==================== sd_cmd_transmitter
**sd_cmd_transmitter: clock wiring as the flow saved it**

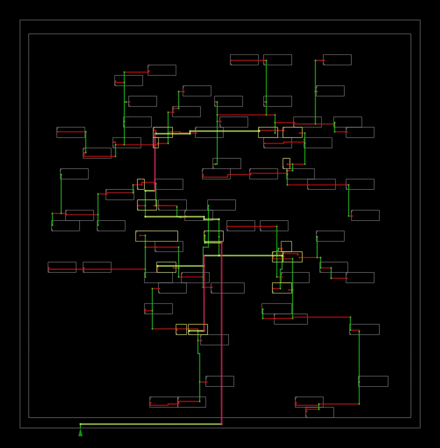
**sd_cmd_transmitter: local utilization**

Drawn at 4 px/um. 10 x 11 tiles, from white (low) to dark blue (high), 0 to 100% covered.
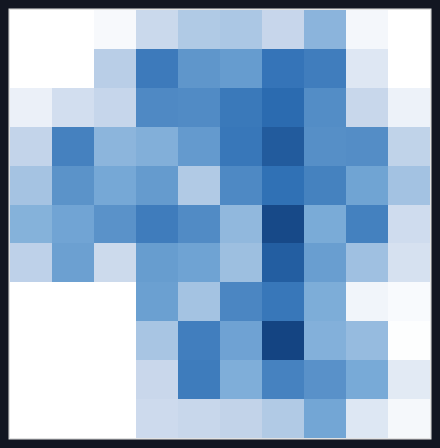
===== config.mk =====
export PLATFORM = sky130hd
export DESIGN_NAME = sd_cmd_transmitter
export DESIGN_NICKNAME = d
export VERILOG_FILES = /design/src/rtl/sd_cmd_transmitter.sv
export SDC_FILE = /design/constraint.sdc
export NUM_CORES = 1
export LEC_CHECK = 0
export CORE_AREA = 2 2 103 105
export CTS_CLUSTER_SIZE = 30
export DETAILED_ROUTE_END_ITERATION = 10
export DIE_AREA = 0 0 105 107
export PLACE_DENSITY = 0.53
export SETUP_SLACK_MARGIN = 0.2
export SKIP_CTS_REPAIR_TIMING = 1
export SLEW_MARGIN = 30
export SYNTH_ARGS = -nofsm -noshare
export SYNTH_HDL_FRONTEND = slang
export SYNTH_SLANG_ARGS = --single-unit

===== constraint.sdc =====
create_clock -name clk -period 1.42 [get_ports clk]
set_input_delay 0.284 -clock clk [delete_from_list [all_inputs] [get_ports clk]]
set_output_delay 0.284 -clock clk [all_outputs]
set_load 0.01 [all_outputs]

===== src/rtl/sd_cmd_transmitter.sv =====
// sd_cmd_transmitter: serialises an SD SPI command frame (filler, header, CRC7, end bit) onto mosi,
// stepping one bit per SCLK falling-edge strobe.
`timescale 1ns/1ps
module sd_cmd_transmitter #(
    parameter int PRE_BYTES = 1
) (
    input  logic        clk,
    input  logic        reset,
    input  logic        sclk_posedge,
    input  logic        sclk_negedge,
    input  logic        start,
    input  logic [5:0]  cmd_index,
    input  logic [31:0] argument,
    output logic        mosi,
    output logic        busy,
    output logic        done
);
    localparam int PRE_BITS = PRE_BYTES * 8;
    localparam int PW = (PRE_BYTES == 0) ? 1 : $clog2(PRE_BITS + 1);
    localparam logic [PW-1:0] PRE_LAST = PW'((PRE_BITS == 0) ? 0 : PRE_BITS - 1);

    typedef enum logic [2:0] {S_IDLE, S_PRE, S_FRAME, S_CRC, S_END, S_FINISH} state_t;

    state_t         state, state_nxt;
    logic [39:0]    hdr;
    logic [6:0]     crc;
    logic [6:0]     crc_upd;
    logic [5:0]     bit_cnt;
    logic [PW-1:0]  pre_cnt;
    logic           neg, pos;

    // a coincident posedge strobe is dropped in favour of the negedge
    assign neg = sclk_negedge;
    assign pos = sclk_posedge & ~sclk_negedge;
    assign crc_upd = {crc[5:0], 1'b0} ^ ((hdr[39] ^ crc[6]) ? 7'h09 : 7'h00);

    always_ff @(posedge clk) begin
        if (reset)
            state <= S_IDLE;
        else
            state <= state_nxt;
    end

    always_comb begin
        state_nxt = state;
        case (state)
            S_IDLE:   if (start) state_nxt = (PRE_BYTES > 0) ? S_PRE : S_FRAME;
            S_PRE:    if (neg && pre_cnt == PRE_LAST) state_nxt = S_FRAME;
            S_FRAME:  if (neg && bit_cnt == 6'd39) state_nxt = S_CRC;
            S_CRC:    if (neg && bit_cnt == 6'd46) state_nxt = S_END;
            S_END:    if (neg) state_nxt = S_FINISH;
            S_FINISH: if (pos) state_nxt = S_IDLE;
            default:  state_nxt = S_IDLE;
        endcase
    end

    always_comb begin
        busy = state != S_IDLE;
    end

    always_ff @(posedge clk) begin
        if (reset) begin
            hdr     <= '0;
            crc     <= '0;
            bit_cnt <= '0;
            pre_cnt <= '0;
            mosi    <= 1'b1;
            done    <= 1'b0;
        end else begin
            done <= state == S_FINISH && pos;
            case (state)
                S_IDLE: begin
                    mosi <= 1'b1;
                    if (start) begin
                        hdr     <= {2'b01, cmd_index, argument};
                        crc     <= '0;
                        bit_cnt <= '0;
                        pre_cnt <= '0;
                    end
                end
                S_PRE: if (neg) pre_cnt <= pre_cnt + 1'b1;
                S_FRAME: if (neg) begin
                    mosi    <= hdr[39];
                    hdr     <= {hdr[38:0], 1'b0};
                    crc     <= crc_upd;
                    bit_cnt <= bit_cnt + 1'b1;
                end
                S_CRC: if (neg) begin
                    mosi    <= crc[6];
                    crc     <= {crc[5:0], 1'b0};
                    bit_cnt <= bit_cnt + 1'b1;
                end
                S_END: if (neg) mosi <= 1'b1;
                default: mosi <= 1'b1;
            endcase
        end
    end
endmodule


==> run summary <==
Summary of implementation figures.

Power
The worst-case IR drop observed on VDD is between 600 and 700 uV. The power dissipated by switching net loads is 0.00259 W. The total leakage power is 1.94 nW. Per the summary, power density relative to cell area is 1660 nW/um^2. The reported sequential group power is 0.00241 W.

The internal power summed over all cells is 0.00478 W. The net switching fraction of the power is 0.352.

Synth
The commonest cells after synthesis are sky130_fd_sc_hd__dfxtp_1 (62), sky130_fd_sc_hd__nor2_1 (57), sky130_fd_sc_hd__mux2i_1 (41). In this run the mean area of a mapped cell was around 9.3 um^2. The area share of the leading cell type in the synthesized netlist is 0.435. The and-or/or-and share of the synthesized area is 0.168.

Per the synth stats, the proportion of register bits with asynchronous set or reset is 0. Per the post-synthesis report, the nets total 352. Summed over all instances, the cell type with the most area after synthesis is sky130_fd_sc_hd__dfxtp_1. For this run, the leading register cell type out of synthesis is sky130_fd_sc_hd__dfxtp_1. Among the non-sequential cells, AND-OR/OR-AND gates take the most area. The fraction of synthesized cell area in xor and xnor cells is 0.0246. The synthesized cell area is 2850 um^2.

Layout
The net count of the finished layout is ~440. Per the cell usage report, the commonest logic cells after layout are sky130_fd_sc_hd__dfxtp_1 (57), sky130_fd_sc_hd__nor2_1 (44), sky130_fd_sc_hd__mux2i_1 (39), sky130_fd_sc_hd__clkdlybuf4s50_1 (39), sky130_fd_sc_hd__buf_4 (32). The finished layout reports a core utilization of 0.439.

The number of flip-flops in the largest register is 40. Registers take approximately 1300 um^2. The final layout report lists a non-clock buffer count of between 90 and 100. The combinational gate area is 1760 um^2. After routing the design area is around 4400 um^2. Of the cells placed in the final design, the portion with a size suffix greater than 1 is 0.348.

In the final layout, the registers with the most flip-flops are hdr: 40 flops, crc: 7 flops, bit_cnt: 6 flops.

GRT
For met2 alone, demand over resource in global routing was 0.189. The initial antenna violation count is 0. The number of global-route vias before repair came to 2,247. Entering global routing, the biggest net connects 40 pins.

The overall routing resource usage is 0.122. The layer carrying the most global-route usage is met2. The met1 track demand over resource in global routing is 0.160.

Routing
Per the log, the first TritonRoute iteration ended with a DRC count of between 90 and 100. After detailed routing, the met3 layer carries 276 um of wire. The via density per instance is 4.77. The script logs the mean routed wire length per placed instance as 14.1 um.

Critical path
The worst-path maximum fanout is 6. The launch point of the worst register-to-register path is recorded as state[1]$_SDFFE_PP0P_. The terminus of the critical flop-to-flop path is hdr[32]$_SDFFE_PP0P_.

STA shows the worst reg2reg path with a cell count of 7. The critical path startpoint category is a flip-flop. The highest-delay cell along the critical path is sky130_fd_sc_hd__dfxtp_4.

The critical path is of the reg2out type. The source of the critical timing path is state[0]$_SDFFE_PP0P_. The worst setup path is captured at an output port.

CTS
Counting the buffers created by CTS gives 9. The H-tree generated during clock tree synthesis spans 3 levels. The clock tree root buffer cell is sky130_fd_sc_hd__clkbuf_8.

STA
The last timing report of the flow puts the setup violation total at 57. The most critical hold endpoint after final layout shows a slack of 0.269 ns. The final timing report lists a hold violation count of 0. The worst-case max-slew headroom was logged as 0.664. The final timing report gives a worst setup slack of -0.157 ns.

Placement
The placed cell area is between 3000 and 4000 um^2. The number of placed instances, taps included, is 495. The placement report lists the number of port buffers as 45.

Floorplan
The initial utilization of the core area, before any placement, comes to 0.282. The boundary pin count is 46.

Outcome
The run finished, with violations left. The final reports fail on negative setup slack.
## Picture notes: 'clock wiring as the flow saved it' of sd_cmd_transmitter
flip-flop and latch count: 62
clock sink total: 62
Final Skew: 0.00664 ns
Clock Buffer Count: 10

## Picture notes: 'local utilization' of sd_cmd_transmitter
The mean over all tiles is 38%. 4.5% of the tiles are over 75% full. The emptiest ninth of the die: bottom left. The fullest tile reaches 92%.


==================== matmul_sequencer
**matmul_sequencer: the metal 3 layer**

Drawn at 4 px/um.
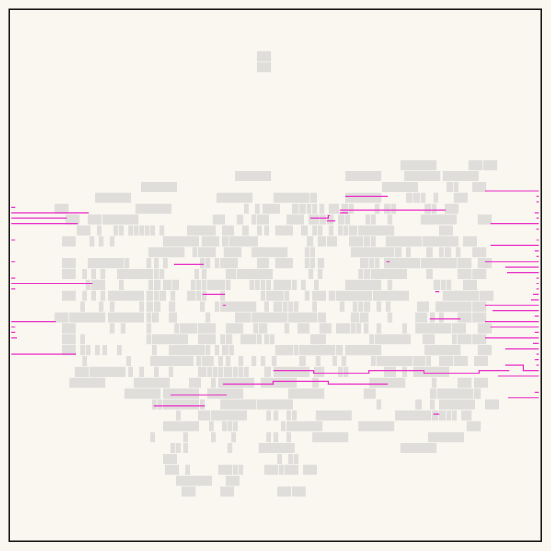
**matmul_sequencer: clock wiring as the flow saved it**

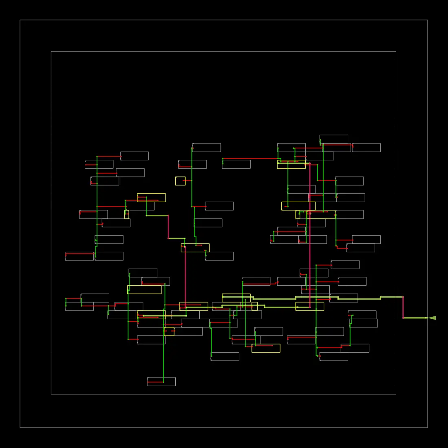
**matmul_sequencer: local utilization**

Drawn at 3 px/um. 13 x 13 tiles, from white (low) to dark blue (high), 0 to 100% covered.
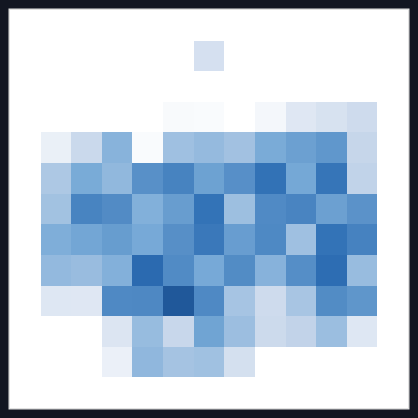
### config.mk
export PLATFORM = sky130hd
export DESIGN_NAME = matmul_sequencer
export DESIGN_NICKNAME = d
export VERILOG_FILES = /design/src/rtl/matmul_sequencer.sv
export SDC_FILE = /design/constraint.sdc
export NUM_CORES = 1
export LEC_CHECK = 0
export ABC_AREA = 1
export CORE_MARGIN = 10
export CORE_UTILIZATION = 25
export DETAILED_ROUTE_END_ITERATION = 8
export GPL_ROUTABILITY_DRIVEN = 0
export SETUP_SLACK_MARGIN = 0.5
export SLEW_MARGIN = 20
export SYNTH_ARGS = -nofsm -noshare
export SYNTH_HDL_FRONTEND = slang
export SYNTH_SLANG_ARGS = --single-unit
### constraint.sdc
create_clock -name clk -period 9.3 [get_ports clk]
set_input_delay 1.86 -clock clk [delete_from_list [all_inputs] [get_ports clk]]
set_output_delay 1.86 -clock clk [all_outputs]
set_load 0.02 [all_outputs]
### src/rtl/matmul_sequencer.sv
// Sequential 2x2 matrix multiplier (3-bit elements, 7-bit results) using one shared multiplier over 8 steps.
// Optional abort input enabled by defining MATMUL_ABORT_EN.
module matmul_sequencer (
   input  logic        clk,
   input  logic        rst_n,
   input  logic        start,
   input  logic [11:0] matrixA,
   input  logic [11:0] matrixB,
   input  logic        ack,
`ifdef MATMUL_ABORT_EN
   input  logic        abort,
`endif
   output logic        busy,
   output logic [3:0]  entry_out,
   output logic [27:0] result,
   output logic        valid
);

   // Handshake: start is taken only in IDLE (never queued); valid is high only in DONE with
   // result frozen; ack is honoured only in DONE and wins over a simultaneous start.
   typedef enum logic [1:0] {IDLE, RUN, DONE} state_t;

   state_t      state_q, state_d;
   logic [2:0]  step_q;
   logic [11:0] a_q, b_q;
   logic [6:0]  acc_q;
   logic [27:0] result_q;
   logic [2:0]  op_a, op_b;
   logic [5:0]  product;
   logic [6:0]  sum;
   logic        abort_req;

`ifdef MATMUL_ABORT_EN
   assign abort_req = abort;
`else
   assign abort_req = 1'b0;
`endif

   function automatic logic [2:0] pick(input logic [11:0] m, input logic [1:0] idx);
      logic [2:0] e;
      case (idx)
         2'd0:    e = m[2:0];
         2'd1:    e = m[5:3];
         2'd2:    e = m[8:6];
         default: e = m[11:9];
      endcase
      return e;
   endfunction

   // Step bits map directly to operand indices: A = {s2,s0}, B = {s0,s1}.
   always_comb begin
      op_a    = pick(a_q, {step_q[2], step_q[0]});
      op_b    = pick(b_q, {step_q[0], step_q[1]});
      product = {3'b000, op_a} * {3'b000, op_b};
      sum     = acc_q + {1'b0, product};
   end

   always_ff @(posedge clk or negedge rst_n) begin
      if (!rst_n) state_q <= IDLE;
      else        state_q <= state_d;
   end

   always_comb begin
      state_d = state_q;
      case (state_q)
         IDLE: if (start) state_d = RUN;
         RUN: begin
            if (abort_req)          state_d = IDLE;
            else if (step_q == 3'd7) state_d = DONE;
         end
         DONE: if (ack) state_d = IDLE;
         default: state_d = IDLE;
      endcase
   end

   always_ff @(posedge clk or negedge rst_n) begin
      if (!rst_n) begin
         a_q      <= '0;
         b_q      <= '0;
         step_q   <= '0;
         acc_q    <= '0;
         result_q <= '0;
      end else begin
         case (state_q)
            IDLE: begin
               if (start) begin
                  a_q      <= matrixA;
                  b_q      <= matrixB;
                  step_q   <= '0;
                  acc_q    <= '0;
                  result_q <= '0;
               end
            end
            RUN: begin
               if (abort_req) begin
                  step_q   <= '0;
                  acc_q    <= '0;
                  result_q <= '0;
               end else begin
                  // Counter rolls to 0 only on the step that also leaves RUN.
                  step_q <= step_q + 3'd1;
                  if (!step_q[0]) begin
                     acc_q <= {1'b0, product};
                  end else begin
                     case (step_q[2:1])
                        2'd0:    result_q[6:0]   <= sum;
                        2'd1:    result_q[13:7]  <= sum;
                        2'd2:    result_q[20:14] <= sum;
                        default: result_q[27:21] <= sum;
                     endcase
                  end
               end
            end
            default: ;
         endcase
      end
   end

   assign busy      = (state_q != IDLE);
   assign valid     = (state_q == DONE);
   assign entry_out = (state_q == RUN) ? {1'b0, step_q} : 4'd8;
   assign result    = result_q;

endmodule
==> run summary <==
Summary of implementation figures.

Outcome
The flow ran to the end, and the final reports show no timing, DRC or antenna violations.

Layout
The most used logic cell in the final layout is sky130_fd_sc_hd__nand2_1. The finished design was reported to have a net count of between 400 and 500. Multi-input logic gates represent a cell area share of 0.326. The final layout report lists a non-clock buffer count of 62. The layout inverter count without the clock tree is 35. The multi-input combinational cells in the finished layout cover a total of 1380 um^2. The number of multi-input logic gates is 266.

The number of flip-flops in the largest register is 28. The clock tree cell share of total cell area is 0.0745. The summed area of non-filler cells in the final layout is 4230 um^2. The number of inserted filler cells in the final layout is between 1k and 1.5k.

Critical path
The worst setup path endpoint is result[25]$_DFFE_PN0P_. The kind of critical path is reg2reg. The terminus of the critical flop-to-flop path is result[25]$_DFFE_PN0P_. The cell family contributing the most delay on the critical path is adder cells.

The buffers plus inverters on the worst setup path is 3. The worst setup path is launched from a flip-flop. Per the OpenROAD timing report, the critical path contains 18 cells.

Synth
The count of different cell masters after synthesis is 28. The synthesis run identifies the leading combinational cell family as simple AND/OR/NAND/NOR gates. The synthesis log from Yosys contains 0 warnings.

After synthesis, the share of flip-flops with an asynchronous set or reset is 1.00. The net count after synthesis is roughly 420. Of the total synthesized cell area, the portion taken by AND-OR and OR-AND cells is 0.0974. By count the netlist is led by sky130_fd_sc_hd__nand2_1 (151), sky130_fd_sc_hd__dfrtp_1 (63), sky130_fd_sc_hd__inv_1 (30).

Routing
The number of nets still failing antenna checks after routing is 0. The highest routing layer actually used is met4. The first detailed-routing pass ran for 4 iterations. Detailed-route iteration 0 reported a violation count of about 190. Per the detail_route report, vias per standard cell equal 4.27.

The routed length per instance is between 10 and 15 um. The number of DRC violations after detailed routing is 0.

CTS
Buffers inserted to repair hold after CTS numbered 0. The post-CTS resize count is 0. The setup fix buffers added after clock tree synthesis is 0.

Placement
The post-placement cell count is approximately 600. During placement, the flow inserted port buffers numbering 61. The placed cell area is between 3000 and 4000 um^2.

STA
The worst hold margin is 0.473 ns. The count of final hold-check violations is 0. The final sum of negative setup slack is 0 ns. The max-slew check reports its worst relative slack as 0.374. Pins over their slew limit in the final report were tallied at 0.

The portion of the clock cycle consumed by the worst path in the final layout is 0.433. The highest clock frequency the design can meet is 248 MHz.

Hold path
The path with the worst hold slack has its endpoint at a_q[11]$_DFFE_PN0P_. The worst hold path begins at a_q[11]$_DFFE_PN0P_. The min-delay analysis places its worst path in the category reg2reg.

Job
The warning total across the stage logs is 29. The number of maximum-capacitance violations recorded for the run is 0.

GRT
The number of global-route vias before repair is 2,718.

Power
The cell area power density is 376 nW/um^2. The power dissipated by switching net loads is 0.000692 W.

Floorplan
According to the floorplan log, the row count is 41. In this run the standard cell core region covers 12,500 um^2.
Notes on 'the metal 3 layer' of matmul_sequencer above:
The layer carries 472 um of wire. 57 nets have wire on it. The wires run mostly horizontal. The longest straight run is 26.2 um.

Notes on 'clock wiring as the flow saved it' of matmul_sequencer above:
Clock Buffer Count: 11
flip-flop and latch count: 63
Clk. pwr: 0.000356 W
number of buffers inserted during clock tree synthesis: 9

Notes on 'local utilization' of matmul_sequencer above:
The emptiest ninth of the die: top left. 49% of the tiles are nearly empty. The fullest tile reaches 84%. The densest ninth of the die: middle. The mean over all tiles is 23%. 1.8% of the tiles are over 75% full.
share of the core filled with cells: 0.338
Init Core Util: 0.253


==================== reg_bank_arbiter
## src/rtl/reg_bank_arb_pkg.sv

```systemverilog
// Shared types and helpers for the register-bank arbiter slice: FSM encoding,
// id-width rule and packed-slice offset arithmetic.
package reg_bank_arb_pkg;

    typedef enum logic {
        IDLE  = 1'b0,
        WRITE = 1'b1
    } state_e;

    // Index width for n items, never narrower than one bit.
    function automatic int unsigned id_width(input int unsigned n);
        return (n > 1) ? $clog2(n) : 1;
    endfunction

    // LSB position of element idx inside a packed vector of width-bit elements.
    function automatic int unsigned slice_lsb(input int unsigned idx, input int unsigned width);
        return idx * width;
    endfunction

endpackage

```

## src/rtl/dffer.sv

```systemverilog
// Async-reset, enable-loaded register primitive used for bank storage.
module dffer #(
    parameter int unsigned WIDTH = 1
) (
    input  logic             clk_i,
    input  logic             rst_n_i,
    input  logic             en_i,
    input  logic [WIDTH-1:0] d_i,
    output logic [WIDTH-1:0] q_o
);

    // NOTE: state is written with <= so every flop samples pre-edge values.
    always_ff @(posedge clk_i or negedge rst_n_i) begin
        if (!rst_n_i) begin
            q_o <= '0;
        end else if (en_i) begin
            q_o <= d_i;
        end
    end

endmodule

```

## src/rtl/reg_bank_arbiter_rr_arbiter.sv

```systemverilog
// Round-robin arbiter: first valid request at or after the pointer wins; the
// pointer moves past the winner whenever update_i accepts the grant.
module rr_arbiter
    import reg_bank_arb_pkg::*;
#(
    parameter  int unsigned REQ_NUM = 4,
    localparam int unsigned ID_W    = id_width(REQ_NUM)
) (
    input  logic               clk_i,
    input  logic               rst_n_i,
    input  logic [REQ_NUM-1:0] req_i,
    input  logic               update_i,
    output logic [REQ_NUM-1:0] grant_o,
    output logic [ID_W-1:0]    grant_idx_o,
    output logic               any_valid_o
);

    logic [ID_W-1:0] ptr;

    // NOTE: every always_comb output gets a default first so no latch is inferred.
    always_comb begin
        int unsigned idx;
        idx         = 0;
        any_valid_o = 1'b0;
        grant_idx_o = '0;
        grant_o     = '0;
        for (int unsigned k = 0; k < REQ_NUM; k++) begin
            idx = (32'(ptr) + k) % REQ_NUM;
            if (!any_valid_o && req_i[idx]) begin
                any_valid_o = 1'b1;
                grant_idx_o = ID_W'(idx);
            end
        end
        if (any_valid_o) begin
            grant_o[grant_idx_o] = 1'b1;
        end
    end

    // Pointer advances when the winner is captured; it is not consulted again
    // until the write completes, so this matches moving it in the write cycle.
    always_ff @(posedge clk_i or negedge rst_n_i) begin
        if (!rst_n_i) begin
            ptr <= '0;
        end else if (update_i) begin
            ptr <= (grant_idx_o == ID_W'(REQ_NUM - 1)) ? '0 : grant_idx_o + ID_W'(1);
        end
    end

endmodule

```

## src/rtl/reg_bank_arbiter.sv

```systemverilog
// Round-robin shared configuration register bank with valid/ready write ports.
// Define REG_BANK_ARB_WSTRB_EN to add per-byte write strobes (req_wstrb_i).
module reg_bank_arbiter
    import reg_bank_arb_pkg::*;
#(
    parameter  int unsigned REQ_NUM    = 4,
    parameter  int unsigned REG_NUM    = 8,
    parameter  int unsigned DATA_WIDTH = 32,
    parameter  int unsigned ADDR_WIDTH = $clog2(REG_NUM),
    localparam int unsigned ID_W       = id_width(REQ_NUM)
) (
    input  logic                             clk_i,
    input  logic                             rst_n_i,
    input  logic [REQ_NUM-1:0]               req_valid_i,
    output logic [REQ_NUM-1:0]               req_ready_o,
    input  logic [REQ_NUM*ADDR_WIDTH-1:0]    req_addr_i,
    input  logic [REQ_NUM*DATA_WIDTH-1:0]    req_wdata_i,
`ifdef REG_BANK_ARB_WSTRB_EN
    input  logic [REQ_NUM*DATA_WIDTH/8-1:0]  req_wstrb_i,
`endif
    input  logic [ADDR_WIDTH-1:0]            rd_addr_i,
    output logic [DATA_WIDTH-1:0]            rd_data_o,
    output logic                             grant_vld_o,
    output logic [ID_W-1:0]                  grant_id_o,
    output logic                             wr_evt_o,
    output logic [ADDR_WIDTH-1:0]            wr_evt_addr_o
);

`ifdef REG_BANK_ARB_WSTRB_EN
    localparam int unsigned STRB_W = DATA_WIDTH / 8;
`endif
    localparam logic [ADDR_WIDTH:0] REG_LIMIT = (ADDR_WIDTH + 1)'(REG_NUM);

    state_e                 state, state_nxt;
    logic                   capture;
    logic [REQ_NUM-1:0]     grant;
    logic [ID_W-1:0]        grant_idx;
    logic                   any_valid;

    logic [ID_W-1:0]        cap_id;
    logic [ADDR_WIDTH-1:0]  cap_addr,  sel_addr;
    logic [DATA_WIDTH-1:0]  cap_data,  sel_data;
`ifdef REG_BANK_ARB_WSTRB_EN
    logic [STRB_W-1:0]      cap_strb,  sel_strb;
    logic [DATA_WIDTH-1:0]  cur_word;
`endif

    logic                   bank_wr;
    logic [DATA_WIDTH-1:0]  wr_word;
    logic [DATA_WIDTH-1:0]  bank [REG_NUM];

    rr_arbiter #(.REQ_NUM(REQ_NUM)) u_arb (
        .clk_i       (clk_i),
        .rst_n_i     (rst_n_i),
        .req_i       (req_valid_i),
        .update_i    (capture),
        .grant_o     (grant),
        .grant_idx_o (grant_idx),
        .any_valid_o (any_valid)
    );

    always_comb begin
        state_nxt   = state;
        capture     = 1'b0;
        grant_vld_o = 1'b0;
        req_ready_o = '0;
        unique case (state)
            IDLE: begin
                if (any_valid) begin
                    capture   = 1'b1;
                    state_nxt = WRITE;
                end
            end
            WRITE: begin
                grant_vld_o         = 1'b1;
                req_ready_o[cap_id] = 1'b1;
                state_nxt           = IDLE;
            end
            default: state_nxt = IDLE;
        endcase
    end

    // One-hot AND-OR select of the winning requester's payload.
    always_comb begin
        sel_addr = '0;
        sel_data = '0;
`ifdef REG_BANK_ARB_WSTRB_EN
        sel_strb = '0;
`endif
        for (int unsigned i = 0; i < REQ_NUM; i++) begin
            if (grant[i]) begin
                sel_addr |= req_addr_i[slice_lsb(i, ADDR_WIDTH) +: ADDR_WIDTH];
                sel_data |= req_wdata_i[slice_lsb(i, DATA_WIDTH) +: DATA_WIDTH];
`ifdef REG_BANK_ARB_WSTRB_EN
                sel_strb |= req_wstrb_i[slice_lsb(i, STRB_W) +: STRB_W];
`endif
            end
        end
    end

    always_ff @(posedge clk_i or negedge rst_n_i) begin
        if (!rst_n_i) begin
            state         <= IDLE;
            cap_id        <= '0;
            cap_addr      <= '0;
            cap_data      <= '0;
`ifdef REG_BANK_ARB_WSTRB_EN
            cap_strb      <= '0;
`endif
            wr_evt_o      <= 1'b0;
            wr_evt_addr_o <= '0;
        end else begin
            state    <= state_nxt;
            wr_evt_o <= bank_wr;
            if (capture) begin
                cap_id   <= grant_idx;
                cap_addr <= sel_addr;
                cap_data <= sel_data;
`ifdef REG_BANK_ARB_WSTRB_EN
                cap_strb <= sel_strb;
`endif
            end
            if (bank_wr) begin
                wr_evt_addr_o <= cap_addr;
            end
        end
    end

    // Out-of-range indices still handshake but never touch the bank.
    assign bank_wr    = (state == WRITE) && ({1'b0, cap_addr} < REG_LIMIT);
    assign grant_id_o = cap_id;

`ifdef REG_BANK_ARB_WSTRB_EN
    assign cur_word = bank_wr ? bank[cap_addr] : '0;
`endif

    always_comb begin
        wr_word = cap_data;
`ifdef REG_BANK_ARB_WSTRB_EN
        for (int unsigned b = 0; b < STRB_W; b++) begin
            if (!cap_strb[b]) begin
                wr_word[b*8 +: 8] = cur_word[b*8 +: 8];
            end
        end
`endif
    end

    // NOTE: the bank is reset (not left as uninitialised memory) so reads after reset return 0.
    for (genvar i = 0; i < REG_NUM; i++) begin : g_bank
        logic en;
        assign en = bank_wr && (cap_addr == ADDR_WIDTH'(i));
        dffer #(.WIDTH(DATA_WIDTH)) u_reg (
            .clk_i   (clk_i),
            .rst_n_i (rst_n_i),
            .en_i    (en),
            .d_i     (wr_word),
            .q_o     (bank[i])
        );
    end

    assign rd_data_o = ({1'b0, rd_addr_i} < REG_LIMIT) ? bank[rd_addr_i] : '0;

`ifndef SV_ASSRT_DISABLE
    // A requester must keep valid asserted until its ready pulse.
    for (genvar r = 0; r < REQ_NUM; r++) begin : g_hold_chk
        a_valid_hold : assert property (@(posedge clk_i) disable iff (!rst_n_i)
            (req_valid_i[r] && !req_ready_o[r]) |=> req_valid_i[r]);
    end
`endif

endmodule

```

## config.mk

```make
export PLATFORM = sky130hd
export DESIGN_NAME = reg_bank_arbiter
export DESIGN_NICKNAME = d
export VERILOG_FILES = /design/src/rtl/reg_bank_arb_pkg.sv /design/src/rtl/dffer.sv /design/src/rtl/reg_bank_arbiter_rr_arbiter.sv /design/src/rtl/reg_bank_arbiter.sv
export SDC_FILE = /design/constraint.sdc
export NUM_CORES = 1
export LEC_CHECK = 0
export CORE_MARGIN = 1.5
export CORE_UTILIZATION = 49
export CTS_CLUSTER_SIZE = 10
export DETAILED_ROUTE_END_ITERATION = 16
export PLACE_DENSITY = 0.73
export RECOVER_POWER = 50
export REMOVE_ABC_BUFFERS = 1
export SLEW_MARGIN = 30
export SYNTH_ARGS = -nofsm -noshare
export SYNTH_HDL_FRONTEND = slang
export SYNTH_SLANG_ARGS = --single-unit
```

## constraint.sdc

```tcl
create_clock -name clk_i -period 2.7 [get_ports clk_i]
set_input_delay 0.405 -clock clk_i [delete_from_list [all_inputs] [get_ports clk_i]]
set_output_delay 0.405 -clock clk_i [all_outputs]
set_load 0.02 [all_outputs]
```

**reg_bank_arbiter: local utilization**

Drawn at 2 px/um. 17 x 17 tiles, from white (low) to dark blue (high), 0 to 100% covered.
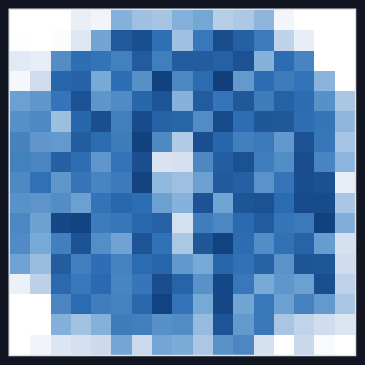
7.3% of the tiles are nearly empty. 30% of the tiles are over 75% full. The fullest tile reaches 94%. The mean over all tiles is 58%.
Init Core Util: 0.502
Core Area: 28,000 um^2
share of the core filled with cells: 0.628

==> run summary <==
Summary of implementation figures.

CTS
The post-CTS resize count is 1. The H-tree level count is 2. TritonCTS created 36 clock buffers.

The TritonCTS clock tree is built.

Placement
The number of port buffers is 191. The placed cell area is 16,700 um^2. Counting tap cells, the placed design contains a total of 1,465 instances.

The routability-driven placement congestion ratio is 0.769.

Synth
The post-synthesis chip area from yosys is between 10,000 and 15,000 um^2. The post-synthesis area per instance is between 15 and 20 um^2. The largest area contributor in the synthesized netlist is sky130_fd_sc_hd__dfrtp_1.

Yosys instantiated no cell more often than sky130_fd_sc_hd__dfrtp_1. The async set or reset register ratio after synthesis is 1.00. For reference, the mux area share after synthesis is 0.343. The count of flip-flops with a built-in enable after synthesis is 0.

By area the synthesized netlist is led by sky130_fd_sc_hd__dfrtp_1 (53%), sky130_fd_sc_hd__mux2_2 (23%), sky130_fd_sc_hd__mux4_2 (5.8%), sky130_fd_sc_hd__mux4_1 (5.2%), sky130_fd_sc_hd__a222oi_1 (2.5%). The share of the yosys chip area belonging to registers is 0.534. Among all flip-flop cells after synthesis, the most frequent one is sky130_fd_sc_hd__dfrtp_1.

Layout
The number of inserted filler cells in the final layout is 2,081. The number of antenna repair diodes is 0. In the layout the commonest cells are sky130_fd_sc_hd__dfrtp_1 (300), sky130_fd_sc_hd__mux2_2 (287), sky130_fd_sc_hd__clkdlybuf4s50_1 (183). Once layout is complete, the cells apart from fillers number 1,512. The final layout contains a sequential cell count of approximately 300.

The summed area of non-filler cells in the final layout is 17,600 um^2. The fraction of cell area in multi-input combinational cells is reported as 0.347.

STA
Setup repair after global routing left no endpoint under its margin. Per the final timing report, the hold violations number 0. Setup slack closes at about 0.065 ns. The final max-slew violation count recorded for this run is 0. The shortest clock period the worst path allows after layout is 2.64 ns.

Routing
After detailed routing, the met2 layer carries 17.2 mm of wire. The first detailed-routing pass took 8 iterations. The via count is 9,053. The script logs the ratio of routed vias to standard cells as 5.99.

Power
The flow reports power dissipated in sequential cells as 0.00847 W. Of the total power, the share spent switching nets is 0.315. The combinational power share is 0.368. The analysis attributes to net switching a power of around 0.0063 W. The clock network power reported by the tool is 0.00416 W. Power attributed to combinational cells is 0.00734 W.

Critical path
Broken down by cell family, the worst path's largest delay share belongs to multiplexers. The worst register-to-register path has a depth of 7. The highest-delay cell along the critical path is sky130_fd_sc_hd__clkdlybuf4s50_1.

The worst-path maximum fanout is 2. The buffers plus inverters on the worst setup path is 1. The worst setup path is launched from a flip-flop. The required time at the worst endpoint is listed as 2.30 ns.

The kind of critical path is reg2out.

GRT
Routing resource usage on met2 recorded by global route was 0.410. Across every metal layer, demand over resource in global routing totals 0.243. The wire length of the first global-routing pass is roughly 54 mm.

The number of global-route vias before repair came to 9,625. The maximum number of pins on one net before global-route repair is slightly below 90.

Job
Warnings raised by the tools during the run amount to 28. The count of maximum capacitance violations is 0.

Outcome
The run finished with clean final reports.

Floorplan
The floorplan report lists the tap cell count as between 300 and 400. The vertical die dimension reported for this design is approximately 170 um.

Hold path
In the hold report, the worst path ends at cap_data[26]$_DFFE_PN0P_.
**reg_bank_arbiter: the metal 3 layer**

Drawn at 3 px/um.
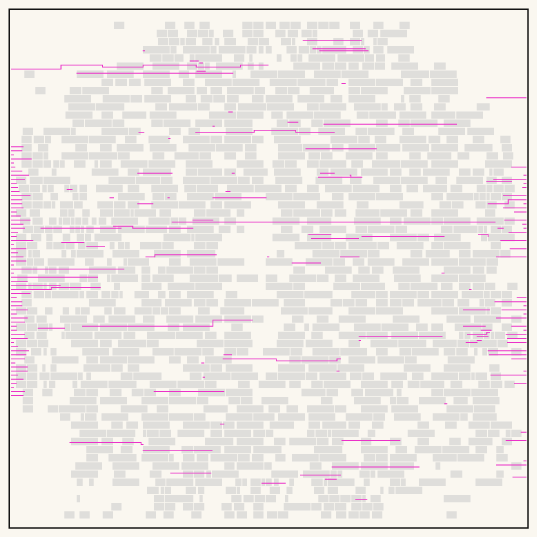
The layer carries 1,550 um of wire. The layer holds 4.5% of the routed length. The wires run mostly horizontal. 136 nets have wire on it.


==================== matmul_engine
**matmul_engine: met1 routing**

Drawn at 2 px/um. Supply wires on this layer in gray.
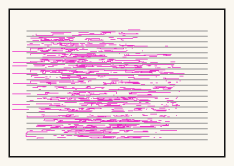
**matmul_engine: clock wiring as the flow saved it**

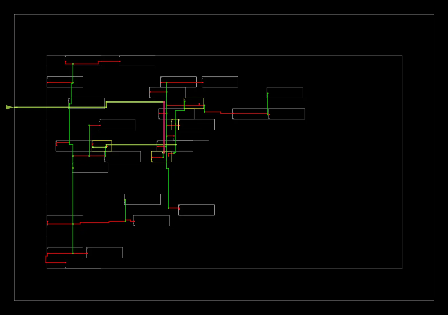
<file path="config.mk">
export PLATFORM = sky130hd
export DESIGN_NAME = matmul_engine
export DESIGN_NICKNAME = d
export VERILOG_FILES = /design/src/rtl/matmul_engine.sv
export SDC_FILE = /design/constraint.sdc
export NUM_CORES = 1
export LEC_CHECK = 0
export CAP_MARGIN = 25
export CORE_AREA = 8 8 99 65
export DETAILED_ROUTE_END_ITERATION = 8
export DIE_AREA = 0 0 107 73
export GPL_TIMING_DRIVEN = 1
export HOLD_SLACK_MARGIN = 0.15
export PLACE_DENSITY = 0.76
export RECOVER_POWER = 100
export SYNTH_ARGS = -nofsm -noshare
export SYNTH_HDL_FRONTEND = slang
export SYNTH_SLANG_ARGS = --single-unit
</file>
<file path="constraint.sdc">
create_clock -name i_clk -period 3.6 [get_ports i_clk]
set_input_delay 1.08 -clock i_clk [delete_from_list [all_inputs] [get_ports i_clk]]
set_output_delay 1.08 -clock i_clk [all_outputs]
set_load 0.005 [all_outputs]
</file>
<file path="src/rtl/matmul_engine.sv">
`default_nettype none
// ============================================================================
// Module   : matmul_engine
// Purpose  : Sequential DIM x DIM matrix multiplier, C = A x B, over a single
//            shared memory port. A, B and C live row-major at A_BASE, B_BASE
//            and C_BASE. Each C element costs 3*DIM+1 cycles: for each k an
//            RD_A / RD_B / MAC triple, then one WR.
// Ports    : i_clk        - clock, rising edge
//            i_rst_n      - asynchronous active-low reset
//            i_start      - level request to begin an operation (IDLE only)
//            o_busy       - high in every state except IDLE
//            o_done       - one-cycle completion pulse
//            o_mem_addr   - memory address (0 when no strobe)
//            o_mem_rd     - read strobe; data returns on the next cycle
//            o_mem_wr     - write strobe
//            o_mem_wdata  - write data (0 when no strobe)
//            i_mem_rdata  - read data, valid one cycle after o_mem_rd
// Options  : SATURATE_EN - when defined, results above 2^DATA_W-1 are
//            written as all-ones; otherwise the low DATA_W bits are written.
// Revision : 1.0 - initial release
// ============================================================================
module matmul_engine #(
  parameter int DATA_W = 8,
  parameter int DIM    = 4,
  parameter int ADDR_W = 16,
  parameter int A_BASE = 0,
  parameter int B_BASE = 16,
  parameter int C_BASE = 32
) (
  input  logic              i_clk,
  input  logic              i_rst_n,
  input  logic              i_start,
  output logic              o_busy,
  output logic              o_done,
  output logic [ADDR_W-1:0] o_mem_addr,
  output logic              o_mem_rd,
  output logic              o_mem_wr,
  output logic [DATA_W-1:0] o_mem_wdata,
  input  logic [DATA_W-1:0] i_mem_rdata
);

  localparam int IDX_W = (DIM > 1) ? $clog2(DIM) : 1;
  // Sum of DIM products of two DATA_W-bit values cannot exceed this width.
  localparam int ACC_W = 2*DATA_W + $clog2(DIM);

  localparam logic [IDX_W-1:0] c_last_idx = IDX_W'(DIM - 1);

  localparam logic [2:0] c_idle = 3'd0;
  localparam logic [2:0] c_rd_a = 3'd1;
  localparam logic [2:0] c_rd_b = 3'd2;
  localparam logic [2:0] c_mac  = 3'd3;
  localparam logic [2:0] c_wr   = 3'd4;
  localparam logic [2:0] c_done = 3'd5;

  logic [2:0]        r_state;
  logic [2:0]        w_next_state;
  logic [IDX_W-1:0]  r_i;
  logic [IDX_W-1:0]  r_j;
  logic [IDX_W-1:0]  r_k;
  logic [DATA_W-1:0] r_a;
  logic [ACC_W-1:0]  r_acc;
  logic [ADDR_W-1:0] w_addr_a;
  logic [ADDR_W-1:0] w_addr_b;
  logic [ADDR_W-1:0] w_addr_c;
  logic [DATA_W-1:0] w_result;

  assign w_addr_a = ADDR_W'(A_BASE) + ADDR_W'(r_i) * ADDR_W'(DIM) + ADDR_W'(r_k);
  assign w_addr_b = ADDR_W'(B_BASE) + ADDR_W'(r_k) * ADDR_W'(DIM) + ADDR_W'(r_j);
  assign w_addr_c = ADDR_W'(C_BASE) + ADDR_W'(r_i) * ADDR_W'(DIM) + ADDR_W'(r_j);

`ifdef SATURATE_EN
  assign w_result = (r_acc > {{(ACC_W-DATA_W){1'b0}}, {DATA_W{1'b1}}}) ?
                    {DATA_W{1'b1}} : r_acc[DATA_W-1:0];
`else
  // Upper accumulator bits are intentionally discarded (modulo wrap).
  logic w_unused_acc_hi;
  assign w_unused_acc_hi = ^r_acc[ACC_W-1:DATA_W];
  assign w_result        = r_acc[DATA_W-1:0];
`endif

  // State register
  always_ff @(posedge i_clk or negedge i_rst_n) begin
    if (!i_rst_n) begin
      r_state <= c_idle;
    end else begin
      r_state <= w_next_state;
    end
  end

  // Next-state logic
  always_comb begin
    w_next_state = r_state;
    case (r_state)
      c_idle:  w_next_state = i_start ? c_rd_a : c_idle;
      c_rd_a:  w_next_state = c_rd_b;
      c_rd_b:  w_next_state = c_mac;
      c_mac:   w_next_state = (r_k == c_last_idx) ? c_wr : c_rd_a;
      c_wr:    w_next_state = (r_i == c_last_idx && r_j == c_last_idx) ? c_done : c_rd_a;
      c_done:  w_next_state = c_idle;
      default: w_next_state = c_idle;
    endcase
  end

  // Outputs decode purely from state, so reset clears them in the same cycle.
  always_comb begin
    o_busy      = (r_state != c_idle);
    o_done      = 1'b0;
    o_mem_rd    = 1'b0;
    o_mem_wr    = 1'b0;
    o_mem_addr  = '0;
    o_mem_wdata = '0;
    case (r_state)
      c_rd_a: begin
        o_mem_rd   = 1'b1;
        o_mem_addr = w_addr_a;
      end
      c_rd_b: begin
        o_mem_rd   = 1'b1;
        o_mem_addr = w_addr_b;
      end
      c_wr: begin
        o_mem_wr    = 1'b1;
        o_mem_addr  = w_addr_c;
        o_mem_wdata = w_result;
      end
      c_done:  o_done = 1'b1;
      default: ;
    endcase
  end

  // Indices, operand latch and accumulator. The A operand returns during
  // RD_B and is latched; the B operand returns during MAC and is used directly.
  always_ff @(posedge i_clk or negedge i_rst_n) begin
    if (!i_rst_n) begin
      r_i   <= '0;
      r_j   <= '0;
      r_k   <= '0;
      r_a   <= '0;
      r_acc <= '0;
    end else begin
      case (r_state)
        c_idle: begin
          if (i_start) begin
            r_i   <= '0;
            r_j   <= '0;
            r_k   <= '0;
            r_acc <= '0;
          end
        end
        c_rd_b: r_a <= i_mem_rdata;
        c_mac: begin
          r_acc <= r_acc + ACC_W'(r_a) * ACC_W'(i_mem_rdata);
          if (r_k != c_last_idx) begin
            r_k <= r_k + IDX_W'(1);
          end
        end
        c_wr: begin
          r_acc <= '0;
          r_k   <= '0;
          if (r_j == c_last_idx) begin
            r_j <= '0;
            r_i <= (r_i == c_last_idx) ? '0 : r_i + IDX_W'(1);
          end else begin
            r_j <= r_j + IDX_W'(1);
          end
        end
        default: ;
      endcase
    end
  end

endmodule
`default_nettype wire

</file>
==> run summary <==
Summary of implementation figures.

Outcome
The flow ran to the end, but the final reports show violations. The checks that failed: negative setup slack.

CTS
The post-CTS resize count is around 45. Counting along the longest clock path gives a buffer depth of 2.

Synth
The gate-level netlist out of Yosys references 35 unique cell types. Before any placement, the netlist area is recorded as 2350 um^2. The synthesis report names the predominant flop master as sky130_fd_sc_hd__dfrtp_1.

The number of warnings issued by yosys is 0.

Job
The warning total across the stage logs is 29. The report counts max-capacitance violations totalling 0.

Critical path
The buffers plus inverters on the worst setup path is 4. In this run the worst path has a maximum fanout of 6. The total number of cells along the worst setup path is 16.

The highest-delay cell along the critical path is sky130_fd_sc_hd__fa_1.

STA
The worst-case max-slew headroom was logged as 0.0659. The count of endpoints failing setup in the final report is 3. In the finished design, the share of the clock period the worst path needs comes to 1.15.

The setup slack after layout is -0.530 ns.

Layout
The net count of the finished layout is ~350. The top cell type in the final layout, fill and taps aside, is sky130_fd_sc_hd__inv_1. After layout, the buffer instance count without clock buffers stands at about 60.

GRT
The number of global-route vias before repair is 1,923. The overall routing resource usage is 0.146.

Routing
The initial detailed-routing violation count is 58.

Power
The share of total power dissipated in sequential elements is 0.185. The internal power summed over all cells is 0.00110 W.
About 'met1 routing' of matmul_engine:
The layer holds 48% of the routed length. The layer carries 2,660 um of wire. The wires run mostly horizontal. 324 nets have wire on it.
total wirelength of the detailed-routed design: 5.50 mm
met1 capacity usage during global routing: 0.193
overall via count from detail_route: 1,785

About 'clock wiring as the flow saved it' of matmul_engine:
Final Skew: 0.00706 ns
Clock Buffer Count: 3
number of buffers inserted during clock tree synthesis: 3
clock sink total: 25


==================== arith_result_stage
**arith_result_stage: local utilization**

Drawn at 3 px/um. 12 x 12 tiles, from white (low) to dark blue (high), 0 to 100% covered.
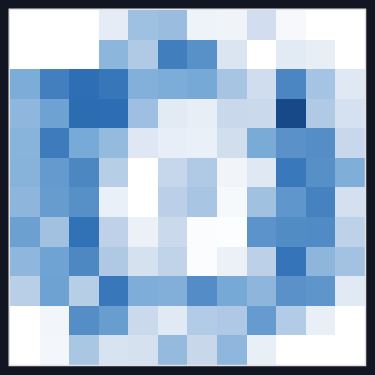
**arith_result_stage: the metal 3 layer**

Drawn at 4 px/um.
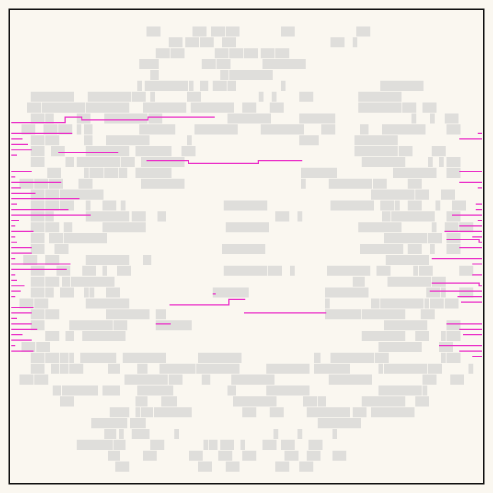
$ cat src/rtl/arith_pkg.sv
// Shared encodings and flag layout for the arithmetic result path.
`timescale 1ns/1ps
package arith_pkg;

    typedef enum logic [1:0] {
        ARITH_ADD = 2'b00,
        ARITH_SUB = 2'b01,
        ARITH_MUL = 2'b10,
        ARITH_DIV = 2'b11
    } arith_op_e;

    localparam int unsigned FLAGS_W = 5;

    localparam int unsigned FLG_Z = 0;
    localparam int unsigned FLG_N = 1;
    localparam int unsigned FLG_C = 2;
    localparam int unsigned FLG_V = 3;
    localparam int unsigned FLG_D = 4;

endpackage

$ cat src/rtl/arith_skid_fifo.sv
// Generic Depth x Width valid/ready buffer; Depth must be a power of two >= 2.
`timescale 1ns/1ps
module arith_skid_fifo #(
    parameter int unsigned Width = 37,
    parameter int unsigned Depth = 2
) (
    input  logic             clk_i,
    input  logic             rst_ni,
    input  logic             in_valid_i,
    output logic             in_ready_o,
    input  logic [Width-1:0] in_data_i,
    output logic             out_valid_o,
    input  logic             out_ready_i,
    output logic [Width-1:0] out_data_o
);

    localparam int unsigned PtrW = (Depth > 1) ? $clog2(Depth) : 1;
    localparam int unsigned CntW = $clog2(Depth + 1);

    logic [Width-1:0] mem_q [Depth];
    logic [PtrW-1:0]  wr_ptr_q, wr_ptr_d;
    logic [PtrW-1:0]  rd_ptr_q, rd_ptr_d;
    logic [CntW-1:0]  count_q, count_d;
    logic             push, pop;

    // Full blocks a push even when a pop coincides: no combinational ready path.
    assign in_ready_o  = (count_q != CntW'(Depth));
    assign out_valid_o = (count_q != '0);
    assign push        = in_valid_i && in_ready_o;
    assign pop         = out_valid_o && out_ready_i;
    assign out_data_o  = out_valid_o ? mem_q[rd_ptr_q] : '0;

    always_comb begin
        wr_ptr_d = wr_ptr_q;
        rd_ptr_d = rd_ptr_q;
        count_d  = count_q;
        if (push) begin
            wr_ptr_d = wr_ptr_q + PtrW'(1);
        end
        if (pop) begin
            rd_ptr_d = rd_ptr_q + PtrW'(1);
        end
        case ({push, pop})
            2'b10:   count_d = count_q + CntW'(1);
            2'b01:   count_d = count_q - CntW'(1);
            default: count_d = count_q;
        endcase
    end

    always_ff @(posedge clk_i or negedge rst_ni) begin
        if (!rst_ni) begin
            wr_ptr_q <= '0;
            rd_ptr_q <= '0;
            count_q  <= '0;
        end else begin
            wr_ptr_q <= wr_ptr_d;
            rd_ptr_q <= rd_ptr_d;
            count_q  <= count_d;
        end
    end

    // Storage needs no reset: reads are masked to zero while empty.
    always_ff @(posedge clk_i) begin
        if (push) begin
            mem_q[wr_ptr_q] <= in_data_i;
        end
    end

endmodule

$ cat src/rtl/arith_result_stage.sv
// Registered result/flag stage after the arithmetic unit, with carry/borrow chain feedback.
// Optional sticky {D,V} accumulation is built when ARITH_STICKY_FLAGS_EN is defined.
`timescale 1ns/1ps
module arith_result_stage import arith_pkg::*; #(
    parameter int unsigned WIDTH = 16,
    parameter int unsigned DEPTH = 2
) (
    input  logic               clk,
    input  logic               rst_n,
    input  logic               in_valid,
    output logic               in_ready,
    input  logic [1:0]         sel_arith,
    input  logic [WIDTH-1:0]   result,
    input  logic [WIDTH-1:0]   multiplication_upperbits,
    input  logic [WIDTH-1:0]   remainder_left,
    input  logic               carryout,
    input  logic               borrowout,
    input  logic               signed_overflow,
    input  logic               divbyzero,
    input  logic               chain_clr,
    output logic               out_valid,
    input  logic               out_ready,
    output logic [WIDTH-1:0]   out_result,
    output logic [WIDTH-1:0]   out_aux,
    output logic [FLAGS_W-1:0] out_flags,
    output logic               carry_fb,
    output logic               borrow_fb,
    output logic [1:0]         sticky_flags
);

    localparam int unsigned EntryW = 2 * WIDTH + FLAGS_W;

    logic [FLAGS_W-1:0] flags_in;
    logic [WIDTH-1:0]   aux_in;
    logic [EntryW-1:0]  entry_in, entry_out;
    logic               push;
    logic               carry_fb_q, carry_fb_d;
    logic               borrow_fb_q, borrow_fb_d;

    always_comb begin
        flags_in        = '0;
        aux_in          = '0;
        flags_in[FLG_Z] = (result == '0);
        flags_in[FLG_N] = result[WIDTH-1];
        case (sel_arith)
            ARITH_ADD: begin
                flags_in[FLG_C] = carryout;
                flags_in[FLG_V] = signed_overflow;
            end
            ARITH_SUB: begin
                flags_in[FLG_C] = borrowout;
                flags_in[FLG_V] = signed_overflow;
            end
            ARITH_MUL: aux_in = multiplication_upperbits;
            ARITH_DIV: begin
                aux_in          = remainder_left;
                flags_in[FLG_D] = divbyzero;
            end
            default: ;
        endcase
    end

    assign entry_in = {result, aux_in, flags_in};
    assign push     = in_valid && in_ready;

    arith_skid_fifo #(
        .Width (EntryW),
        .Depth (DEPTH)
    ) u_fifo (
        .clk_i       (clk),
        .rst_ni      (rst_n),
        .in_valid_i  (in_valid),
        .in_ready_o  (in_ready),
        .in_data_i   (entry_in),
        .out_valid_o (out_valid),
        .out_ready_i (out_ready),
        .out_data_o  (entry_out)
    );

    assign out_result = entry_out[EntryW-1 -: WIDTH];
    assign out_aux    = entry_out[FLAGS_W +: WIDTH];
    assign out_flags  = entry_out[FLAGS_W-1:0];

    // chain_clr overrides a same-cycle load so a new chain always starts from zero.
    always_comb begin
        carry_fb_d  = carry_fb_q;
        borrow_fb_d = borrow_fb_q;
        if (chain_clr) begin
            carry_fb_d  = 1'b0;
            borrow_fb_d = 1'b0;
        end else if (push) begin
            if (sel_arith == ARITH_ADD) begin
                carry_fb_d = carryout;
            end
            if (sel_arith == ARITH_SUB) begin
                borrow_fb_d = borrowout;
            end
        end
    end

    always_ff @(posedge clk or negedge rst_n) begin
        if (!rst_n) begin
            carry_fb_q  <= 1'b0;
            borrow_fb_q <= 1'b0;
        end else begin
            carry_fb_q  <= carry_fb_d;
            borrow_fb_q <= borrow_fb_d;
        end
    end

    assign carry_fb  = carry_fb_q;
    assign borrow_fb = borrow_fb_q;

`ifdef ARITH_STICKY_FLAGS_EN
    logic [1:0] sticky_q, sticky_d;

    always_comb begin
        sticky_d = sticky_q;
        if (chain_clr) begin
            sticky_d = 2'b00;
        end else if (push) begin
            sticky_d = sticky_q | {flags_in[FLG_D], flags_in[FLG_V]};
        end
    end

    always_ff @(posedge clk or negedge rst_n) begin
        if (!rst_n) begin
            sticky_q <= 2'b00;
        end else begin
            sticky_q <= sticky_d;
        end
    end

    assign sticky_flags = sticky_q;
`else
    assign sticky_flags = 2'b00;
`endif

endmodule
$ cat config.mk
export PLATFORM = sky130hd
export DESIGN_NAME = arith_result_stage
export DESIGN_NICKNAME = d
export VERILOG_FILES = /design/src/rtl/arith_pkg.sv /design/src/rtl/arith_skid_fifo.sv /design/src/rtl/arith_result_stage.sv
export SDC_FILE = /design/constraint.sdc
export NUM_CORES = 1
export LEC_CHECK = 0
export ABC_AREA = 0
export ABC_CLOCK_PERIOD_IN_PS = 5240
export CAP_MARGIN = 10
export CORE_MARGIN = 2
export CORE_UTILIZATION = 26
export DETAILED_ROUTE_END_ITERATION = 10
export PLACE_DENSITY = 0.59
export SYNTH_ARGS = -nofsm -noshare
export SYNTH_HDL_FRONTEND = slang
export SYNTH_SLANG_ARGS = --single-unit
$ cat constraint.sdc
create_clock -name clk -period 5.24 [get_ports clk]
set_input_delay 0.786 -clock clk [delete_from_list [all_inputs] [get_ports clk]]
set_output_delay 0.786 -clock clk [all_outputs]
set_load 0.01 [all_outputs]
==> run summary <==
Summary of implementation figures.

Outcome
The flow ran to the end, and the final reports show no timing, DRC or antenna violations.

Placement
At the end of routability-driven placement, the weighted congestion stood at 0.710. The post-placement cell count is 486. The number of port buffers is 99.

CTS
Per the skew report, the later register of the worst-skew pair sees a clock latency of between 0.3 and 0.4 ns.

Power
The internal power of the cells totals about 0.0017 W. The highest ir drop seen on vdd is 222 uV. Overall power consumption after layout is estimated at 0.00250 W.

Synth
The post-synthesis chip area from yosys is 3390 um^2. The largest area contributor in the synthesized netlist is sky130_fd_sc_hd__edfxtp_1. The dominant kind of combinational cell is multiplexers. Of the post-synthesis cell area, the dominant cell type holds 0.637.

In this run, the synthesized area fraction spent on adder and majority cells is recorded as 0.00369.

STA
In the post-route analysis, the smallest setup slack over all paths is 2.05 ns. The worst hold margin is approximately 0.55 ns. The remaining max-slew budget at the tightest pin is 0.246.

Layout
The layout cell share with drive strength beyond 1 is 0.0606. The register ranked first by flip-flop count is u_fifo.mem_q. Leaving out fill and tap cells, the most frequent cell in the layout is sky130_fd_sc_hd__clkdlybuf4s50_1. Per the layout area report, the combinational fraction of cell area is 0.208.

The combinational gate area is 1000 um^2. The repair_antennas step left the layout with diodes totalling 0. The sequential portion of the cell area is 0.480.

Routing
The number of nets still failing antenna checks after routing is 0. The initial detailed-routing violation count is 42. The amount of wire on met2 after detailed routing is 3.35 mm.

Floorplan
The chip width is ~120 um. According to the floorplan report, the total die area is 14,000 um^2. The boundary pin count is 102.

Critical path
The buffers plus inverters on the worst setup path is 1. The source of the critical timing path is u_fifo.rd_ptr_q$_DFFE_PN0P_. The highest-delay cell along the critical path is sky130_fd_sc_hd__dfrtp_2.

GRT
Global routing put the most usage on met2.
About 'local utilization' of arith_result_stage:
2.1% of the tiles are over 75% full. The emptiest ninth of the die: middle. The fullest tile reaches 90%.
Core Area: 12,700 um^2
Init Core Util: 0.268
share of the core filled with cells: 0.381

About 'the metal 3 layer' of arith_result_stage:
The longest straight run is 20.2 um. The layer carries 496 um of wire. 68 nets have wire on it. The layer holds 7.1% of the routed length.
met3 track utilization from global routing: 0.0372
total wirelength of the detailed-routed design: 7.02 mm
overall via count from detail_route: 2,073


==================== demux8_reg
**demux8_reg: clock wiring as the flow saved it**

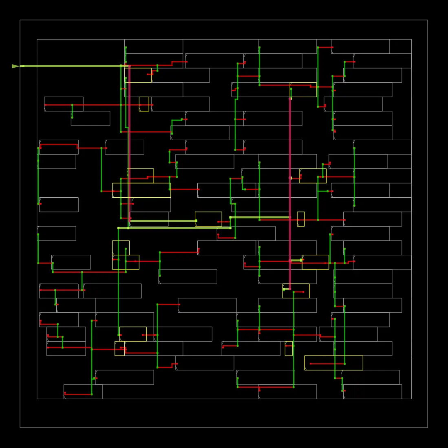
**demux8_reg: the metal 3 layer**

Drawn at 6 px/um.
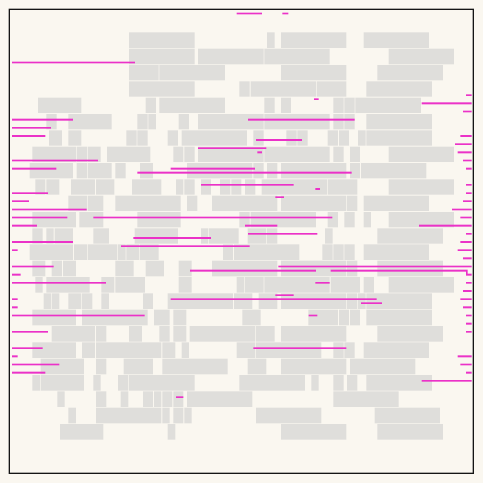
### src/rtl/demux8_reg.sv
// Registered 1-to-8 distributor: one write bus steered into eight holding registers
// with per-slot valid/update status. Optional auto-increment pointer: DEMUX8_AUTOINC_EN.
module demux8_reg #(
    parameter int WIDTH = 8
) (
    input  logic             clk,
    input  logic             rst,
    input  logic [WIDTH-1:0] d,
    input  logic [2:0]       s,
    input  logic             we,
    input  logic             clr,
`ifdef DEMUX8_AUTOINC_EN
    input  logic             inc_mode,
    output logic [2:0]       ptr,
`endif
    output logic [WIDTH-1:0] y0,
    output logic [WIDTH-1:0] y1,
    output logic [WIDTH-1:0] y2,
    output logic [WIDTH-1:0] y3,
    output logic [WIDTH-1:0] y4,
    output logic [WIDTH-1:0] y5,
    output logic [WIDTH-1:0] y6,
    output logic [WIDTH-1:0] y7,
    output logic [7:0]       vld,
    output logic [7:0]       upd
);

    logic [WIDTH-1:0] slot_r [8];
    logic [7:0]       vld_r;
    logic [7:0]       upd_r;
    logic [2:0]       dest_s;
    logic [7:0]       wr_mask_s;

`ifdef DEMUX8_AUTOINC_EN
    logic [2:0]       ptr_r;
    logic [2:0]       ptr_nxt_s;

    // Destination select and next pointer; a clear resets the pointer before the write uses it.
    always_comb begin
        dest_s    = s;
        ptr_nxt_s = ptr_r;
        if (inc_mode) begin
            dest_s = clr ? 3'd0 : ptr_r;
        end else begin
            dest_s = s;
        end
        if (clr) begin
            ptr_nxt_s = (we && inc_mode) ? 3'd1 : 3'd0;
        end else if (we && inc_mode) begin
            ptr_nxt_s = ptr_r + 3'd1;
        end else begin
            ptr_nxt_s = ptr_r;
        end
    end

    // Pointer register.
    always_ff @(posedge clk) begin
        if (rst) begin
            ptr_r <= 3'd0;
        end else begin
            ptr_r <= ptr_nxt_s;
        end
    end

    assign ptr = ptr_r;
`else
    // Destination is always the explicit select.
    always_comb begin
        dest_s = s;
    end
`endif

    // One-hot write strobe for the destination slot.
    always_comb begin
        wr_mask_s = 8'h00;
        if (we) begin
            wr_mask_s = 8'h01 << dest_s;
        end else begin
            wr_mask_s = 8'h00;
        end
    end

    // Holding registers and status; the write wins over the clear on its own slot.
    always_ff @(posedge clk) begin
        if (rst) begin
            for (int i = 0; i < 8; i++) begin
                slot_r[i] <= '0;
            end
            vld_r <= 8'h00;
            upd_r <= 8'h00;
        end else begin
            for (int i = 0; i < 8; i++) begin
                if (wr_mask_s[i]) begin
                    slot_r[i] <= d;
                end else if (clr) begin
                    slot_r[i] <= '0;
                end else begin
                    slot_r[i] <= slot_r[i];
                end
            end
            vld_r <= (clr ? 8'h00 : vld_r) | wr_mask_s;
            upd_r <= wr_mask_s;
        end
    end

    assign y0  = slot_r[0];
    assign y1  = slot_r[1];
    assign y2  = slot_r[2];
    assign y3  = slot_r[3];
    assign y4  = slot_r[4];
    assign y5  = slot_r[5];
    assign y6  = slot_r[6];
    assign y7  = slot_r[7];
    assign vld = vld_r;
    assign upd = upd_r;

endmodule

### config.mk
export PLATFORM = sky130hd
export DESIGN_NAME = demux8_reg
export DESIGN_NICKNAME = d
export VERILOG_FILES = /design/src/rtl/demux8_reg.sv
export SDC_FILE = /design/constraint.sdc
export NUM_CORES = 1
export LEC_CHECK = 0
export ABC_CLOCK_PERIOD_IN_PS = 3000
export CORE_MARGIN = 3
export CORE_UTILIZATION = 60
export DETAILED_ROUTE_END_ITERATION = 8
export DONT_BUFFER_PORTS = 1
export PLACE_DENSITY = 0.76
export SYNTH_ARGS = -nofsm -noshare
export SYNTH_HDL_FRONTEND = slang
export SYNTH_SLANG_ARGS = --single-unit
### constraint.sdc
create_clock -name clk -period 3 [get_ports clk]
set_clock_uncertainty 0.15 [all_clocks]
set_input_delay 0.6 -clock clk [delete_from_list [all_inputs] [get_ports clk]]
set_output_delay 0.6 -clock clk [all_outputs]
set_load 0.01 [all_outputs]
==> run summary <==
Summary of implementation figures.

GRT
The maximum number of pins on one net before global-route repair is 65. Summed over all routing layers, the global router reports a total usage of 0.215.

Layout
The fraction of cell area in multi-input combinational cells is reported as 0.205. The fraction of final cell area spent on clock buffers and inverters in this run is 0.0647. Ranked by flip-flop count, first place goes to slot_r. The multi-input combinational cells in the finished layout cover a total of approximately 670 um^2.

Outcome
The run finished with clean final reports.

Synth
The synthesized cell area is 3030 um^2. The commonest cells after synthesis are sky130_fd_sc_hd__edfxtp_1 (64), sky130_fd_sc_hd__a21oi_1 (54), sky130_fd_sc_hd__nand2b_1 (17). Ranked by total cell area, the synthesized netlist is headed by sky130_fd_sc_hd__edfxtp_1 (63%), sky130_fd_sc_hd__dfxtp_1 (11%), sky130_fd_sc_hd__a21oi_1 (8.9%), sky130_fd_sc_hd__nand2b_1 (3.5%), sky130_fd_sc_hd__a21oi_2 (2.6%). For this run, the register share of the synthesized area comes to 0.739. Of the total synthesized cell area, the portion taken by XOR and XNOR cells is 0. Of the total synthesized cell area, the portion taken by AND-OR and OR-AND cells is 0.120.

STA
The shortest clock period the worst path allows after layout is 1.78 ns. For reference, the final report shows the hold violation count at 0.

Routing
The first detailed-routing pass took 4 iterations. The routed design has 6.22 mm of wire.

Power
The flow reports power dissipated in combinational cells as 0.0000858 W. The power report attributes to the clock group a share of 0.362. The cell area power density is 699 nW/um^2.

Hold path
The worst hold path belongs to the class in2reg.
Notes on 'clock wiring as the flow saved it' of demux8_reg above:
number of buffers inserted during clock tree synthesis: 9
insertion delay to the later sink of the worst-skew pair: 0.33 ns
Clock Buffer Count: 9

Notes on 'the metal 3 layer' of demux8_reg above:
The layer carries 568 um of wire. The longest straight run is 39.6 um. 69 nets have wire on it. The layer holds 9.1% of the routed length.


==================== alu_cmd_sequencer
**alu_cmd_sequencer: local utilization**

Drawn at 6 px/um. 7 x 7 tiles, from white (low) to dark blue (high), 0 to 100% covered.
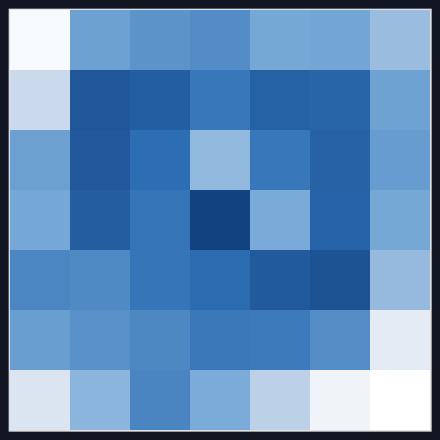
$ cat config.mk
export PLATFORM = sky130hd
export DESIGN_NAME = alu_cmd_sequencer
export DESIGN_NICKNAME = d
export VERILOG_FILES = /design/src/rtl/alu_cmd_sequencer.sv
export SDC_FILE = /design/constraint.sdc
export NUM_CORES = 1
export LEC_CHECK = 0
export ABC_AREA = 1
export CAP_MARGIN = 20
export CORE_MARGIN = 2
export CORE_UTILIZATION = 44
export DETAILED_ROUTE_END_ITERATION = 12
export GPL_ROUTABILITY_DRIVEN = 0
export PLACE_DENSITY = 0.84
export SYNTH_ARGS = -nofsm -noshare
export SYNTH_HDL_FRONTEND = slang
export SYNTH_SLANG_ARGS = --single-unit
$ cat constraint.sdc
create_clock -name clk -period 1.73 [get_ports clk]
set_clock_uncertainty 0.2 [all_clocks]
set_input_delay 0.2595 -clock clk [delete_from_list [all_inputs] [get_ports clk]]
set_output_delay 0.2595 -clock clk [all_outputs]
set_load 0.02 [all_outputs]
$ cat src/rtl/alu_cmd_sequencer.sv
// Command front-end for the 8-bit ALU: handshakes one command, sequences the ALU load and latency, returns the result.
// Optional operand chaining (last result as operand 1) is enabled by defining ALU_SEQ_CHAIN_EN.
module alu_cmd_sequencer #(
  parameter int WIDTH   = 8,
  parameter int ALU_LAT = 1
) (
  input  logic             clk,
  input  logic             rst,
  input  logic             cmd_valid,
  output logic             cmd_ready,
  input  logic [2:0]       cmd_op,
  input  logic [WIDTH-1:0] cmd_a,
  input  logic [WIDTH-1:0] cmd_b,
`ifdef ALU_SEQ_CHAIN_EN
  input  logic             cmd_chain,
`endif
  output logic [WIDTH-1:0] alu_num1,
  output logic [WIDTH-1:0] alu_num2,
  output logic [2:0]       alu_in_sel,
  output logic [6:0]       alu_out_sel,
  input  logic [WIDTH-1:0] alu_result,
  input  logic             alu_ovf,
  output logic             res_valid,
  input  logic             res_ready,
  output logic [WIDTH-1:0] res_data,
  output logic             res_ovf,
  output logic             res_err
);

  typedef enum logic [1:0] {S_IDLE, S_LOAD, S_WAIT, S_DONE} state_t;

  localparam logic [2:0] OP_MULT    = 3'd6;
  localparam logic [2:0] OP_ILLEGAL = 3'd7;

  state_t     state, next_state;
  logic       init_q;
  logic       err_pend;
  logic [2:0] op_q;
  logic [3:0] wait_cnt;
  logic       accept;
  logic       illegal_in;
  logic [WIDTH-1:0] num1_in;

  function automatic logic [6:0] op_onehot(input logic [2:0] op);
    logic [6:0] sel;
    sel = 7'b0;
    if (op != OP_ILLEGAL) sel = 7'b1000000 >> op;
    return sel;
  endfunction

`ifdef ALU_SEQ_CHAIN_EN
  logic chain_ok;
  assign illegal_in = (cmd_op == OP_ILLEGAL) || (cmd_chain && !chain_ok);
  assign num1_in    = cmd_chain ? res_data : cmd_a;
`else
  assign illegal_in = (cmd_op == OP_ILLEGAL);
  assign num1_in    = cmd_a;
`endif

  // An illegal command spends one IDLE cycle with err_pend set so its result appears one edge after acceptance.
  always_comb begin
    next_state = state;
    cmd_ready  = 1'b0;
    accept     = 1'b0;
    res_valid  = 1'b0;
    alu_in_sel = init_q ? 3'b001 : 3'b100;
    case (state)
      S_IDLE: begin
        if (err_pend) begin
          next_state = S_DONE;
        end else begin
          cmd_ready = !init_q;
          accept    = cmd_valid && !init_q;
          if (accept) next_state = illegal_in ? S_IDLE : S_LOAD;
        end
      end
      S_LOAD: begin
        alu_in_sel = 3'b010;
        next_state = S_WAIT;
      end
      S_WAIT: begin
        if (wait_cnt == 4'd0) next_state = S_DONE;
      end
      S_DONE: begin
        res_valid = 1'b1;
        if (res_ready) next_state = S_IDLE;
      end
      default: next_state = S_IDLE;
    endcase
  end

  always_ff @(posedge clk) begin
    if (rst) begin
      state       <= S_IDLE;
      init_q      <= 1'b1;
      err_pend    <= 1'b0;
      op_q        <= 3'd0;
      wait_cnt    <= 4'd0;
      alu_num1    <= '0;
      alu_num2    <= '0;
      alu_out_sel <= 7'b0;
      res_data    <= '0;
      res_ovf     <= 1'b0;
      res_err     <= 1'b0;
    end else begin
      state  <= next_state;
      init_q <= 1'b0;
      if (accept) begin
        op_q     <= cmd_op;
        res_err  <= illegal_in;
        err_pend <= illegal_in;
        if (illegal_in) begin
          res_data <= '0;
          res_ovf  <= 1'b0;
        end else begin
          alu_num1    <= num1_in;
          alu_num2    <= cmd_b;
          alu_out_sel <= op_onehot(cmd_op);
        end
      end else if (state == S_IDLE && err_pend) begin
        err_pend <= 1'b0;
      end
      if (state == S_LOAD) wait_cnt <= 4'(ALU_LAT - 1);
      if (state == S_WAIT) begin
        if (wait_cnt == 4'd0) begin
          res_data <= alu_result;
          res_ovf  <= (op_q == OP_MULT) ? alu_ovf : 1'b0;
        end else begin
          wait_cnt <= wait_cnt - 4'd1;
        end
      end
    end
  end

`ifdef ALU_SEQ_CHAIN_EN
  always_ff @(posedge clk) begin
    if (rst) chain_ok <= 1'b0;
    else if (state == S_DONE && res_ready) chain_ok <= !res_err;
  end
`endif

endmodule

==> run summary <==
Summary of implementation figures.

Routing
In the routed layout, each cell is associated on average with a via count of between 4 and 5. After detailed routing, the wire length on met1 is 1.99 mm. In the detailed route, the total length drawn on met2 is 2.06 mm. The detailed router finished its first iteration with around 65 violations.

The detailed-route wire length is 4.38 mm. The routed length per instance is roughly 12 um. The met3 routed wirelength is ~280 um.

CTS
In this run the post-CTS setup repair buffer count came out at 0. The clock transition at the registers of the reported paths is 0.08 ns. The clock reaches the later pin of the worst-skew pair after 0.29 ns. The clock tree root buffer cell is sky130_fd_sc_hd__clkbuf_8. The H-tree was split into 2 levels.

Critical path
The worst setup path endpoint is res_ovf. The kind of end point of the critical path is an output port. The launch point of the worst register-to-register path is recorded as state[0]$_SDFFE_PP0P_. The capture point of the worst register-to-register path is recorded as alu_num1[1]$_SDFFE_PP0P_. The worst reg-to-reg setup slack is 0.11 ns. The arrival time of data at the worst endpoint is listed as 1.24 ns.

Synth
The synthesis stat section lists a flop and latch total of 44. In the synthesized netlist, the dominant kind of combinational cell is simple AND/OR/NAND/NOR gates. The mux contribution to synthesized area is 0. The cell-mix breakdown from Yosys lists the XOR/XNOR area share as 0.00457. The cell-mix breakdown from Yosys lists the adder-cell area share as 0.0326. The largest area contributor in the synthesized netlist is sky130_fd_sc_hd__dfxtp_1. The number of standard cells after synthesis is 241. The most used flip-flop cell after synthesis is sky130_fd_sc_hd__dfxtp_1. The synthesized cell area is 1920 um^2.

Floorplan
The horizontal die dimension reported for this design is 70.0 um. The area of the core is 4260 um^2. The die height is 70.0 um. For this floorplan the total number of well-tap instances is approximately 52.

The number of cell rows is 24.

Power
The sequential group share of total power is 0.386. The script extracted a net switching power of 0.00116 W. The internal power of the cells totals 0.00203 W. The power consumed by the clock network is around 0.0006 W.

Placement
The placed cell area is 2710 um^2. Buffers placed on the I/O ports in this run total ~70. The total half-perimeter wirelength after legalization and detailed placement is 3.17 mm. The post-placement cell count is 367.

GRT
The total overflow left after global routing is 0. The number of global-route vias before repair came to 1,655. The met1 track demand over resource in global routing is 0.234. The maximum number of pins on one net before global-route repair is 24.

STA
Derived from the worst setup path, the maximum achievable clock frequency is 590 MHz. After layout, the minimum clock period comes to ~1.7 ns. At the pin with the least slew margin, the transition time is ~0.36 ns.

Layout
The most used logic cell in the final layout is sky130_fd_sc_hd__nand2_1. The clock tree cell share of total cell area is 0.0281. The number of inserted filler cells in the final layout is ~360. The net count of the finished layout is roughly 360. The area overhead of the layout relative to synthesis is 50.7%. The number of multi-input logic gates is 166.

In the final layout, the registers with the most flip-flops are alu_num1: 8 flops, alu_num2: 8 flops, res_data: 8 flops. The multi-input logic portion of the cell area is 0.320.

Outcome
The run finished with clean final reports.

Job
The number of warnings reported in the stage logs is 30.
Notes on 'local utilization' of alu_cmd_sequencer above:
The fullest tile reaches 93%. 2.0% of the tiles are nearly empty. The mean over all tiles is 58%. 27% of the tiles are over 75% full.


==================== tx_link_ctrl
===== config.mk =====
export PLATFORM = sky130hd
export DESIGN_NAME = tx_link_ctrl
export DESIGN_NICKNAME = d
export VERILOG_FILES = /design/src/rtl/jesd_tx_pkg.sv /design/src/rtl/tx_lmfc_counter.sv /design/src/rtl/tx_link_ctrl.sv
export SDC_FILE = /design/constraint.sdc
export NUM_CORES = 1
export LEC_CHECK = 0
export CAP_MARGIN = 40
export CELL_PAD_IN_SITES_DETAIL_PLACEMENT = 2
export CELL_PAD_IN_SITES_GLOBAL_PLACEMENT = 2
export CORE_ASPECT_RATIO = 1.4
export CORE_MARGIN = 2
export CORE_UTILIZATION = 24
export CTS_CLUSTER_SIZE = 10
export DETAILED_ROUTE_END_ITERATION = 16
export PLACE_DENSITY_LB_ADDON = 0.1
export SLEW_MARGIN = 5
export SYNTH_ARGS = -nofsm -noshare
export SYNTH_HDL_FRONTEND = slang
export SYNTH_SLANG_ARGS = --single-unit

===== constraint.sdc =====
create_clock -name clk -period 3.35 [get_ports clk]
set_input_delay 0.67 -clock clk [delete_from_list [all_inputs] [get_ports clk]]
set_output_delay 0.67 -clock clk [all_outputs]
set_load 0.01 [all_outputs]

===== src/rtl/jesd_tx_pkg.sv =====
// Shared definitions for the JESD204B TX link layer: control characters, link states
// and ILAS geometry.
package jesd_tx_pkg;

  localparam logic [7:0] K28_0 = 8'h1C;  // /R/ multiframe start
  localparam logic [7:0] K28_3 = 8'h7C;  // /A/ multiframe end
  localparam logic [7:0] K28_4 = 8'h9C;  // /Q/ config marker
  localparam logic [7:0] K28_5 = 8'hBC;  // /K/ code-group sync
  localparam logic [7:0] K28_7 = 8'hFC;  // /F/ frame end

  // Encoding doubles as the encoder link-mux select.
  typedef enum logic [2:0] {
    StCgs  = 3'd0,
    StIlas = 3'd1,
    StData = 3'd2
  } link_state_e;

  localparam int unsigned IlasMfs = 4;
  localparam int unsigned CfgLen  = 14;

endpackage


===== src/rtl/tx_lmfc_counter.sv =====
// Free-running LMFC counter. Outputs describe the slot being loaded into the output
// registers on the coming edge, so they line up with the registered octet.
module tx_lmfc_counter #(
  parameter int unsigned F = 1,
  parameter int unsigned K = 32
) (
  input  logic       clk,
  input  logic       rst_n,
  output logic [7:0] cnt,
  output logic       frame_end,
  output logic       mf_end,
  output logic       boundary
);

  localparam int unsigned MfLen = F * K;

  logic [7:0] cnt_q;
  logic [2:0] frm_q, frm_d;

  always_comb begin
    boundary  = (cnt_q == 8'(MfLen - 1));
    cnt       = boundary ? 8'd0 : cnt_q + 8'd1;
    frm_d     = (boundary || frm_q == 3'(F - 1)) ? 3'd0 : frm_q + 3'd1;
    frame_end = (frm_d == 3'(F - 1));
    mf_end    = (cnt == 8'(MfLen - 1));
  end

  always_ff @(posedge clk or negedge rst_n) begin
    if (!rst_n) begin
      cnt_q <= 8'd0;
      frm_q <= 3'd0;
    end else begin
      cnt_q <= cnt;
      frm_q <= frm_d;
    end
  end

endmodule


===== src/rtl/tx_link_ctrl.sv =====
// JESD204B TX link control: CGS, LMFC-aligned 4-multiframe ILAS, then user data.
// Build macro TX_CHAR_REPLACE_EN enables end-of-frame /F/ and /A/ character replacement.
module tx_link_ctrl
  import jesd_tx_pkg::*;
#(
  parameter int unsigned F = 1,
  parameter int unsigned K = 32
) (
  input  logic                  clk,
  input  logic                  rst_n,
  input  logic                  i_sync_n,
  input  logic [8*CfgLen-1:0]   i_cfg,
  input  logic [7:0]            i_user_data,
  input  logic                  i_user_vld,
  output logic                  o_user_rdy,
  output logic [7:0]            o_data,
  output logic                  o_vld,
  output logic                  o_k,
  output logic [2:0]            o_link_mux,
  output logic                  o_lmfc
);

  link_state_e state_q, state_d;
  logic [1:0]   mf_q, mf_d;
  logic         sync_q;
  logic [7:0]   user_data_q;
  logic         user_vld_q;
  logic [7:0]   slot_cnt;
  logic         frame_end, mf_end, boundary;
  logic [7:0]   data_d, user_oct, cfg_byte;
  logic         k_d;
  logic [3:0]   cfg_sel;
  logic [127:0] cfg_pad;

  assign cfg_pad = {{(128 - 8 * CfgLen){1'b0}}, i_cfg};

  tx_lmfc_counter #(
    .F (F),
    .K (K)
  ) u_lmfc (
    .clk       (clk),
    .rst_n     (rst_n),
    .cnt       (slot_cnt),
    .frame_end (frame_end),
    .mf_end    (mf_end),
    .boundary  (boundary)
  );

  always_comb begin
    state_d = state_q;
    mf_d    = mf_q;
    case (state_q)
      StCgs: begin
        if (sync_q && boundary) begin
          state_d = StIlas;
          mf_d    = 2'd0;
        end
      end
      StIlas: begin
        if (!sync_q) begin
          state_d = StCgs;
          mf_d    = 2'd0;
        end else if (boundary) begin
          if (mf_q == 2'(IlasMfs - 1)) begin
            state_d = StData;
            mf_d    = 2'd0;
          end else begin
            mf_d = mf_q + 2'd1;
          end
        end
      end
      StData: begin
        if (!sync_q) state_d = StCgs;
      end
      default: begin
        state_d = StCgs;
        mf_d    = 2'd0;
      end
    endcase
  end

`ifdef TX_CHAR_REPLACE_EN
  logic [7:0] prev_q, prev_d;
`else
  logic unused_frame_end;
  assign unused_frame_end = frame_end;
`endif

  // Octet for the slot being loaded, decoded from the next state so a state change
  // and its first octet appear together.
  always_comb begin
    data_d   = K28_5;
    k_d      = 1'b1;
    user_oct = user_vld_q ? user_data_q : 8'h00;
    cfg_sel  = 4'(slot_cnt - 8'd2);
    cfg_byte = cfg_pad[{cfg_sel, 3'b000} +: 8];
`ifdef TX_CHAR_REPLACE_EN
    prev_d   = prev_q;
`endif
    case (state_d)
      StIlas: begin
        if (slot_cnt == 8'd0) begin
          data_d = K28_0;
        end else if (mf_end) begin
          data_d = K28_3;
        end else if (mf_d == 2'd1 && slot_cnt == 8'd1) begin
          data_d = K28_4;
        end else begin
          k_d    = 1'b0;
          data_d = (mf_d == 2'd1 && slot_cnt >= 8'd2 && slot_cnt < 8'(CfgLen + 2)) ?
                   cfg_byte : slot_cnt;
        end
      end
      StData: begin
        data_d = user_oct;
        k_d    = 1'b0;
`ifdef TX_CHAR_REPLACE_EN
        // Idle fill never takes part in replacement; compare against unreplaced octets.
        if (state_q != StData) begin
          prev_d = 8'h00;
        end else if (user_vld_q && frame_end) begin
          prev_d = user_oct;
          if (user_oct == prev_q) begin
            data_d = mf_end ? K28_3 : K28_7;
            k_d    = 1'b1;
          end
        end
`endif
      end
      default: ;
    endcase
  end

  always_ff @(posedge clk or negedge rst_n) begin
    if (!rst_n) begin
      sync_q      <= 1'b0;
      state_q     <= StCgs;
      mf_q        <= 2'd0;
      user_data_q <= 8'h00;
      user_vld_q  <= 1'b0;
      o_data      <= 8'h00;
      o_vld       <= 1'b0;
      o_k         <= 1'b0;
      o_link_mux  <= 3'd0;
      o_user_rdy  <= 1'b0;
      o_lmfc      <= 1'b0;
`ifdef TX_CHAR_REPLACE_EN
      prev_q      <= 8'h00;
`endif
    end else begin
      sync_q      <= i_sync_n;
      state_q     <= state_d;
      mf_q        <= mf_d;
      user_data_q <= i_user_data;
      user_vld_q  <= o_user_rdy & i_user_vld;
      o_data      <= data_d;
      o_vld       <= 1'b1;
      o_k         <= k_d;
      o_link_mux  <= state_d;
      o_user_rdy  <= (state_d == StData);
      o_lmfc      <= boundary;
`ifdef TX_CHAR_REPLACE_EN
      prev_q      <= prev_d;
`endif
    end
  end

endmodule


**tx_link_ctrl: clock wiring as the flow saved it**

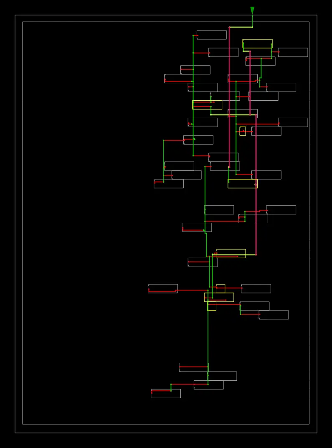
flip-flop and latch count: 35
insertion delay to the later sink of the worst-skew pair: 0.29 ns

==> run summary <==
Summary of implementation figures.

Outcome
The flow ran to the end, and the final reports show no timing, DRC or antenna violations.

STA
Setup repair after global routing left no endpoint under its margin. After layout, the setup clock skew is reported as 0.00254 ns. The number of slew-limit violations in the final report is 0. Post-route period utilization is reported as 0.857.

Floorplan
Row generation in the floorplan step produced about 46 rows. The region available for standard cell placement spans 11,200 um^2.

Layout
The layout cell share with drive strength beyond 1 is 0.115. The number of antenna repair diodes is 0. The cell class with the largest area share is multi-input combinational cells. For this run, the post-layout net count is roughly 520.

The clock tree buffer count of the final layout is 5. The final layout report lists a filler cell count of 1,221.

Hold path
The source of the worst hold timing path is user_data_q[0]$_DFF_PN0_. The worst hold path cell count is 2. For hold timing, the worst endpoint is o_data[0]$_DFF_PN0_.

Synth
The number of warnings issued by yosys is 0. Of the total synthesized cell area, the portion taken by AND-OR and OR-AND cells is 0.162. The synthesized cell area is approximately 2700 um^2. The count of different cell masters after synthesis is 59.

Power
VDD sags by at most 157 uV. The share of total power dissipated in sequential elements is 0.395.

CTS
CTS placed an instance of sky130_fd_sc_hd__clkbuf_16 at the clock tree root.

Critical path
The worst-path maximum fanout is 15. STA classifies the critical path endpoint as a flip-flop.

Routing
The routed length per instance is 18.8 um. For this run, the detailed router reports a per-instance via density of 4.90. In the routed design, unresolved DRC markers number 0. The routed length on met1 is 3.80 mm.

Job
Across the run, the number of max-cap violations was 0.

GRT
Global routing put the most usage on met2. The maximum number of pins on one net before global-route repair is 36. The overall routing resource usage is 0.172. The met2 track demand over resource in global routing is 0.333.

Placement
The placed cell area is 4250 um^2.
**tx_link_ctrl: clock network drawn from the DEF**

Drawn at 3 px/um.
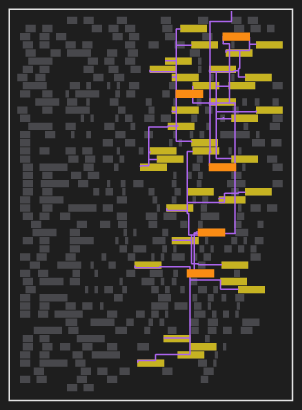
clock wires: drawn in purple, length 583 um. clock-net drivers: drawn in orange, count 5. flip-flops: drawn in yellow, count 35.
There are 6 routed clock nets.


==================== elevator_ctrl
**elevator_ctrl: clock network drawn from the DEF**

Drawn at 10 px/um.
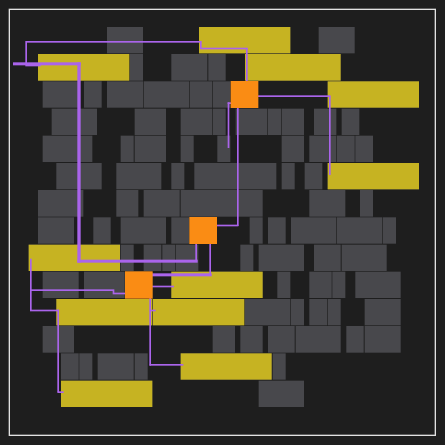
**elevator_ctrl: clock wiring as the flow saved it**

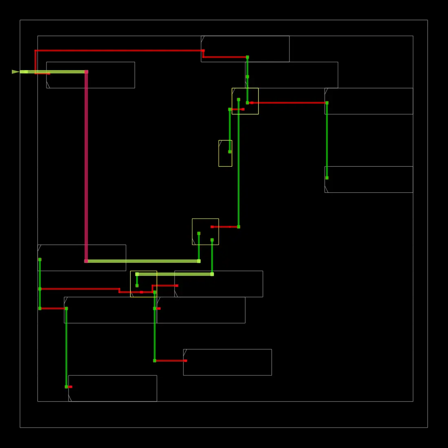
`src/rtl/elevator_ctrl.sv`:
```
// Four-floor LOOK elevator controller: latches request pulses, travels, opens the door.
// Optional ELEV_DOOR_REOPEN_EN: a same-floor request during DOOR restarts the door timer.
module elevator_ctrl #(
    parameter int TRAVEL_CYCLES = 4,
    parameter int DOOR_CYCLES   = 3
) (
    input  logic       clk,
    input  logic       reset,
    input  logic [3:0] req,
    output logic [1:0] floor,
    output logic       moving,
    output logic       door,
    output logic       direction
);

    localparam int MAX_CYCLES = (TRAVEL_CYCLES > DOOR_CYCLES) ? TRAVEL_CYCLES : DOOR_CYCLES;
    localparam int TW         = (MAX_CYCLES > 1) ? $clog2(MAX_CYCLES) : 1;
    localparam logic [TW-1:0] TRAVEL_LAST = TW'(TRAVEL_CYCLES - 1);
    localparam logic [TW-1:0] DOOR_LAST   = TW'(DOOR_CYCLES - 1);

    typedef enum logic [1:0] {
        S_IDLE,
        S_MOVE,
        S_DOOR
    } state_t;

    state_t          state_q, state_d;
    logic [3:0]      requests_q, requests_d;
    logic [1:0]      floor_q, floor_d;
    logic            dir_q, dir_d;
    logic [TW-1:0]   timer_q, timer_d;

    logic [3:0]      clr;
    logic [3:0]      above;
    logic [3:0]      below;
    logic [1:0]      next_floor;
    logic            door_restart;

    // Pending requests strictly above / below the car decide the LOOK direction.
    always_comb begin
        above = '0;
        below = '0;
        for (int i = 0; i < 4; i++) begin
            above[i] = requests_q[i] && (i > int'(floor_q));
            below[i] = requests_q[i] && (i < int'(floor_q));
        end
    end

    assign next_floor = dir_q ? floor_q + 2'd1 : floor_q - 2'd1;

`ifdef ELEV_DOOR_REOPEN_EN
    assign door_restart = req[floor_q];
`else
    assign door_restart = 1'b0;
`endif

    // NOTE: every always_comb output gets a default first so no path can infer a latch.
    always_comb begin
        state_d = state_q;
        floor_d = floor_q;
        dir_d   = dir_q;
        timer_d = timer_q;
        clr     = '0;

        unique case (state_q)
            S_IDLE: begin
                timer_d = '0;
                if (requests_q[floor_q]) begin
                    state_d        = S_DOOR;
                    clr[floor_q]   = 1'b1;
                end else if (|above) begin
                    state_d = S_MOVE;
                    dir_d   = 1'b1;
                end else if (|below) begin
                    state_d = S_MOVE;
                    dir_d   = 1'b0;
                end
            end

            S_MOVE: begin
                if (timer_q == TRAVEL_LAST) begin
                    floor_d = next_floor;
                    timer_d = '0;
                    if (requests_q[next_floor]) begin
                        state_d         = S_DOOR;
                        clr[next_floor] = 1'b1;
                    end
                end else begin
                    timer_d = timer_q + TW'(1);
                end
            end

            S_DOOR: begin
                // Same-floor requests while the door is open are always absorbed.
                clr[floor_q] = 1'b1;
                if (door_restart) begin
                    timer_d = '0;
                end else if (timer_q == DOOR_LAST) begin
                    state_d = S_IDLE;
                    timer_d = '0;
                end else begin
                    timer_d = timer_q + TW'(1);
                end
            end

            default: begin
                state_d = S_IDLE;
                timer_d = '0;
            end
        endcase

        requests_d = (requests_q | req) & ~clr;
    end

    // NOTE: sequential state uses non-blocking assignments so all flops update together.
    always_ff @(posedge clk or posedge reset) begin
        if (reset) begin
            state_q    <= S_IDLE;
            requests_q <= '0;
            floor_q    <= 2'd0;
            dir_q      <= 1'b1;
            timer_q    <= '0;
        end else begin
            state_q    <= state_d;
            requests_q <= requests_d;
            floor_q    <= floor_d;
            dir_q      <= dir_d;
            timer_q    <= timer_d;
        end
    end

    assign floor     = floor_q;
    assign moving    = (state_q == S_MOVE);
    assign door      = (state_q == S_DOOR);
    assign direction = dir_q;

endmodule

```
`config.mk`:
```
export PLATFORM = sky130hd
export DESIGN_NAME = elevator_ctrl
export DESIGN_NICKNAME = d
export VERILOG_FILES = /design/src/rtl/elevator_ctrl.sv
export SDC_FILE = /design/constraint.sdc
export NUM_CORES = 1
export LEC_CHECK = 0
export CORE_MARGIN = 1.5
export CORE_UTILIZATION = 52
export DETAILED_ROUTE_END_ITERATION = 12
export GPL_TIMING_DRIVEN = 0
export HOLD_SLACK_MARGIN = 0.03
export PLACE_DENSITY_LB_ADDON = 0.08
export SLEW_MARGIN = 20
export SYNTH_ARGS = -nofsm -noshare
export SYNTH_HDL_FRONTEND = slang
export SYNTH_SLANG_ARGS = --single-unit
```
`constraint.sdc`:
```
create_clock -name clk -period 2.6 [get_ports clk]
set_input_delay 0.52 -clock clk [delete_from_list [all_inputs] [get_ports clk]]
set_output_delay 0.52 -clock clk [all_outputs]
set_load 0.01 [all_outputs]
```
==> run summary <==
Summary of implementation figures.

GRT
The global routing usage on met3 is 0.0517. For met2 alone, demand over resource in global routing was 0.283. The maximum number of pins on one net before global-route repair is 12.

The global-route congestion overflow total is 0.

Synth
Of the total synthesized cell area, the portion taken by full adders, half adders and majority gates is 0.216. For this run, the register share of the synthesized area comes to 0.342. The count of different cell masters after synthesis is 26. Per the post-synthesis stats, the area per cell is 9.75 um^2. The dominant kind of combinational cell is adder cells. The synthesis report gives the async set-or-reset register share as 1.00.

STA
The remaining max-slew budget at the tightest pin is 0.697. Hold-check failures listed in the final report amount to 0. Pins over their slew limit in the final report were tallied at 0. The pin closest to its max-slew limit shows a slew of 0.454 ns.

Setup repair after global routing left no endpoint under its margin.

CTS
The TritonCTS clock tree is built. Clock tree synthesis selected as its root buffer the cell sky130_fd_sc_hd__clkbuf_4. The H-tree level count is 1. The post-CTS resize count is 0.

Routing
Signal nets in the final route climb as high as met4. Before antenna repair, the detailed router went through 4 iterations. The via count is 629.

Once iteration 0 of detailed routing completed, the report listed 20 DRC markers. The met3 routed wirelength is 43 um. The routed length on met1 is 767 um.

The amount of wire on met2 after detailed routing is 715 um.

Critical path
In this run the critical path is formed by inv_1, ha_1, xnor2_1, mux4_2, o21ba_1, a21oi_1, a21oi_1. At the worst endpoint, the required time is 2.76 ns. The terminus of the critical flop-to-flop path is state_q[0]$_DFFE_PP0P_.

Layout
The fraction of cell area in multi-input combinational cells is reported as 0.518. The layout inverter count without the clock tree is 10. The final core area utilization is 0.643. The sequential portion of the cell area is 0.290. By area, the class that comes first in the final layout consists of multi-input combinational cells.

The clock tree cell share of total cell area is 0.0275.

Power
The proportion of power drawn by the clock network is 0.125. The highest ir drop seen on vdd is 427 uV. The switching component of the power was reported as 0.000376 W. Of the total power, combinational logic draws 0.541.

Floorplan
The overall die area is ~1800 um^2. The number of cell rows is 14. The horizontal die dimension reported for this design is 42.5 um. Pin placement for this block handled 11 I/O pins.

Outcome
The flow ran to the end, and the final reports show no timing, DRC or antenna violations.

Hold path
The worst hold path belongs to the class in2async.

Placement
Per the post-place timing report, worst setup slack is between 0.1 and 0.15 ns.
About 'clock network drawn from the DEF' of elevator_ctrl:
clock wires: drawn in purple, length 165 um. flip-flops: drawn in yellow, count 11. clock-net drivers: drawn in orange, count 3.
Position of the flops: all over the die.

About 'clock wiring as the flow saved it' of elevator_ctrl:
clock sink total: 11
Clock Buffer Count: 4
Final Skew: 0.00251 ns


==================== mem_bus_arbiter
==> src/rtl/mem_bus_arbiter_pkg.sv <==
// Shared widths and FSM encodings for the memory bus arbiter and
// any future bus masters that sequence the same memory.
package mem_bus_arbiter_pkg;

    localparam int WORD_SIZE = 16;
    localparam int ADDR_SIZE = 8;

    typedef logic [1:0] arb_state_t;

    localparam arb_state_t ST_IDLE   = 2'd0;
    localparam arb_state_t ST_ACCESS = 2'd1;
    localparam arb_state_t ST_RESP   = 2'd2;
    localparam arb_state_t ST_HOLD   = 2'd3;

endpackage

==> src/rtl/arb_rr_pick.sv <==
// Combinational two-way round-robin picker: on a tie the requester
// that did not own the bus last wins.
module arb_rr_pick (
    input  logic req0,
    input  logic req1,
    input  logic last,
    output logic valid,
    output logic pick
);

    assign valid = req0 | req1;
    assign pick  = (req0 & req1) ? ~last : req1;

endmodule

==> src/rtl/mem_bus_arbiter.sv <==
// Two-requester arbiter and sequencer for the shared synchronous memory
// bus; grants per access or per capped locked burst, round-robin on ties.
module mem_bus_arbiter
    import mem_bus_arbiter_pkg::*;
#(
    parameter int DATA_W    = WORD_SIZE,
    parameter int ADDR_W    = ADDR_SIZE,
    parameter int MAX_BURST = 8
) (
    input  logic              clk,
    input  logic              rst,
    input  logic              req0,
    input  logic              req1,
    input  logic              lock0,
    input  logic              lock1,
    input  logic              we0,
    input  logic              we1,
    input  logic [ADDR_W-1:0] addr0,
    input  logic [ADDR_W-1:0] addr1,
    input  logic [DATA_W-1:0] wdata0,
    input  logic [DATA_W-1:0] wdata1,
    output logic              gnt0,
    output logic              gnt1,
    output logic              ack0,
    output logic              ack1,
    output logic [DATA_W-1:0] rdata,
    output logic [ADDR_W-1:0] mem_addr,
    output logic [DATA_W-1:0] mem_wdata,
    output logic              mem_wr_en,
    input  logic [DATA_W-1:0] mem_rdata,
    output logic              busy
);

    localparam int            BW   = $clog2(MAX_BURST + 1);
    localparam logic [BW-1:0] BCAP = BW'(MAX_BURST - 1);

    arb_state_t    state_q, state_d;
    logic          owner_q, owner_d;
    logic          last_q,  last_d;
    logic [BW-1:0] bcnt_q,  bcnt_d;

    logic              pick_valid;
    logic              pick;
    logic              own_req;
    logic              own_lock;
    logic              own_we;
    logic [ADDR_W-1:0] own_addr;
    logic [DATA_W-1:0] own_wdata;
    logic              in_access;
    logic              in_resp;

    arb_rr_pick u_pick (
        .req0  (req0),
        .req1  (req1),
        .last  (last_q),
        .valid (pick_valid),
        .pick  (pick)
    );

    assign own_req   = owner_q ? req1   : req0;
    assign own_lock  = owner_q ? lock1  : lock0;
    assign own_we    = owner_q ? we1    : we0;
    assign own_addr  = owner_q ? addr1  : addr0;
    assign own_wdata = owner_q ? wdata1 : wdata0;

    always_comb begin
        state_d = state_q;
        owner_d = owner_q;
        last_d  = last_q;
        bcnt_d  = bcnt_q;
        unique case (state_q)
            ST_IDLE: begin
                if (pick_valid) begin
                    owner_d = pick;
                    bcnt_d  = '0;
                    state_d = ST_ACCESS;
                end
            end
            ST_ACCESS: state_d = ST_RESP;
            ST_RESP: begin
                if (own_lock && (bcnt_q < BCAP)) begin
                    state_d = ST_HOLD;
                end else begin
                    last_d  = owner_q;
                    state_d = ST_IDLE;
                end
            end
            ST_HOLD: begin
                // The peer is ignored here; only the owner's req matters.
                if (own_req) begin
                    bcnt_d  = bcnt_q + BW'(1);
                    state_d = ST_ACCESS;
                end else begin
                    last_d  = owner_q;
                    state_d = ST_IDLE;
                end
            end
            default: state_d = ST_IDLE;
        endcase
    end

    always_ff @(posedge clk or posedge rst) begin
        if (rst) begin
            state_q <= ST_IDLE;
            owner_q <= 1'b0;
            last_q  <= 1'b1;
            bcnt_q  <= '0;
        end else begin
            state_q <= state_d;
            owner_q <= owner_d;
            last_q  <= last_d;
            bcnt_q  <= bcnt_d;
        end
    end

    assign in_access = (state_q == ST_ACCESS);
    assign in_resp   = (state_q == ST_RESP);
    assign busy      = (state_q != ST_IDLE);

    assign gnt0 = busy & ~owner_q;
    assign gnt1 = busy &  owner_q;
    assign ack0 = in_resp & ~owner_q;
    assign ack1 = in_resp &  owner_q;

    assign rdata     = in_resp   ? mem_rdata : '0;
    assign mem_addr  = in_access ? own_addr  : '0;
    assign mem_wdata = in_access ? own_wdata : '0;
    assign mem_wr_en = in_access & own_we;

endmodule

==> config.mk <==
export PLATFORM = sky130hd
export DESIGN_NAME = mem_bus_arbiter
export DESIGN_NICKNAME = d
export VERILOG_FILES = /design/src/rtl/mem_bus_arbiter_pkg.sv /design/src/rtl/arb_rr_pick.sv /design/src/rtl/mem_bus_arbiter.sv
export SDC_FILE = /design/constraint.sdc
export NUM_CORES = 1
export LEC_CHECK = 0
export CAP_MARGIN = 20
export CORE_ASPECT_RATIO = 1.75
export CORE_UTILIZATION = 26
export CTS_BUF_LIST = sky130_fd_sc_hd__clkbuf_16
export CTS_CLUSTER_SIZE = 40
export DETAILED_ROUTE_END_ITERATION = 16
export PLACE_DENSITY = 0.86
export SYNTH_ARGS = -nofsm -noshare
export SYNTH_HDL_FRONTEND = slang
export SYNTH_SLANG_ARGS = --single-unit
==> constraint.sdc <==
create_clock -name clk -period 1.8 [get_ports clk]
set_clock_uncertainty 0.1 [all_clocks]
set_input_delay 0.36 -clock clk [delete_from_list [all_inputs] [get_ports clk]]
set_output_delay 0.36 -clock clk [all_outputs]
set_load 0.05 [all_outputs]
==> run summary <==
Summary of implementation figures.

CTS
The number of setup buffers added after CTS is 1. TritonCTS built the clock tree.

STA
The critical path in the final layout is reported with a setup slack of -0.125 ns. The max-slew check reports its worst relative slack as 0.690. The count of endpoints failing setup in the final report is 32.

Routing
Summed over all nets, wire length on met3 after detailed routing comes to 508 um. The routed length per instance is 22.7 um. The routed length on met1 is 2.21 mm.

Power
The reported sequential group power is between 0.0003 and 0.0004 W. The power report attributes to the combinational group a share of 0.874. The heaviest power group is combinational cells.

Synth
The synthesis stats list as the most numerous cell sky130_fd_sc_hd__mux2i_1.

Outcome
The flow ran to the end, but the final reports show violations. The final reports fail on negative setup slack.

Layout
The layout cell share with drive strength beyond 1 is 0.550. The finished design was reported to have a net count of 323. For the completed layout, the total cell area is recorded as 3230 um^2.

GRT
The layer flagged by global routing as most heavily used is met2. Entering global routing, the biggest net connects 26 pins.

Floorplan
The core utilization before placement is 0.277. Tap insertion was completed with 45 tapcells.

Critical path
The required time reported for the critical path endpoint is 1.34 ns.
**mem_bus_arbiter: met1 routing**

Drawn at 4 px/um. Supply wires on this layer in gray.
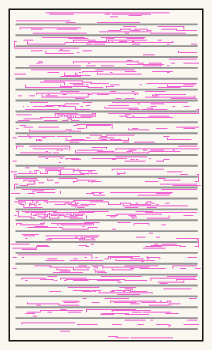
271 nets have wire on it. The wires run mostly horizontal. The layer holds 33% of the routed length. The layer carries 2,210 um of wire.


==================== exception_entry
## config.mk

```make
export PLATFORM = sky130hd
export DESIGN_NAME = exception_entry
export DESIGN_NICKNAME = d
export VERILOG_FILES = /design/src/rtl/cp0_pkg.sv /design/src/rtl/irq_pending.sv /design/src/rtl/exception_entry.sv
export SDC_FILE = /design/constraint.sdc
export NUM_CORES = 1
export LEC_CHECK = 0
export ABC_AREA = 1
export CORE_ASPECT_RATIO = 0.6
export CORE_MARGIN = 2
export CORE_UTILIZATION = 35
export DETAILED_ROUTE_END_ITERATION = 10
export GPL_ROUTABILITY_DRIVEN = 1
export GPL_TIMING_DRIVEN = 0
export PLACE_DENSITY = 0.73
export SYNTH_ARGS = -nofsm -noshare
export SYNTH_HDL_FRONTEND = slang
export SYNTH_SLANG_ARGS = --single-unit
export TNS_END_PERCENT = 100
```

## constraint.sdc

```tcl
create_clock -name clock -period 1.7 [get_ports clock]
set_input_delay 0.51 -clock clock [delete_from_list [all_inputs] [get_ports clock]]
set_output_delay 0.51 -clock clock [all_outputs]
set_load 0.005 [all_outputs]
```

## src/rtl/cp0_pkg.sv

```systemverilog
// cp0_pkg: types and constants shared by the exception-entry slice.
// Holds the sequencer state encoding, cause codes, the default handler
// vector and a helper that isolates the highest set bit of an IRQ vector.
package cp0_pkg;

    typedef enum logic [1:0] {
        ST_RUN     = 2'd0,
        ST_ENTER   = 2'd1,
        ST_HANDLER = 2'd2,
        ST_RETURN  = 2'd3
    } exc_state_t;

    localparam logic [4:0]  EXC_INT            = 5'd0;
    localparam logic [4:0]  EXC_SYS            = 5'd8;
    localparam logic [31:0] DEFAULT_EXC_VECTOR = 32'h0040_0004;
    localparam int          NIRQ_MAX           = 8;

    // One-hot of the highest-index set bit of v (all zero when v is zero).
    function automatic logic [NIRQ_MAX-1:0] msb_onehot(input logic [NIRQ_MAX-1:0] v);
        logic [NIRQ_MAX-1:0] r;
        r = '0;
        for (int i = 0; i < NIRQ_MAX; i++) begin
            if (v[i]) begin
                r    = '0;
                r[i] = 1'b1;
            end
        end
        return r;
    endfunction

endpackage

```

## src/rtl/irq_pending.sv

```systemverilog
// irq_pending: interrupt capture, mask register and live cause_ip.
// With IRQ_EDGE_EN defined, pending bits latch on rising edges of irq and
// the highest-index unmasked pending bit is cleared when the interrupt is
// taken. Without it, pending simply follows the irq lines.
module irq_pending
    import cp0_pkg::*;
#(
    parameter int NIRQ = 8
) (
    input  logic            i_clock,
    input  logic            i_reset_n,
    input  logic [NIRQ-1:0] i_irq,
    input  logic            i_im_we,
    input  logic [NIRQ-1:0] i_im_wdata,
    input  logic            i_take_irq,
    output logic [NIRQ-1:0] o_cause_ip
);

    logic [NIRQ-1:0] r_im;
    logic [NIRQ-1:0] w_pending;

    // Interrupt mask register; a write only affects the take decision from the next cycle on.
    always_ff @(posedge i_clock or negedge i_reset_n) begin
        if (!i_reset_n) begin
            r_im <= '0;
        end else if (i_im_we) begin
            r_im <= i_im_wdata;
        end
    end

`ifdef IRQ_EDGE_EN
    logic [NIRQ-1:0]     r_irq_d;
    logic [NIRQ-1:0]     r_pending;
    logic [NIRQ_MAX-1:0] w_ip_ext;
    logic [NIRQ_MAX-1:0] w_clr_ext;
    logic [NIRQ-1:0]     w_clr;

    // Widen the live cause bits so the package helper can pick the top one.
    always_comb begin
        w_ip_ext            = '0;
        w_ip_ext[NIRQ-1:0]  = r_pending & r_im;
    end

    assign w_clr_ext = msb_onehot(w_ip_ext);
    assign w_clr     = i_take_irq ? w_clr_ext[NIRQ-1:0] : '0;

    // Edge capture: a fresh rising edge wins over a clear of the same bit.
    always_ff @(posedge i_clock or negedge i_reset_n) begin
        if (!i_reset_n) begin
            r_irq_d   <= '0;
            r_pending <= '0;
        end else begin
            r_irq_d   <= i_irq;
            r_pending <= (r_pending & ~w_clr) | (i_irq & ~r_irq_d);
        end
    end

    assign w_pending = r_pending;
`else
    logic w_unused_take;

    assign w_unused_take = i_take_irq;
    assign w_pending     = i_irq;
`endif

    assign o_cause_ip = w_pending & r_im;

endmodule

```

## src/rtl/exception_entry.sv

```systemverilog
// exception_entry: exception entry/return sequencer for the single-cycle
// MIPS core. Takes enabled interrupts and syscalls in RUN, captures EPC and
// cause, raises EXL, strobes exc_req for one cycle, then waits in HANDLER
// for eret and strobes ret_req for one cycle on the way back to RUN.
// Build option: define IRQ_EDGE_EN for edge-latched interrupt pending bits;
// the default build uses level-sensitive interrupt lines.
module exception_entry
    import cp0_pkg::*;
#(
    parameter logic [31:0] EXC_VECTOR = DEFAULT_EXC_VECTOR,
    parameter int          NIRQ       = 8
) (
    input  logic            clock,
    input  logic            reset_n,
    input  logic [NIRQ-1:0] irq,
    input  logic            ie,
    input  logic            im_we,
    input  logic [NIRQ-1:0] im_wdata,
    input  logic            syscall,
    input  logic            eret,
    input  logic [31:0]     pc_next,
    output logic            exc_req,
    output logic [31:0]     exc_vector,
    output logic            ret_req,
    output logic [31:0]     epc,
    output logic            exl,
    output logic [4:0]      cause_code,
    output logic [NIRQ-1:0] cause_ip,
    output logic            nest_err
);

    exc_state_t r_state;
    logic       r_defer_sys;
    logic       w_in_run;
    logic       w_sys_want;
    logic       w_irq_want;
    logic       w_take;
    logic       w_take_irq;

    irq_pending #(
        .NIRQ (NIRQ)
    ) u_irq_pending (
        .i_clock    (clock),
        .i_reset_n  (reset_n),
        .i_irq      (irq),
        .i_im_we    (im_we),
        .i_im_wdata (im_wdata),
        .i_take_irq (w_take_irq),
        .o_cause_ip (cause_ip)
    );

    // A syscall that arrived during RETURN is replayed here so it is not lost.
    assign w_in_run   = (r_state == ST_RUN);
    assign w_sys_want = syscall | r_defer_sys;
    assign w_irq_want = ie & (|cause_ip);
    assign w_take     = w_in_run & (w_sys_want | w_irq_want);
    assign w_take_irq = w_in_run & ~w_sys_want & w_irq_want;
    assign exc_vector = EXC_VECTOR;

    // Sequencer FSM with registered strobes and captured EPC/cause/EXL.
    always_ff @(posedge clock or negedge reset_n) begin
        if (!reset_n) begin
            r_state     <= ST_RUN;
            r_defer_sys <= 1'b0;
            epc         <= '0;
            exl         <= 1'b0;
            cause_code  <= EXC_INT;
            nest_err    <= 1'b0;
            exc_req     <= 1'b0;
            ret_req     <= 1'b0;
        end else begin
            if (syscall && exl) begin
                nest_err <= 1'b1;
            end
            case (r_state)
                ST_RUN: begin
                    if (w_take) begin
                        r_state     <= ST_ENTER;
                        r_defer_sys <= 1'b0;
                        epc         <= pc_next;
                        exl         <= 1'b1;
                        cause_code  <= w_sys_want ? EXC_SYS : EXC_INT;
                        exc_req     <= 1'b1;
                    end
                end
                ST_ENTER: begin
                    exc_req <= 1'b0;
                    r_state <= ST_HANDLER;
                end
                ST_HANDLER: begin
                    if (eret) begin
                        r_state <= ST_RETURN;
                        exl     <= 1'b0;
                        ret_req <= 1'b1;
                    end
                end
                ST_RETURN: begin
                    ret_req <= 1'b0;
                    r_state <= ST_RUN;
                    if (syscall) begin
                        r_defer_sys <= 1'b1;
                    end
                end
                default: begin
                    r_state <= ST_RUN;
                end
            endcase
        end
    end

endmodule

```

**exception_entry: local utilization**

Drawn at 4 px/um. 11 x 7 tiles, from white (low) to dark blue (high), 0 to 100% covered.
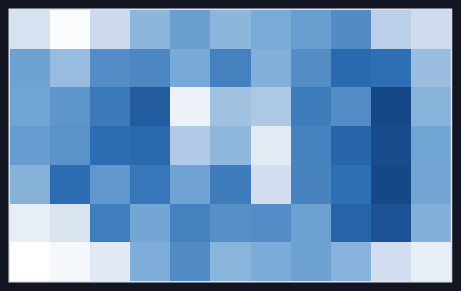
1.3% of the tiles are nearly empty. The densest ninth of the die: right middle. 17% of the tiles are over 75% full. The emptiest ninth of the die: bottom left.
Core Area: 6620 um^2
Init Core Util: 0.358
share of the core filled with cells: 0.591

**exception_entry: clock wiring as the flow saved it**

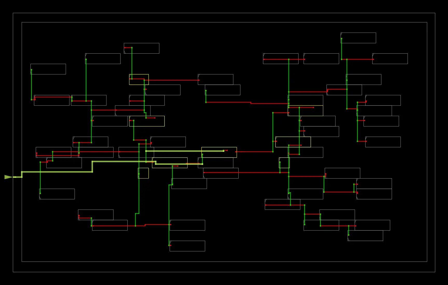
Final Skew: 0.00512 ns
Clock Buffer Count: 6
insertion delay to the later sink of the worst-skew pair: 0.28 ns
number of buffers inserted during clock tree synthesis: 5

==> run summary <==
Summary of implementation figures.

Critical path
The worst reg-to-reg path cell count is 6. The category of cells accounting for the largest share of critical-path delay is buffers and inverters. Looking at the critical path, the single cell with the biggest stage delay is sky130_fd_sc_hd__clkdlybuf4s50_1. Across all register-to-register paths, the minimum setup slack is ~0.22 ns. The capture point of the worst register-to-register path is recorded as epc[24]$_DFFE_PN0P_. The worst setup path is captured at an output port.

Power
The share of total power dissipated in the clock network is 0.178. The sequential group share of total power is 0.335. The internal power summed over all cells is 0.00372 W. VDD sags by at most 722 uV. The flow reported a cell area power density of 1440 nW/um^2. The design draws roughly 0.0056 W. The switching portion of total power comes to 0.340.

Synth
The synthesized cell area is around 2400 um^2. The portion of synthesized area spent on multiplexers is 0.0380. Per the synthesis report, the adder-cell share of the synthesized area is 0.0211. The and-or/or-and share of the synthesized area is 0.0116. The async set or reset register ratio after synthesis is 1.00. Sorting the Yosys area breakdown by cell type puts at the top sky130_fd_sc_hd__dfrtp_1. The area fraction in and, or, nand and nor cells is 0.247. The area share of the leading cell type in the synthesized netlist is 0.507.

The post-synthesis area per instance is roughly 9 um^2. Per the synth stats, the flop cell with the highest instance count is sky130_fd_sc_hd__dfrtp_1. After synthesis, the netlist uses 18 different library cells.

Layout
After layout, the inverter instance count without clock inverters stands at 17. The clock tree cell share of total cell area is 0.0393. The layout has 150 buffers outside the clock class.

More flip-flops sit in one register than any other, and that register is epc. The layout sequential cell count is 48. In the final layout, the registers with the most flip-flops are epc: 32 flops, u_irq_pending.r_im: 8 flops, r_state: 2 flops. Ranking logic cells in the layout by count gives the top entries sky130_fd_sc_hd__nand2_1 (91), sky130_fd_sc_hd__clkdlybuf4s50_1 (65), sky130_fd_sc_hd__dfrtp_1 (48). The most used logic cell in the final layout is sky130_fd_sc_hd__nand2_1. The layout summary lists the proportion of cells stronger than drive strength 1 as 0.208.

The post-layout instance count excluding filler cells is 501.

CTS
Per the repair_timing log after CTS, setup buffers inserted total 0. The clock drives 48 sinks. The number of hold buffers added after CTS is 0. The clock passes through at most 2 buffers.

GRT
Global route summary, busiest routing layer listed as met2. Entering global routing, the biggest net connects 36 pins. For this run, global-route usage on met3 was measured as 0.0608. The first global-routing pass estimated 9.47 mm of wire. met1 track demand over resource after global routing is 0.223.

STA
The number of slew-limit violations in the final report is 0. The worst path needs ~1.7 ns of the cycle, external delays included. The final sum of negative setup slack is 0 ns.

Job
The warning total across the stage logs is 29.

Routing
The number of DRC violations after detailed routing is 0. Summed over all layers, the routed wires come to between 6 and 7 mm. The via density per instance is 4.23. Per the post-route antenna check, the number of violating nets is 0.

Placement
Prior to clock tree synthesis, the placed netlist has a worst setup slack of -0.391 ns. The total half-perimeter wirelength after legalization and detailed placement is 4.68 mm. Per the gpl log, the routability congestion estimate is 0.760.

Floorplan
Across the placement rows, the number of tap cells is 87. The overall die area is between 7000 and 8000 um^2.

Outcome
The flow ran to the end, and the final reports show no timing, DRC or antenna violations.

Hold path
The type of the most critical hold path is in2async.
**exception_entry: clock network drawn from the DEF**

Drawn at 4 px/um.
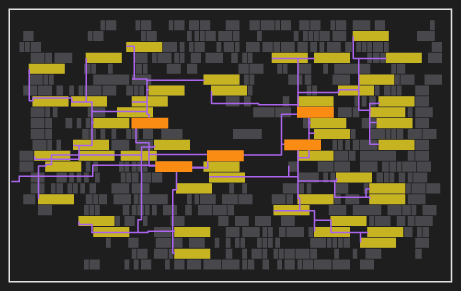
clock wires: drawn in purple, length 601 um. flip-flops: drawn in yellow, count 48. clock-net drivers: drawn in orange, count 5.
Position of the flops: all over the die.


==================== exec_stage_mc
File: config.mk
export PLATFORM = sky130hd
export DESIGN_NAME = exec_stage_mc
export DESIGN_NICKNAME = d
export VERILOG_FILES = /design/src/rtl/exec_stage_mc.sv
export SDC_FILE = /design/constraint.sdc
export NUM_CORES = 1
export LEC_CHECK = 0
export CAP_MARGIN = 20
export CORE_UTILIZATION = 55
export CTS_BUF_LIST = sky130_fd_sc_hd__clkbuf_8
export DETAILED_ROUTE_END_ITERATION = 6
export PLACE_DENSITY = 0.79
export RECOVER_POWER = 50
export SYNTH_ARGS = -nofsm -noshare
export SYNTH_HDL_FRONTEND = slang
export SYNTH_SLANG_ARGS = --single-unit
File: constraint.sdc
create_clock -name CLK -period 19.6 [get_ports CLK]
set_input_delay 3.92 -clock CLK [delete_from_list [all_inputs] [get_ports CLK]]
set_output_delay 3.92 -clock CLK [all_outputs]
set_load 0.005 [all_outputs]
File: src/rtl/exec_stage_mc.sv
// Execute stage: operand forwarding, single-cycle ALU, destination mux and an iterative
// shift-add multiplier that stalls the front end. Optional MULH high-half result: EXEC_MULH_EN.
module exec_stage_mc #(
  parameter int WIDTH = 32
) (
  input  logic             CLK,
  input  logic             CLR,
  input  logic             REG_WRITE_E,
  input  logic             MEM_TO_REG_E,
  input  logic             MEM_WRITE_E,
  input  logic [3:0]       ALU_CONTROL_E,
  input  logic             ALU_SRC_E,
  input  logic             REG_DST_E,
  input  logic [WIDTH-1:0] RD1_E,
  input  logic [WIDTH-1:0] RD2_E,
  input  logic [4:0]       RA2_E,
  input  logic [4:0]       RS_E,
  input  logic [WIDTH-1:0] SIGN_IMM_E,
  input  logic [1:0]       FWD_A_E,
  input  logic [1:0]       FWD_B_E,
  input  logic [WIDTH-1:0] ALU_OUT_M,
  input  logic [WIDTH-1:0] RESULT_W,
  output logic [WIDTH-1:0] ALU_OUT_E,
  output logic [WIDTH-1:0] WRITE_DATA_E,
  output logic [4:0]       WRITE_REG_E,
  output logic             STALL_E,
  output logic             REG_WRITE_EO,
  output logic             MEM_TO_REG_EO,
  output logic             MEM_WRITE_EO
);

  localparam int CW = $clog2(WIDTH) + 1;

  localparam logic [3:0] OP_ADD  = 4'b0000;
  localparam logic [3:0] OP_SUB  = 4'b0001;
  localparam logic [3:0] OP_AND  = 4'b0010;
  localparam logic [3:0] OP_OR   = 4'b0011;
  localparam logic [3:0] OP_XOR  = 4'b0100;
  localparam logic [3:0] OP_SLT  = 4'b0101;
  localparam logic [3:0] OP_SLL  = 4'b0110;
  localparam logic [3:0] OP_SRL  = 4'b0111;
  localparam logic [3:0] OP_MUL  = 4'b1000;
  localparam logic [3:0] OP_MULH = 4'b1001;

  typedef enum logic [1:0] {IDLE, BUSY, DONE} mul_state_t;

  mul_state_t             state, state_nxt;
  logic [2*WIDTH-1:0]     product;
  logic [WIDTH-1:0]       mcand;
  logic [WIDTH-1:0]       mplier;
  logic [CW-1:0]          cnt;
  logic [WIDTH-1:0]       src_a, fwd_b, src_b;
  logic signed [WIDTH-1:0] s_a, s_b;
  logic [WIDTH:0]         acc_sum;
  logic                   is_mul;
  logic [WIDTH-1:0]       alu_res;

  function automatic logic [WIDTH-1:0] fwd_pick(input logic [1:0] sel,
                                                input logic [WIDTH-1:0] rd,
                                                input logic [WIDTH-1:0] m,
                                                input logic [WIDTH-1:0] w);
    case (sel)
      2'b01:   return w;
      2'b10:   return m;
      default: return rd;
    endcase
  endfunction

  assign src_a = fwd_pick(FWD_A_E, RD1_E, ALU_OUT_M, RESULT_W);
  assign fwd_b = fwd_pick(FWD_B_E, RD2_E, ALU_OUT_M, RESULT_W);
  assign src_b = ALU_SRC_E ? SIGN_IMM_E : fwd_b;
  assign s_a   = src_a;
  assign s_b   = src_b;

`ifdef EXEC_MULH_EN
  assign is_mul = (ALU_CONTROL_E == OP_MUL) || (ALU_CONTROL_E == OP_MULH);
`else
  assign is_mul = (ALU_CONTROL_E == OP_MUL);
`endif

  assign STALL_E       = is_mul && (state != DONE) && !CLR;
  assign REG_WRITE_EO  = REG_WRITE_E & ~STALL_E;
  assign MEM_WRITE_EO  = MEM_WRITE_E & ~STALL_E;
  assign MEM_TO_REG_EO = MEM_TO_REG_E;
  assign WRITE_DATA_E  = fwd_b;
  assign WRITE_REG_E   = REG_DST_E ? RS_E : RA2_E;

  always_comb begin
    alu_res = '0;
    case (ALU_CONTROL_E)
      OP_ADD: alu_res = src_a + src_b;
      OP_SUB: alu_res = src_a - src_b;
      OP_AND: alu_res = src_a & src_b;
      OP_OR:  alu_res = src_a | src_b;
      OP_XOR: alu_res = src_a ^ src_b;
      OP_SLT: alu_res = {{(WIDTH-1){1'b0}}, (s_a < s_b)};
      OP_SLL: alu_res = src_a << src_b[4:0];
      OP_SRL: alu_res = src_a >> src_b[4:0];
      OP_MUL: alu_res = (state == DONE) ? product[WIDTH-1:0] : '0;
`ifdef EXEC_MULH_EN
      OP_MULH: alu_res = (state == DONE) ? product[2*WIDTH-1:WIDTH] : '0;
`endif
      default: alu_res = '0;
    endcase
  end

  assign ALU_OUT_E = alu_res;

  always_comb begin
    state_nxt = state;
    case (state)
      IDLE:    if (is_mul) state_nxt = BUSY;
      BUSY:    if (cnt == CW'(WIDTH-1)) state_nxt = DONE;
      DONE:    state_nxt = IDLE;
      default: state_nxt = IDLE;
    endcase
  end

  always_ff @(negedge CLK or posedge CLR) begin
    if (CLR) state <= IDLE;
    else     state <= state_nxt;
  end

  // The product shifts right each iteration so the multiplicand is always added to the upper half
  assign acc_sum = {1'b0, product[2*WIDTH-1:WIDTH]} + {1'b0, (mplier[0] ? mcand : '0)};

  always_ff @(negedge CLK or posedge CLR) begin
    if (CLR) begin
      product <= '0;
      mcand   <= '0;
      mplier  <= '0;
      cnt     <= '0;
    end else if (state == IDLE && is_mul) begin
      product <= '0;
      mcand   <= src_a;
      mplier  <= src_b;
      cnt     <= '0;
    end else if (state == BUSY) begin
      product <= {acc_sum, product[WIDTH-1:1]};
      mplier  <= mplier >> 1;
      cnt     <= cnt + 1'b1;
    end
  end

endmodule

**exec_stage_mc: clock wiring as the flow saved it**

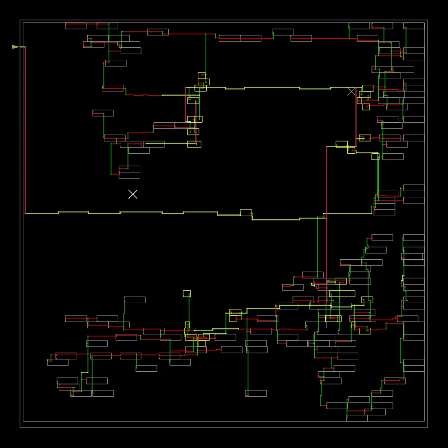
number of buffers inserted during clock tree synthesis: 17
insertion delay to the later sink of the worst-skew pair: 0.43 ns
Clk. pwr: 0.000242 W
Clock Buffer Count: 17

==> run summary <==
Summary of implementation figures.

Routing
In the detailed route, the total length drawn on met3 is 9.15 mm. The number of DRC violations after detailed routing is 5.

Power
The highest ir drop seen on vdd is 49.0 uV. The combinational power share is 0.559. The internal power summed over all cells is 0.000760 W. The script computed the net switching share of total power as 0.487.

The design draws 0.00148 W.

Synth
According to the Yosys statistics, the synthesized design has a chip area of 17,000 um^2. The area share of the leading cell type in the synthesized netlist is 0.200. Synthesis produced 2,327 cells. Of the synthesized area, sequential elements account for 0.200. Yosys mapped a number of flops with a built-in enable equal to 0.

The adder-cell share of the synthesized area is 0.102. In the synthesized netlist the async set-or-reset flop fraction comes to 1.00. The Yosys step of the flow raised 0 warnings. Per the synthesis report, the XOR/XNOR share of the synthesized area is 0.0149. The count of different cell masters after synthesis is 84. In the synthesized netlist, the cells that appear most often are sky130_fd_sc_hd__nand2_1 (262), sky130_fd_sc_hd__o21ai_0 (228), sky130_fd_sc_hd__nor2_1 (193).

Layout
By area, the class that comes first in the final layout consists of multi-input combinational cells. Of the total standard cell area in the layout, the multi-input combinational portion is 0.615. Of all the cell area in the finished design, the clock network holds 0.0188. The final layout report lists a filler cell count of 2,562. The layout sequential cell count is 136. The layout has 307 buffers outside the clock class. The most used logic cell in the final layout is sky130_fd_sc_hd__nand2_1.

The summed area of non-filler cells in the final layout is 20,100 um^2. In the layout the commonest cells are sky130_fd_sc_hd__nand2_1 (261), sky130_fd_sc_hd__o21ai_0 (226), sky130_fd_sc_hd__clkdlybuf4s50_1 (218).

STA
The final timing report lists a max-slew violation count of 106. The setup slack after layout is 2.05 ns. The final sum of negative setup slack is 0 ns.

Floorplan
The die is 178 um wide. The floorplan step records an initial core utilization of 0.558. The tap cell count is 396.

Critical path
The worst-path maximum fanout is 34. The timing report gives the biggest stage delay along the critical path as roughly 1.1 ns. The terminus of the critical flop-to-flop path is product[61]$_DFFE_NP0P_.

The timing report shows that the slowest cell on the worst path is sky130_fd_sc_hd__dfrtn_1. The OpenROAD report gives the critical path a required time of 15.68 ns. Traced cell by cell, the critical path runs through nor3b_2, buf_4, a222oi_1, o21ai_0, a211oi_1, nand2_1, a2111oi_2, a21oi_1, clkdlybuf4s50_1.

Outcome
The run finished, with violations left. The checks that failed: design-rule violations, max-capacitance violations, max-slew violations.

Placement
The buffer_ports step reported a buffer count of ~260. Detailed placement finished with a half-perimeter wire length of 60.6 mm. The minimum setup slack after placement is 2.26 ns.

CTS
The registers of the reported paths see a clock transition of 0.06 ns.

GRT
The initial antenna violation count is 0.

Job
Max-cap violations in this run came to 3.

Hold path
The worst hold path cell count is 2.
**exec_stage_mc: clock network drawn from the DEF**

Drawn at 2 px/um.
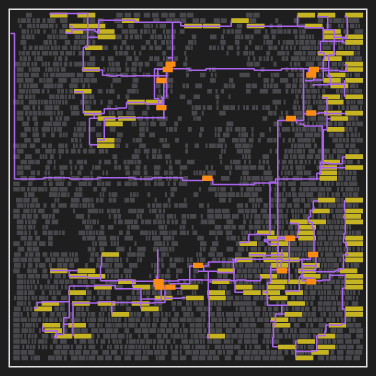
flip-flops: drawn in yellow, count 136. clock-net drivers: drawn in orange, count 17. clock wires: drawn in purple, length 2,300 um.
Position of the flops: all over the die.
clock network fraction of design power: 0.163
Final Skew: 0.0132 ns


==================== card_draw_scheduler
**card_draw_scheduler: clock network drawn from the DEF**

Drawn at 4 px/um.
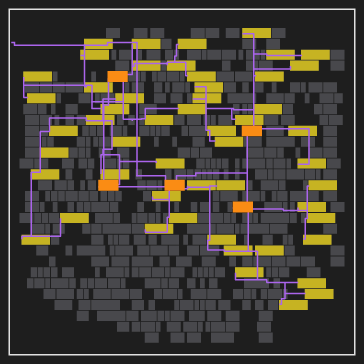
$ cat src/rtl/card_draw_scheduler.sv
// card_draw_scheduler
//   Arbitrates card-draw requests from the player and dealer logic. For each
//   grant it sequences one 24x36 sprite blit. It scans the card ROM
//   (value base + y*24 + x) and plots each returned pixel through the
//   160x120 VGA adapter plot interface.
//
// Ports
//   i_clk, i_rst          clock, synchronous active-high reset
//   i_p_req/i_p_card/i_p_slot, o_p_ack   player request, card {suit,value}, slot, grant pulse
//   i_d_req/i_d_card/i_d_slot, o_d_ack   dealer request, card, slot, grant pulse
//   o_rom_addr, i_rom_data                card ROM address / pixel (1-cycle latency)
//   o_vga_x, o_vga_y, o_vga_colour, o_vga_plot   VGA adapter plot interface
//   o_busy                high from grant through the done cycle
//   o_done                1-cycle completion pulse
//   o_owner               0 = player, 1 = dealer (valid while busy)
//
// Build option
//   SUIT_TINT_EN  when defined, ink pixels (rom_data == FG_COLOUR) of suit 1/2
//                 cards are recoloured to TINT_COLOUR.
module card_draw_scheduler #(
  parameter int unsigned          X_BASE      = 4,
  parameter int unsigned          SLOT_PITCH  = 28,
  parameter int unsigned          MAX_SLOTS   = 5,
  parameter int unsigned          Y_PLAYER    = 80,
  parameter int unsigned          Y_DEALER    = 8,
  parameter int unsigned          COLOUR_W    = 3,
  parameter logic [COLOUR_W-1:0]  FG_COLOUR   = 3'b000,
  parameter logic [COLOUR_W-1:0]  TINT_COLOUR = 3'b100
) (
  input  logic                i_clk,
  input  logic                i_rst,
  input  logic                i_p_req,
  input  logic [5:0]          i_p_card,
  input  logic [2:0]          i_p_slot,
  output logic                o_p_ack,
  input  logic                i_d_req,
  input  logic [5:0]          i_d_card,
  input  logic [2:0]          i_d_slot,
  output logic                o_d_ack,
  output logic [13:0]         o_rom_addr,
  input  logic [COLOUR_W-1:0] i_rom_data,
  output logic [7:0]          o_vga_x,
  output logic [6:0]          o_vga_y,
  output logic [COLOUR_W-1:0] o_vga_colour,
  output logic                o_vga_plot,
  output logic                o_busy,
  output logic                o_done,
  output logic                o_owner
);

  typedef enum logic [1:0] {S_IDLE, S_DRAW, S_FLUSH, S_DONE} state_t;

  state_t      r_state;
  logic [4:0]  r_x;
  logic [5:0]  r_y;
  logic [2:0]  r_slot;
  logic        r_owner;
  logic        r_last;      // last granted requester: 0 player, 1 dealer
  logic        r_p_ack;
  logic        r_d_ack;
  logic        r_busy;
  logic        r_done;
  logic        r_plot;
  logic [13:0] r_rom_addr;
  logic [7:0]  r_vga_x;
  logic [6:0]  r_vga_y;
`ifdef SUIT_TINT_EN
  logic [1:0]  r_suit;
`endif

  logic                w_can_grant;
  logic                w_grant_p;
  logic                w_grant_d;
  logic                w_slot_ok;
  logic [5:0]          w_sel_card;
  logic [2:0]          w_sel_slot;
  logic [13:0]         w_base;
  logic [7:0]          w_vga_x;
  logic [6:0]          w_vga_y;
  logic [COLOUR_W-1:0] w_colour;

  // The DONE cycle also arbitrates, so the next ack can follow done directly.
  assign w_can_grant = (r_state == S_IDLE) || (r_state == S_DONE);
  // Round-robin on a tie: the requester that was not granted last wins.
  assign w_grant_p   = w_can_grant && i_p_req && (!i_d_req || r_last);
  assign w_grant_d   = w_can_grant && i_d_req && (!i_p_req || !r_last);
  assign w_sel_card  = w_grant_d ? i_d_card : i_p_card;
  assign w_sel_slot  = w_grant_d ? i_d_slot : i_p_slot;
  assign w_slot_ok   = (32'(w_sel_slot) < MAX_SLOTS);

  always_comb begin
    w_base = '0;
    if (w_sel_card[3:0] >= 4'd1 && w_sel_card[3:0] <= 4'd13)
      w_base = ({10'd0, w_sel_card[3:0]} - 14'd1) * 14'd864;
  end

  assign w_vga_x = 8'(X_BASE + SLOT_PITCH * 32'(r_slot) + 32'(r_x));
  assign w_vga_y = 7'((r_owner ? Y_DEALER : Y_PLAYER) + 32'(r_y));

  always_ff @(posedge i_clk) begin
    if (i_rst) begin
      r_state    <= S_IDLE;
      r_x        <= '0;
      r_y        <= '0;
      r_slot     <= '0;
      r_owner    <= 1'b0;
      r_last     <= 1'b1;
      r_p_ack    <= 1'b0;
      r_d_ack    <= 1'b0;
      r_busy     <= 1'b0;
      r_done     <= 1'b0;
      r_plot     <= 1'b0;
      r_rom_addr <= '0;
      r_vga_x    <= '0;
      r_vga_y    <= '0;
`ifdef SUIT_TINT_EN
      r_suit     <= '0;
`endif
    end else begin
      r_p_ack <= 1'b0;
      r_d_ack <= 1'b0;
      r_done  <= 1'b0;
      r_plot  <= 1'b0;
      case (r_state)
        S_IDLE, S_DONE: begin
          r_busy  <= 1'b0;
          r_state <= S_IDLE;
          if (w_grant_p || w_grant_d) begin
            r_p_ack <= w_grant_p;
            r_d_ack <= w_grant_d;
            r_owner <= w_grant_d;
            r_last  <= w_grant_d;
            r_slot  <= w_sel_slot;
            r_busy  <= 1'b1;
            r_x     <= '0;
            r_y     <= '0;
`ifdef SUIT_TINT_EN
            r_suit  <= w_sel_card[5:4];
`endif
            // Invalid slots skip the scan and complete through FLUSH.
            if (w_slot_ok) begin
              r_rom_addr <= w_base;
              r_state    <= S_DRAW;
            end else begin
              r_rom_addr <= '0;
              r_state    <= S_FLUSH;
            end
          end
        end
        S_DRAW: begin
          // Coordinates are registered alongside the ROM read so they line
          // up with rom_data one cycle later.
          r_plot  <= 1'b1;
          r_vga_x <= w_vga_x;
          r_vga_y <= w_vga_y;
          // x runs fastest, so base + y*24 + x advances by exactly one per pixel.
          if (r_x == 5'd23) begin
            r_x <= '0;
            if (r_y == 6'd35) begin
              r_y        <= '0;
              r_rom_addr <= '0;
              r_state    <= S_FLUSH;
            end else begin
              r_y        <= r_y + 6'd1;
              r_rom_addr <= r_rom_addr + 14'd1;
            end
          end else begin
            r_x        <= r_x + 5'd1;
            r_rom_addr <= r_rom_addr + 14'd1;
          end
        end
        S_FLUSH: begin
          r_done  <= 1'b1;
          r_state <= S_DONE;
        end
        default: r_state <= S_IDLE;
      endcase
    end
  end

  always_comb begin
    w_colour = '0;
    if (r_plot) begin
      w_colour = i_rom_data;
`ifdef SUIT_TINT_EN
      if ((r_suit == 2'd1 || r_suit == 2'd2) && i_rom_data == FG_COLOUR)
        w_colour = TINT_COLOUR;
`endif
    end
  end

`ifndef SUIT_TINT_EN
  logic w_unused_tint;
  assign w_unused_tint = ^{i_p_card[5:4], i_d_card[5:4], FG_COLOUR, TINT_COLOUR};
`endif

  assign o_p_ack      = r_p_ack;
  assign o_d_ack      = r_d_ack;
  assign o_rom_addr   = r_rom_addr;
  assign o_vga_x      = r_vga_x;
  assign o_vga_y      = r_vga_y;
  assign o_vga_colour = w_colour;
  assign o_vga_plot   = r_plot;
  assign o_busy       = r_busy;
  assign o_done       = r_done;
  assign o_owner      = r_owner;

endmodule

$ cat config.mk
export PLATFORM = sky130hd
export DESIGN_NAME = card_draw_scheduler
export DESIGN_NICKNAME = d
export VERILOG_FILES = /design/src/rtl/card_draw_scheduler.sv
export SDC_FILE = /design/constraint.sdc
export NUM_CORES = 1
export LEC_CHECK = 0
export CORE_MARGIN = 2
export CORE_UTILIZATION = 53
export DETAILED_ROUTE_END_ITERATION = 12
export PLACE_DENSITY = 0.8
export SYNTH_ARGS = -nofsm -noshare
export SYNTH_HDL_FRONTEND = slang
export SYNTH_SLANG_ARGS = --single-unit
$ cat constraint.sdc
create_clock -name i_clk -period 5.4 [get_ports i_clk]
set_clock_uncertainty 0.1 [all_clocks]
set_input_delay 0.54 -clock i_clk [delete_from_list [all_inputs] [get_ports i_clk]]
set_output_delay 0.54 -clock i_clk [all_outputs]
set_load 0.02 [all_outputs]
==> run summary <==
Summary of implementation figures.

Power
Per report_power, the top consumer among the power groups is combinational cells. The highest ir drop seen on vdd is 547 uV. In this run, power in the clock network comes to 0.000224 W.

Critical path
For this run, the slowest stage of the critical path takes 0.47 ns. The worst setup path is captured at a flip-flop. The kind of critical path is reg2reg. Along the worst path, the maximum fanout reaches 11. The capture point of the critical path was reported as o_rom_addr[13]$_SDFFE_PP0P_. The worst reg-to-reg setup slack is 0.77 ns.

Layout
The finished cells cover 4260 um^2. The sequential portion of the cell area is 0.245. The fraction of cell area in multi-input combinational cells is reported as 0.548. The layout inverter count without the clock tree is 18.

The clock tree cell share of total cell area is 0.0206. The area overhead of the layout relative to synthesis is 19.5%. The number of multi-input logic gates is 318.

Floorplan
The number of cell rows is 29. The tap cell count is 77. The core utilization before placement is 0.555.

The floorplan report gives the top-level pin count as 63.

Synth
Per the synthesis report, the adder-cell share of the synthesized area is 0.159. The cell count listed in synth_stat.txt is 407. The fraction of synthesized cell area in xor and xnor cells is 0.0861. Sorting the synthesized cells by area gives the leading types as sky130_fd_sc_hd__dfxtp_1 (29%), sky130_fd_sc_hd__ha_1 (11%), sky130_fd_sc_hd__xnor2_1 (6.1%), sky130_fd_sc_hd__nor2_1 (5.9%), sky130_fd_sc_hd__mux2i_1 (5.6%).

In this run, the synthesized area fraction spent on AND-OR/OR-AND gates is recorded as 0.151. The commonest cells after synthesis are sky130_fd_sc_hd__nor2_1 (56), sky130_fd_sc_hd__dfxtp_1 (52), sky130_fd_sc_hd__ha_1 (31). Counting flops with an async set or reset pin after synthesis yields a share of 0. The area fraction in and, or, nand and nor cells is 0.185.

Routing
The number of DRC violations after detailed routing is 0. According to the report, the first pass of detailed routing completed in 4 iterations. In this run, the number of DRC markers left after iteration 0 of detailed routing was 178. The detailed router placed 3,041 vias in this run. The number of nets still failing antenna checks after routing is 0.

The via density per instance is 5.65.

GRT
The global routing report lists met3 layer usage as 0.0318. The initial antenna violation count is 0. The met1 track demand over resource in global routing is 0.275.

STA
The slew at the pin with the worst max-slew slack is approximately 1.0 ns. Per the slew report, the remaining headroom to the max-slew limit stands at 0.317. In the post-route analysis, the smallest setup slack over all paths is 0.771 ns. The final sum of negative setup slack is 0 ns.

CTS
The post-CTS resize count is 0.

Outcome
The run finished with clean final reports.
About 'clock network drawn from the DEF' of card_draw_scheduler:
clock wires: drawn in purple, length 650 um. flip-flops: drawn in yellow, count 52. clock-net drivers: drawn in orange, count 5.
There are 6 routed clock nets.


==================== gear_var_flat
**gear_var_flat: met1 routing**

Drawn at 2 px/um. Supply wires on this layer in gray.
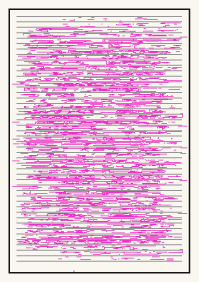
**gear_var_flat: the metal 3 layer**

Drawn at 4 px/um.
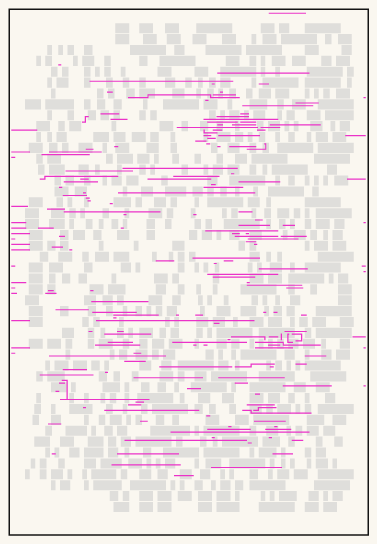
--- config.mk ---
export PLATFORM = sky130hd
export DESIGN_NAME = gear_var_flat
export DESIGN_NICKNAME = d
export VERILOG_FILES = /design/src/rtl/gear_var_pkg.sv /design/src/rtl/gear_var_if.sv /design/src/rtl/gear_var_acc.sv /design/src/rtl/gear_var.sv /design/src/flat_wrapper.sv
export SDC_FILE = /design/constraint.sdc
export NUM_CORES = 1
export LEC_CHECK = 0
export CAP_MARGIN = 40
export CELL_PAD_IN_SITES_DETAIL_PLACEMENT = 1
export CELL_PAD_IN_SITES_GLOBAL_PLACEMENT = 1
export CORE_ASPECT_RATIO = 1.5
export CORE_MARGIN = 3
export CORE_UTILIZATION = 43
export CTS_BUF_LIST = sky130_fd_sc_hd__clkbuf_16
export DETAILED_ROUTE_END_ITERATION = 8
export GPL_TIMING_DRIVEN = 0
export PLACE_DENSITY = 0.81
export SLEW_MARGIN = 5
export SYNTH_ARGS = -nofsm -noshare
export SYNTH_HDL_FRONTEND = slang
export SYNTH_SLANG_ARGS = --single-unit
--- constraint.sdc ---
create_clock -name clk -period 3.8 [get_ports clk]
set_input_delay 0.95 -clock clk [delete_from_list [all_inputs] [get_ports clk]]
set_output_delay 0.95 -clock clk [all_outputs]
set_load 0.05 [all_outputs]
--- src/rtl/gear_var_pkg.sv ---
// Shared types and helpers for the gear_var width gearbox.
package gear_var_pkg;

  typedef enum logic {
    RUN   = 1'b0,
    FLUSH = 1'b1
  } state_t;

  function automatic int clog2(input int value);
    int result = 0;
    while ((1 << result) < value) result++;
    return result;
  endfunction

  // Returns a vector whose low nbits bits all equal the pad value.
  function automatic logic [127:0] pad_fill(input logic pad, input int nbits);
    logic [127:0] fill = '0;
    for (int i = 0; i < nbits; i++) fill[i] = pad;
    return fill;
  endfunction

endpackage

--- src/rtl/gear_var_if.sv ---
// Stream-side signals of the gearbox: framed input words in, framed output words out.
interface gear_var_if #(
  parameter int IN_W  = 24,
  parameter int OUT_W = 16
);
  logic [IN_W-1:0]  datin;
  logic             davin;
  logic             fstin;
  logic             lstin;
  logic             dinrdy;
  logic [OUT_W-1:0] datout;
  logic             davout;
  logic             fstout;
  logic             lstout;
  logic             doutrdy;
  logic             errfrm;

  modport master (
    output datin, davin, fstin, lstin, doutrdy,
    input  dinrdy, datout, davout, fstout, lstout, errfrm
  );

  modport slave (
    input  datin, davin, fstin, lstin, doutrdy,
    output dinrdy, datout, davout, fstout, lstout, errfrm
  );
endinterface

--- src/rtl/gear_var_acc.sv ---
// Gearbox datapath: MSB-aligned bit accumulator with shift-out-by-OUT_W and insert-at-count.
module gear_var_acc
  import gear_var_pkg::*;
#(
  parameter int   IN_W  = 24,
  parameter int   OUT_W = 16,
  parameter logic PAD   = 1'b0,
  localparam int  ACC_W = IN_W + OUT_W,
  localparam int  CW    = clog2(ACC_W + 1)
) (
  input  logic             clk,
  input  logic             init_n,
  input  logic             push,
  input  logic             pop,
  input  logic             discard,
  input  logic [IN_W-1:0]  datin,
  output logic [OUT_W-1:0] datout,
  output logic [CW-1:0]    cnt,
  output logic [CW-1:0]    cnt_pop,
  output logic [CW-1:0]    cnt_next
);

  localparam logic [127:0]     PAD_ALL = pad_fill(PAD, ACC_W);
  localparam logic [ACC_W-1:0] FILL    = PAD_ALL[ACC_W-1:0];
  localparam logic [ACC_W-1:0] ONES    = '1;
  localparam logic [CW-1:0]    OUT_C   = CW'(OUT_W);
  localparam logic [CW-1:0]    IN_C    = CW'(IN_W);

  logic [ACC_W-1:0] acc;
  logic [ACC_W-1:0] acc_pop;
  logic [ACC_W-1:0] acc_next;
  logic [ACC_W-1:0] word_ext;
  logic [ACC_W-1:0] keep_mask;
  logic [ACC_W-1:0] tail_mask;
  logic [CW-1:0]    base;

  assign datout = acc[ACC_W-1 -: OUT_W];

  // cnt_pop is reported before any frame-error discard so the caller can detect the error
  // without a combinational loop; base is the insertion offset actually used.
  always_comb begin
    acc_pop = acc;
    cnt_pop = cnt;
    if (pop) begin
      acc_pop = {acc[ACC_W-OUT_W-1:0], FILL[OUT_W-1:0]};
      cnt_pop = (cnt > OUT_C) ? cnt - OUT_C : '0;
    end
    base      = discard ? '0 : cnt_pop;
    word_ext  = {datin, {OUT_W{1'b0}}} >> base;
    keep_mask = ~(ONES >> base);
    tail_mask = ONES >> (base + IN_C);
    acc_next  = acc_pop;
    cnt_next  = cnt_pop;
    if (push) begin
      acc_next = (acc_pop & keep_mask) | word_ext | (FILL & tail_mask);
      cnt_next = base + IN_C;
    end
  end

  always_ff @(posedge clk or negedge init_n) begin
    if (!init_n) begin
      acc <= '0;
      cnt <= '0;
    end else begin
      acc <= acc_next;
      cnt <= cnt_next;
    end
  end

endmodule

--- src/rtl/gear_var.sv ---
// Framed IN_W -> OUT_W width gearbox with ready/valid on both sides and tail flush.
module gear_var
  import gear_var_pkg::*;
#(
  parameter int   IN_W  = 24,
  parameter int   OUT_W = 16,
  parameter logic PAD   = 1'b0
) (
  input logic     clk,
  input logic     init_n,
  gear_var_if.slave bus
);

  localparam int            ACC_W = IN_W + OUT_W;
  localparam int            CW    = clog2(ACC_W + 1);
  localparam logic [CW-1:0] OUT_C = CW'(OUT_W);
  localparam logic [CW-1:0] ROOM  = CW'(ACC_W - IN_W);

  state_t        state;
  state_t        state_next;
  logic          fst_pend;
  logic          errfrm_q;
  logic          live;
  logic          push;
  logic          pop;
  logic          frame_err;
  logic          dinrdy;
  logic          davout;
  logic [CW-1:0] cnt;
  logic [CW-1:0] cnt_pop;
  logic [CW-1:0] cnt_next;

  // live holds dinrdy low during reset and for the release cycle, so all outputs read 0.
  assign dinrdy    = live & (state == RUN) & (cnt <= ROOM);
  assign davout    = (cnt >= OUT_C) | ((state == FLUSH) & (cnt != '0));
  assign push      = bus.davin & dinrdy;
  assign pop       = davout & bus.doutrdy;
  assign frame_err = push & bus.fstin & (cnt_pop != '0);

  assign bus.dinrdy = dinrdy;
  assign bus.davout = davout;
  assign bus.fstout = fst_pend & davout;
  assign bus.lstout = (state == FLUSH) & davout & (cnt <= OUT_C);
  assign bus.errfrm = errfrm_q;

  gear_var_acc #(
    .IN_W (IN_W),
    .OUT_W(OUT_W),
    .PAD  (PAD)
  ) u_acc (
    .clk     (clk),
    .init_n  (init_n),
    .push    (push),
    .pop     (pop),
    .discard (frame_err),
    .datin   (bus.datin),
    .datout  (bus.datout),
    .cnt     (cnt),
    .cnt_pop (cnt_pop),
    .cnt_next(cnt_next)
  );

  always_comb begin
    state_next = state;
    case (state)
      RUN:     if (push & bus.lstin) state_next = FLUSH;
      FLUSH:   if (pop & (cnt_next == '0)) state_next = RUN;
      default: state_next = RUN;
    endcase
  end

  always_ff @(posedge clk or negedge init_n) begin
    if (!init_n) begin
      state    <= RUN;
      fst_pend <= 1'b0;
      errfrm_q <= 1'b0;
      live     <= 1'b0;
    end else begin
      state <= state_next;
      live  <= 1'b1;
      if (push & bus.fstin) fst_pend <= 1'b1;
      else if (pop)         fst_pend <= 1'b0;
      if (frame_err) errfrm_q <= 1'b1;
    end
  end

endmodule
--- src/flat_wrapper.sv ---
// flat-port wrapper written by rule: the top's interface ports become plain ports
module gear_var_flat import gear_var_pkg::*;
#(
  parameter int   IN_W  = 24,
  parameter int   OUT_W = 16,
  parameter logic PAD   = 1'b0
)
  (clk, init_n, bus_datin, bus_davin, bus_fstin, bus_lstin, bus_doutrdy, bus_dinrdy, bus_datout, bus_davout, bus_fstout, bus_lstout, bus_errfrm);
  gear_var_if #(.IN_W(IN_W), .OUT_W(OUT_W)) bus_i ();
  input logic clk;
  input logic init_n;
  input wire logic [$bits(bus_i.datin)-1:0] bus_datin;
  input wire logic [$bits(bus_i.davin)-1:0] bus_davin;
  input wire logic [$bits(bus_i.fstin)-1:0] bus_fstin;
  input wire logic [$bits(bus_i.lstin)-1:0] bus_lstin;
  input wire logic [$bits(bus_i.doutrdy)-1:0] bus_doutrdy;
  output wire logic [$bits(bus_i.dinrdy)-1:0] bus_dinrdy;
  output wire logic [$bits(bus_i.datout)-1:0] bus_datout;
  output wire logic [$bits(bus_i.davout)-1:0] bus_davout;
  output wire logic [$bits(bus_i.fstout)-1:0] bus_fstout;
  output wire logic [$bits(bus_i.lstout)-1:0] bus_lstout;
  output wire logic [$bits(bus_i.errfrm)-1:0] bus_errfrm;
  assign bus_i.datin = bus_datin;
  assign bus_i.davin = bus_davin;
  assign bus_i.fstin = bus_fstin;
  assign bus_i.lstin = bus_lstin;
  assign bus_i.doutrdy = bus_doutrdy;
  assign bus_dinrdy = bus_i.dinrdy;
  assign bus_datout = bus_i.datout;
  assign bus_davout = bus_i.davout;
  assign bus_fstout = bus_i.fstout;
  assign bus_lstout = bus_i.lstout;
  assign bus_errfrm = bus_i.errfrm;
  gear_var #(.IN_W(IN_W), .OUT_W(OUT_W), .PAD(PAD)) u_core (.clk(clk), .init_n(init_n), .bus(bus_i));
endmodule
==> run summary <==
Summary of implementation figures.

Outcome
The run finished with clean final reports.

Critical path
The highest-delay cell along the critical path is sky130_fd_sc_hd__clkdlybuf4s50_1. The buffers plus inverters on the worst setup path is 2. Along the worst path, the maximum fanout reaches 7. Per the timing report, the most critical flop-to-flop path originates at u_core.u_acc.cnt[3]$_DFF_PN0_. For flop-to-flop paths, the worst setup slack is 0.17 ns. On the worst path, the slowest cell contributes a delay of 0.69 ns. The worst setup path endpoint is bus_fstout. The kind of critical path is reg2out. In this run the critical register-to-register path is captured at u_core.u_acc.acc[16]$_DFF_PN0_. According to the timing report, the arrival time at the worst endpoint equals 2.72 ns.

Placement
The placement report lists the number of port buffers as 49. The placed cell area is approximately 5100 um^2.

Synth
The post-synthesis chip area from yosys is 4480 um^2. In this run the cell area of the synthesized design comes to 4480 um^2. Per the post-synthesis report, the number of cells in the design is approximately 570.

By area the synthesized netlist is led by sky130_fd_sc_hd__dfrtp_1 (28%), sky130_fd_sc_hd__mux2i_1 (7.8%), sky130_fd_sc_hd__nor2_1 (5.9%), sky130_fd_sc_hd__nand2_1 (5.6%), sky130_fd_sc_hd__o21ai_0 (4.7%). The adder-cell share of the synthesized area is 0.0112. The post-synth register bit count is 50. The async set or reset register ratio after synthesis is 1.00.

Power
The cell area power density is 736 nW/um^2. The reported sequential group power is 0.000880 W.

GRT
The met2 track demand over resource in global routing is 0.620. The overall routing resource usage is 0.364. After global routing the overflow that remains totals 0.

Entering global routing, the biggest net connects 36 pins.

Layout
The number of inserted filler cells in the final layout is 1,265. Ranked by flip-flop count, first place goes to u_core.u_acc.acc. The largest registers in the layout are u_core.u_acc.acc: 40 flops, u_core.u_acc.cnt: 6 flops. The layout sequential cell count is 50. The number of multi-input logic gates is 453. Per the final layout report, the fraction of cells sized above drive strength 1 comes to 0.130. With fillers left out, the area of the finished cells amounts to between 5000 and 6000 um^2.

The layout inverter count without the clock tree is 11. The number of buffers other than clock buffers in the final layout is 111.

STA
Hold timing on the final database bottoms out at a slack of slightly below 0.5 ns. The remaining max-slew budget at the tightest pin is 0.435. The setup slack after layout is about 0.13 ns.

Routing
The via density per instance is 6.93.

Job
Max-cap violations in this run came to 0.

Floorplan
In this run the full chip footprint comes out at 11,700 um^2. The area of the core is 10,100 um^2.

CTS
The H-tree level count is 2. Looking at the clock tree report, the root buffer type is sky130_fd_sc_hd__clkbuf_16. The total CTS buffers is 5.

Hold path
The worst hold path cell count is 1.
## Picture notes: 'met1 routing' of gear_var_flat
The layer holds 37% of the routed length. The layer carries 7,570 um of wire.

## Picture notes: 'the metal 3 layer' of gear_var_flat
The wires run mostly horizontal. The longest straight run is 39.3 um. The layer holds 6.2% of the routed length. The layer carries 1,290 um of wire.
overall via count from detail_route: 5,194
total wirelength of the detailed-routed design: 20.7 mm
met3 track utilization from global routing: 0.0533


==================== sad_min_search
File: config.mk
export PLATFORM = sky130hd
export DESIGN_NAME = sad_min_search
export DESIGN_NICKNAME = d
export VERILOG_FILES = /design/src/rtl/sad_min_search.sv
export SDC_FILE = /design/constraint.sdc
export NUM_CORES = 2
export LEC_CHECK = 0
export CAP_MARGIN = 15
export CORE_AREA = 10 10 558 560
export DETAILED_ROUTE_END_ITERATION = 16
export DIE_AREA = 0 0 568 570
export GPL_TIMING_DRIVEN = 0
export PLACE_DENSITY_LB_ADDON = 0.3
export SLEW_MARGIN = 0
export SYNTH_ARGS = -nofsm -noshare
export SYNTH_HDL_FRONTEND = slang
export SYNTH_SLANG_ARGS = --single-unit
File: constraint.sdc
create_clock -name clk_i -period 44.7 [get_ports clk_i]
set_input_delay 13.41 -clock clk_i [delete_from_list [all_inputs] [get_ports clk_i]]
set_output_delay 13.41 -clock clk_i [all_outputs]
set_load 0.02 [all_outputs]
File: src/rtl/sad_min_search.sv
// Reduces per-row partial SADs to block SADs and tracks the minimum-SAD
// candidate over a search window of NUM_BATCHES accepted beats.
module sad_min_search #(
  parameter int PIXELS_IN_BATCH = 16,
  parameter int EDGE_LEN        = 8,
  parameter int PSAD_BIT_WIDTH  = 11,
  parameter int SAD_BIT_WIDTH   = 14,
  parameter int NUM_BATCHES     = 64,
  localparam int IDX_WIDTH      = $clog2(NUM_BATCHES * PIXELS_IN_BATCH)
) (
  input  logic                                                clk_i,
  input  logic                                                rst_n_i,
  input  logic                                                start_i,
  input  logic                                                valid_i,
  input  logic [PSAD_BIT_WIDTH*EDGE_LEN*PIXELS_IN_BATCH-1:0]  psad_addend_batch,
  output logic                                                busy_o,
  output logic                                                done_o,
  output logic [SAD_BIT_WIDTH-1:0]                            best_sad_o,
  output logic [IDX_WIDTH-1:0]                                best_idx_o
);

  localparam int BATCH_W = (NUM_BATCHES > 1) ? $clog2(NUM_BATCHES) : 1;
  localparam int LIDX_W  = (PIXELS_IN_BATCH > 1) ? $clog2(PIXELS_IN_BATCH) : 1;

  typedef enum logic [1:0] {IDLE, ACCUM, DRAIN, DONE} state_e;

  state_e                   state_q, state_d;
  logic [BATCH_W-1:0]       batch_q, batch_d;
  logic                     drain_q, drain_d;
  logic                     accept, last_beat, load_best;
  logic [BATCH_W-1:0]       beat_batch;

  logic                                          s1_vld_q, s1_vld_d;
  logic [BATCH_W-1:0]                            s1_batch_q, s1_batch_d;
  logic [PIXELS_IN_BATCH-1:0][SAD_BIT_WIDTH-1:0] s1_sad_q, s1_sad_d;

  logic                     s2_vld_q, s2_vld_d;
  logic [BATCH_W-1:0]       s2_batch_q, s2_batch_d;
  logic [SAD_BIT_WIDTH-1:0] s2_sad_q, s2_sad_d;
  logic [LIDX_W-1:0]        s2_lidx_q, s2_lidx_d;

  logic [SAD_BIT_WIDTH-1:0] run_sad_q, run_sad_d;
  logic [IDX_WIDTH-1:0]     run_idx_q, run_idx_d;
  logic [IDX_WIDTH-1:0]     s2_gidx;
  logic [SAD_BIT_WIDTH-1:0] best_sad_q, best_sad_d;
  logic [IDX_WIDTH-1:0]     best_idx_q, best_idx_d;

  always_comb begin
    state_d    = state_q;
    batch_d    = batch_q;
    drain_d    = drain_q;
    accept     = valid_i && (start_i || state_q == ACCUM);
    beat_batch = start_i ? '0 : batch_q;
    last_beat  = accept && (beat_batch == BATCH_W'(NUM_BATCHES - 1));
    load_best  = (state_q == DRAIN) && drain_q && !start_i;

    unique case (state_q)
      DRAIN: begin
        drain_d = 1'b1;
        if (drain_q) state_d = DONE;
      end
      DONE:    state_d = IDLE;
      default: ;
    endcase

    // start_i overrides everything, including an in-flight window
    if (start_i) begin
      state_d = ACCUM;
      batch_d = '0;
      drain_d = 1'b0;
    end
    if (accept) batch_d = beat_batch + 1'b1;
    if (last_beat) begin
      state_d = DRAIN;
      batch_d = '0;
      drain_d = 1'b0;
    end
  end

  always_comb begin
    s1_vld_d   = accept;
    s1_batch_d = accept ? beat_batch : s1_batch_q;
    s1_sad_d   = s1_sad_q;
    if (accept) begin
      for (int unsigned p = 0; p < PIXELS_IN_BATCH; p++) begin
        s1_sad_d[p] = '0;
        for (int unsigned r = 0; r < EDGE_LEN; r++) begin
          s1_sad_d[p] = s1_sad_d[p] + SAD_BIT_WIDTH'(
            psad_addend_batch[(p*EDGE_LEN + r)*PSAD_BIT_WIDTH +: PSAD_BIT_WIDTH]);
        end
      end
    end
  end

  always_comb begin
    s2_vld_d   = s1_vld_q && !start_i;
    s2_batch_d = s1_batch_q;
    s2_sad_d   = s1_sad_q[0];
    s2_lidx_d  = '0;
    // strict compare in ascending order keeps the lowest index on ties
    for (int unsigned p = 1; p < PIXELS_IN_BATCH; p++) begin
      if (s1_sad_q[p] < s2_sad_d) begin
        s2_sad_d  = s1_sad_q[p];
        s2_lidx_d = LIDX_W'(p);
      end
    end
  end

  always_comb begin
    s2_gidx   = IDX_WIDTH'(s2_batch_q) * IDX_WIDTH'(PIXELS_IN_BATCH) + IDX_WIDTH'(s2_lidx_q);
    run_sad_d = run_sad_q;
    run_idx_d = run_idx_q;
    if (s2_vld_q && !start_i && (s2_batch_q == '0 || s2_sad_q < run_sad_q)) begin
      run_sad_d = s2_sad_q;
      run_idx_d = s2_gidx;
    end
    best_sad_d = load_best ? run_sad_d : best_sad_q;
    best_idx_d = load_best ? run_idx_d : best_idx_q;
  end

  always_ff @(posedge clk_i or negedge rst_n_i) begin
    if (!rst_n_i) begin
      state_q    <= IDLE;
      batch_q    <= '0;
      drain_q    <= 1'b0;
      s1_vld_q   <= 1'b0;
      s1_batch_q <= '0;
      s1_sad_q   <= '0;
      s2_vld_q   <= 1'b0;
      s2_batch_q <= '0;
      s2_sad_q   <= '0;
      s2_lidx_q  <= '0;
      run_sad_q  <= '0;
      run_idx_q  <= '0;
      best_sad_q <= '0;
      best_idx_q <= '0;
    end else begin
      state_q    <= state_d;
      batch_q    <= batch_d;
      drain_q    <= drain_d;
      s1_vld_q   <= s1_vld_d;
      s1_batch_q <= s1_batch_d;
      s1_sad_q   <= s1_sad_d;
      s2_vld_q   <= s2_vld_d;
      s2_batch_q <= s2_batch_d;
      s2_sad_q   <= s2_sad_d;
      s2_lidx_q  <= s2_lidx_d;
      run_sad_q  <= run_sad_d;
      run_idx_q  <= run_idx_d;
      best_sad_q <= best_sad_d;
      best_idx_q <= best_idx_d;
    end
  end

  assign busy_o     = (state_q != IDLE);
  assign done_o     = (state_q == DONE);
  assign best_sad_o = best_sad_q;
  assign best_idx_o = best_idx_q;

endmodule

**sad_min_search: clock network drawn from the DEF**

Drawn at 1 px/um.
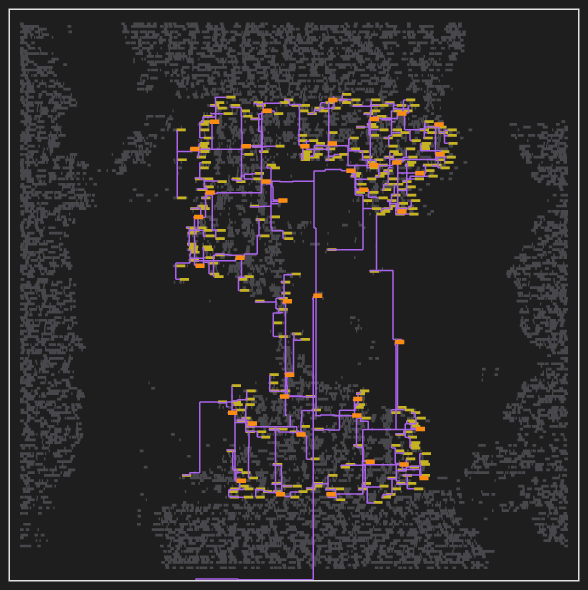
clock-net drivers: drawn in orange, count 40. flip-flops: drawn in yellow, count 313. clock wires: drawn in purple, length 6,560 um.
There are 41 routed clock nets.

==> run summary <==
Summary of implementation figures.

Hold path
The worst hold path cell count is 0. Looking at hold timing, the worst path starts from s1_batch_q[0]$_DFFE_PN0P_. The endpoint of the worst hold path is reported as s2_batch_q[0]$_DFF_PN0_.

Synth
The count of flip-flops with a built-in enable after synthesis is 0. The adder-cell share of the synthesized area is 0.492. The cell-mix breakdown from Yosys lists the compound-gate area share as 0.109.

The number of different library cells used by synthesis comes to between 100 and 150. Before any placement, the netlist area is recorded as 52,600 um^2. The share of synthesized area in the top cell type comes to 0.396. The dominant register cell is sky130_fd_sc_hd__dfrtp_1. Per the Yosys statistics, synthesis produced 5,462 cells. Counting every instance in the synthesized netlist gives about 5.5k.

Layout
The number of antenna repair diodes is 19. The layout cell share with drive strength beyond 1 is 0.0342. The cell class with the largest area share is multi-input combinational cells. The net count of the finished layout is 9,799. The post-layout instance count excluding filler cells is about 11k.

The flow measured a signed area growth from synthesis to layout of 40.0%. The combinational gate area is 38,400 um^2. The number of buffers other than clock buffers in the final layout is 1,543.

Routing
The number of DRC violations after detailed routing is 0. The detailed-route wire length is about 240 mm. The met3 routed wirelength is 16.8 mm.

The amount of wire on met2 after detailed routing is 115 mm. The violation tally recorded at the end of detailed-routing iteration 0 is 1,827. Per the detail_route report, vias per standard cell equal 3.87.

GRT
The global routing usage on met3 is 0.0372. The number of global-route vias before repair is 48.6k. The first global-routing pass estimated between 300 and 400 mm of wire.

Floorplan
Tap insertion was completed with ~4.0k tapcells. The die height is 570 um. The area of the core is 300,000 um^2.

Placement
The post-placement cell count is about 11k. Logged for this run, the post-placement worst setup slack is 4.93 ns. After its last routability iteration, the placer logged a weighted congestion of 0.905.

CTS
The clock transition at the registers of the reported paths is 0.06 ns. The clock tree root buffer cell is sky130_fd_sc_hd__clkbuf_16. In this run the post-CTS setup repair buffer count came out at 0. The number of hold buffers added after CTS is 0.

Post-CTS repair ended up resizing 0 cells. The TritonCTS clock tree is built.

STA
The highest clock frequency the design can meet is 24.7 MHz. The setup slack after layout is 4.26 ns. The worst hold margin is 0.374 ns.

The final timing summary puts the cycle share of the worst path at 0.905. Looking at the max-slew report, the worst-margin pin has a slew of roughly 1.0 ns. The shortest clock period the worst path allows after layout is 40.44 ns. The final timing report lists clock skew as 0.0197 ns.

Critical path
The category of cells accounting for the largest share of critical-path delay is AND-OR/OR-AND gates. The dominant cell type by count on the critical path is sky130_fd_sc_hd__a21oi_1. The required time at the worst endpoint is listed as 45.21 ns.

For the worst reg-to-reg path, the endpoint reported by OpenROAD is s2_sad_q[10]$_DFF_PN0_. The worst reg-to-reg setup slack is between 4 and 5 ns. For the worst flop-to-flop path, the logic depth is 168. The worst setup path endpoint is s2_sad_q[10]$_DFF_PN0_.

The worst setup path is captured at a flip-flop. The total number of cells along the worst setup path is between 150 and 200.

Outcome
The flow ran to the end, and the final reports show no timing, DRC or antenna violations.

Job
In this run the tools logged warnings totalling 26.

==================== mci_mcu_sram_ctrl
### src/rtl/mci_pkg.sv
// Shared types and constants for the MCI MCU SRAM controller.
// Optional SECDED ECC is enabled with MCI_MCU_SRAM_ECC_EN.
package mci_pkg;

    typedef enum logic [1:0] {
        IDLE,
        RD_DATA,
        RMW_RD,
        RMW_WR
    } mci_mcu_sram_state_e;

    localparam int MCI_MCU_SRAM_ECC_W = 7;
    localparam int MCI_MCU_SRAM_EXEC_GRAN_WORDS = 1024;

    // Hamming position of data bit idx; powers of two hold check bits
    function automatic logic [5:0] mci_secded_pos(input int idx);
        int n;
        logic [5:0] p;
        p = 6'd0;
        n = 0;
        for (int q = 1; q < 39; q++) begin
            if ((q & (q - 1)) != 0) begin
                if (n == idx) p = 6'(q);
                n++;
            end
        end
        return p;
    endfunction

endpackage

### src/rtl/mci_mcu_sram_secded.sv
// Combinational Hamming SECDED (39,32) encoder and checker/corrector.
// Used by mci_mcu_sram_ctrl only when MCI_MCU_SRAM_ECC_EN is defined.
module mci_mcu_sram_secded
    import mci_pkg::*;
(
    input  logic [31:0] enc_data,
    output logic [6:0]  enc_ecc,
    input  logic [31:0] dec_data,
    input  logic [6:0]  dec_ecc,
    output logic [31:0] dec_corr,
    output logic        dec_sb,
    output logic        dec_db
);

    logic [5:0] dpar;
    logic [5:0] syn;
    logic [5:0] pos;
    logic       odd;

    always_comb begin
        enc_ecc = '0;
        dpar = '0;
        pos = '0;
        for (int j = 0; j < 32; j++) begin
            pos = mci_secded_pos(j);
            for (int i = 0; i < 6; i++) begin
                enc_ecc[i] = enc_ecc[i] ^ (enc_data[j] & pos[i]);
                dpar[i] = dpar[i] ^ (dec_data[j] & pos[i]);
            end
        end
        enc_ecc[6] = ^{enc_data, enc_ecc[5:0]};
    end

    // Syndrome 0 with odd parity means the overall check bit itself flipped
    always_comb begin
        syn = dpar ^ dec_ecc[5:0];
        odd = ^{dec_data, dec_ecc};
        dec_corr = dec_data;
        for (int j = 0; j < 32; j++) begin
            if (syn == mci_secded_pos(j)) dec_corr[j] = ~dec_data[j];
        end
        dec_sb = odd && (syn <= 6'd38);
        dec_db = (!odd && (syn != 6'd0)) || (odd && (syn > 6'd38));
    end

endmodule

### src/rtl/mci_mcu_sram_ctrl.sv
// MCU SRAM request controller: read wait state, RMW partial writes,
// exec-region write protection, optional SECDED (MCI_MCU_SRAM_ECC_EN).
module mci_mcu_sram_ctrl
    import mci_pkg::*;
#(
    parameter  int MCU_SRAM_SIZE_KB = 512,
    localparam int SRAM_AW = $clog2(MCU_SRAM_SIZE_KB * 256)
) (
    input  logic               clk,
    input  logic               rst,
    input  logic               cif_dv,
    input  logic [31:0]        cif_addr,
    input  logic               cif_write,
    input  logic [31:0]        cif_wdata,
    input  logic [3:0]         cif_wstrb,
    input  logic               axi_mcu_req,
    input  logic               axi_mcu_sram_config_req,
    output logic               cif_hold,
    output logic [31:0]        cif_rdata,
    output logic               cif_error,
    input  logic               fw_exec_region_lock,
    input  logic [15:0]        exec_region_size,
    output logic               sram_cs,
    output logic               sram_we,
    output logic [SRAM_AW-1:0] sram_addr,
    output logic [38:0]        sram_wdata,
    input  logic [38:0]        sram_rdata,
    output logic               ecc_sb_err,
    output logic               ecc_db_err,
    output logic [15:0]        ecc_sb_count
);

    mci_mcu_sram_state_e state_q, state_d;

    logic [31:0]                   merge_q, merge_d;
    logic [SRAM_AW-1:0]            word;
    logic [31:0]                   region_end;
    logic                          prot_err;
    logic                          req;
    logic [31:0]                   wr_data;
    logic [MCI_MCU_SRAM_ECC_W-1:0] wr_ecc;
    logic [31:0]                   rd_corr;
    logic [31:0]                   rd_merge;
    logic                          rd_sb, rd_db;
    logic                          sb_evt, db_evt;

    assign word = cif_addr[SRAM_AW+1:2];
    assign region_end = (32'(exec_region_size) + 32'd1)
                      * 32'(MCI_MCU_SRAM_EXEC_GRAN_WORDS);
    assign prot_err = cif_write && (32'(word) < region_end) &&
                      (fw_exec_region_lock ? !axi_mcu_req
                                           : !axi_mcu_sram_config_req);

    // Reset gates the request so the SRAM is released at once
    assign req = cif_dv && !rst;
    assign wr_data = (state_q == RMW_WR) ? merge_q : cif_wdata;
    assign sram_addr = word;
    assign sram_wdata = {wr_ecc, wr_data};

    always_comb begin
        rd_merge = rd_corr;
        for (int b = 0; b < 4; b++) begin
            if (cif_wstrb[b]) rd_merge[8*b +: 8] = cif_wdata[8*b +: 8];
        end
    end

    always_comb begin
        state_d = state_q;
        merge_d = merge_q;
        sram_cs = 1'b0;
        sram_we = 1'b0;
        cif_hold = 1'b0;
        cif_rdata = '0;
        cif_error = 1'b0;
        sb_evt = 1'b0;
        db_evt = 1'b0;
        if (!req) begin
            state_d = IDLE;
        end else begin
            unique case (state_q)
                IDLE: begin
                    if (prot_err) begin
                        cif_error = 1'b1;
                    end else begin
                        sram_cs = 1'b1;
                        if (!cif_write) begin
                            cif_hold = 1'b1;
                            state_d = RD_DATA;
                        end else if (cif_wstrb == 4'hF) begin
                            sram_we = 1'b1;
                        end else begin
                            cif_hold = 1'b1;
                            state_d = RMW_RD;
                        end
                    end
                end
                RD_DATA: begin
                    cif_rdata = rd_db ? 32'd0 : rd_corr;
                    cif_error = rd_db;
                    sb_evt = rd_sb;
                    db_evt = rd_db;
                    state_d = IDLE;
                end
                RMW_RD: begin
                    sb_evt = rd_sb;
                    db_evt = rd_db;
                    if (rd_db) begin
                        cif_error = 1'b1;
                        state_d = IDLE;
                    end else begin
                        cif_hold = 1'b1;
                        merge_d = rd_merge;
                        state_d = RMW_WR;
                    end
                end
                RMW_WR: begin
                    sram_cs = 1'b1;
                    sram_we = 1'b1;
                    state_d = IDLE;
                end
            endcase
        end
    end

    always_ff @(posedge clk or posedge rst) begin
        if (rst) begin
            state_q <= IDLE;
            merge_q <= '0;
        end else begin
            state_q <= state_d;
            merge_q <= merge_d;
        end
    end

`ifdef MCI_MCU_SRAM_ECC_EN
    mci_mcu_sram_secded u_secded (
        .enc_data (wr_data),
        .enc_ecc  (wr_ecc),
        .dec_data (sram_rdata[31:0]),
        .dec_ecc  (sram_rdata[38:32]),
        .dec_corr (rd_corr),
        .dec_sb   (rd_sb),
        .dec_db   (rd_db)
    );

    always_ff @(posedge clk or posedge rst) begin
        if (rst) begin
            ecc_sb_err <= 1'b0;
            ecc_db_err <= 1'b0;
            ecc_sb_count <= '0;
        end else begin
            ecc_sb_err <= sb_evt;
            ecc_db_err <= db_evt;
            if (sb_evt && ecc_sb_count != 16'hFFFF)
                ecc_sb_count <= ecc_sb_count + 16'd1;
        end
    end
`else
    assign wr_ecc = '0;
    assign rd_corr = sram_rdata[31:0];
    assign rd_sb = 1'b0;
    assign rd_db = 1'b0;
    assign ecc_sb_err = 1'b0;
    assign ecc_db_err = 1'b0;
    assign ecc_sb_count = '0;

    logic unused_ecc;
    assign unused_ecc = ^{sram_rdata[38:32], sb_evt, db_evt};
`endif

    logic unused_addr;
    assign unused_addr = ^{cif_addr[31:SRAM_AW+2], cif_addr[1:0]};

`ifndef SYNTHESIS
    a_dv_held: assert property (@(posedge clk) disable iff (rst)
        (state_q != IDLE) |-> cif_dv);
`endif

endmodule

### config.mk
export PLATFORM = sky130hd
export DESIGN_NAME = mci_mcu_sram_ctrl
export DESIGN_NICKNAME = d
export VERILOG_FILES = /design/src/rtl/mci_pkg.sv /design/src/rtl/mci_mcu_sram_secded.sv /design/src/rtl/mci_mcu_sram_ctrl.sv
export SDC_FILE = /design/constraint.sdc
export NUM_CORES = 1
export LEC_CHECK = 0
export CAP_MARGIN = 20
export CORE_MARGIN = 1
export CORE_UTILIZATION = 35
export DETAILED_ROUTE_END_ITERATION = 10
export MAX_ROUTING_LAYER = met4
export PLACE_DENSITY = 0.93
export SYNTH_ARGS = -nofsm -noshare
export SYNTH_HDL_FRONTEND = slang
export SYNTH_HIERARCHICAL = 1
export SYNTH_SLANG_ARGS = --single-unit
### constraint.sdc
create_clock -name clk -period 5.33 [get_ports clk]
set_input_delay 1.599 -clock clk [delete_from_list [all_inputs] [get_ports clk]]
set_output_delay 1.599 -clock clk [all_outputs]
set_load 0.03 [all_outputs]
**mci_mcu_sram_ctrl: clock wiring as the flow saved it**

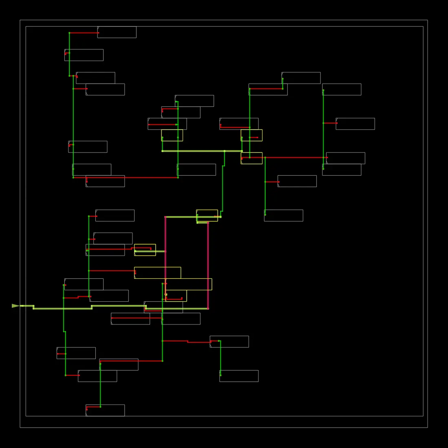
Clock Buffer Count: 6
clock sink total: 34
insertion delay to the later sink of the worst-skew pair: 0.29 ns

==> run summary <==
Summary of implementation figures.

GRT
The number of global-route vias before repair is between 3k and 4k. The global routing usage on met3 is 0.0441.

Layout
The final core area utilization is 0.594. The number of flip-flops in the largest register is 32. The number of multi-input combinational cells in the layout is 281. Per the final layout report, the fraction of cells sized above drive strength 1 comes to 0.197.

The layout buffering overhead excluding clock cells is 0.376. The library cell used most frequently in the layout, excluding fill and tap cells, is sky130_fd_sc_hd__clkdlybuf4s50_1.

Synth
The synthesized cell area is 3140 um^2. The synthesis log from Yosys contains 6 warnings. The count of different cell masters after synthesis is 34.

Routing
The number of DRC violations after detailed routing is 0.

STA
The count of endpoints failing setup in the final report is 1. The setup slack after layout is -0.000603 ns. The worst path in the final design needs a cycle of 5.33 ns, including I/O delays and setup. The portion of the clock cycle consumed by the worst path in the final layout is 1.00.

Power
For this design the total switching power over the nets is around 0.00034 W. The power report attributes to the combinational group a share of 0.363. The total power is between 0.001 and 0.0015 W.

Critical path
The terminus of the critical flop-to-flop path is merge_q[7]$_DFFE_PP0P_. The buffers plus inverters on the worst setup path is 3.

Placement
After legalization and detailed placement, the total HPWL measured 7.23 mm.

Floorplan
The overall die area is about 9400 um^2.

Outcome
The run finished, with violations left. The final reports fail on negative setup slack.

CTS
TritonCTS built the clock tree.

Hold path
Looking at hold timing, the worst path starts from merge_q[20]$_DFFE_PP0P_.

==================== game_sequencer
**game_sequencer: local utilization**

Drawn at 3 px/um. 12 x 10 tiles, from white (low) to dark blue (high), 0 to 100% covered.
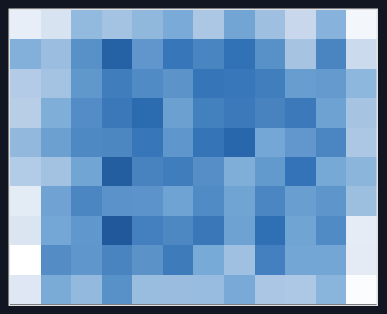
**game_sequencer: clock network drawn from the DEF**

Drawn at 3 px/um.
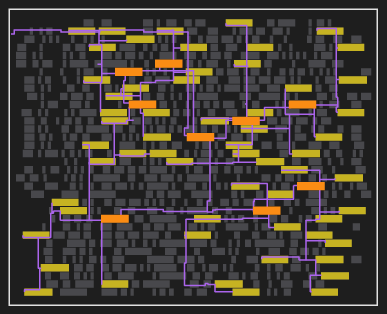
**config.mk**
```make
export PLATFORM = sky130hd
export DESIGN_NAME = game_sequencer
export DESIGN_NICKNAME = d
export VERILOG_FILES = /design/src/rtl/game_sequencer.sv
export SDC_FILE = /design/constraint.sdc
export NUM_CORES = 1
export LEC_CHECK = 0
export ABC_AREA = 1
export CAP_MARGIN = 0
export CELL_PAD_IN_SITES_DETAIL_PLACEMENT = 1
export CELL_PAD_IN_SITES_GLOBAL_PLACEMENT = 2
export CORE_ASPECT_RATIO = 0.8
export CORE_UTILIZATION = 32
export CTS_CLUSTER_DIAMETER = 60
export DETAILED_ROUTE_END_ITERATION = 6
export GPL_TIMING_DRIVEN = 1
export PLACE_DENSITY_LB_ADDON = 0.1
export SETUP_SLACK_MARGIN = 0.5
export SLEW_MARGIN = 5
export SYNTH_ARGS = -nofsm -noshare
export SYNTH_HDL_FRONTEND = slang
export SYNTH_SLANG_ARGS = --single-unit
```
**constraint.sdc**
```tcl
create_clock -name clk -period 2.4 [get_ports clk]
set_clock_uncertainty 0.05 [all_clocks]
set_input_delay 0.48 -clock clk [delete_from_list [all_inputs] [get_ports clk]]
set_output_delay 0.48 -clock clk [all_outputs]
set_load 0.01 [all_outputs]
```
**src/rtl/game_sequencer.sv**
```systemverilog
// Game-flow sequencer: broadcasts row commands, paces gravity, selects pieces, clears full rows, keeps score.
// Optional: define SEQ_LEVEL_SPEEDUP_EN to shorten the drop interval as the score climbs.
module game_sequencer #(
   parameter int ROWS       = 20,
   parameter int DROP_TICKS = 25000000,
   parameter int CNT_W      = 25,
   parameter int ROW_W      = 5
) (
   input  logic             clk,
   input  logic             reset,
   input  logic             start,
   input  logic             fast_drop,
   input  logic             stop_any,
   input  logic             endgame_any,
   input  logic [ROWS-1:0]  full_rows,
   output logic [1:0]       state,
   output logic [2:0]       spawn_sel,
   output logic [ROW_W-1:0] shift_row,
   output logic             game_over,
   output logic [15:0]      score
);

   typedef enum logic [1:0] {
      CMD_CHECK = 2'b00,
      CMD_MOVE  = 2'b01,
      CMD_WRSEL = 2'b10,
      CMD_SHIFT = 2'b11
   } cmd_t;

   typedef enum logic [3:0] {
      S_IDLE,
      S_SPAWN,
      S_SPAWN_CHK,
      S_WAIT,
      S_MOVE,
      S_MOVE_CHK,
      S_CLR_SCAN,
      S_CLR_SHIFT,
      S_OVER
   } fsm_t;

   localparam logic [CNT_W-1:0] LP_FULL = CNT_W'(DROP_TICKS);
   localparam logic [CNT_W-1:0] LP_STEP = CNT_W'(DROP_TICKS >> 3);

   fsm_t             r_fsm;
   cmd_t             r_cmd;
   logic [2:0]       r_lfsr;
   logic [2:0]       r_spawn_sel;
   logic [ROW_W-1:0] r_shift_row;
   logic             r_game_over;
   logic [15:0]      r_score;
   logic [CNT_W-1:0] r_timer;

   logic [2:0]       w_lfsr_next;
   logic [2:0]       w_piece;
   logic [ROW_W-1:0] w_low;
   logic [CNT_W-1:0] w_base;
   logic [CNT_W-1:0] w_interval;
   logic [CNT_W-1:0] w_limit;

   // x^3+x^2+1; the all-ones state is folded onto piece 0
   assign w_lfsr_next = {r_lfsr[1:0], r_lfsr[2] ^ r_lfsr[1]};
   assign w_piece     = (r_lfsr == 3'd7) ? 3'd0 : r_lfsr;

   always_comb begin
      w_low = '0;
      for (int unsigned i = ROWS; i > 0; i--) begin
         if (full_rows[i-1]) w_low = ROW_W'(i - 1);
      end
   end

`ifdef SEQ_LEVEL_SPEEDUP_EN
   logic [2:0] w_level;
   always_comb begin
      w_level = (r_score[15:3] > 13'd7) ? 3'd7 : r_score[5:3];
      w_base  = LP_FULL - CNT_W'(w_level) * LP_STEP;
   end
`else
   assign w_base = LP_FULL;
`endif

   assign w_interval = fast_drop ? (w_base >> 3) : w_base;
   assign w_limit    = w_interval - CNT_W'(1);

   always_ff @(posedge clk or posedge reset) begin
      if (reset) begin
         r_fsm       <= S_IDLE;
         r_cmd       <= CMD_CHECK;
         r_lfsr      <= 3'b001;
         r_spawn_sel <= '0;
         r_shift_row <= '0;
         r_game_over <= 1'b0;
         r_score     <= '0;
         r_timer     <= '0;
      end else begin
         case (r_fsm)
            S_IDLE: begin
               if (start) begin
                  r_fsm       <= S_SPAWN;
                  r_cmd       <= CMD_WRSEL;
                  r_spawn_sel <= w_piece;
                  r_score     <= '0;
               end
            end
            S_SPAWN: begin
               r_fsm <= S_SPAWN_CHK;
               r_cmd <= CMD_CHECK;
            end
            S_SPAWN_CHK: begin
               if (endgame_any) begin
                  r_fsm       <= S_OVER;
                  r_game_over <= 1'b1;
               end else begin
                  r_lfsr <= w_lfsr_next;
                  r_fsm  <= S_WAIT;
               end
            end
            S_WAIT: begin
               if (r_timer >= w_limit) begin
                  r_timer <= '0;
                  r_fsm   <= S_MOVE;
                  r_cmd   <= CMD_MOVE;
               end else begin
                  r_timer <= r_timer + CNT_W'(1);
               end
            end
            S_MOVE: begin
               r_fsm <= S_MOVE_CHK;
               r_cmd <= CMD_CHECK;
            end
            S_MOVE_CHK: begin
               r_fsm <= stop_any ? S_CLR_SCAN : S_WAIT;
            end
            // each cleared row costs one SCAN/SHIFT pair; rows update full_rows during SHIFT
            S_CLR_SCAN: begin
               if (full_rows == '0) begin
                  r_fsm       <= S_SPAWN;
                  r_cmd       <= CMD_WRSEL;
                  r_spawn_sel <= w_piece;
               end else begin
                  r_shift_row <= w_low;
                  if (r_score != 16'hFFFF) r_score <= r_score + 16'd1;
                  r_fsm       <= S_CLR_SHIFT;
                  r_cmd       <= CMD_SHIFT;
               end
            end
            S_CLR_SHIFT: begin
               r_fsm <= S_CLR_SCAN;
               r_cmd <= CMD_CHECK;
            end
            S_OVER: begin
               r_fsm <= S_OVER;
            end
            default: begin
               r_fsm <= S_IDLE;
               r_cmd <= CMD_CHECK;
            end
         endcase
      end
   end

   assign state     = r_cmd;
   assign spawn_sel = r_spawn_sel;
   assign shift_row = r_shift_row;
   assign game_over = r_game_over;
   assign score     = r_score;

endmodule

```
==> run summary <==
Summary of implementation figures.

Synth
The area fraction of the largest cell type after synthesis is 0.393. A synthesized cell averages ~7.5 um^2. The count of flip-flops with a built-in enable after synthesis is 0. For this run, the leading register cell type out of synthesis is sky130_fd_sc_hd__dfrtp_1. The async set or reset register ratio after synthesis is 1.00. The dominant kind of combinational cell is simple AND/OR/NAND/NOR gates. After technology mapping, the gate count stands at a little under 500.

Routing
After detailed routing, the total wire length is 13.8 mm. The amount of wire on met2 after detailed routing is 6.90 mm. The number of DRC violations after detailed routing is 0. After detailed routing, the number of vias per cell comes to 5.08.

GRT
The number of global-route vias before repair is 4,095. The met1 track demand over resource in global routing is 0.305. Entering global routing, the biggest net connects 24 pins. On met3, the global router reports a usage of 0.0502. The layer carrying the most global-route usage is met2. The first global-routing pass estimated 20.7 mm of wire.

Floorplan
The boundary pin count is ~53.

Critical path
The highest-delay cell along the critical path is sky130_fd_sc_hd__ha_4. Per STA, the startpoint of the critical path is fast_drop. STA classifies the critical path startpoint as an input pin. STA puts the critical path data required time at 2.56 ns.

STA
At the pin with the least slew margin, the transition time is 0.585 ns. The count of endpoints failing setup in the final report is 0. In the finished design, the share of the clock period the worst path needs comes to 0.909.

Hold path
The startpoint identified for the worst hold timing path is spawn_sel[0]$_DFFE_PP0P_. Along the worst hold path, the cell count comes to 2. STA shows the worst min-delay path finishing at spawn_sel[0]$_DFFE_PP0P_.

CTS
The maximum clock insertion buffer count is 2.

Placement
The number of port buffers is 52.

Outcome
The run finished with clean final reports.

Layout
Per the final report, the share of cell area in non-clock buffers is 0.227. The most used logic cell in the final layout is sky130_fd_sc_hd__nand2_1. The clock tree cell share of total cell area is 0.0480.

Power
The script computed the net switching share of total power as 0.404.
Notes on 'local utilization' of game_sequencer above:
1.7% of the tiles are nearly empty. The fullest tile reaches 84%. The mean over all tiles is 52%. 4.2% of the tiles are over 75% full.
share of the core filled with cells: 0.575
Init Core Util: 0.334
Core Area: 11,100 um^2

Notes on 'clock network drawn from the DEF' of game_sequencer above:
clock-net drivers: drawn in orange, count 9. flip-flops: drawn in yellow, count 59. clock wires: drawn in purple, length 1,070 um.
There are 10 routed clock nets. Position of the flops: all over the die.
clock network fraction of design power: 0.233
insertion delay to the later sink of the worst-skew pair: 0.33 ns
Clk. pwr: 0.00135 W


==================== corevx_loadunit
**corevx_loadunit: local utilization**

Drawn at 4 px/um. 10 x 10 tiles, from white (low) to dark blue (high), 0 to 100% covered.
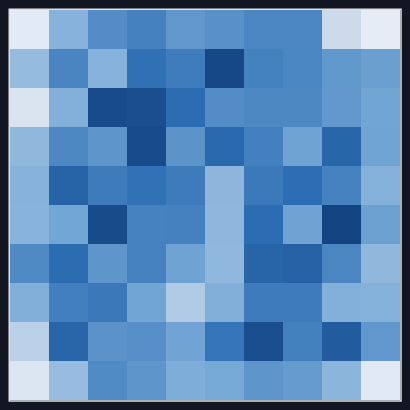
**corevx_loadunit: clock wiring as the flow saved it**

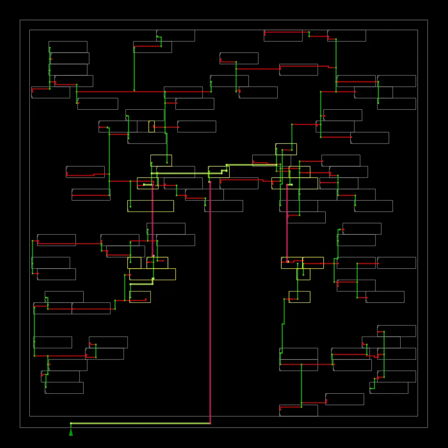
--- src/rtl/corevx_loadunit_pkg.sv ---
// Shared definitions for the corevx load unit: load funct3 codes, FSM states,
// response flags and size/legality decode helpers.
package corevx_loadunit_pkg;

  localparam logic [2:0] LOAD_BYTE           = 3'b000;
  localparam logic [2:0] LOAD_HALF           = 3'b001;
  localparam logic [2:0] LOAD_WORD           = 3'b010;
  localparam logic [2:0] LOAD_DOUBLE         = 3'b011;
  localparam logic [2:0] LOAD_BYTE_UNSIGNED  = 3'b100;
  localparam logic [2:0] LOAD_HALF_UNSIGNED  = 3'b101;
  localparam logic [2:0] LOAD_WORD_UNSIGNED  = 3'b110;

  typedef enum logic [2:0] {
    ST_IDLE,
    ST_REQ0,
    ST_WAIT0,
    ST_REQ1,
    ST_WAIT1,
    ST_RESP
  } load_state_e;

  typedef struct packed {
    logic misaligned;
    logic unknown_type;
    logic access_fault;
  } load_flags_t;

  // Access size in bytes; 0 for an encoding with no defined size.
  function automatic logic [3:0] load_size(input logic [2:0] ltype);
    case (ltype)
      LOAD_BYTE, LOAD_BYTE_UNSIGNED: return 4'd1;
      LOAD_HALF, LOAD_HALF_UNSIGNED: return 4'd2;
      LOAD_WORD, LOAD_WORD_UNSIGNED: return 4'd4;
      LOAD_DOUBLE:                   return 4'd8;
      default:                       return 4'd0;
    endcase
  endfunction

  function automatic logic load_type_legal(input logic [2:0] ltype, input logic xlen64);
    case (ltype)
      LOAD_DOUBLE, LOAD_WORD_UNSIGNED: return xlen64;
      3'b111:                          return 1'b0;
      default:                         return 1'b1;
    endcase
  endfunction

endpackage

--- src/rtl/corevx_loadunit_extract.sv ---
// Combinational field extraction: shifts {beat1, beat0} right by the byte
// offset and sign/zero-extends the addressed field to XLEN.
module corevx_loadunit_extract
  import corevx_loadunit_pkg::*;
#(
  parameter int unsigned XLEN = 32
) (
  input  logic [2*XLEN-1:0]          beats_i,
  input  logic [$clog2(XLEN/8)-1:0]  offset_i,
  input  logic [2:0]                 ltype_i,
  output logic [XLEN-1:0]            data_o
);

  logic [XLEN-1:0] shifted;

  assign shifted = XLEN'(beats_i >> {offset_i, 3'b000});

  always_comb begin
    data_o = '0;
    case (ltype_i)
      LOAD_BYTE:          data_o = XLEN'($signed(shifted[7:0]));
      LOAD_HALF:          data_o = XLEN'($signed(shifted[15:0]));
      LOAD_WORD:          data_o = XLEN'($signed(shifted[31:0]));
      LOAD_DOUBLE:        data_o = shifted;
      LOAD_BYTE_UNSIGNED: data_o = XLEN'(shifted[7:0]);
      LOAD_HALF_UNSIGNED: data_o = XLEN'(shifted[15:0]);
      LOAD_WORD_UNSIGNED: data_o = XLEN'(shifted[31:0]);
      default:            data_o = '0;
    endcase
  end

endmodule

--- src/rtl/corevx_loadunit.sv ---
// Sequential load unit: one request -> one (or two) aligned bus beats ->
// extended result with error flags. Two-beat misaligned servicing is enabled
// by defining COREVX_LOADUNIT_MISALIGNED_SPLIT_EN.
module corevx_loadunit
  import corevx_loadunit_pkg::*;
#(
  parameter int unsigned XLEN   = 32,
  parameter int unsigned ADDR_W = 32
) (
  input  logic              clk,
  input  logic              rst_n,
  input  logic              ReqValid,
  output logic              ReqReady,
  input  logic [ADDR_W-1:0] ReqAddr,
  input  logic [2:0]        ReqType,
  output logic              MemReqValid,
  input  logic              MemReqReady,
  output logic [ADDR_W-1:0] MemAddr,
  input  logic              MemRespValid,
  input  logic [XLEN-1:0]   MemRespData,
  input  logic              MemRespError,
  output logic              RspValid,
  input  logic              RspReady,
  output logic [XLEN-1:0]   RspData,
  output logic              RspMisaligned,
  output logic              RspUnknownType,
  output logic              RspAccessFault
);

  localparam int unsigned BEAT_BYTES = XLEN / 8;
  localparam int unsigned OFF_W      = $clog2(BEAT_BYTES);

  load_state_e       state_q, state_d;
  logic [OFF_W-1:0]  offset_q, offset_d;
  logic [2:0]        type_q, type_d;
  logic              req_ready_q, req_ready_d;
  logic              mem_req_valid_q, mem_req_valid_d;
  logic [ADDR_W-1:0] mem_addr_q, mem_addr_d;
  logic              rsp_valid_q, rsp_valid_d;
  logic [XLEN-1:0]   rsp_data_q, rsp_data_d;
  load_flags_t       flags_q, flags_d;

  logic [3:0]        size_c;
  logic              legal_c;
  logic [ADDR_W-1:0] aligned_c;
  logic [XLEN-1:0]   beat0_sel_c, beat1_sel_c;
  logic [XLEN-1:0]   ext_data_c;

  assign size_c    = load_size(ReqType);
  assign legal_c   = load_type_legal(ReqType, XLEN == 64);
  assign aligned_c = {ReqAddr[ADDR_W-1:OFF_W], {OFF_W{1'b0}}};

`ifdef COREVX_LOADUNIT_MISALIGNED_SPLIT_EN
  logic [XLEN-1:0] beat0_q, beat0_d;
  logic            cross_q, cross_d;
  logic            cross_c;

  // The load needs a second beat when its last byte falls past this beat.
  assign cross_c     = (5'(ReqAddr[OFF_W-1:0]) + 5'(size_c)) > 5'(BEAT_BYTES);
  assign beat0_sel_c = (state_q == ST_WAIT1) ? beat0_q : MemRespData;
  assign beat1_sel_c = (state_q == ST_WAIT1) ? MemRespData : '0;
`else
  logic misal_c;

  assign misal_c     = (ReqAddr[2:0] & 3'(size_c - 4'd1)) != 3'd0;
  assign beat0_sel_c = MemRespData;
  assign beat1_sel_c = '0;
`endif

  corevx_loadunit_extract #(
    .XLEN (XLEN)
  ) u_extract (
    .beats_i  ({beat1_sel_c, beat0_sel_c}),
    .offset_i (offset_q),
    .ltype_i  (type_q),
    .data_o   (ext_data_c)
  );

  // State and output registers.
  always_ff @(posedge clk or negedge rst_n) begin
    if (!rst_n) begin
      state_q         <= ST_IDLE;
      offset_q        <= '0;
      type_q          <= '0;
      req_ready_q     <= 1'b1;
      mem_req_valid_q <= 1'b0;
      mem_addr_q      <= '0;
      rsp_valid_q     <= 1'b0;
      rsp_data_q      <= '0;
      flags_q         <= '0;
`ifdef COREVX_LOADUNIT_MISALIGNED_SPLIT_EN
      beat0_q         <= '0;
      cross_q         <= 1'b0;
`endif
    end else begin
      state_q         <= state_d;
      offset_q        <= offset_d;
      type_q          <= type_d;
      req_ready_q     <= req_ready_d;
      mem_req_valid_q <= mem_req_valid_d;
      mem_addr_q      <= mem_addr_d;
      rsp_valid_q     <= rsp_valid_d;
      rsp_data_q      <= rsp_data_d;
      flags_q         <= flags_d;
`ifdef COREVX_LOADUNIT_MISALIGNED_SPLIT_EN
      beat0_q         <= beat0_d;
      cross_q         <= cross_d;
`endif
    end
  end

  // Next-state and next-output logic.
  always_comb begin
    state_d         = state_q;
    offset_d        = offset_q;
    type_d          = type_q;
    req_ready_d     = req_ready_q;
    mem_req_valid_d = mem_req_valid_q;
    mem_addr_d      = mem_addr_q;
    rsp_valid_d     = rsp_valid_q;
    rsp_data_d      = rsp_data_q;
    flags_d         = flags_q;
`ifdef COREVX_LOADUNIT_MISALIGNED_SPLIT_EN
    beat0_d         = beat0_q;
    cross_d         = cross_q;
`endif

    case (state_q)
      ST_IDLE: begin
        if (ReqValid) begin
          offset_d    = ReqAddr[OFF_W-1:0];
          type_d      = ReqType;
          req_ready_d = 1'b0;
          rsp_data_d  = '0;
          flags_d     = '0;
          if (!legal_c) begin
            flags_d.unknown_type = 1'b1;
            rsp_valid_d          = 1'b1;
            state_d              = ST_RESP;
          end
`ifndef COREVX_LOADUNIT_MISALIGNED_SPLIT_EN
          else if (misal_c) begin
            flags_d.misaligned = 1'b1;
            rsp_valid_d        = 1'b1;
            state_d            = ST_RESP;
          end
`endif
          else begin
            mem_req_valid_d = 1'b1;
            mem_addr_d      = aligned_c;
            state_d         = ST_REQ0;
`ifdef COREVX_LOADUNIT_MISALIGNED_SPLIT_EN
            cross_d         = cross_c;
`endif
          end
        end
      end

      ST_REQ0: begin
        if (MemReqReady) begin
          mem_req_valid_d = 1'b0;
          state_d         = ST_WAIT0;
        end
      end

      ST_WAIT0: begin
        if (MemRespValid) begin
          if (MemRespError) begin
            flags_d.access_fault = 1'b1;
            rsp_data_d           = '0;
            rsp_valid_d          = 1'b1;
            state_d              = ST_RESP;
          end
`ifdef COREVX_LOADUNIT_MISALIGNED_SPLIT_EN
          else if (cross_q) begin
            beat0_d         = MemRespData;
            mem_req_valid_d = 1'b1;
            mem_addr_d      = mem_addr_q + ADDR_W'(BEAT_BYTES);
            state_d         = ST_REQ1;
          end
`endif
          else begin
            rsp_data_d  = ext_data_c;
            rsp_valid_d = 1'b1;
            state_d     = ST_RESP;
          end
        end
      end

`ifdef COREVX_LOADUNIT_MISALIGNED_SPLIT_EN
      ST_REQ1: begin
        if (MemReqReady) begin
          mem_req_valid_d = 1'b0;
          state_d         = ST_WAIT1;
        end
      end

      ST_WAIT1: begin
        if (MemRespValid) begin
          flags_d.access_fault = flags_q.access_fault | MemRespError;
          rsp_data_d           = MemRespError ? '0 : ext_data_c;
          rsp_valid_d          = 1'b1;
          state_d              = ST_RESP;
        end
      end
`endif

      ST_RESP: begin
        if (RspReady) begin
          rsp_valid_d = 1'b0;
          req_ready_d = 1'b1;
          state_d     = ST_IDLE;
        end
      end

      default: begin
        state_d         = ST_IDLE;
        req_ready_d     = 1'b1;
        mem_req_valid_d = 1'b0;
        rsp_valid_d     = 1'b0;
      end
    endcase
  end

  assign ReqReady       = req_ready_q;
  assign MemReqValid    = mem_req_valid_q;
  assign MemAddr        = mem_addr_q;
  assign RspValid       = rsp_valid_q;
  assign RspData        = rsp_data_q;
  assign RspMisaligned  = flags_q.misaligned;
  assign RspUnknownType = flags_q.unknown_type;
  assign RspAccessFault = flags_q.access_fault;

endmodule

--- config.mk ---
export PLATFORM = sky130hd
export DESIGN_NAME = corevx_loadunit
export DESIGN_NICKNAME = d
export VERILOG_FILES = /design/src/rtl/corevx_loadunit_pkg.sv /design/src/rtl/corevx_loadunit_extract.sv /design/src/rtl/corevx_loadunit.sv
export SDC_FILE = /design/constraint.sdc
export NUM_CORES = 1
export LEC_CHECK = 0
export ABC_AREA = 1
export CAP_MARGIN = 5
export CORE_MARGIN = 2
export CORE_UTILIZATION = 45
export DETAILED_ROUTE_END_ITERATION = 6
export GPL_TIMING_DRIVEN = 0
export PLACE_DENSITY = 0.81
export SLEW_MARGIN = 0
export SYNTH_ARGS = -nofsm -noshare
export SYNTH_HDL_FRONTEND = slang
export SYNTH_SLANG_ARGS = --single-unit
--- constraint.sdc ---
create_clock -name clk -period 4.28 [get_ports clk]
set_input_delay 1.07 -clock clk [delete_from_list [all_inputs] [get_ports clk]]
set_output_delay 1.07 -clock clk [all_outputs]
set_load 0.005 [all_outputs]
==> run summary <==
Summary of implementation figures.

Outcome
The run finished with clean final reports.

Layout
The number of inserted filler cells in the final layout is 764. The combinational gate area is between 1500 and 2000 um^2. The layout sequential cell count is 76.

Leaving out the clock tree, the finished layout contains a buffer count of 172.

Routing
The via density per instance is 4.98. Wire segments on met3 add up to approximately 460 um in the final route. The count of nets left with antenna violations once routing finished came out at 0.

STA
Endpoints failing hold in the final report were tallied at 0. The shortest clock period the worst path allows after layout is 2.44 ns.

Critical path
The worst setup path endpoint is ReqReady. The kind of end point of the critical path is an output port. The signal arrival time at the worst endpoint is 1.37 ns.

Power
Summed over all combinational cells, the power is 0.00178 W. After layout, the design draws a total of 0.00359 W. The power report puts the leakage power at 2.93 nW.

Synth
The most popular library cell in the synthesized design by count is sky130_fd_sc_hd__nand2_1. The fraction of synthesized cell area in xor and xnor cells is 0. The area share of the leading cell type in the synthesized netlist is 0.476. Of the total synthesized cell area, the portion taken by full adders, half adders and majority gates is 0.

Floorplan
The tap cell count is approximately 110.

Placement
The post-placement cell area is 5520 um^2.

Hold path
In this run the most critical hold path is launched from MemAddr[23]$_DFFE_PN0P_.
## Picture notes: 'local utilization' of corevx_loadunit
The fullest tile reaches 92%. 18% of the tiles are over 75% full. The densest ninth of the die: top middle.

## Picture notes: 'clock wiring as the flow saved it' of corevx_loadunit
Final Skew: 0.0124 ns
Clock Buffer Count: 11
number of buffers inserted during clock tree synthesis: 9
insertion delay to the later sink of the worst-skew pair: 0.34 ns
clock sink total: 76


==================== pll_lock_sequencer_flat
### src/rtl/pll_lock_sequencer_if.sv
// Signal bundle between the PLL lock sequencer and its environment.
// The master drives start and the PLL LOCK. The slave (the sequencer) returns status.
interface pll_lock_sequencer_if #(
   parameter int unsigned RETRY_W = 4
);
   logic               start;
   logic               lock_in;
   logic               pll_rst;
   logic               ready;
   logic               fail;
   logic [2:0]         state;
   logic [RETRY_W-1:0] retry_cnt;
   logic [7:0]         loss_cnt;

   modport master (
      output start, lock_in,
      input  pll_rst, ready, fail, state, retry_cnt, loss_cnt
   );

   modport slave (
      input  start, lock_in,
      output pll_rst, ready, fail, state, retry_cnt, loss_cnt
   );
endinterface

### src/rtl/pll_lock_sequencer.sv
// PLL reset / lock-qualification sequencer with bounded retries.
// It drives the PLL RST pin and asserts ready only after LOCK has stayed stable.
module pll_lock_sequencer #(
   parameter int unsigned RST_CYCLES    = 16,
   parameter int unsigned LOCK_TIMEOUT  = 1024,
   parameter int unsigned STABLE_CYCLES = 64,
   parameter int unsigned MAX_RETRY     = 3,
   parameter int unsigned RETRY_W       = 4
) (
   input logic                 Sysclk,
   input logic                 async_rst,
   pll_lock_sequencer_if.slave bus
);
   localparam int unsigned MAX_AB  = (RST_CYCLES > LOCK_TIMEOUT) ? RST_CYCLES : LOCK_TIMEOUT;
   localparam int unsigned MAX_C   = (MAX_AB > STABLE_CYCLES) ? MAX_AB : STABLE_CYCLES;
   localparam int unsigned TIMER_W = $clog2(MAX_C);

   typedef enum logic [2:0] {
      ST_ASSERT = 3'b001,
      ST_WAIT   = 3'b010,
      ST_STABLE = 3'b011,
      ST_LOCKED = 3'b100,
      ST_FAIL   = 3'b101
   } state_t;

   state_t               state_q, state_d;
   logic [TIMER_W-1:0]   timer_q, timer_d;
   logic [RETRY_W-1:0]   retry_cnt_q, retry_cnt_d;
   logic [7:0]           loss_cnt_q, loss_cnt_d;
   logic                 lock_meta_q, lock_meta_d;
   logic                 lock_s_q, lock_s_d;
   logic                 pll_rst_q, pll_rst_d;
   logic                 ready_q, ready_d;
   logic                 fail_q, fail_d;
   logic                 fail_path;
   logic [RETRY_W-1:0]   retry_inc;

   always_comb begin
      lock_meta_d = bus.lock_in;
      lock_s_d    = lock_meta_q;
      state_d     = state_q;
      retry_cnt_d = retry_cnt_q;
      loss_cnt_d  = loss_cnt_q;
      fail_path   = 1'b0;
      retry_inc   = retry_cnt_q + RETRY_W'(1);

      if (bus.start) begin
         state_d     = ST_ASSERT;
         retry_cnt_d = '0;
      end else begin
         case (state_q)
            ST_ASSERT: if (timer_q == TIMER_W'(RST_CYCLES - 1)) state_d = ST_WAIT;
            // A lock seen on the timeout cycle takes precedence over the timeout.
            ST_WAIT: begin
               if (lock_s_q)                                     state_d   = ST_STABLE;
               else if (timer_q == TIMER_W'(LOCK_TIMEOUT - 1))   fail_path = 1'b1;
            end
            ST_STABLE: begin
               if (!lock_s_q) begin
                  fail_path = 1'b1;
               end else if (timer_q == TIMER_W'(STABLE_CYCLES - 1)) begin
                  state_d     = ST_LOCKED;
                  retry_cnt_d = '0;
               end
            end
            ST_LOCKED: begin
               if (!lock_s_q) begin
                  state_d = ST_ASSERT;
                  if (loss_cnt_q != 8'hFF) loss_cnt_d = loss_cnt_q + 8'd1;
               end
            end
            ST_FAIL: state_d = ST_FAIL;
            default: state_d = ST_ASSERT;
         endcase
      end

      if (fail_path) begin
         retry_cnt_d = retry_inc;
         state_d     = (retry_inc == RETRY_W'(MAX_RETRY)) ? ST_FAIL : ST_ASSERT;
      end

      timer_d   = (bus.start || (state_d != state_q)) ? '0 : timer_q + TIMER_W'(1);
      pll_rst_d = (state_d == ST_ASSERT) || (state_d == ST_FAIL);
      ready_d   = (state_d == ST_LOCKED);
      fail_d    = (state_d == ST_FAIL);
   end

   always_ff @(posedge Sysclk or negedge async_rst) begin
      if (!async_rst) begin
         state_q     <= ST_ASSERT;
         timer_q     <= '0;
         retry_cnt_q <= '0;
         loss_cnt_q  <= '0;
         lock_meta_q <= 1'b0;
         lock_s_q    <= 1'b0;
         pll_rst_q   <= 1'b1;
         ready_q     <= 1'b0;
         fail_q      <= 1'b0;
      end else begin
         state_q     <= state_d;
         timer_q     <= timer_d;
         retry_cnt_q <= retry_cnt_d;
         loss_cnt_q  <= loss_cnt_d;
         lock_meta_q <= lock_meta_d;
         lock_s_q    <= lock_s_d;
         pll_rst_q   <= pll_rst_d;
         ready_q     <= ready_d;
         fail_q      <= fail_d;
      end
   end

   assign bus.pll_rst   = pll_rst_q;
   assign bus.ready     = ready_q;
   assign bus.fail      = fail_q;
   assign bus.state     = state_q;
   assign bus.retry_cnt = retry_cnt_q;
   assign bus.loss_cnt  = loss_cnt_q;
endmodule
### src/flat_wrapper.sv
// flat-port wrapper written by rule: the top's interface ports become plain ports
module pll_lock_sequencer_flat 
#(
   parameter int unsigned RST_CYCLES    = 16,
   parameter int unsigned LOCK_TIMEOUT  = 1024,
   parameter int unsigned STABLE_CYCLES = 64,
   parameter int unsigned MAX_RETRY     = 3,
   parameter int unsigned RETRY_W       = 4
)
  (Sysclk, async_rst, bus_start, bus_lock_in, bus_pll_rst, bus_ready, bus_fail, bus_state, bus_retry_cnt, bus_loss_cnt);
  pll_lock_sequencer_if #(.RETRY_W(RETRY_W)) bus_i ();
  input logic Sysclk;
  input logic async_rst;
  input wire logic [$bits(bus_i.start)-1:0] bus_start;
  input wire logic [$bits(bus_i.lock_in)-1:0] bus_lock_in;
  output wire logic [$bits(bus_i.pll_rst)-1:0] bus_pll_rst;
  output wire logic [$bits(bus_i.ready)-1:0] bus_ready;
  output wire logic [$bits(bus_i.fail)-1:0] bus_fail;
  output wire logic [$bits(bus_i.state)-1:0] bus_state;
  output wire logic [$bits(bus_i.retry_cnt)-1:0] bus_retry_cnt;
  output wire logic [$bits(bus_i.loss_cnt)-1:0] bus_loss_cnt;
  assign bus_i.start = bus_start;
  assign bus_i.lock_in = bus_lock_in;
  assign bus_pll_rst = bus_i.pll_rst;
  assign bus_ready = bus_i.ready;
  assign bus_fail = bus_i.fail;
  assign bus_state = bus_i.state;
  assign bus_retry_cnt = bus_i.retry_cnt;
  assign bus_loss_cnt = bus_i.loss_cnt;
  pll_lock_sequencer #(.RST_CYCLES(RST_CYCLES), .LOCK_TIMEOUT(LOCK_TIMEOUT), .STABLE_CYCLES(STABLE_CYCLES), .MAX_RETRY(MAX_RETRY), .RETRY_W(RETRY_W)) u_core (.Sysclk(Sysclk), .async_rst(async_rst), .bus(bus_i));
endmodule
### config.mk
export PLATFORM = sky130hd
export DESIGN_NAME = pll_lock_sequencer_flat
export DESIGN_NICKNAME = d
export VERILOG_FILES = /design/src/rtl/pll_lock_sequencer_if.sv /design/src/rtl/pll_lock_sequencer.sv /design/src/flat_wrapper.sv
export SDC_FILE = /design/constraint.sdc
export NUM_CORES = 1
export LEC_CHECK = 0
export CORE_ASPECT_RATIO = 0.8
export CORE_MARGIN = 3
export CORE_UTILIZATION = 40
export CTS_CLUSTER_DIAMETER = 40
export DETAILED_ROUTE_END_ITERATION = 8
export GPL_TIMING_DRIVEN = 0
export PLACE_DENSITY = 0.69
export SETUP_SLACK_MARGIN = 0.15
export SLEW_MARGIN = 20
export SYNTH_ARGS = -nofsm -noshare
export SYNTH_HDL_FRONTEND = slang
export SYNTH_SLANG_ARGS = --single-unit
### constraint.sdc
create_clock -name Sysclk -period 4.8 [get_ports Sysclk]
set_input_delay 1.2 -clock Sysclk [delete_from_list [all_inputs] [get_ports Sysclk]]
set_output_delay 1.2 -clock Sysclk [all_outputs]
set_load 0.01 [all_outputs]
**pll_lock_sequencer_flat: clock wiring as the flow saved it**

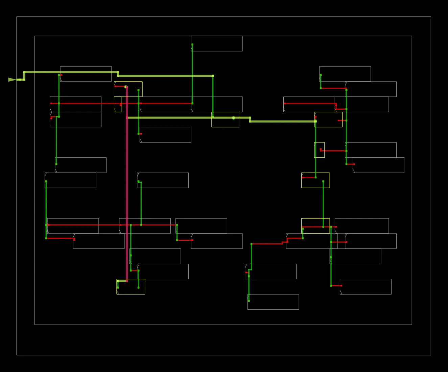
number of buffers inserted during clock tree synthesis: 5
flip-flop and latch count: 30

**pll_lock_sequencer_flat: local utilization**

Drawn at 4 px/um. 7 x 6 tiles, from white (low) to dark blue (high), 0 to 100% covered.
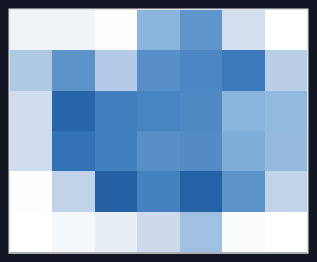
The mean over all tiles is 40%. The fullest tile reaches 81%. The densest ninth of the die: middle. 7.1% of the tiles are over 75% full. The emptiest ninth of the die: bottom left.

**pll_lock_sequencer_flat: the metal 3 layer**

Drawn at 6 px/um.
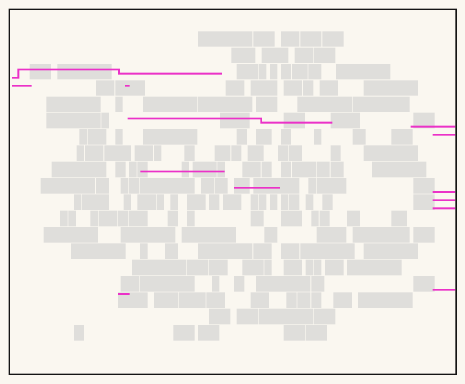
11 nets have wire on it. The longest straight run is 22.1 um. The layer carries 122 um of wire. The wires run mostly horizontal.

==> run summary <==
Summary of implementation figures.

Critical path
The timing report gives the biggest stage delay along the critical path as ~0.50 ns. The kind of end point of the critical path is a flip-flop. The signal on the critical path passes through clkdlybuf4s50_1, nor4_1, o211a_1, and4_1, nand3_1, xnor2_1.

STA
The setup slack after layout is 2.04 ns. The count of endpoints failing setup in the final report is 0.

Layout
The area overhead of the layout relative to synthesis is 23.4%. The final core area utilization is 0.526. Ranking logic cells in the layout by count gives the top entries sky130_fd_sc_hd__dfrtp_1 (28), sky130_fd_sc_hd__clkdlybuf4s50_1 (20), sky130_fd_sc_hd__nor2_1 (19). In the final layout, the fill cell count is 306. The layout buffering overhead excluding clock cells is 0.116. The clock tree cell share of total cell area is 0.0497.

CTS
The clock transition at the registers of the reported paths is 0.06 ns. The setup fix buffers added after clock tree synthesis is 0. Per the CTS log, the maximum H-tree level is 2.

Hold path
The sink of the worst hold path is u_core.lock_s_q$_DFF_PN0_. The type of the most critical hold path is reg2reg.

Routing
The routed design uses 1.17 mm of met2 wire. After detailed routing, the average wire length per cell comes to around 13 um. The routed length on met1 is 1.36 mm.

Placement
The final weighted congestion recorded by global placement is 0.881.

Floorplan
For this configuration, the core starts out at a cell density of 0.426. The chip width is 74.2 um.

GRT
After global routing the overflow that remains totals 0.

Outcome
The run finished with clean final reports.

Job
The warning total across the stage logs is 27.

Synth
The synthesized cell area is 1490 um^2. The number of nets at floorplan is 149.

Power
Of the total power, the clock network draws 0.424. The share of total power dissipated in combinational logic is 0.029. For the combinational group, total power comes out at 0.0000136 W. In this run the power spent charging and discharging nets is approximately 0.000095 W.

==================== rgb_cycle_monitor_flat
**rgb_cycle_monitor_flat: the metal 3 layer**

Drawn at 4 px/um.
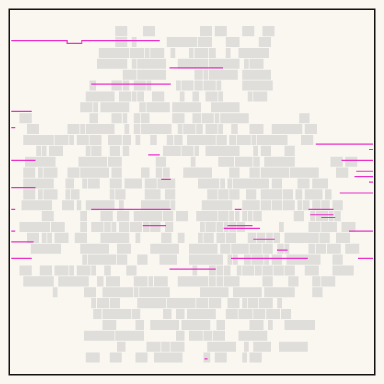
**rgb_cycle_monitor_flat: local utilization**

Drawn at 4 px/um. 9 x 9 tiles, from white (low) to dark blue (high), 0 to 100% covered.
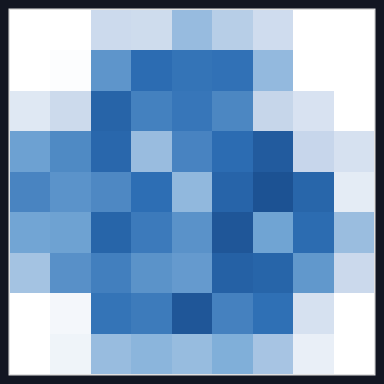
**rgb_cycle_monitor_flat: met1 routing**

Drawn at 3 px/um. Supply wires on this layer in gray.
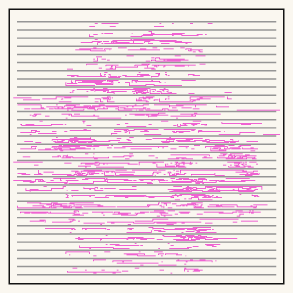
--- config.mk ---
export PLATFORM = sky130hd
export DESIGN_NAME = rgb_cycle_monitor_flat
export DESIGN_NICKNAME = d
export VERILOG_FILES = /design/src/rtl/rgb_pkg.sv /design/src/rtl/rgb_cycle_monitor_if.sv /design/src/rtl/rgb_input_filter.sv /design/src/rtl/rgb_cycle_monitor.sv /design/src/flat_wrapper.sv
export SDC_FILE = /design/constraint.sdc
export NUM_CORES = 1
export LEC_CHECK = 0
export CORE_MARGIN = 2
export CORE_UTILIZATION = 40
export CTS_BUF_LIST = sky130_fd_sc_hd__clkbuf_2
export DETAILED_ROUTE_END_ITERATION = 8
export PLACE_DENSITY = 0.67
export SLEW_MARGIN = 10
export SYNTH_ARGS = -nofsm -noshare
export SYNTH_HDL_FRONTEND = slang
export SYNTH_SLANG_ARGS = --single-unit
--- constraint.sdc ---
create_clock -name clk -period 1.75 [get_ports clk]
set_input_delay 0.525 -clock clk [delete_from_list [all_inputs] [get_ports clk]]
set_output_delay 0.525 -clock clk [all_outputs]
set_load 0.005 [all_outputs]
--- src/rtl/rgb_pkg.sv ---
// Shared types and helpers for the RGB colour-cycle monitor.
// Lines are active-low and packed {R,G,B}.
package rgb_pkg;

   typedef enum logic [2:0] {
      RED     = 3'd0,
      YELLOW  = 3'd1,
      GREEN   = 3'd2,
      CYAN    = 3'd3,
      BLUE    = 3'd4,
      MAGENTA = 3'd5,
      NONE    = 3'd7
   } color_t;

   typedef enum logic [1:0] {
      IDLE  = 2'd0,
      FIRST = 2'd1,
      TRACK = 2'd2
   } mon_state_t;

   function automatic color_t decode_pattern(input logic [2:0] rgb);
      case (rgb)
         3'b011:  return RED;
         3'b001:  return YELLOW;
         3'b101:  return GREEN;
         3'b100:  return CYAN;
         3'b110:  return BLUE;
         3'b010:  return MAGENTA;
         default: return NONE;
      endcase
   endfunction

   function automatic color_t successor(input color_t c);
      case (c)
         RED:     return YELLOW;
         YELLOW:  return GREEN;
         GREEN:   return CYAN;
         CYAN:    return BLUE;
         BLUE:    return MAGENTA;
         MAGENTA: return RED;
         default: return NONE;
      endcase
   endfunction

endpackage

--- src/rtl/rgb_cycle_monitor_if.sv ---
// RGB line inputs and monitor status outputs; master drives the lines,
// slave is the monitor.
interface rgb_cycle_monitor_if #(parameter int DW = 21);
   logic          RGB_R;
   logic          RGB_G;
   logic          RGB_B;
   logic [2:0]    color;
   logic          color_valid;
   logic          color_change;
   logic          seq_error;
   logic          dwell_error;
   logic          locked;
   logic [DW-1:0] last_dwell;

   modport master (
      output RGB_R, RGB_G, RGB_B,
      input  color, color_valid, color_change, seq_error, dwell_error,
             locked, last_dwell
   );

   modport slave (
      input  RGB_R, RGB_G, RGB_B,
      output color, color_valid, color_change, seq_error, dwell_error,
             locked, last_dwell
   );
endinterface

--- src/rtl/rgb_input_filter.sv ---
// Two-flop synchroniser per line followed by a stability filter; emits the
// accepted pattern and a one-cycle strobe whenever it changes.
module rgb_input_filter #(
   parameter int STABLE_CYCLES = 4
) (
   input  logic       clk,
   input  logic       reset,
   input  logic [2:0] pins,
   output logic [2:0] pattern,
   output logic       accept
);

   localparam int            CW   = $clog2(STABLE_CYCLES);
   localparam logic [CW-1:0] CMAX = CW'(STABLE_CYCLES - 1);

   logic [2:0]    sync_p0;
   logic [2:0]    sync_p1;
   logic [2:0]    cand;
   logic [CW-1:0] cnt;

   always_ff @(posedge clk) begin
      if (reset) begin
         sync_p0 <= 3'b111;
         sync_p1 <= 3'b111;
         cand    <= 3'b111;
         cnt     <= '0;
         pattern <= 3'b111;
         accept  <= 1'b0;
      end else begin
         // synchroniser stage boundary: sync_p0 -> sync_p1
         sync_p0 <= pins;
         sync_p1 <= sync_p0;
         accept  <= 1'b0;
         if (sync_p1 != cand) begin
            cand <= sync_p1;
            cnt  <= '0;
         end else if (cnt != CMAX) begin
            cnt <= cnt + CW'(1);
         end
         // cand has been seen STABLE_CYCLES times in a row here
         if (cnt == CMAX && cand != pattern) begin
            pattern <= cand;
            accept  <= 1'b1;
         end
      end
   end

endmodule

--- src/rtl/rgb_cycle_monitor.sv ---
// Checks colour order and per-step dwell of an active-low RGB cycling source.
// FSM tracks IDLE -> FIRST -> TRACK; the dwell counter restarts on each accept.
module rgb_cycle_monitor
   import rgb_pkg::*;
#(
   parameter int STABLE_CYCLES = 4,
   parameter int DWELL_NOM     = 2000000,
   parameter int DWELL_TOL     = 16
) (
   input logic                 clk,
   input logic                 reset,
   rgb_cycle_monitor_if.slave  mon
);

   localparam int            DW     = $clog2(DWELL_NOM + DWELL_TOL + 2);
   localparam int            DMAX_I = DWELL_NOM + DWELL_TOL + 1;
   localparam logic [DW-1:0] DMAX   = DW'(DMAX_I);

   logic [2:0]    pattern;
   logic          accept;

   mon_state_t    state, state_nxt;
   logic [DW-1:0] dcnt;
   logic [DW-1:0] last_q;
   color_t        color_q, color_nxt;
   logic          valid_q, valid_nxt;
   logic          change_q, change_nxt;
   logic          seqe_q, seqe_nxt;
   logic          dwe_q, dwe_nxt;

   color_t        new_col;
   logic          new_ok;
   logic          is_succ;
   logic          dwell_bad;
   logic          stall;

   rgb_input_filter #(.STABLE_CYCLES(STABLE_CYCLES)) u_filter (
      .clk     (clk),
      .reset   (reset),
      .pins    ({mon.RGB_R, mon.RGB_G, mon.RGB_B}),
      .pattern (pattern),
      .accept  (accept)
   );

   assign new_col   = decode_pattern(pattern);
   assign new_ok    = (new_col != NONE);
   assign is_succ   = new_ok && (new_col == successor(color_q));
   assign dwell_bad = (int'(dcnt) > DWELL_NOM + DWELL_TOL) ||
                      (int'(dcnt) < DWELL_NOM - DWELL_TOL);
   // an accept restarts the counter, so a stall can only fire without one
   assign stall     = (state == TRACK) && (dcnt == DMAX) && !accept;

   always_ff @(posedge clk) begin
      if (reset) state <= IDLE;
      else       state <= state_nxt;
   end

   always_comb begin
      state_nxt = state;
      if (accept) begin
         case (state)
            IDLE:        if (new_ok) state_nxt = FIRST;
            FIRST,
            TRACK: begin
               if (!new_ok)      state_nxt = IDLE;
               else if (is_succ) state_nxt = TRACK;
               else              state_nxt = FIRST;
            end
            default:     state_nxt = IDLE;
         endcase
      end else if (stall) begin
         state_nxt = FIRST;
      end
   end

   always_comb begin
      color_nxt  = color_q;
      valid_nxt  = valid_q;
      change_nxt = 1'b0;
      seqe_nxt   = 1'b0;
      dwe_nxt    = 1'b0;
      if (accept) begin
         if (new_ok) begin
            color_nxt = new_col;
            valid_nxt = 1'b1;
            if (state != IDLE) begin
               if (is_succ) begin
                  change_nxt = 1'b1;
                  dwe_nxt    = (state == TRACK) && dwell_bad;
               end else begin
                  seqe_nxt = 1'b1;
               end
            end
         end else begin
            color_nxt = NONE;
            valid_nxt = 1'b0;
            seqe_nxt  = (state != IDLE);
         end
      end else if (stall) begin
         dwe_nxt = 1'b1;
      end
   end

   always_ff @(posedge clk) begin
      if (reset) begin
         color_q  <= NONE;
         valid_q  <= 1'b0;
         change_q <= 1'b0;
         seqe_q   <= 1'b0;
         dwe_q    <= 1'b0;
         dcnt     <= '0;
         last_q   <= '0;
      end else begin
         color_q  <= color_nxt;
         valid_q  <= valid_nxt;
         change_q <= change_nxt;
         seqe_q   <= seqe_nxt;
         dwe_q    <= dwe_nxt;
         if (accept) begin
            last_q <= dcnt;
            dcnt   <= DW'(1);
         end else if (dcnt != DMAX) begin
            dcnt <= dcnt + DW'(1);
         end
      end
   end

   assign mon.color        = color_q;
   assign mon.color_valid  = valid_q;
   assign mon.color_change = change_q;
   assign mon.seq_error    = seqe_q;
   assign mon.dwell_error  = dwe_q;
   assign mon.locked       = (state == TRACK);
   assign mon.last_dwell   = last_q;

endmodule

--- src/flat_wrapper.sv ---
// flat-port wrapper written by rule: the top's interface ports become plain ports
module rgb_cycle_monitor_flat import rgb_pkg::*;
#(
   parameter int STABLE_CYCLES = 4,
   parameter int DWELL_NOM     = 2000000,
   parameter int DWELL_TOL     = 16
)
  (clk, reset, mon_RGB_R, mon_RGB_G, mon_RGB_B, mon_color, mon_color_valid, mon_color_change, mon_seq_error, mon_dwell_error, mon_locked, mon_last_dwell);
  rgb_cycle_monitor_if #(.DW(($clog2(DWELL_NOM + DWELL_TOL + 2)))) mon_i ();
  input logic clk;
  input logic reset;
  input wire logic [$bits(mon_i.RGB_R)-1:0] mon_RGB_R;
  input wire logic [$bits(mon_i.RGB_G)-1:0] mon_RGB_G;
  input wire logic [$bits(mon_i.RGB_B)-1:0] mon_RGB_B;
  output wire logic [$bits(mon_i.color)-1:0] mon_color;
  output wire logic [$bits(mon_i.color_valid)-1:0] mon_color_valid;
  output wire logic [$bits(mon_i.color_change)-1:0] mon_color_change;
  output wire logic [$bits(mon_i.seq_error)-1:0] mon_seq_error;
  output wire logic [$bits(mon_i.dwell_error)-1:0] mon_dwell_error;
  output wire logic [$bits(mon_i.locked)-1:0] mon_locked;
  output wire logic [$bits(mon_i.last_dwell)-1:0] mon_last_dwell;
  assign mon_i.RGB_R = mon_RGB_R;
  assign mon_i.RGB_G = mon_RGB_G;
  assign mon_i.RGB_B = mon_RGB_B;
  assign mon_color = mon_i.color;
  assign mon_color_valid = mon_i.color_valid;
  assign mon_color_change = mon_i.color_change;
  assign mon_seq_error = mon_i.seq_error;
  assign mon_dwell_error = mon_i.dwell_error;
  assign mon_locked = mon_i.locked;
  assign mon_last_dwell = mon_i.last_dwell;
  rgb_cycle_monitor #(.STABLE_CYCLES(STABLE_CYCLES), .DWELL_NOM(DWELL_NOM), .DWELL_TOL(DWELL_TOL)) u_core (.clk(clk), .reset(reset), .mon(mon_i));
endmodule
==> run summary <==
Summary of implementation figures.

Critical path
The critical path goes through inv_2, ha_4, buf_6. The kind of critical path is reg2out. According to the timing report, the data required time at the worst endpoint equals 1.22 ns. The reg-to-reg startpoint is u_core.mon.color[1]$_SDFFE_PP1P_.

Floorplan
The floorplan step records an initial core utilization of 0.415. Measured along the y axis, the die boundary spans 91.0 um. The area of the core is 7290 um^2.

Routing
The initial detailed-routing violation count is ~90. The number of DRC violations after detailed routing is 0. The highest routing layer actually used is met4. The number of nets still failing antenna checks after routing is 0. The detailed router reports a met3 wire length of 246 um.

Synth
The cell type that accounts for the most area after synthesis is sky130_fd_sc_hd__dfxtp_1. Yosys mapped the design onto 52 distinct sky130hd cell types. Per the Yosys statistics, synthesis produced about 320 cells. The synthesis stat section lists a flop and latch total of 66. The async set or reset register ratio after synthesis is 0. The and-or/or-and share of the synthesized area is 0.0848.

Layout
The number of buffers other than clock buffers in the final layout is ~70. The sequential portion of the cell area is 0.361. 0 antenna diodes ended up in the layout.

By area, multi-input combinational cells come first. The layout inverter count without the clock tree is 8.

STA
Setup repair after global routing could not meet its margin everywhere. Across all hold checks on the routed design, the worst slack comes to about 0.4 ns.

CTS
TritonCTS created 9 clock buffers. In this run the number of H-tree levels came out at 3.

Outcome
The flow ran to the end, and the final reports show no timing, DRC or antenna violations.

GRT
The initial antenna violation count is 0.

Hold path
The tightest min-delay check is of the reg2reg type. The sink of the worst hold path is u_core.u_filter.sync_p1[0]$_SDFF_PP1_. The source of the worst hold timing path is u_core.u_filter.sync_p0[0]$_SDFF_PP1_.

Job
The warning total across the stage logs is 31.

Power
Of all power groups, the one with the highest power is sequential cells. Looking at the VDD voltage map, the peak drop is around 370 uV. The switching component of the power was reported as 0.000639 W.

The cell area power density is 631 nW/um^2.

Placement
After its last routability iteration, the placer logged a weighted congestion of 0.847.
## Picture notes: 'the metal 3 layer' of rgb_cycle_monitor_flat
The layer carries 246 um of wire. 29 nets have wire on it. The wires run mostly horizontal. The longest straight run is 19.6 um.
total wirelength of the detailed-routed design: 6.17 mm
met3 track utilization from global routing: 0.0515
overall via count from detail_route: 2,452

## Picture notes: 'local utilization' of rgb_cycle_monitor_flat
16% of the tiles are nearly empty. The emptiest ninth of the die: top right. The fullest tile reaches 86%.

## Picture notes: 'met1 routing' of rgb_cycle_monitor_flat
The layer carries 2,980 um of wire. The longest straight run is 23.5 um. 367 nets have wire on it.
met1 capacity usage during global routing: 0.206


==================== envelope_shaper
**envelope_shaper: clock network drawn from the DEF**

Drawn at 4 px/um.
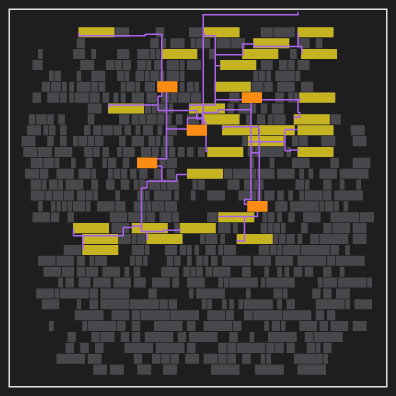
**envelope_shaper: clock wiring as the flow saved it**

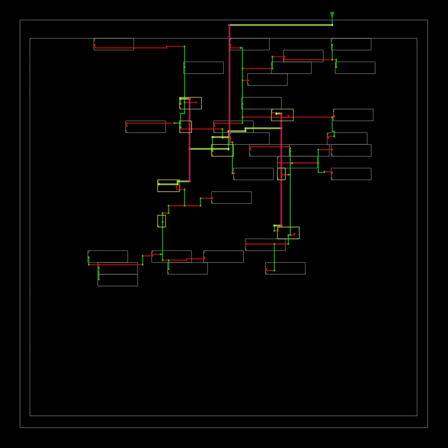
<file path="config.mk">
export PLATFORM = sky130hd
export DESIGN_NAME = envelope_shaper
export DESIGN_NICKNAME = d
export VERILOG_FILES = /design/src/rtl/envelope_shaper.sv
export SDC_FILE = /design/constraint.sdc
export NUM_CORES = 1
export LEC_CHECK = 0
export ABC_CLOCK_PERIOD_IN_PS = 11300
export CAP_MARGIN = 0
export CORE_MARGIN = 2
export CORE_UTILIZATION = 52
export CTS_CLUSTER_SIZE = 24
export DETAILED_ROUTE_END_ITERATION = 7
export GPL_ROUTABILITY_DRIVEN = 0
export GPL_TIMING_DRIVEN = 0
export PLACE_DENSITY = 0.72
export SYNTH_ARGS = -nofsm -noshare
export SYNTH_HDL_FRONTEND = slang
export SYNTH_SLANG_ARGS = --single-unit
</file>
<file path="constraint.sdc">
create_clock -name CLK_32KHz -period 11.3 [get_ports CLK_32KHz]
set_input_delay 2.26 -clock CLK_32KHz [delete_from_list [all_inputs] [get_ports CLK_32KHz]]
set_output_delay 2.26 -clock CLK_32KHz [all_outputs]
set_load 0.1 [all_outputs]
</file>
<file path="src/rtl/envelope_shaper.sv">
// envelope_shaper
//   ADSR amplitude envelope applied to the raw 8-bit unsigned sine sample.
//   Everything runs in the CLK_32KHz domain, one sample per clock.
//
//   Optional build macro: ENVELOPE_ZERO_SYNC_EN
//     defined   -> note start / retrigger (IDLE->ATTACK, RELEASE->ATTACK)
//                  waits for indexZero=1 so the note begins at the trough.
//     undefined -> note starts on the first cycle noteOn=1; indexZero ignored.
//
// Ports:
//   CLK_32KHz     in   sample clock
//   reset_n       in   asynchronous active-low reset
//   noteOn        in   note gate, level-sensitive (1 = key held)
//   inputSample   in   [7:0] unsigned sine sample (0 = trough)
//   indexZero     in   generator at table index 0
//   outputSample  out  [7:0] enveloped sample, registered (1 clock latency)
//   envelopeLevel out  [7:0] current envelope level
//   envState      out  [2:0] 0=IDLE 1=ATTACK 2=DECAY 3=SUSTAIN 4=RELEASE
//   active        out  high whenever envState != IDLE
module envelope_shaper #(
    parameter int TICK_DIV      = 32,
    parameter int ATTACK_STEP   = 8,
    parameter int DECAY_STEP    = 2,
    parameter int SUSTAIN_LEVEL = 160,
    parameter int RELEASE_STEP  = 4
) (
    input  logic       CLK_32KHz,
    input  logic       reset_n,
    input  logic       noteOn,
    input  logic [7:0] inputSample,
    input  logic       indexZero,
    output logic [7:0] outputSample,
    output logic [7:0] envelopeLevel,
    output logic [2:0] envState,
    output logic       active
);

    typedef enum logic [2:0] {
        IDLE    = 3'd0,
        ATTACK  = 3'd1,
        DECAY   = 3'd2,
        SUSTAIN = 3'd3,
        RELEASE = 3'd4
    } env_state_t;

    localparam logic [9:0] TICK_LAST   = 10'(TICK_DIV - 1);
    localparam logic [7:0] ATTACK_INC  = 8'(ATTACK_STEP);
    localparam logic [7:0] DECAY_DEC   = 8'(DECAY_STEP);
    localparam logic [7:0] RELEASE_DEC = 8'(RELEASE_STEP);
    localparam logic [7:0] SUSTAIN_LVL = 8'(SUSTAIN_LEVEL);

    // 9-bit add; carry out means the level would pass full scale.
    function automatic logic [7:0] sat_add(input logic [7:0] a, input logic [7:0] b);
        logic [8:0] sum;
        sum = {1'b0, a} + {1'b0, b};
        return sum[8] ? 8'hFF : sum[7:0];
    endfunction

    // 9-bit subtract; borrow (bit 8) or undershoot clamps to the floor.
    function automatic logic [7:0] floor_sub(input logic [7:0] a, input logic [7:0] b,
                                             input logic [7:0] floor_lvl);
        logic [8:0] diff;
        diff = {1'b0, a} - {1'b0, b};
        if (diff[8] || (diff[7:0] < floor_lvl))
            return floor_lvl;
        return diff[7:0];
    endfunction

    env_state_t  state_q, state_d;
    logic [7:0]  level_q, level_d;
    logic [9:0]  tick_cnt;
    logic        tick;
    logic        start_ok;
    logic [8:0]  level_inc;
    logic [16:0] prod_p0;
    logic [7:0]  out_p1;

`ifdef ENVELOPE_ZERO_SYNC_EN
    assign start_ok = noteOn && indexZero;
`else
    logic index_zero_unused;
    assign index_zero_unused = indexZero;
    assign start_ok          = noteOn;
`endif

    // Free-running divider; gate activity never touches it.
    assign tick = (tick_cnt == TICK_LAST);

    always_ff @(posedge CLK_32KHz or negedge reset_n) begin
        if (!reset_n)
            tick_cnt <= '0;
        else if (tick)
            tick_cnt <= '0;
        else
            tick_cnt <= tick_cnt + 10'd1;
    end

    always_ff @(posedge CLK_32KHz or negedge reset_n) begin
        if (!reset_n) begin
            state_q <= IDLE;
            level_q <= '0;
        end else begin
            state_q <= state_d;
            level_q <= level_d;
        end
    end

    // Gate-driven transitions are tested first so they win over a tick:
    // the state moves and the level is left alone that cycle.
    always_comb begin
        state_d = state_q;
        level_d = level_q;
        case (state_q)
            IDLE: begin
                level_d = '0;
                if (start_ok)
                    state_d = ATTACK;
            end
            ATTACK: begin
                if (!noteOn) begin
                    state_d = RELEASE;
                end else if (tick) begin
                    level_d = sat_add(level_q, ATTACK_INC);
                    if (level_d == 8'hFF)
                        state_d = DECAY;
                end
            end
            DECAY: begin
                if (!noteOn) begin
                    state_d = RELEASE;
                end else if (tick) begin
                    level_d = floor_sub(level_q, DECAY_DEC, SUSTAIN_LVL);
                    if (level_d == SUSTAIN_LVL)
                        state_d = SUSTAIN;
                end
            end
            SUSTAIN: begin
                if (!noteOn)
                    state_d = RELEASE;
            end
            RELEASE: begin
                // Retrigger keeps the current level; no drop to zero.
                if (start_ok) begin
                    state_d = ATTACK;
                end else if (tick) begin
                    level_d = floor_sub(level_q, RELEASE_DEC, 8'd0);
                    if (level_d == 8'd0)
                        state_d = IDLE;
                end
            end
            default: begin
                state_d = IDLE;
                level_d = '0;
            end
        endcase
    end

    // ---- stage p0: sample x (level+1); 255*256 fits in 17 bits ----
    assign level_inc = {1'b0, level_q} + 9'd1;
    assign prod_p0   = {9'd0, inputSample} * {8'd0, level_inc};

    // ---- stage p1: registered output ----
    always_ff @(posedge CLK_32KHz or negedge reset_n) begin
        if (!reset_n)
            out_p1 <= '0;
        else if (state_q == IDLE)
            out_p1 <= '0;
        else
            out_p1 <= 8'(prod_p0 >> 8);
    end

    assign outputSample  = out_p1;
    assign envelopeLevel = level_q;
    assign envState      = state_q;
    assign active        = (state_q != IDLE);

endmodule
</file>
==> run summary <==
Summary of implementation figures.

Synth
The number of warnings issued by yosys is 0. The most popular library cell in the synthesized design by count is sky130_fd_sc_hd__inv_1. The largest area contributor in the synthesized netlist is sky130_fd_sc_hd__fa_1. The area share of the leading cell type in the synthesized netlist is 0.190.

Layout
The layout cell share with drive strength beyond 1 is 0.0376. The post-layout instance count excluding filler cells is 634. Relative to the synthesized area, the layout overhead comes to 11.9%. The clock tree cell share of total cell area is 0.0183. The net count of the finished layout is 624. The layout inverter count without the clock tree is 59. The summed area of non-filler cells in the final layout is 4710 um^2.

Placement
The detailed placer reported the number of placed instances as between 600 and 700. The total half-perimeter wirelength after legalization and detailed placement is 7.95 mm.

Routing
The amount of wire on met2 after detailed routing is 4.83 mm. In this run the top signal layer used is met4.

Floorplan
According to the I/O placement log, the pin count is 32.

Critical path
The buffers plus inverters on the worst setup path is 3. The category of cells accounting for the largest share of critical-path delay is adder cells. The worst reg-to-reg path cell count is 17.

STA
The setup slack after layout is about 4.8 ns.

CTS
The H-tree level count is 2.

Outcome
The run finished with clean final reports.
Notes on 'clock network drawn from the DEF' of envelope_shaper above:
clock wires: drawn in purple, length 459 um. flip-flops: drawn in yellow, count 29. clock-net drivers: drawn in orange, count 5.
There are 6 routed clock nets.
Final Skew: 0.00478 ns
Clk. pwr: 0.0000871 W
clock network fraction of design power: 0.272
insertion delay to the later sink of the worst-skew pair: 0.29 ns

Notes on 'clock wiring as the flow saved it' of envelope_shaper above:
number of buffers inserted during clock tree synthesis: 5
clock sink total: 29
flip-flop and latch count: 29
Clock Buffer Count: 5


==================== fetch_sequencer
**fetch_sequencer: clock network drawn from the DEF**

Drawn at 3 px/um.
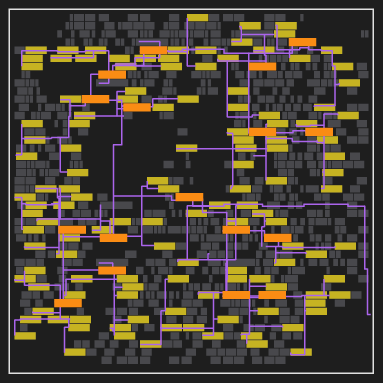
**fetch_sequencer: local utilization**

Drawn at 3 px/um. 12 x 12 tiles, from white (low) to dark blue (high), 0 to 100% covered.
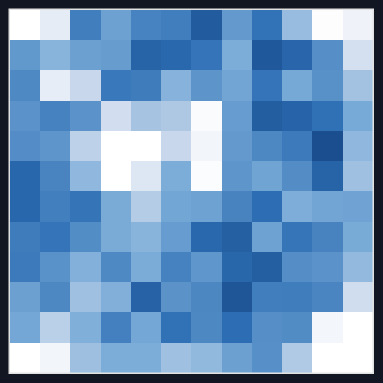
File: src/rtl/fetch_sequencer.sv
// fetch_sequencer: PC owner and registered valid/ready fetch stage with redirect, drain and halt
module fetch_sequencer #(
  parameter logic [31:0] RESET_PC = 32'h0000_0000,
  parameter int unsigned MEM_DEPTH = 32
) (
  input  logic        clk,
  input  logic        reset,
  input  logic        start,
  output logic [31:0] imem_addr,
  input  logic [31:0] imem_data,
  input  logic        imem_exit,
  input  logic        redirect_valid,
  input  logic [31:0] redirect_pc,
  output logic        if_valid,
  input  logic        if_ready,
  output logic [31:0] if_instr,
  output logic [31:0] if_pc,
  output logic        halted,
  output logic [31:0] fetch_count
);
  typedef enum logic [1:0] {IDLE, FETCH, DRAIN, HALT} state_t;
  state_t state, state_n;
  logic [31:0] pc;
  logic end_hit, take, hs, redir;
  assign imem_addr = {2'b00, pc[31:2]};
  assign end_hit = imem_exit | (imem_addr >= MEM_DEPTH);
  assign hs = if_valid & if_ready;
  assign redir = redirect_valid & (state == FETCH || state == DRAIN);
  assign take = (state == FETCH) & ~end_hit & (~if_valid | if_ready);
  assign halted = state == HALT;
  always_comb begin
    state_n = redir ? FETCH :
              state == IDLE  ? (start ? FETCH : IDLE) :
              state == FETCH ? (end_hit ? ((if_valid & ~if_ready) ? DRAIN : HALT) : FETCH) :
              state == DRAIN ? (hs ? HALT : DRAIN) : HALT;
  end
  always_ff @(posedge clk) begin
    if (reset) begin
      state       <= IDLE;
      pc          <= {RESET_PC[31:2], 2'b00};
      if_valid    <= 1'b0;
      if_instr    <= '0;
      if_pc       <= '0;
      fetch_count <= '0;
    end else begin
      state <= state_n;
      if (hs && fetch_count != '1) fetch_count <= fetch_count + 32'd1;
      if (redir) begin
        pc       <= {redirect_pc[31:2], 2'b00};
        if_valid <= 1'b0;
      end else if (take) begin
        if_instr <= imem_data;
        if_pc    <= pc;
        pc       <= pc + 32'd4;
        if_valid <= 1'b1;
      end else if (hs) begin
        if_valid <= 1'b0;
      end
    end
  end
endmodule

File: config.mk
export PLATFORM = sky130hd
export DESIGN_NAME = fetch_sequencer
export DESIGN_NICKNAME = d
export VERILOG_FILES = /design/src/rtl/fetch_sequencer.sv
export SDC_FILE = /design/constraint.sdc
export NUM_CORES = 1
export LEC_CHECK = 0
export CAP_MARGIN = 20
export CORE_UTILIZATION = 35
export DETAILED_ROUTE_END_ITERATION = 8
export PLACE_DENSITY = 0.68
export SYNTH_ARGS = -nofsm -noshare
export SYNTH_HDL_FRONTEND = slang
export SYNTH_SLANG_ARGS = --single-unit
File: constraint.sdc
create_clock -name clk -period 4 [get_ports clk]
set_input_delay 0.8 -clock clk [delete_from_list [all_inputs] [get_ports clk]]
set_output_delay 0.8 -clock clk [all_outputs]
set_load 0.005 [all_outputs]
==> run summary <==
Summary of implementation figures.

Outcome
The run finished with clean final reports.

Placement
The placed cell area is slightly above 7000 um^2. Before CTS, the worst setup slack after placement is approximately 0.97 ns. The number of port buffers is 193.

Layout
Summing all flip-flop and latch instances after layout gives 2540 um^2. There are 127 flip-flops and latches. The sequential portion of the cell area is 0.329. Of the cells placed in the final design, the portion with a size suffix greater than 1 is 0.0665. Of all the cell area in the finished design, non-clock buffers hold 0.258.

The top cell types in the final layout, fill and taps aside, are sky130_fd_sc_hd__clkdlybuf4s50_1 (192), sky130_fd_sc_hd__dfxtp_1 (127), sky130_fd_sc_hd__nand2_1 (102). The repair_antennas step left the layout with diodes totalling 0. Multi-input combinational cells in the finished layout were counted as between 300 and 400.

Per the layout area report, the combinational fraction of cell area is 0.292. The combinational gate area is 2260 um^2. In the final layout, the registers with the most flip-flops are fetch_count: 32 flops, if_instr: 32 flops. The most used logic cell in the final layout is sky130_fd_sc_hd__clkdlybuf4s50_1.

Routing
The count of nets left with antenna violations once routing finished came out at 0. The detailed-route wire length is 14.0 mm. The via count is 4,727. The routed length on met1 is 5.90 mm.

The highest routing layer actually used is met4. According to the report, the first pass of detailed routing completed in 4 iterations.

STA
The slew at the pin with the worst max-slew slack is approximately 0.79 ns. Setup repair after global routing left no endpoint under its margin. In the finished design, the share of the clock period the worst path needs comes to 0.648.

Critical path
The worst reg-to-reg setup slack is 1.41 ns. The kind of critical path is in2reg. The maximum cell stage delay along the critical path is 0.54 ns. The category of cells accounting for the largest share of critical-path delay is simple AND/OR/NAND/NOR gates. On the critical path, the stage with the largest delay is an instance of sky130_fd_sc_hd__or4_1. The report puts the cell count of the worst reg-to-reg path at 7. The source of the critical timing path is imem_exit. The total number of cells along the worst setup path is 6.

Hold path
The endpoint of the worst hold path is reported as if_instr[0]$_SDFFE_PP0P_. STA reports the tightest min-delay check as being of type reg2reg. The worst hold path was traced through 2 stages. The source of the worst hold timing path is if_instr[0]$_SDFFE_PP0P_.

Power
The total leakage power is around 2.6 nW. The script computed a power per unit cell area of between 400 and 500 nW/um^2. The combinational gate power is 0.000339 W. Of the total power, the clock network draws 0.513. After layout, the design draws a total of 0.00346 W. The internal power summed over all cells is between 0.002 and 0.003 W. The heaviest power group is clock.

GRT
The wire length of the first global-routing pass is 22.7 mm. The initial antenna violation count is 0. The global routing usage on met3 is 0.0736. On met2, the global router reports a usage of 0.329. Routing resource usage on met1 recorded by global route was 0.231. The total overflow left after global routing is 0.

The number of global-route vias before repair is 4,606. Entering global routing, the biggest net connects 77 pins.

Floorplan
Across the placement rows, the number of tap cells is around 180. The die height is 121 um. approximately 200 I/O pins were placed.

Synth
The cell count listed in synth_stat.txt is 553. Looking at area per cell type in the netlist, the leader is sky130_fd_sc_hd__dfxtp_1. The commonest cells after synthesis are sky130_fd_sc_hd__dfxtp_1 (127), sky130_fd_sc_hd__nand2_1 (102), sky130_fd_sc_hd__a21oi_1 (56).

The mux contribution to synthesized area is 0.00607. The most used flip-flop cell after synthesis is sky130_fd_sc_hd__dfxtp_1. The async set or reset register ratio after synthesis is 0.

CTS
The root buffer cell chosen for the clock tree is sky130_fd_sc_hd__clkbuf_16. The setup fix buffers added after clock tree synthesis is 0. The number of hold buffers added after CTS is 0. The CTS log lists the clock sinks for this run as about 130.

Post-CTS repair changed the size of 0 cells. In the CTS report, the clock slew at the register clock pins of the worst setup and hold paths is listed as approximately 0.060 ns. Per the CTS log, the maximum H-tree level is 4.
## Picture notes: 'clock network drawn from the DEF' of fetch_sequencer
clock wires: drawn in purple, length 1,660 um. flip-flops: drawn in yellow, count 127. clock-net drivers: drawn in orange, count 17.
There are 18 routed clock nets. Position of the flops: all over the die.

## Picture notes: 'local utilization' of fetch_sequencer
6.2% of the tiles are nearly empty. The mean over all tiles is 51%. The fullest tile reaches 88%. 13% of the tiles are over 75% full.
share of the core filled with cells: 0.559
Core Area: 13,800 um^2
Init Core Util: 0.358


==================== adder_arbiter
**adder_arbiter: clock network drawn from the DEF**

Drawn at 2 px/um.
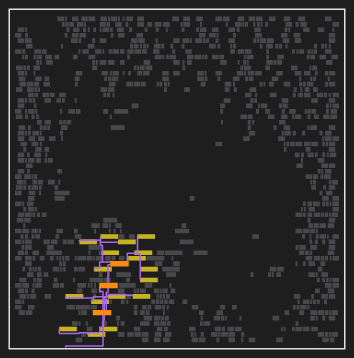
**adder_arbiter: clock wiring as the flow saved it**

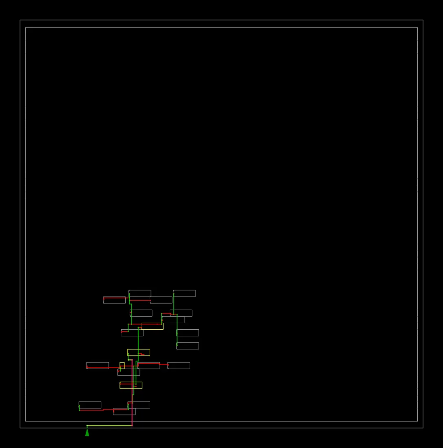
<file path="src/rtl/adder_arbiter.sv">
// adder_arbiter: round-robin front end that shares one pipelined adder
// between several requesters. Each accepted operation carries its requester
// tag through the adder's metadata path so results can be routed back.
// Multi-beat sequences (req_last=0) lock the grant to one owner so carries
// can be chained across beats. Each requester is limited in how many
// operations it may have in flight.
module adder_arbiter #(
  parameter int num_requesters  = 4,
  parameter int width           = 32,
  parameter int max_outstanding = 4,
  parameter int id_width        = (num_requesters > 1) ? $clog2(num_requesters) : 1
) (
  input  logic                             clock,
  input  logic                             reset,
  input  logic [num_requesters-1:0]        req_valid,
  output logic [num_requesters-1:0]        req_ready,
  input  logic [num_requesters*width-1:0]  req_lhs,
  input  logic [num_requesters*width-1:0]  req_rhs,
  input  logic [num_requesters-1:0]        req_icarry,
  input  logic [num_requesters-1:0]        req_last,
  output logic [num_requesters-1:0]        rsp_valid,
  input  logic [num_requesters-1:0]        rsp_ready,
  output logic [width-1:0]                 rsp_res,
  output logic                             rsp_ocarry,
  output logic                             add_ivalid,
  input  logic                             add_iready,
  output logic [id_width-1:0]              add_imeta,
  output logic [width-1:0]                 add_lhs,
  output logic [width-1:0]                 add_rhs,
  output logic                             add_icarry,
  input  logic                             add_ovalid,
  output logic                             add_oready,
  input  logic [id_width-1:0]              add_ometa,
  input  logic [width-1:0]                 add_res,
  input  logic                             add_ocarry,
  output logic                             idle
);

  localparam int CNT_W = $clog2(max_outstanding + 1);

  typedef enum logic {S_IDLE, S_LOCKED} state_t;

  state_t               r_state;
  state_t               w_state_nxt;
  logic [id_width-1:0]  r_rr_ptr;
  logic [id_width-1:0]  w_rr_ptr_nxt;
  logic [id_width-1:0]  r_owner;
  logic [id_width-1:0]  w_owner_nxt;
  logic [CNT_W-1:0]     r_count [num_requesters];

  logic [num_requesters-1:0] w_elig;
  logic [num_requesters-1:0] w_inc;
  logic [num_requesters-1:0] w_dec;
  logic                      w_found;
  logic [id_width-1:0]       w_winner;
  logic [id_width-1:0]       w_idx;
  logic [id_width-1:0]       w_ptr_inc;
  logic                      w_last_sel;
  logic                      w_accept;
  logic                      w_meta_ok;
  logic                      w_rsp_rdy;
  logic                      w_all_zero;

  // A requester may compete only while it has credit left
  always_comb begin
    w_elig = '0;
    for (int k = 0; k < num_requesters; k++) begin
      w_elig[k] = req_valid[k] && (r_count[k] < CNT_W'(max_outstanding));
    end
  end

  // Pick the winner: the lock owner only, or the first eligible from rr_ptr
  always_comb begin
    w_found  = 1'b0;
    w_winner = '0;
    w_idx    = '0;
    if (r_state == S_LOCKED) begin
      if (w_elig[r_owner]) begin
        w_found  = 1'b1;
        w_winner = r_owner;
      end
    end else begin
      for (int i = 0; i < num_requesters; i++) begin
        w_idx = id_width'((int'(r_rr_ptr) + i) % num_requesters);
        if (!w_found && w_elig[w_idx]) begin
          w_found  = 1'b1;
          w_winner = w_idx;
        end
      end
    end
  end

  // Steer the winner's operands onto the adder input and hand back its ready
  always_comb begin
    add_lhs    = '0;
    add_rhs    = '0;
    add_icarry = 1'b0;
    w_last_sel = 1'b0;
    req_ready  = '0;
    for (int k = 0; k < num_requesters; k++) begin
      if (w_winner == id_width'(k)) begin
        add_lhs      = req_lhs[k*width +: width];
        add_rhs      = req_rhs[k*width +: width];
        add_icarry   = req_icarry[k];
        w_last_sel   = req_last[k];
        req_ready[k] = reset && w_found && add_iready;
      end
    end
    add_ivalid = reset && w_found;
    add_imeta  = w_winner;
  end

  assign w_accept  = add_ivalid && add_iready;
  assign w_ptr_inc = (w_winner == id_width'(num_requesters - 1)) ? '0 : w_winner + 1'b1;

  // Route the adder output to the tagged requester; unknown tags are drained
  always_comb begin
    rsp_valid = '0;
    w_meta_ok = 1'b0;
    w_rsp_rdy = 1'b0;
    for (int k = 0; k < num_requesters; k++) begin
      if (add_ometa == id_width'(k)) begin
        w_meta_ok    = 1'b1;
        w_rsp_rdy    = rsp_ready[k];
        rsp_valid[k] = reset && add_ovalid;
      end
    end
    add_oready = reset && (w_meta_ok ? w_rsp_rdy : 1'b1);
  end

  assign rsp_res    = add_res;
  assign rsp_ocarry = add_ocarry;

  // Credit bookkeeping events: issue increments, delivery decrements
  always_comb begin
    w_inc = '0;
    w_dec = '0;
    for (int k = 0; k < num_requesters; k++) begin
      w_inc[k] = w_accept && (w_winner == id_width'(k));
      w_dec[k] = add_ovalid && add_oready && (add_ometa == id_width'(k));
    end
  end

  // Per-requester in-flight counters
  always_ff @(posedge clock or negedge reset) begin
    if (!reset) begin
      for (int k = 0; k < num_requesters; k++) r_count[k] <= '0;
    end else begin
      for (int k = 0; k < num_requesters; k++) begin
        case ({w_inc[k], w_dec[k]})
          2'b10:   r_count[k] <= r_count[k] + 1'b1;
          2'b01:   r_count[k] <= r_count[k] - 1'b1;
          default: r_count[k] <= r_count[k];
        endcase
      end
    end
  end

  // Lock/pointer next state: final beat releases and advances, others lock
  always_comb begin
    w_state_nxt  = r_state;
    w_owner_nxt  = r_owner;
    w_rr_ptr_nxt = r_rr_ptr;
    if (w_accept) begin
      if (w_last_sel) begin
        w_state_nxt  = S_IDLE;
        w_rr_ptr_nxt = w_ptr_inc;
      end else begin
        w_state_nxt = S_LOCKED;
        w_owner_nxt = w_winner;
      end
    end
  end

  // Arbitration state registers
  always_ff @(posedge clock or negedge reset) begin
    if (!reset) begin
      r_state  <= S_IDLE;
      r_owner  <= '0;
      r_rr_ptr <= '0;
    end else begin
      r_state  <= w_state_nxt;
      r_owner  <= w_owner_nxt;
      r_rr_ptr <= w_rr_ptr_nxt;
    end
  end

  // Idle when unlocked and nothing is in flight for anyone
  always_comb begin
    w_all_zero = 1'b1;
    for (int k = 0; k < num_requesters; k++) begin
      if (r_count[k] != '0) w_all_zero = 1'b0;
    end
    idle = !reset || ((r_state == S_IDLE) && w_all_zero);
  end

endmodule

</file>
<file path="config.mk">
export PLATFORM = sky130hd
export DESIGN_NAME = adder_arbiter
export DESIGN_NICKNAME = d
export VERILOG_FILES = /design/src/rtl/adder_arbiter.sv
export SDC_FILE = /design/constraint.sdc
export NUM_CORES = 1
export LEC_CHECK = 0
export CAP_MARGIN = 20
export CORE_AREA = 2 2 165 167
export DETAILED_ROUTE_END_ITERATION = 8
export DIE_AREA = 0 0 167 169
export PLACE_DENSITY = 0.45
export SLEW_MARGIN = 20
export SYNTH_ARGS = -nofsm -noshare
export SYNTH_HDL_FRONTEND = slang
export SYNTH_SLANG_ARGS = --single-unit
</file>
<file path="constraint.sdc">
create_clock -name clock -period 7.7 [get_ports clock]
set_input_delay 1.925 -clock clock [delete_from_list [all_inputs] [get_ports clock]]
set_output_delay 1.925 -clock clock [all_outputs]
set_load 0.03 [all_outputs]
</file>
==> run summary <==
Summary of implementation figures.

Synth
Post-synthesis, Yosys gives the total cell area as between 3000 and 4000 um^2. The biggest area contributor in the post-synthesis netlist is sky130_fd_sc_hd__a21oi_1. Of the total synthesized cell area, the portion taken by XOR and XNOR cells is 0.0281. After synthesis, the share of flip-flops with an asynchronous set or reset is 1.00. Yosys mapped the design onto 48 distinct sky130hd cell types. For this run, the number of Yosys warnings is 0. Yosys reported a register bit count of 17.

GRT
The global routing usage on met3 is 0.0337. The initial antenna violation count came to 1.

Layout
The number of buffers other than clock buffers in the final layout is 377. The clock tree buffer count of the final layout is 3. The summed area of non-filler cells in the final layout is 7620 um^2. The top cell type in the final layout, fill and taps aside, is sky130_fd_sc_hd__clkdlybuf4s50_1. The fraction of final cell area spent on non-clock buffers in this run is 0.495. The area overhead of the layout relative to synthesis is 104%. The layout report gives the register share of total cell area as 0.0558.

Critical path
The reg-to-reg startpoint is r_count[8]$_DFFE_PN0P_. Counting buffers and inverters, the worst setup path is 13 cells deep. The worst reg-to-reg setup slack is 3.98 ns. The worst setup path endpoint is add_rhs[16]. The required time reported for the critical path endpoint is 5.78 ns. The maximum cell stage delay along the critical path is about 0.70 ns. The kind of critical path is in2out. The category of cells accounting for the largest share of critical-path delay is buffers and inverters.

CTS
CTS built an H-tree with a depth of 1. The maximum clock insertion buffer count is 2. CTS placed an instance of sky130_fd_sc_hd__clkbuf_16 at the clock tree root. Gates resized during post-CTS repair numbered 0.

Floorplan
The die height is 169 um. The boundary pin count is 422. The core utilization before placement is 0.141.

Power
The power consumed by the clock network is roughly 0.00010 W. The share of total power dissipated in combinational logic is 0.918. The heaviest power group is combinational cells.

Per report_power, the Sequential row totals 0.000179 W. The internal portion of the total power is 0.00153 W. Of the total power, registers draw 0.052.

Overall power consumption after layout is estimated at 0.00344 W. The total leakage power is 2.67 nW. The flow reported a cell area power density of 452 nW/um^2.

Routing
The detailed-route wire length is a little over 20 mm. The routed design shows a via density per instance of 4.19. The initial detailed-routing violation count is 218. The number of nets still failing antenna checks after routing is 0. Dividing the detail-routed wire length by the instance count gives 16.2 um.

Outcome
The run finished with clean final reports.

STA
The final sum of negative setup slack is 0 ns. The worst hold margin is 0.472 ns. The worst-case max-slew headroom was logged as 0.610.

Hold path
The type of the most critical hold path is reg2reg. For the worst min-delay path, the startpoint reported by OpenROAD is r_count[9]$_DFFE_PN0P_.

Job
The logs give a warning total of 29. The count of maximum capacitance violations is 0.

Placement
The total half-perimeter wirelength after legalization and detailed placement is approximately 16 mm. In this run, placement finished with an instance count of 1,242. The routability-driven placement congestion ratio is 0.772.
## Picture notes: 'clock network drawn from the DEF' of adder_arbiter
flip-flops: drawn in yellow, count 17. clock wires: drawn in purple, length 257 um. clock-net drivers: drawn in orange, count 3.
There are 4 routed clock nets.

## Picture notes: 'clock wiring as the flow saved it' of adder_arbiter
clock sink total: 17
flip-flop and latch count: 17
insertion delay to the later sink of the worst-skew pair: 0.25 ns
number of buffers inserted during clock tree synthesis: 3
Final Skew: 0.000492 ns


==================== spi_burst_sequencer
**spi_burst_sequencer: clock network drawn from the DEF**

Drawn at 2 px/um.
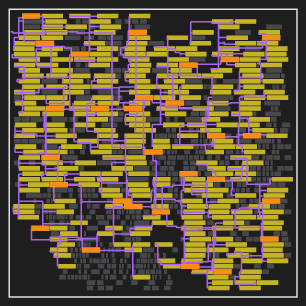
**spi_burst_sequencer: local utilization**

Drawn at 2 px/um. 14 x 14 tiles, from white (low) to dark blue (high), 0 to 100% covered.
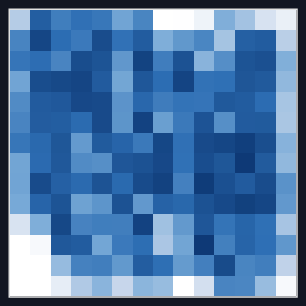
**spi_burst_sequencer: met1 routing**

Drawn at 2 px/um. Supply wires on this layer in gray.
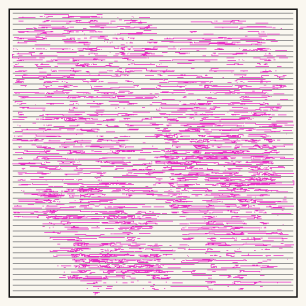
`config.mk`:
```
export PLATFORM = sky130hd
export DESIGN_NAME = spi_burst_sequencer
export DESIGN_NICKNAME = d
export VERILOG_FILES = /design/src/rtl/spi_burst_sequencer.sv
export SDC_FILE = /design/constraint.sdc
export NUM_CORES = 1
export LEC_CHECK = 0
export ABC_CLOCK_PERIOD_IN_PS = 3500
export CAP_MARGIN = 5
export CORE_UTILIZATION = 60
export CTS_CLUSTER_SIZE = 16
export DETAILED_ROUTE_END_ITERATION = 8
export PLACE_DENSITY = 0.76
export SETUP_SLACK_MARGIN = 0.02
export SYNTH_ARGS = -nofsm -noshare
export SYNTH_HDL_FRONTEND = slang
export SYNTH_SLANG_ARGS = --single-unit
```
`constraint.sdc`:
```
create_clock -name clk_i -period 3.5 [get_ports clk_i]
set_input_delay 0.7 -clock clk_i [delete_from_list [all_inputs] [get_ports clk_i]]
set_output_delay 0.7 -clock clk_i [all_outputs]
set_load 0.02 [all_outputs]
```
`src/rtl/spi_burst_sequencer.sv`:
```
// ---------------------------------------------------------------------------
// spi_burst_sequencer
//
// Multi-word transaction front end placed directly upstream of the SPI
// controller. Host TX words are buffered in a FIFO and handed to the
// controller one at a time over its data_in/data_in_valid handshake. Every
// word received back is collected in an RX FIFO. One start runs a burst of
// len words and finishes with a single-cycle done pulse.
//
// Optional feature macro: SPI_SEQ_GAP_EN
//   When defined, a GAP state and a GAP_CYCLES down-counter stretch every
//   inter-word interval by GAP_CYCLES clocks. There is no gap after the last
//   word. When undefined, words go back-to-back, limited only by spi_busy_i.
//
// Ports
//   clk_i                 system clock
//   rst_n_i               asynchronous active-low reset (shared with controller)
//   tx_wr_en_i            push tx_wr_data_i into the TX FIFO
//   tx_wr_data_i          TX word
//   tx_full_o             TX FIFO full
//   start_i               begin a burst (sampled only while idle)
//   len_i                 number of words in the burst, sampled with start_i
//   seq_busy_o            burst in progress
//   done_o                one-cycle pulse at burst end
//   rx_overflow_o         sticky RX-word-dropped flag, cleared by accepted start
//   rx_rd_en_i            pop the RX FIFO head
//   rx_rd_data_o          RX FIFO head (first-word fall-through, 0 when empty)
//   rx_empty_o            RX FIFO empty
//   spi_data_in_o         word to the controller
//   spi_data_in_valid_o   one-cycle issue strobe to the controller
//   spi_data_out_i        received word from the controller
//   spi_data_out_valid_i  received-word strobe
//   spi_busy_i            controller busy
// ---------------------------------------------------------------------------
module spi_burst_sequencer #(
    parameter int unsigned       WORD_W     = 8,
    parameter int unsigned       FIFO_DEPTH = 16,
    parameter int unsigned       LEN_W      = 8,
    parameter logic [WORD_W-1:0] FILL_WORD  = WORD_W'(8'hFF),
    parameter int unsigned       GAP_CYCLES = 4
) (
    input  logic              clk_i,
    input  logic              rst_n_i,
    input  logic              tx_wr_en_i,
    input  logic [WORD_W-1:0] tx_wr_data_i,
    output logic              tx_full_o,
    input  logic              start_i,
    input  logic [LEN_W-1:0]  len_i,
    output logic              seq_busy_o,
    output logic              done_o,
    output logic              rx_overflow_o,
    input  logic              rx_rd_en_i,
    output logic [WORD_W-1:0] rx_rd_data_o,
    output logic              rx_empty_o,
    output logic [WORD_W-1:0] spi_data_in_o,
    output logic              spi_data_in_valid_o,
    input  logic [WORD_W-1:0] spi_data_out_i,
    input  logic              spi_data_out_valid_i,
    input  logic              spi_busy_i
);

    localparam int unsigned AW = $clog2(FIFO_DEPTH);

`ifdef SPI_SEQ_GAP_EN
    localparam int unsigned GW = (GAP_CYCLES < 2) ? 1 : $clog2(GAP_CYCLES);

    typedef enum logic [2:0] {
        S_IDLE      = 3'd0,
        S_ISSUE     = 3'd1,
        S_WAIT_RX   = 3'd2,
        S_WAIT_IDLE = 3'd3,
        S_GAP       = 3'd4,
        S_DONE      = 3'd5
    } state_t;
`else
    typedef enum logic [2:0] {
        S_IDLE      = 3'd0,
        S_ISSUE     = 3'd1,
        S_WAIT_RX   = 3'd2,
        S_WAIT_IDLE = 3'd3,
        S_DONE      = 3'd5
    } state_t;
`endif

    state_t             state_q, state_d;
    logic [LEN_W-1:0]   remaining_q, remaining_d;
    // Remembers that the current DONE came from a zero-length start, so that
    // seq_busy_o stays high for that single cycle instead of dropping.
    logic               empty_burst_q, empty_burst_d;
    logic               rx_overflow_q;
`ifdef SPI_SEQ_GAP_EN
    logic [GW-1:0]      gap_cnt_q, gap_cnt_d;
`endif

    // FIFO storage and pointers; pointers carry one extra wrap bit.
    logic [WORD_W-1:0]  tx_mem [FIFO_DEPTH];
    logic [WORD_W-1:0]  rx_mem [FIFO_DEPTH];
    logic [AW:0]        tx_wr_ptr_q, tx_rd_ptr_q;
    logic [AW:0]        rx_wr_ptr_q, rx_rd_ptr_q;

    logic tx_empty, tx_full, tx_push, tx_pop;
    logic rx_empty, rx_full, rx_push_req, rx_push, rx_pop, rx_drop;
    logic start_accept;

    assign tx_empty = (tx_wr_ptr_q == tx_rd_ptr_q);
    assign tx_full  = (tx_wr_ptr_q[AW] != tx_rd_ptr_q[AW]) &&
                      (tx_wr_ptr_q[AW-1:0] == tx_rd_ptr_q[AW-1:0]);
    assign rx_empty = (rx_wr_ptr_q == rx_rd_ptr_q);
    assign rx_full  = (rx_wr_ptr_q[AW] != rx_rd_ptr_q[AW]) &&
                      (rx_wr_ptr_q[AW-1:0] == rx_rd_ptr_q[AW-1:0]);

    // A pop in ISSUE frees the head slot at the same edge, so a push into a
    // full TX FIFO is accepted in that cycle.
    assign tx_pop  = (state_q == S_ISSUE) && !tx_empty;
    assign tx_push = tx_wr_en_i && (!tx_full || tx_pop);

    // Likewise a host pop makes room for a received word in a full RX FIFO.
    assign rx_pop      = rx_rd_en_i && !rx_empty;
    assign rx_push_req = (state_q == S_WAIT_RX) && spi_data_out_valid_i;
    assign rx_push     = rx_push_req && (!rx_full || rx_pop);
    assign rx_drop     = rx_push_req && rx_full && !rx_pop;

    assign start_accept = (state_q == S_IDLE) && start_i;

    // Sequencer state and burst bookkeeping registers.
    always_ff @(posedge clk_i or negedge rst_n_i) begin
        if (!rst_n_i) begin
            state_q       <= S_IDLE;
            remaining_q   <= '0;
            empty_burst_q <= 1'b0;
`ifdef SPI_SEQ_GAP_EN
            gap_cnt_q     <= '0;
`endif
        end else begin
            state_q       <= state_d;
            remaining_q   <= remaining_d;
            empty_burst_q <= empty_burst_d;
`ifdef SPI_SEQ_GAP_EN
            gap_cnt_q     <= gap_cnt_d;
`endif
        end
    end

    // Next-state logic. The remaining counter is decremented when a word is
    // received, so reaching zero in WAIT_IDLE means the burst is complete.
    always_comb begin
        state_d       = state_q;
        remaining_d   = remaining_q;
        empty_burst_d = empty_burst_q;
`ifdef SPI_SEQ_GAP_EN
        gap_cnt_d     = gap_cnt_q;
`endif
        case (state_q)
            S_IDLE: begin
                if (start_i) begin
                    remaining_d   = len_i;
                    empty_burst_d = (len_i == '0);
                    state_d       = (len_i == '0) ? S_DONE : S_ISSUE;
                end
            end
            S_ISSUE: begin
                state_d = S_WAIT_RX;
            end
            S_WAIT_RX: begin
                if (spi_data_out_valid_i) begin
                    remaining_d = remaining_q - LEN_W'(1);
                    state_d     = S_WAIT_IDLE;
                end
            end
            S_WAIT_IDLE: begin
                if (!spi_busy_i) begin
                    if (remaining_q == '0) begin
                        state_d = S_DONE;
                    end else begin
`ifdef SPI_SEQ_GAP_EN
                        // GAP occupies exactly GAP_CYCLES cycles: counts
                        // GAP_CYCLES-1 down to 0, leaving on the zero cycle.
                        gap_cnt_d = GW'(GAP_CYCLES - 1);
                        state_d   = S_GAP;
`else
                        state_d = S_ISSUE;
`endif
                    end
                end
            end
`ifdef SPI_SEQ_GAP_EN
            S_GAP: begin
                if (gap_cnt_q == '0) begin
                    state_d = S_ISSUE;
                end else begin
                    gap_cnt_d = gap_cnt_q - GW'(1);
                end
            end
`endif
            S_DONE: begin
                empty_burst_d = 1'b0;
                state_d       = S_IDLE;
            end
            default: begin
                state_d = S_IDLE;
            end
        endcase
    end

    // TX FIFO pointers.
    always_ff @(posedge clk_i or negedge rst_n_i) begin
        if (!rst_n_i) begin
            tx_wr_ptr_q <= '0;
            tx_rd_ptr_q <= '0;
        end else begin
            if (tx_push) begin
                tx_wr_ptr_q <= tx_wr_ptr_q + (AW+1)'(1);
            end
            if (tx_pop) begin
                tx_rd_ptr_q <= tx_rd_ptr_q + (AW+1)'(1);
            end
        end
    end

    // RX FIFO pointers and sticky overflow flag.
    always_ff @(posedge clk_i or negedge rst_n_i) begin
        if (!rst_n_i) begin
            rx_wr_ptr_q   <= '0;
            rx_rd_ptr_q   <= '0;
            rx_overflow_q <= 1'b0;
        end else begin
            if (rx_push) begin
                rx_wr_ptr_q <= rx_wr_ptr_q + (AW+1)'(1);
            end
            if (rx_pop) begin
                rx_rd_ptr_q <= rx_rd_ptr_q + (AW+1)'(1);
            end
            if (start_accept) begin
                rx_overflow_q <= 1'b0;
            end else if (rx_drop) begin
                rx_overflow_q <= 1'b1;
            end
        end
    end

    // FIFO storage needs no reset; the pointers define what is valid.
    always_ff @(posedge clk_i) begin
        if (tx_push) begin
            tx_mem[tx_wr_ptr_q[AW-1:0]] <= tx_wr_data_i;
        end
        if (rx_push) begin
            rx_mem[rx_wr_ptr_q[AW-1:0]] <= spi_data_out_i;
        end
    end

    assign tx_full_o           = tx_full;
    assign rx_empty_o          = rx_empty;
    assign rx_overflow_o       = rx_overflow_q;
    assign rx_rd_data_o        = rx_empty ? '0 : rx_mem[rx_rd_ptr_q[AW-1:0]];
    assign spi_data_in_valid_o = (state_q == S_ISSUE);
    assign spi_data_in_o       = (state_q != S_ISSUE) ? '0 :
                                 (tx_empty ? FILL_WORD : tx_mem[tx_rd_ptr_q[AW-1:0]]);
    assign done_o              = (state_q == S_DONE);
    assign seq_busy_o          = ((state_q != S_IDLE) && (state_q != S_DONE)) ||
                                 ((state_q == S_DONE) && empty_burst_q);

endmodule

```
==> run summary <==
Summary of implementation figures.

Outcome
The run finished with clean final reports.

Critical path
The reg-to-reg startpoint is state_q[0]$_DFFE_PN0P_. The timing report shows that the slowest cell on the worst path is sky130_fd_sc_hd__clkdlybuf4s50_1. The critical path in this run is classified as reg2out. The signal arrival time at the worst endpoint is 2.73 ns.

STA puts the critical path data required time at 2.80 ns. The total number of cells along the worst setup path is 5. Setup slack on the worst reg-to-reg path comes out at roughly 0.81 ns. The capture point of the critical path was reported as spi_data_in_o[7]. The kind of end point of the critical path is an output port. The critical path goes through or3b_2, o22ai_1, nor3_1, a21oi_1, clkdlybuf4s50_1.

GRT
The initial antenna violation count is 0. The met2 track demand over resource in global routing is 0.420. The global route stage reports its total congestion overflow as 0.

The number of global-route vias before repair came to 6,446. The overall routing resource usage is 0.238.

Routing
The count of nets left with antenna violations once routing finished came out at 0. For this run, the detailed router reports a per-instance via density of roughly 6. In the final routing, the length of wire on met1 measures 9.37 mm.

Synth
Among the non-sequential cells, multiplexers take the most area. The dominant register cell is sky130_fd_sc_hd__edfxtp_1. The post-synthesis area per instance is 17.4 um^2.

Summing every instance area after synthesis gives 11,900 um^2. Yosys mapped a number of flops with a built-in enable equal to 256. Ranked by total cell area, the synthesized netlist is headed by sky130_fd_sc_hd__edfxtp_1 (64%), sky130_fd_sc_hd__mux4_2 (9.1%), sky130_fd_sc_hd__dfrtp_1 (6.9%), sky130_fd_sc_hd__mux2i_1 (2.7%), sky130_fd_sc_hd__a21oi_1 (1.4%). By count the netlist is led by sky130_fd_sc_hd__edfxtp_1 (256), sky130_fd_sc_hd__mux4_2 (48), sky130_fd_sc_hd__a21oi_1 (34). sky130_fd_sc_hd__edfxtp_1 is the most common cell in the netlist.

The number of warnings issued by yosys is 0. The cell-mix breakdown from Yosys lists the compound-gate area share as 0.0499. Per the synthesis report, the adder-cell share of the synthesized area is 0.0126.

In the Yosys stats the netlist draws on ~49 distinct library cells. Synthesis produced a netlist with a net count of 730.

Layout
The finished layout holds 1,043 standard cells, fillers aside. Summing all flip-flop and latch instances after layout gives 8530 um^2. Leaving out fill and tap cells, the most frequent cells in the layout are sky130_fd_sc_hd__edfxtp_1 (256), sky130_fd_sc_hd__mux4_2 (48), sky130_fd_sc_hd__clkdlybuf4s50_1 (44). The combinational gate area is around 3200 um^2. The number of multi-input logic gates is around 350. The layout inverter count without the clock tree is 10. In the finished design the tool counted flip-flops and latches totalling 289.

Of all the cell area in the finished design, the clock network holds 0.0686. For this run, the script counts the antenna cells in the layout as 0.

Job
The tool flagged a number of max-cap violations equal to 0.

Floorplan
The chip width is 143 um. The overall die area is roughly 20,000 um^2. The boundary pin count is 53.

The tap cell count is 265.

CTS
Looking at the post-CTS report, the setup buffer insertion count equals 3. The CTS report gives the tree buffer count as 28. In this run, post-CTS repair resized a total of 8 instances. The number of hold buffers added after CTS is 0. TritonCTS built the clock tree. Per the CTS log, the maximum H-tree level is 1.

Power
Of the total power, registers draw 0.403. The largest part of the power goes to sequential cells. The power dissipated by switching net loads is 0.00357 W. Summed over all cells, the static leakage comes to 4.84 nW.

STA
The slew at the pin with the worst max-slew slack is 0.887 ns. Based on the critical path, the design can be clocked at up to 291 MHz. Endpoints failing hold in the final report were tallied at 0. The number of slew-limit violations in the final report is 0.

The worst-case max-slew headroom was logged as 0.407. The worst path meets setup with 0.0669 ns of slack. Dividing the final minimum period by the clock period gives 0.981.

Hold path
The most critical min-delay path falls under reg2reg.

Placement
At the end of routability-driven placement, the weighted congestion stood at 0.872. Per the post-place timing report, worst setup slack is 0.432 ns.
About 'clock network drawn from the DEF' of spi_burst_sequencer:
clock wires: drawn in purple, length 2,990 um. flip-flops: drawn in yellow, count 289. clock-net drivers: drawn in orange, count 28.
Position of the flops: all over the die.
clock network fraction of design power: 0.273
Clk. pwr: 0.00306 W
Final Skew: 0.0214 ns
insertion delay to the later sink of the worst-skew pair: 0.55 ns

About 'local utilization' of spi_burst_sequencer:
45% of the tiles are over 75% full. 4.1% of the tiles are nearly empty. The emptiest ninth of the die: bottom left. The mean over all tiles is 66%.
Init Core Util: 0.614
Core Area: 19,500 um^2
share of the core filled with cells: 0.707

About 'met1 routing' of spi_burst_sequencer:
The layer holds 40% of the routed length. The wires run mostly horizontal.



==> gallery <==
The metal 3 layer.
Plate I
Drawn at 6 px/um.
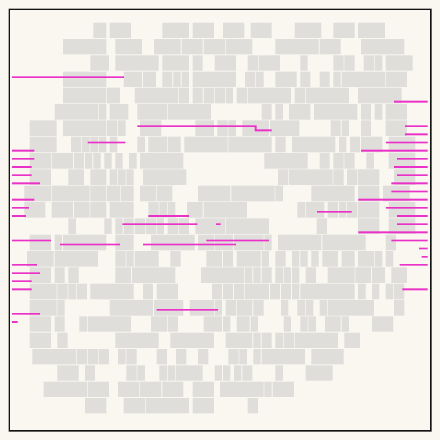
Plate II
Drawn at 4 px/um.
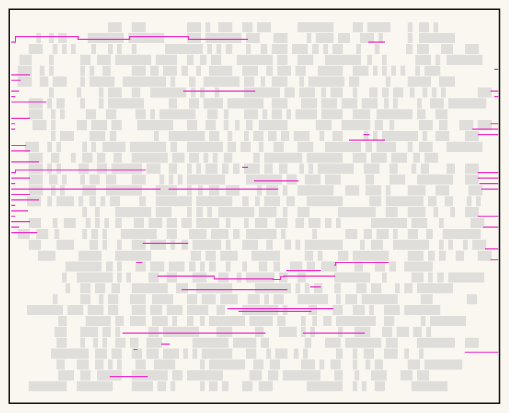
Plate III
Drawn at 6 px/um.
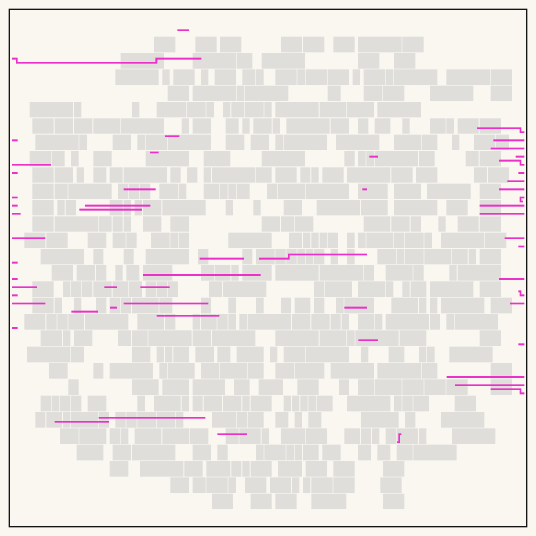
Plate IV
Drawn at 3 px/um.
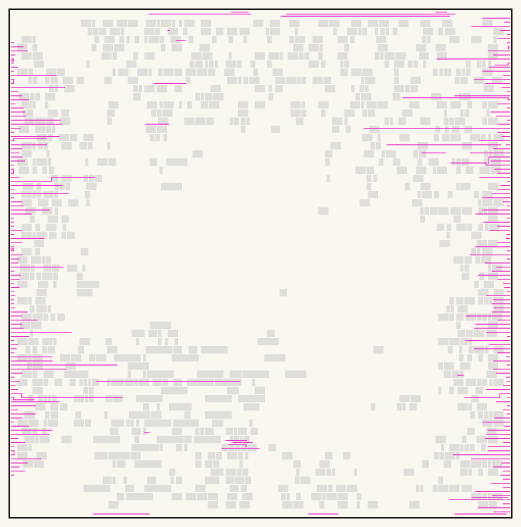
Plate V
Drawn at 4 px/um.
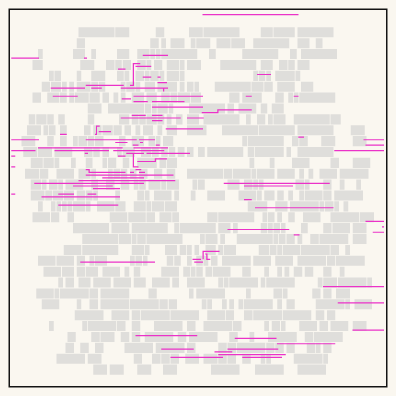
Plate VI
Drawn at 6 px/um.
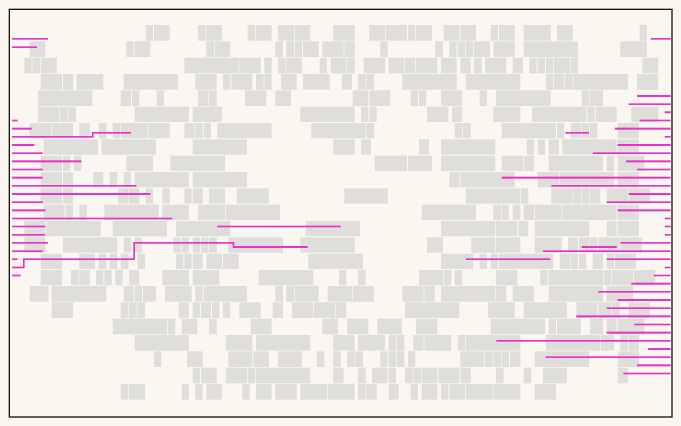
| picture | from |
|---|---|
| Plate III | card_draw_scheduler |
| Plate I | alu_cmd_sequencer |
| Plate IV | adder_arbiter |
| Plate V | envelope_shaper |
| Plate II | game_sequencer |
| Plate VI | exception_entry |
Of these, largest die: Plate IV


==> notes/layouts.md <==
Pictures saved along the way, in no particular order.

Met1 routing.
(a)
Drawn at 6 px/um. Supply wires on this layer in gray.
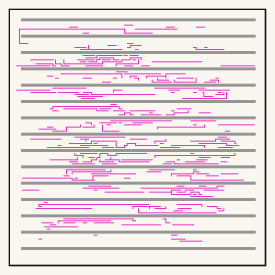
(b)
Drawn at 3 px/um. Supply wires on this layer in gray.
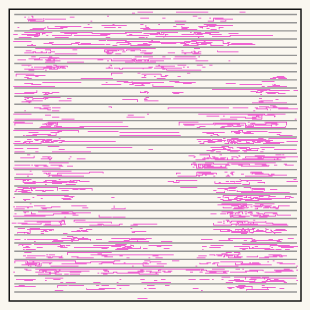
(c)
Drawn at 4 px/um. Supply wires on this layer in gray.
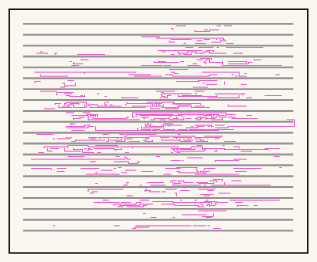
(d)
Drawn at 2 px/um. Supply wires on this layer in gray.
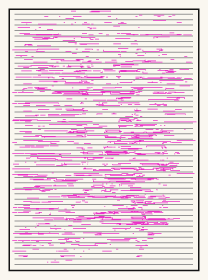
(e)
Drawn at 3 px/um. Supply wires on this layer in gray.
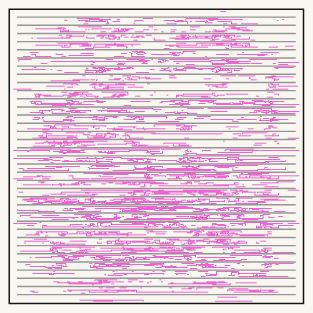
(f)
Drawn at 2 px/um. Supply wires on this layer in gray.
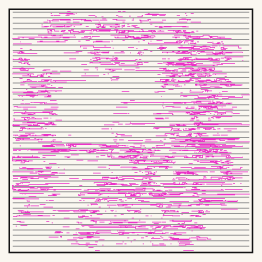
(a) comes from elevator_ctrl.
(d) comes from tx_link_ctrl.
(b) comes from mci_mcu_sram_ctrl.
(c) comes from pll_lock_sequencer_flat.
(e) comes from corevx_loadunit.
(f) comes from fetch_sequencer.

Power figures rest on the tool's default switching activity, not on a simulated workload.
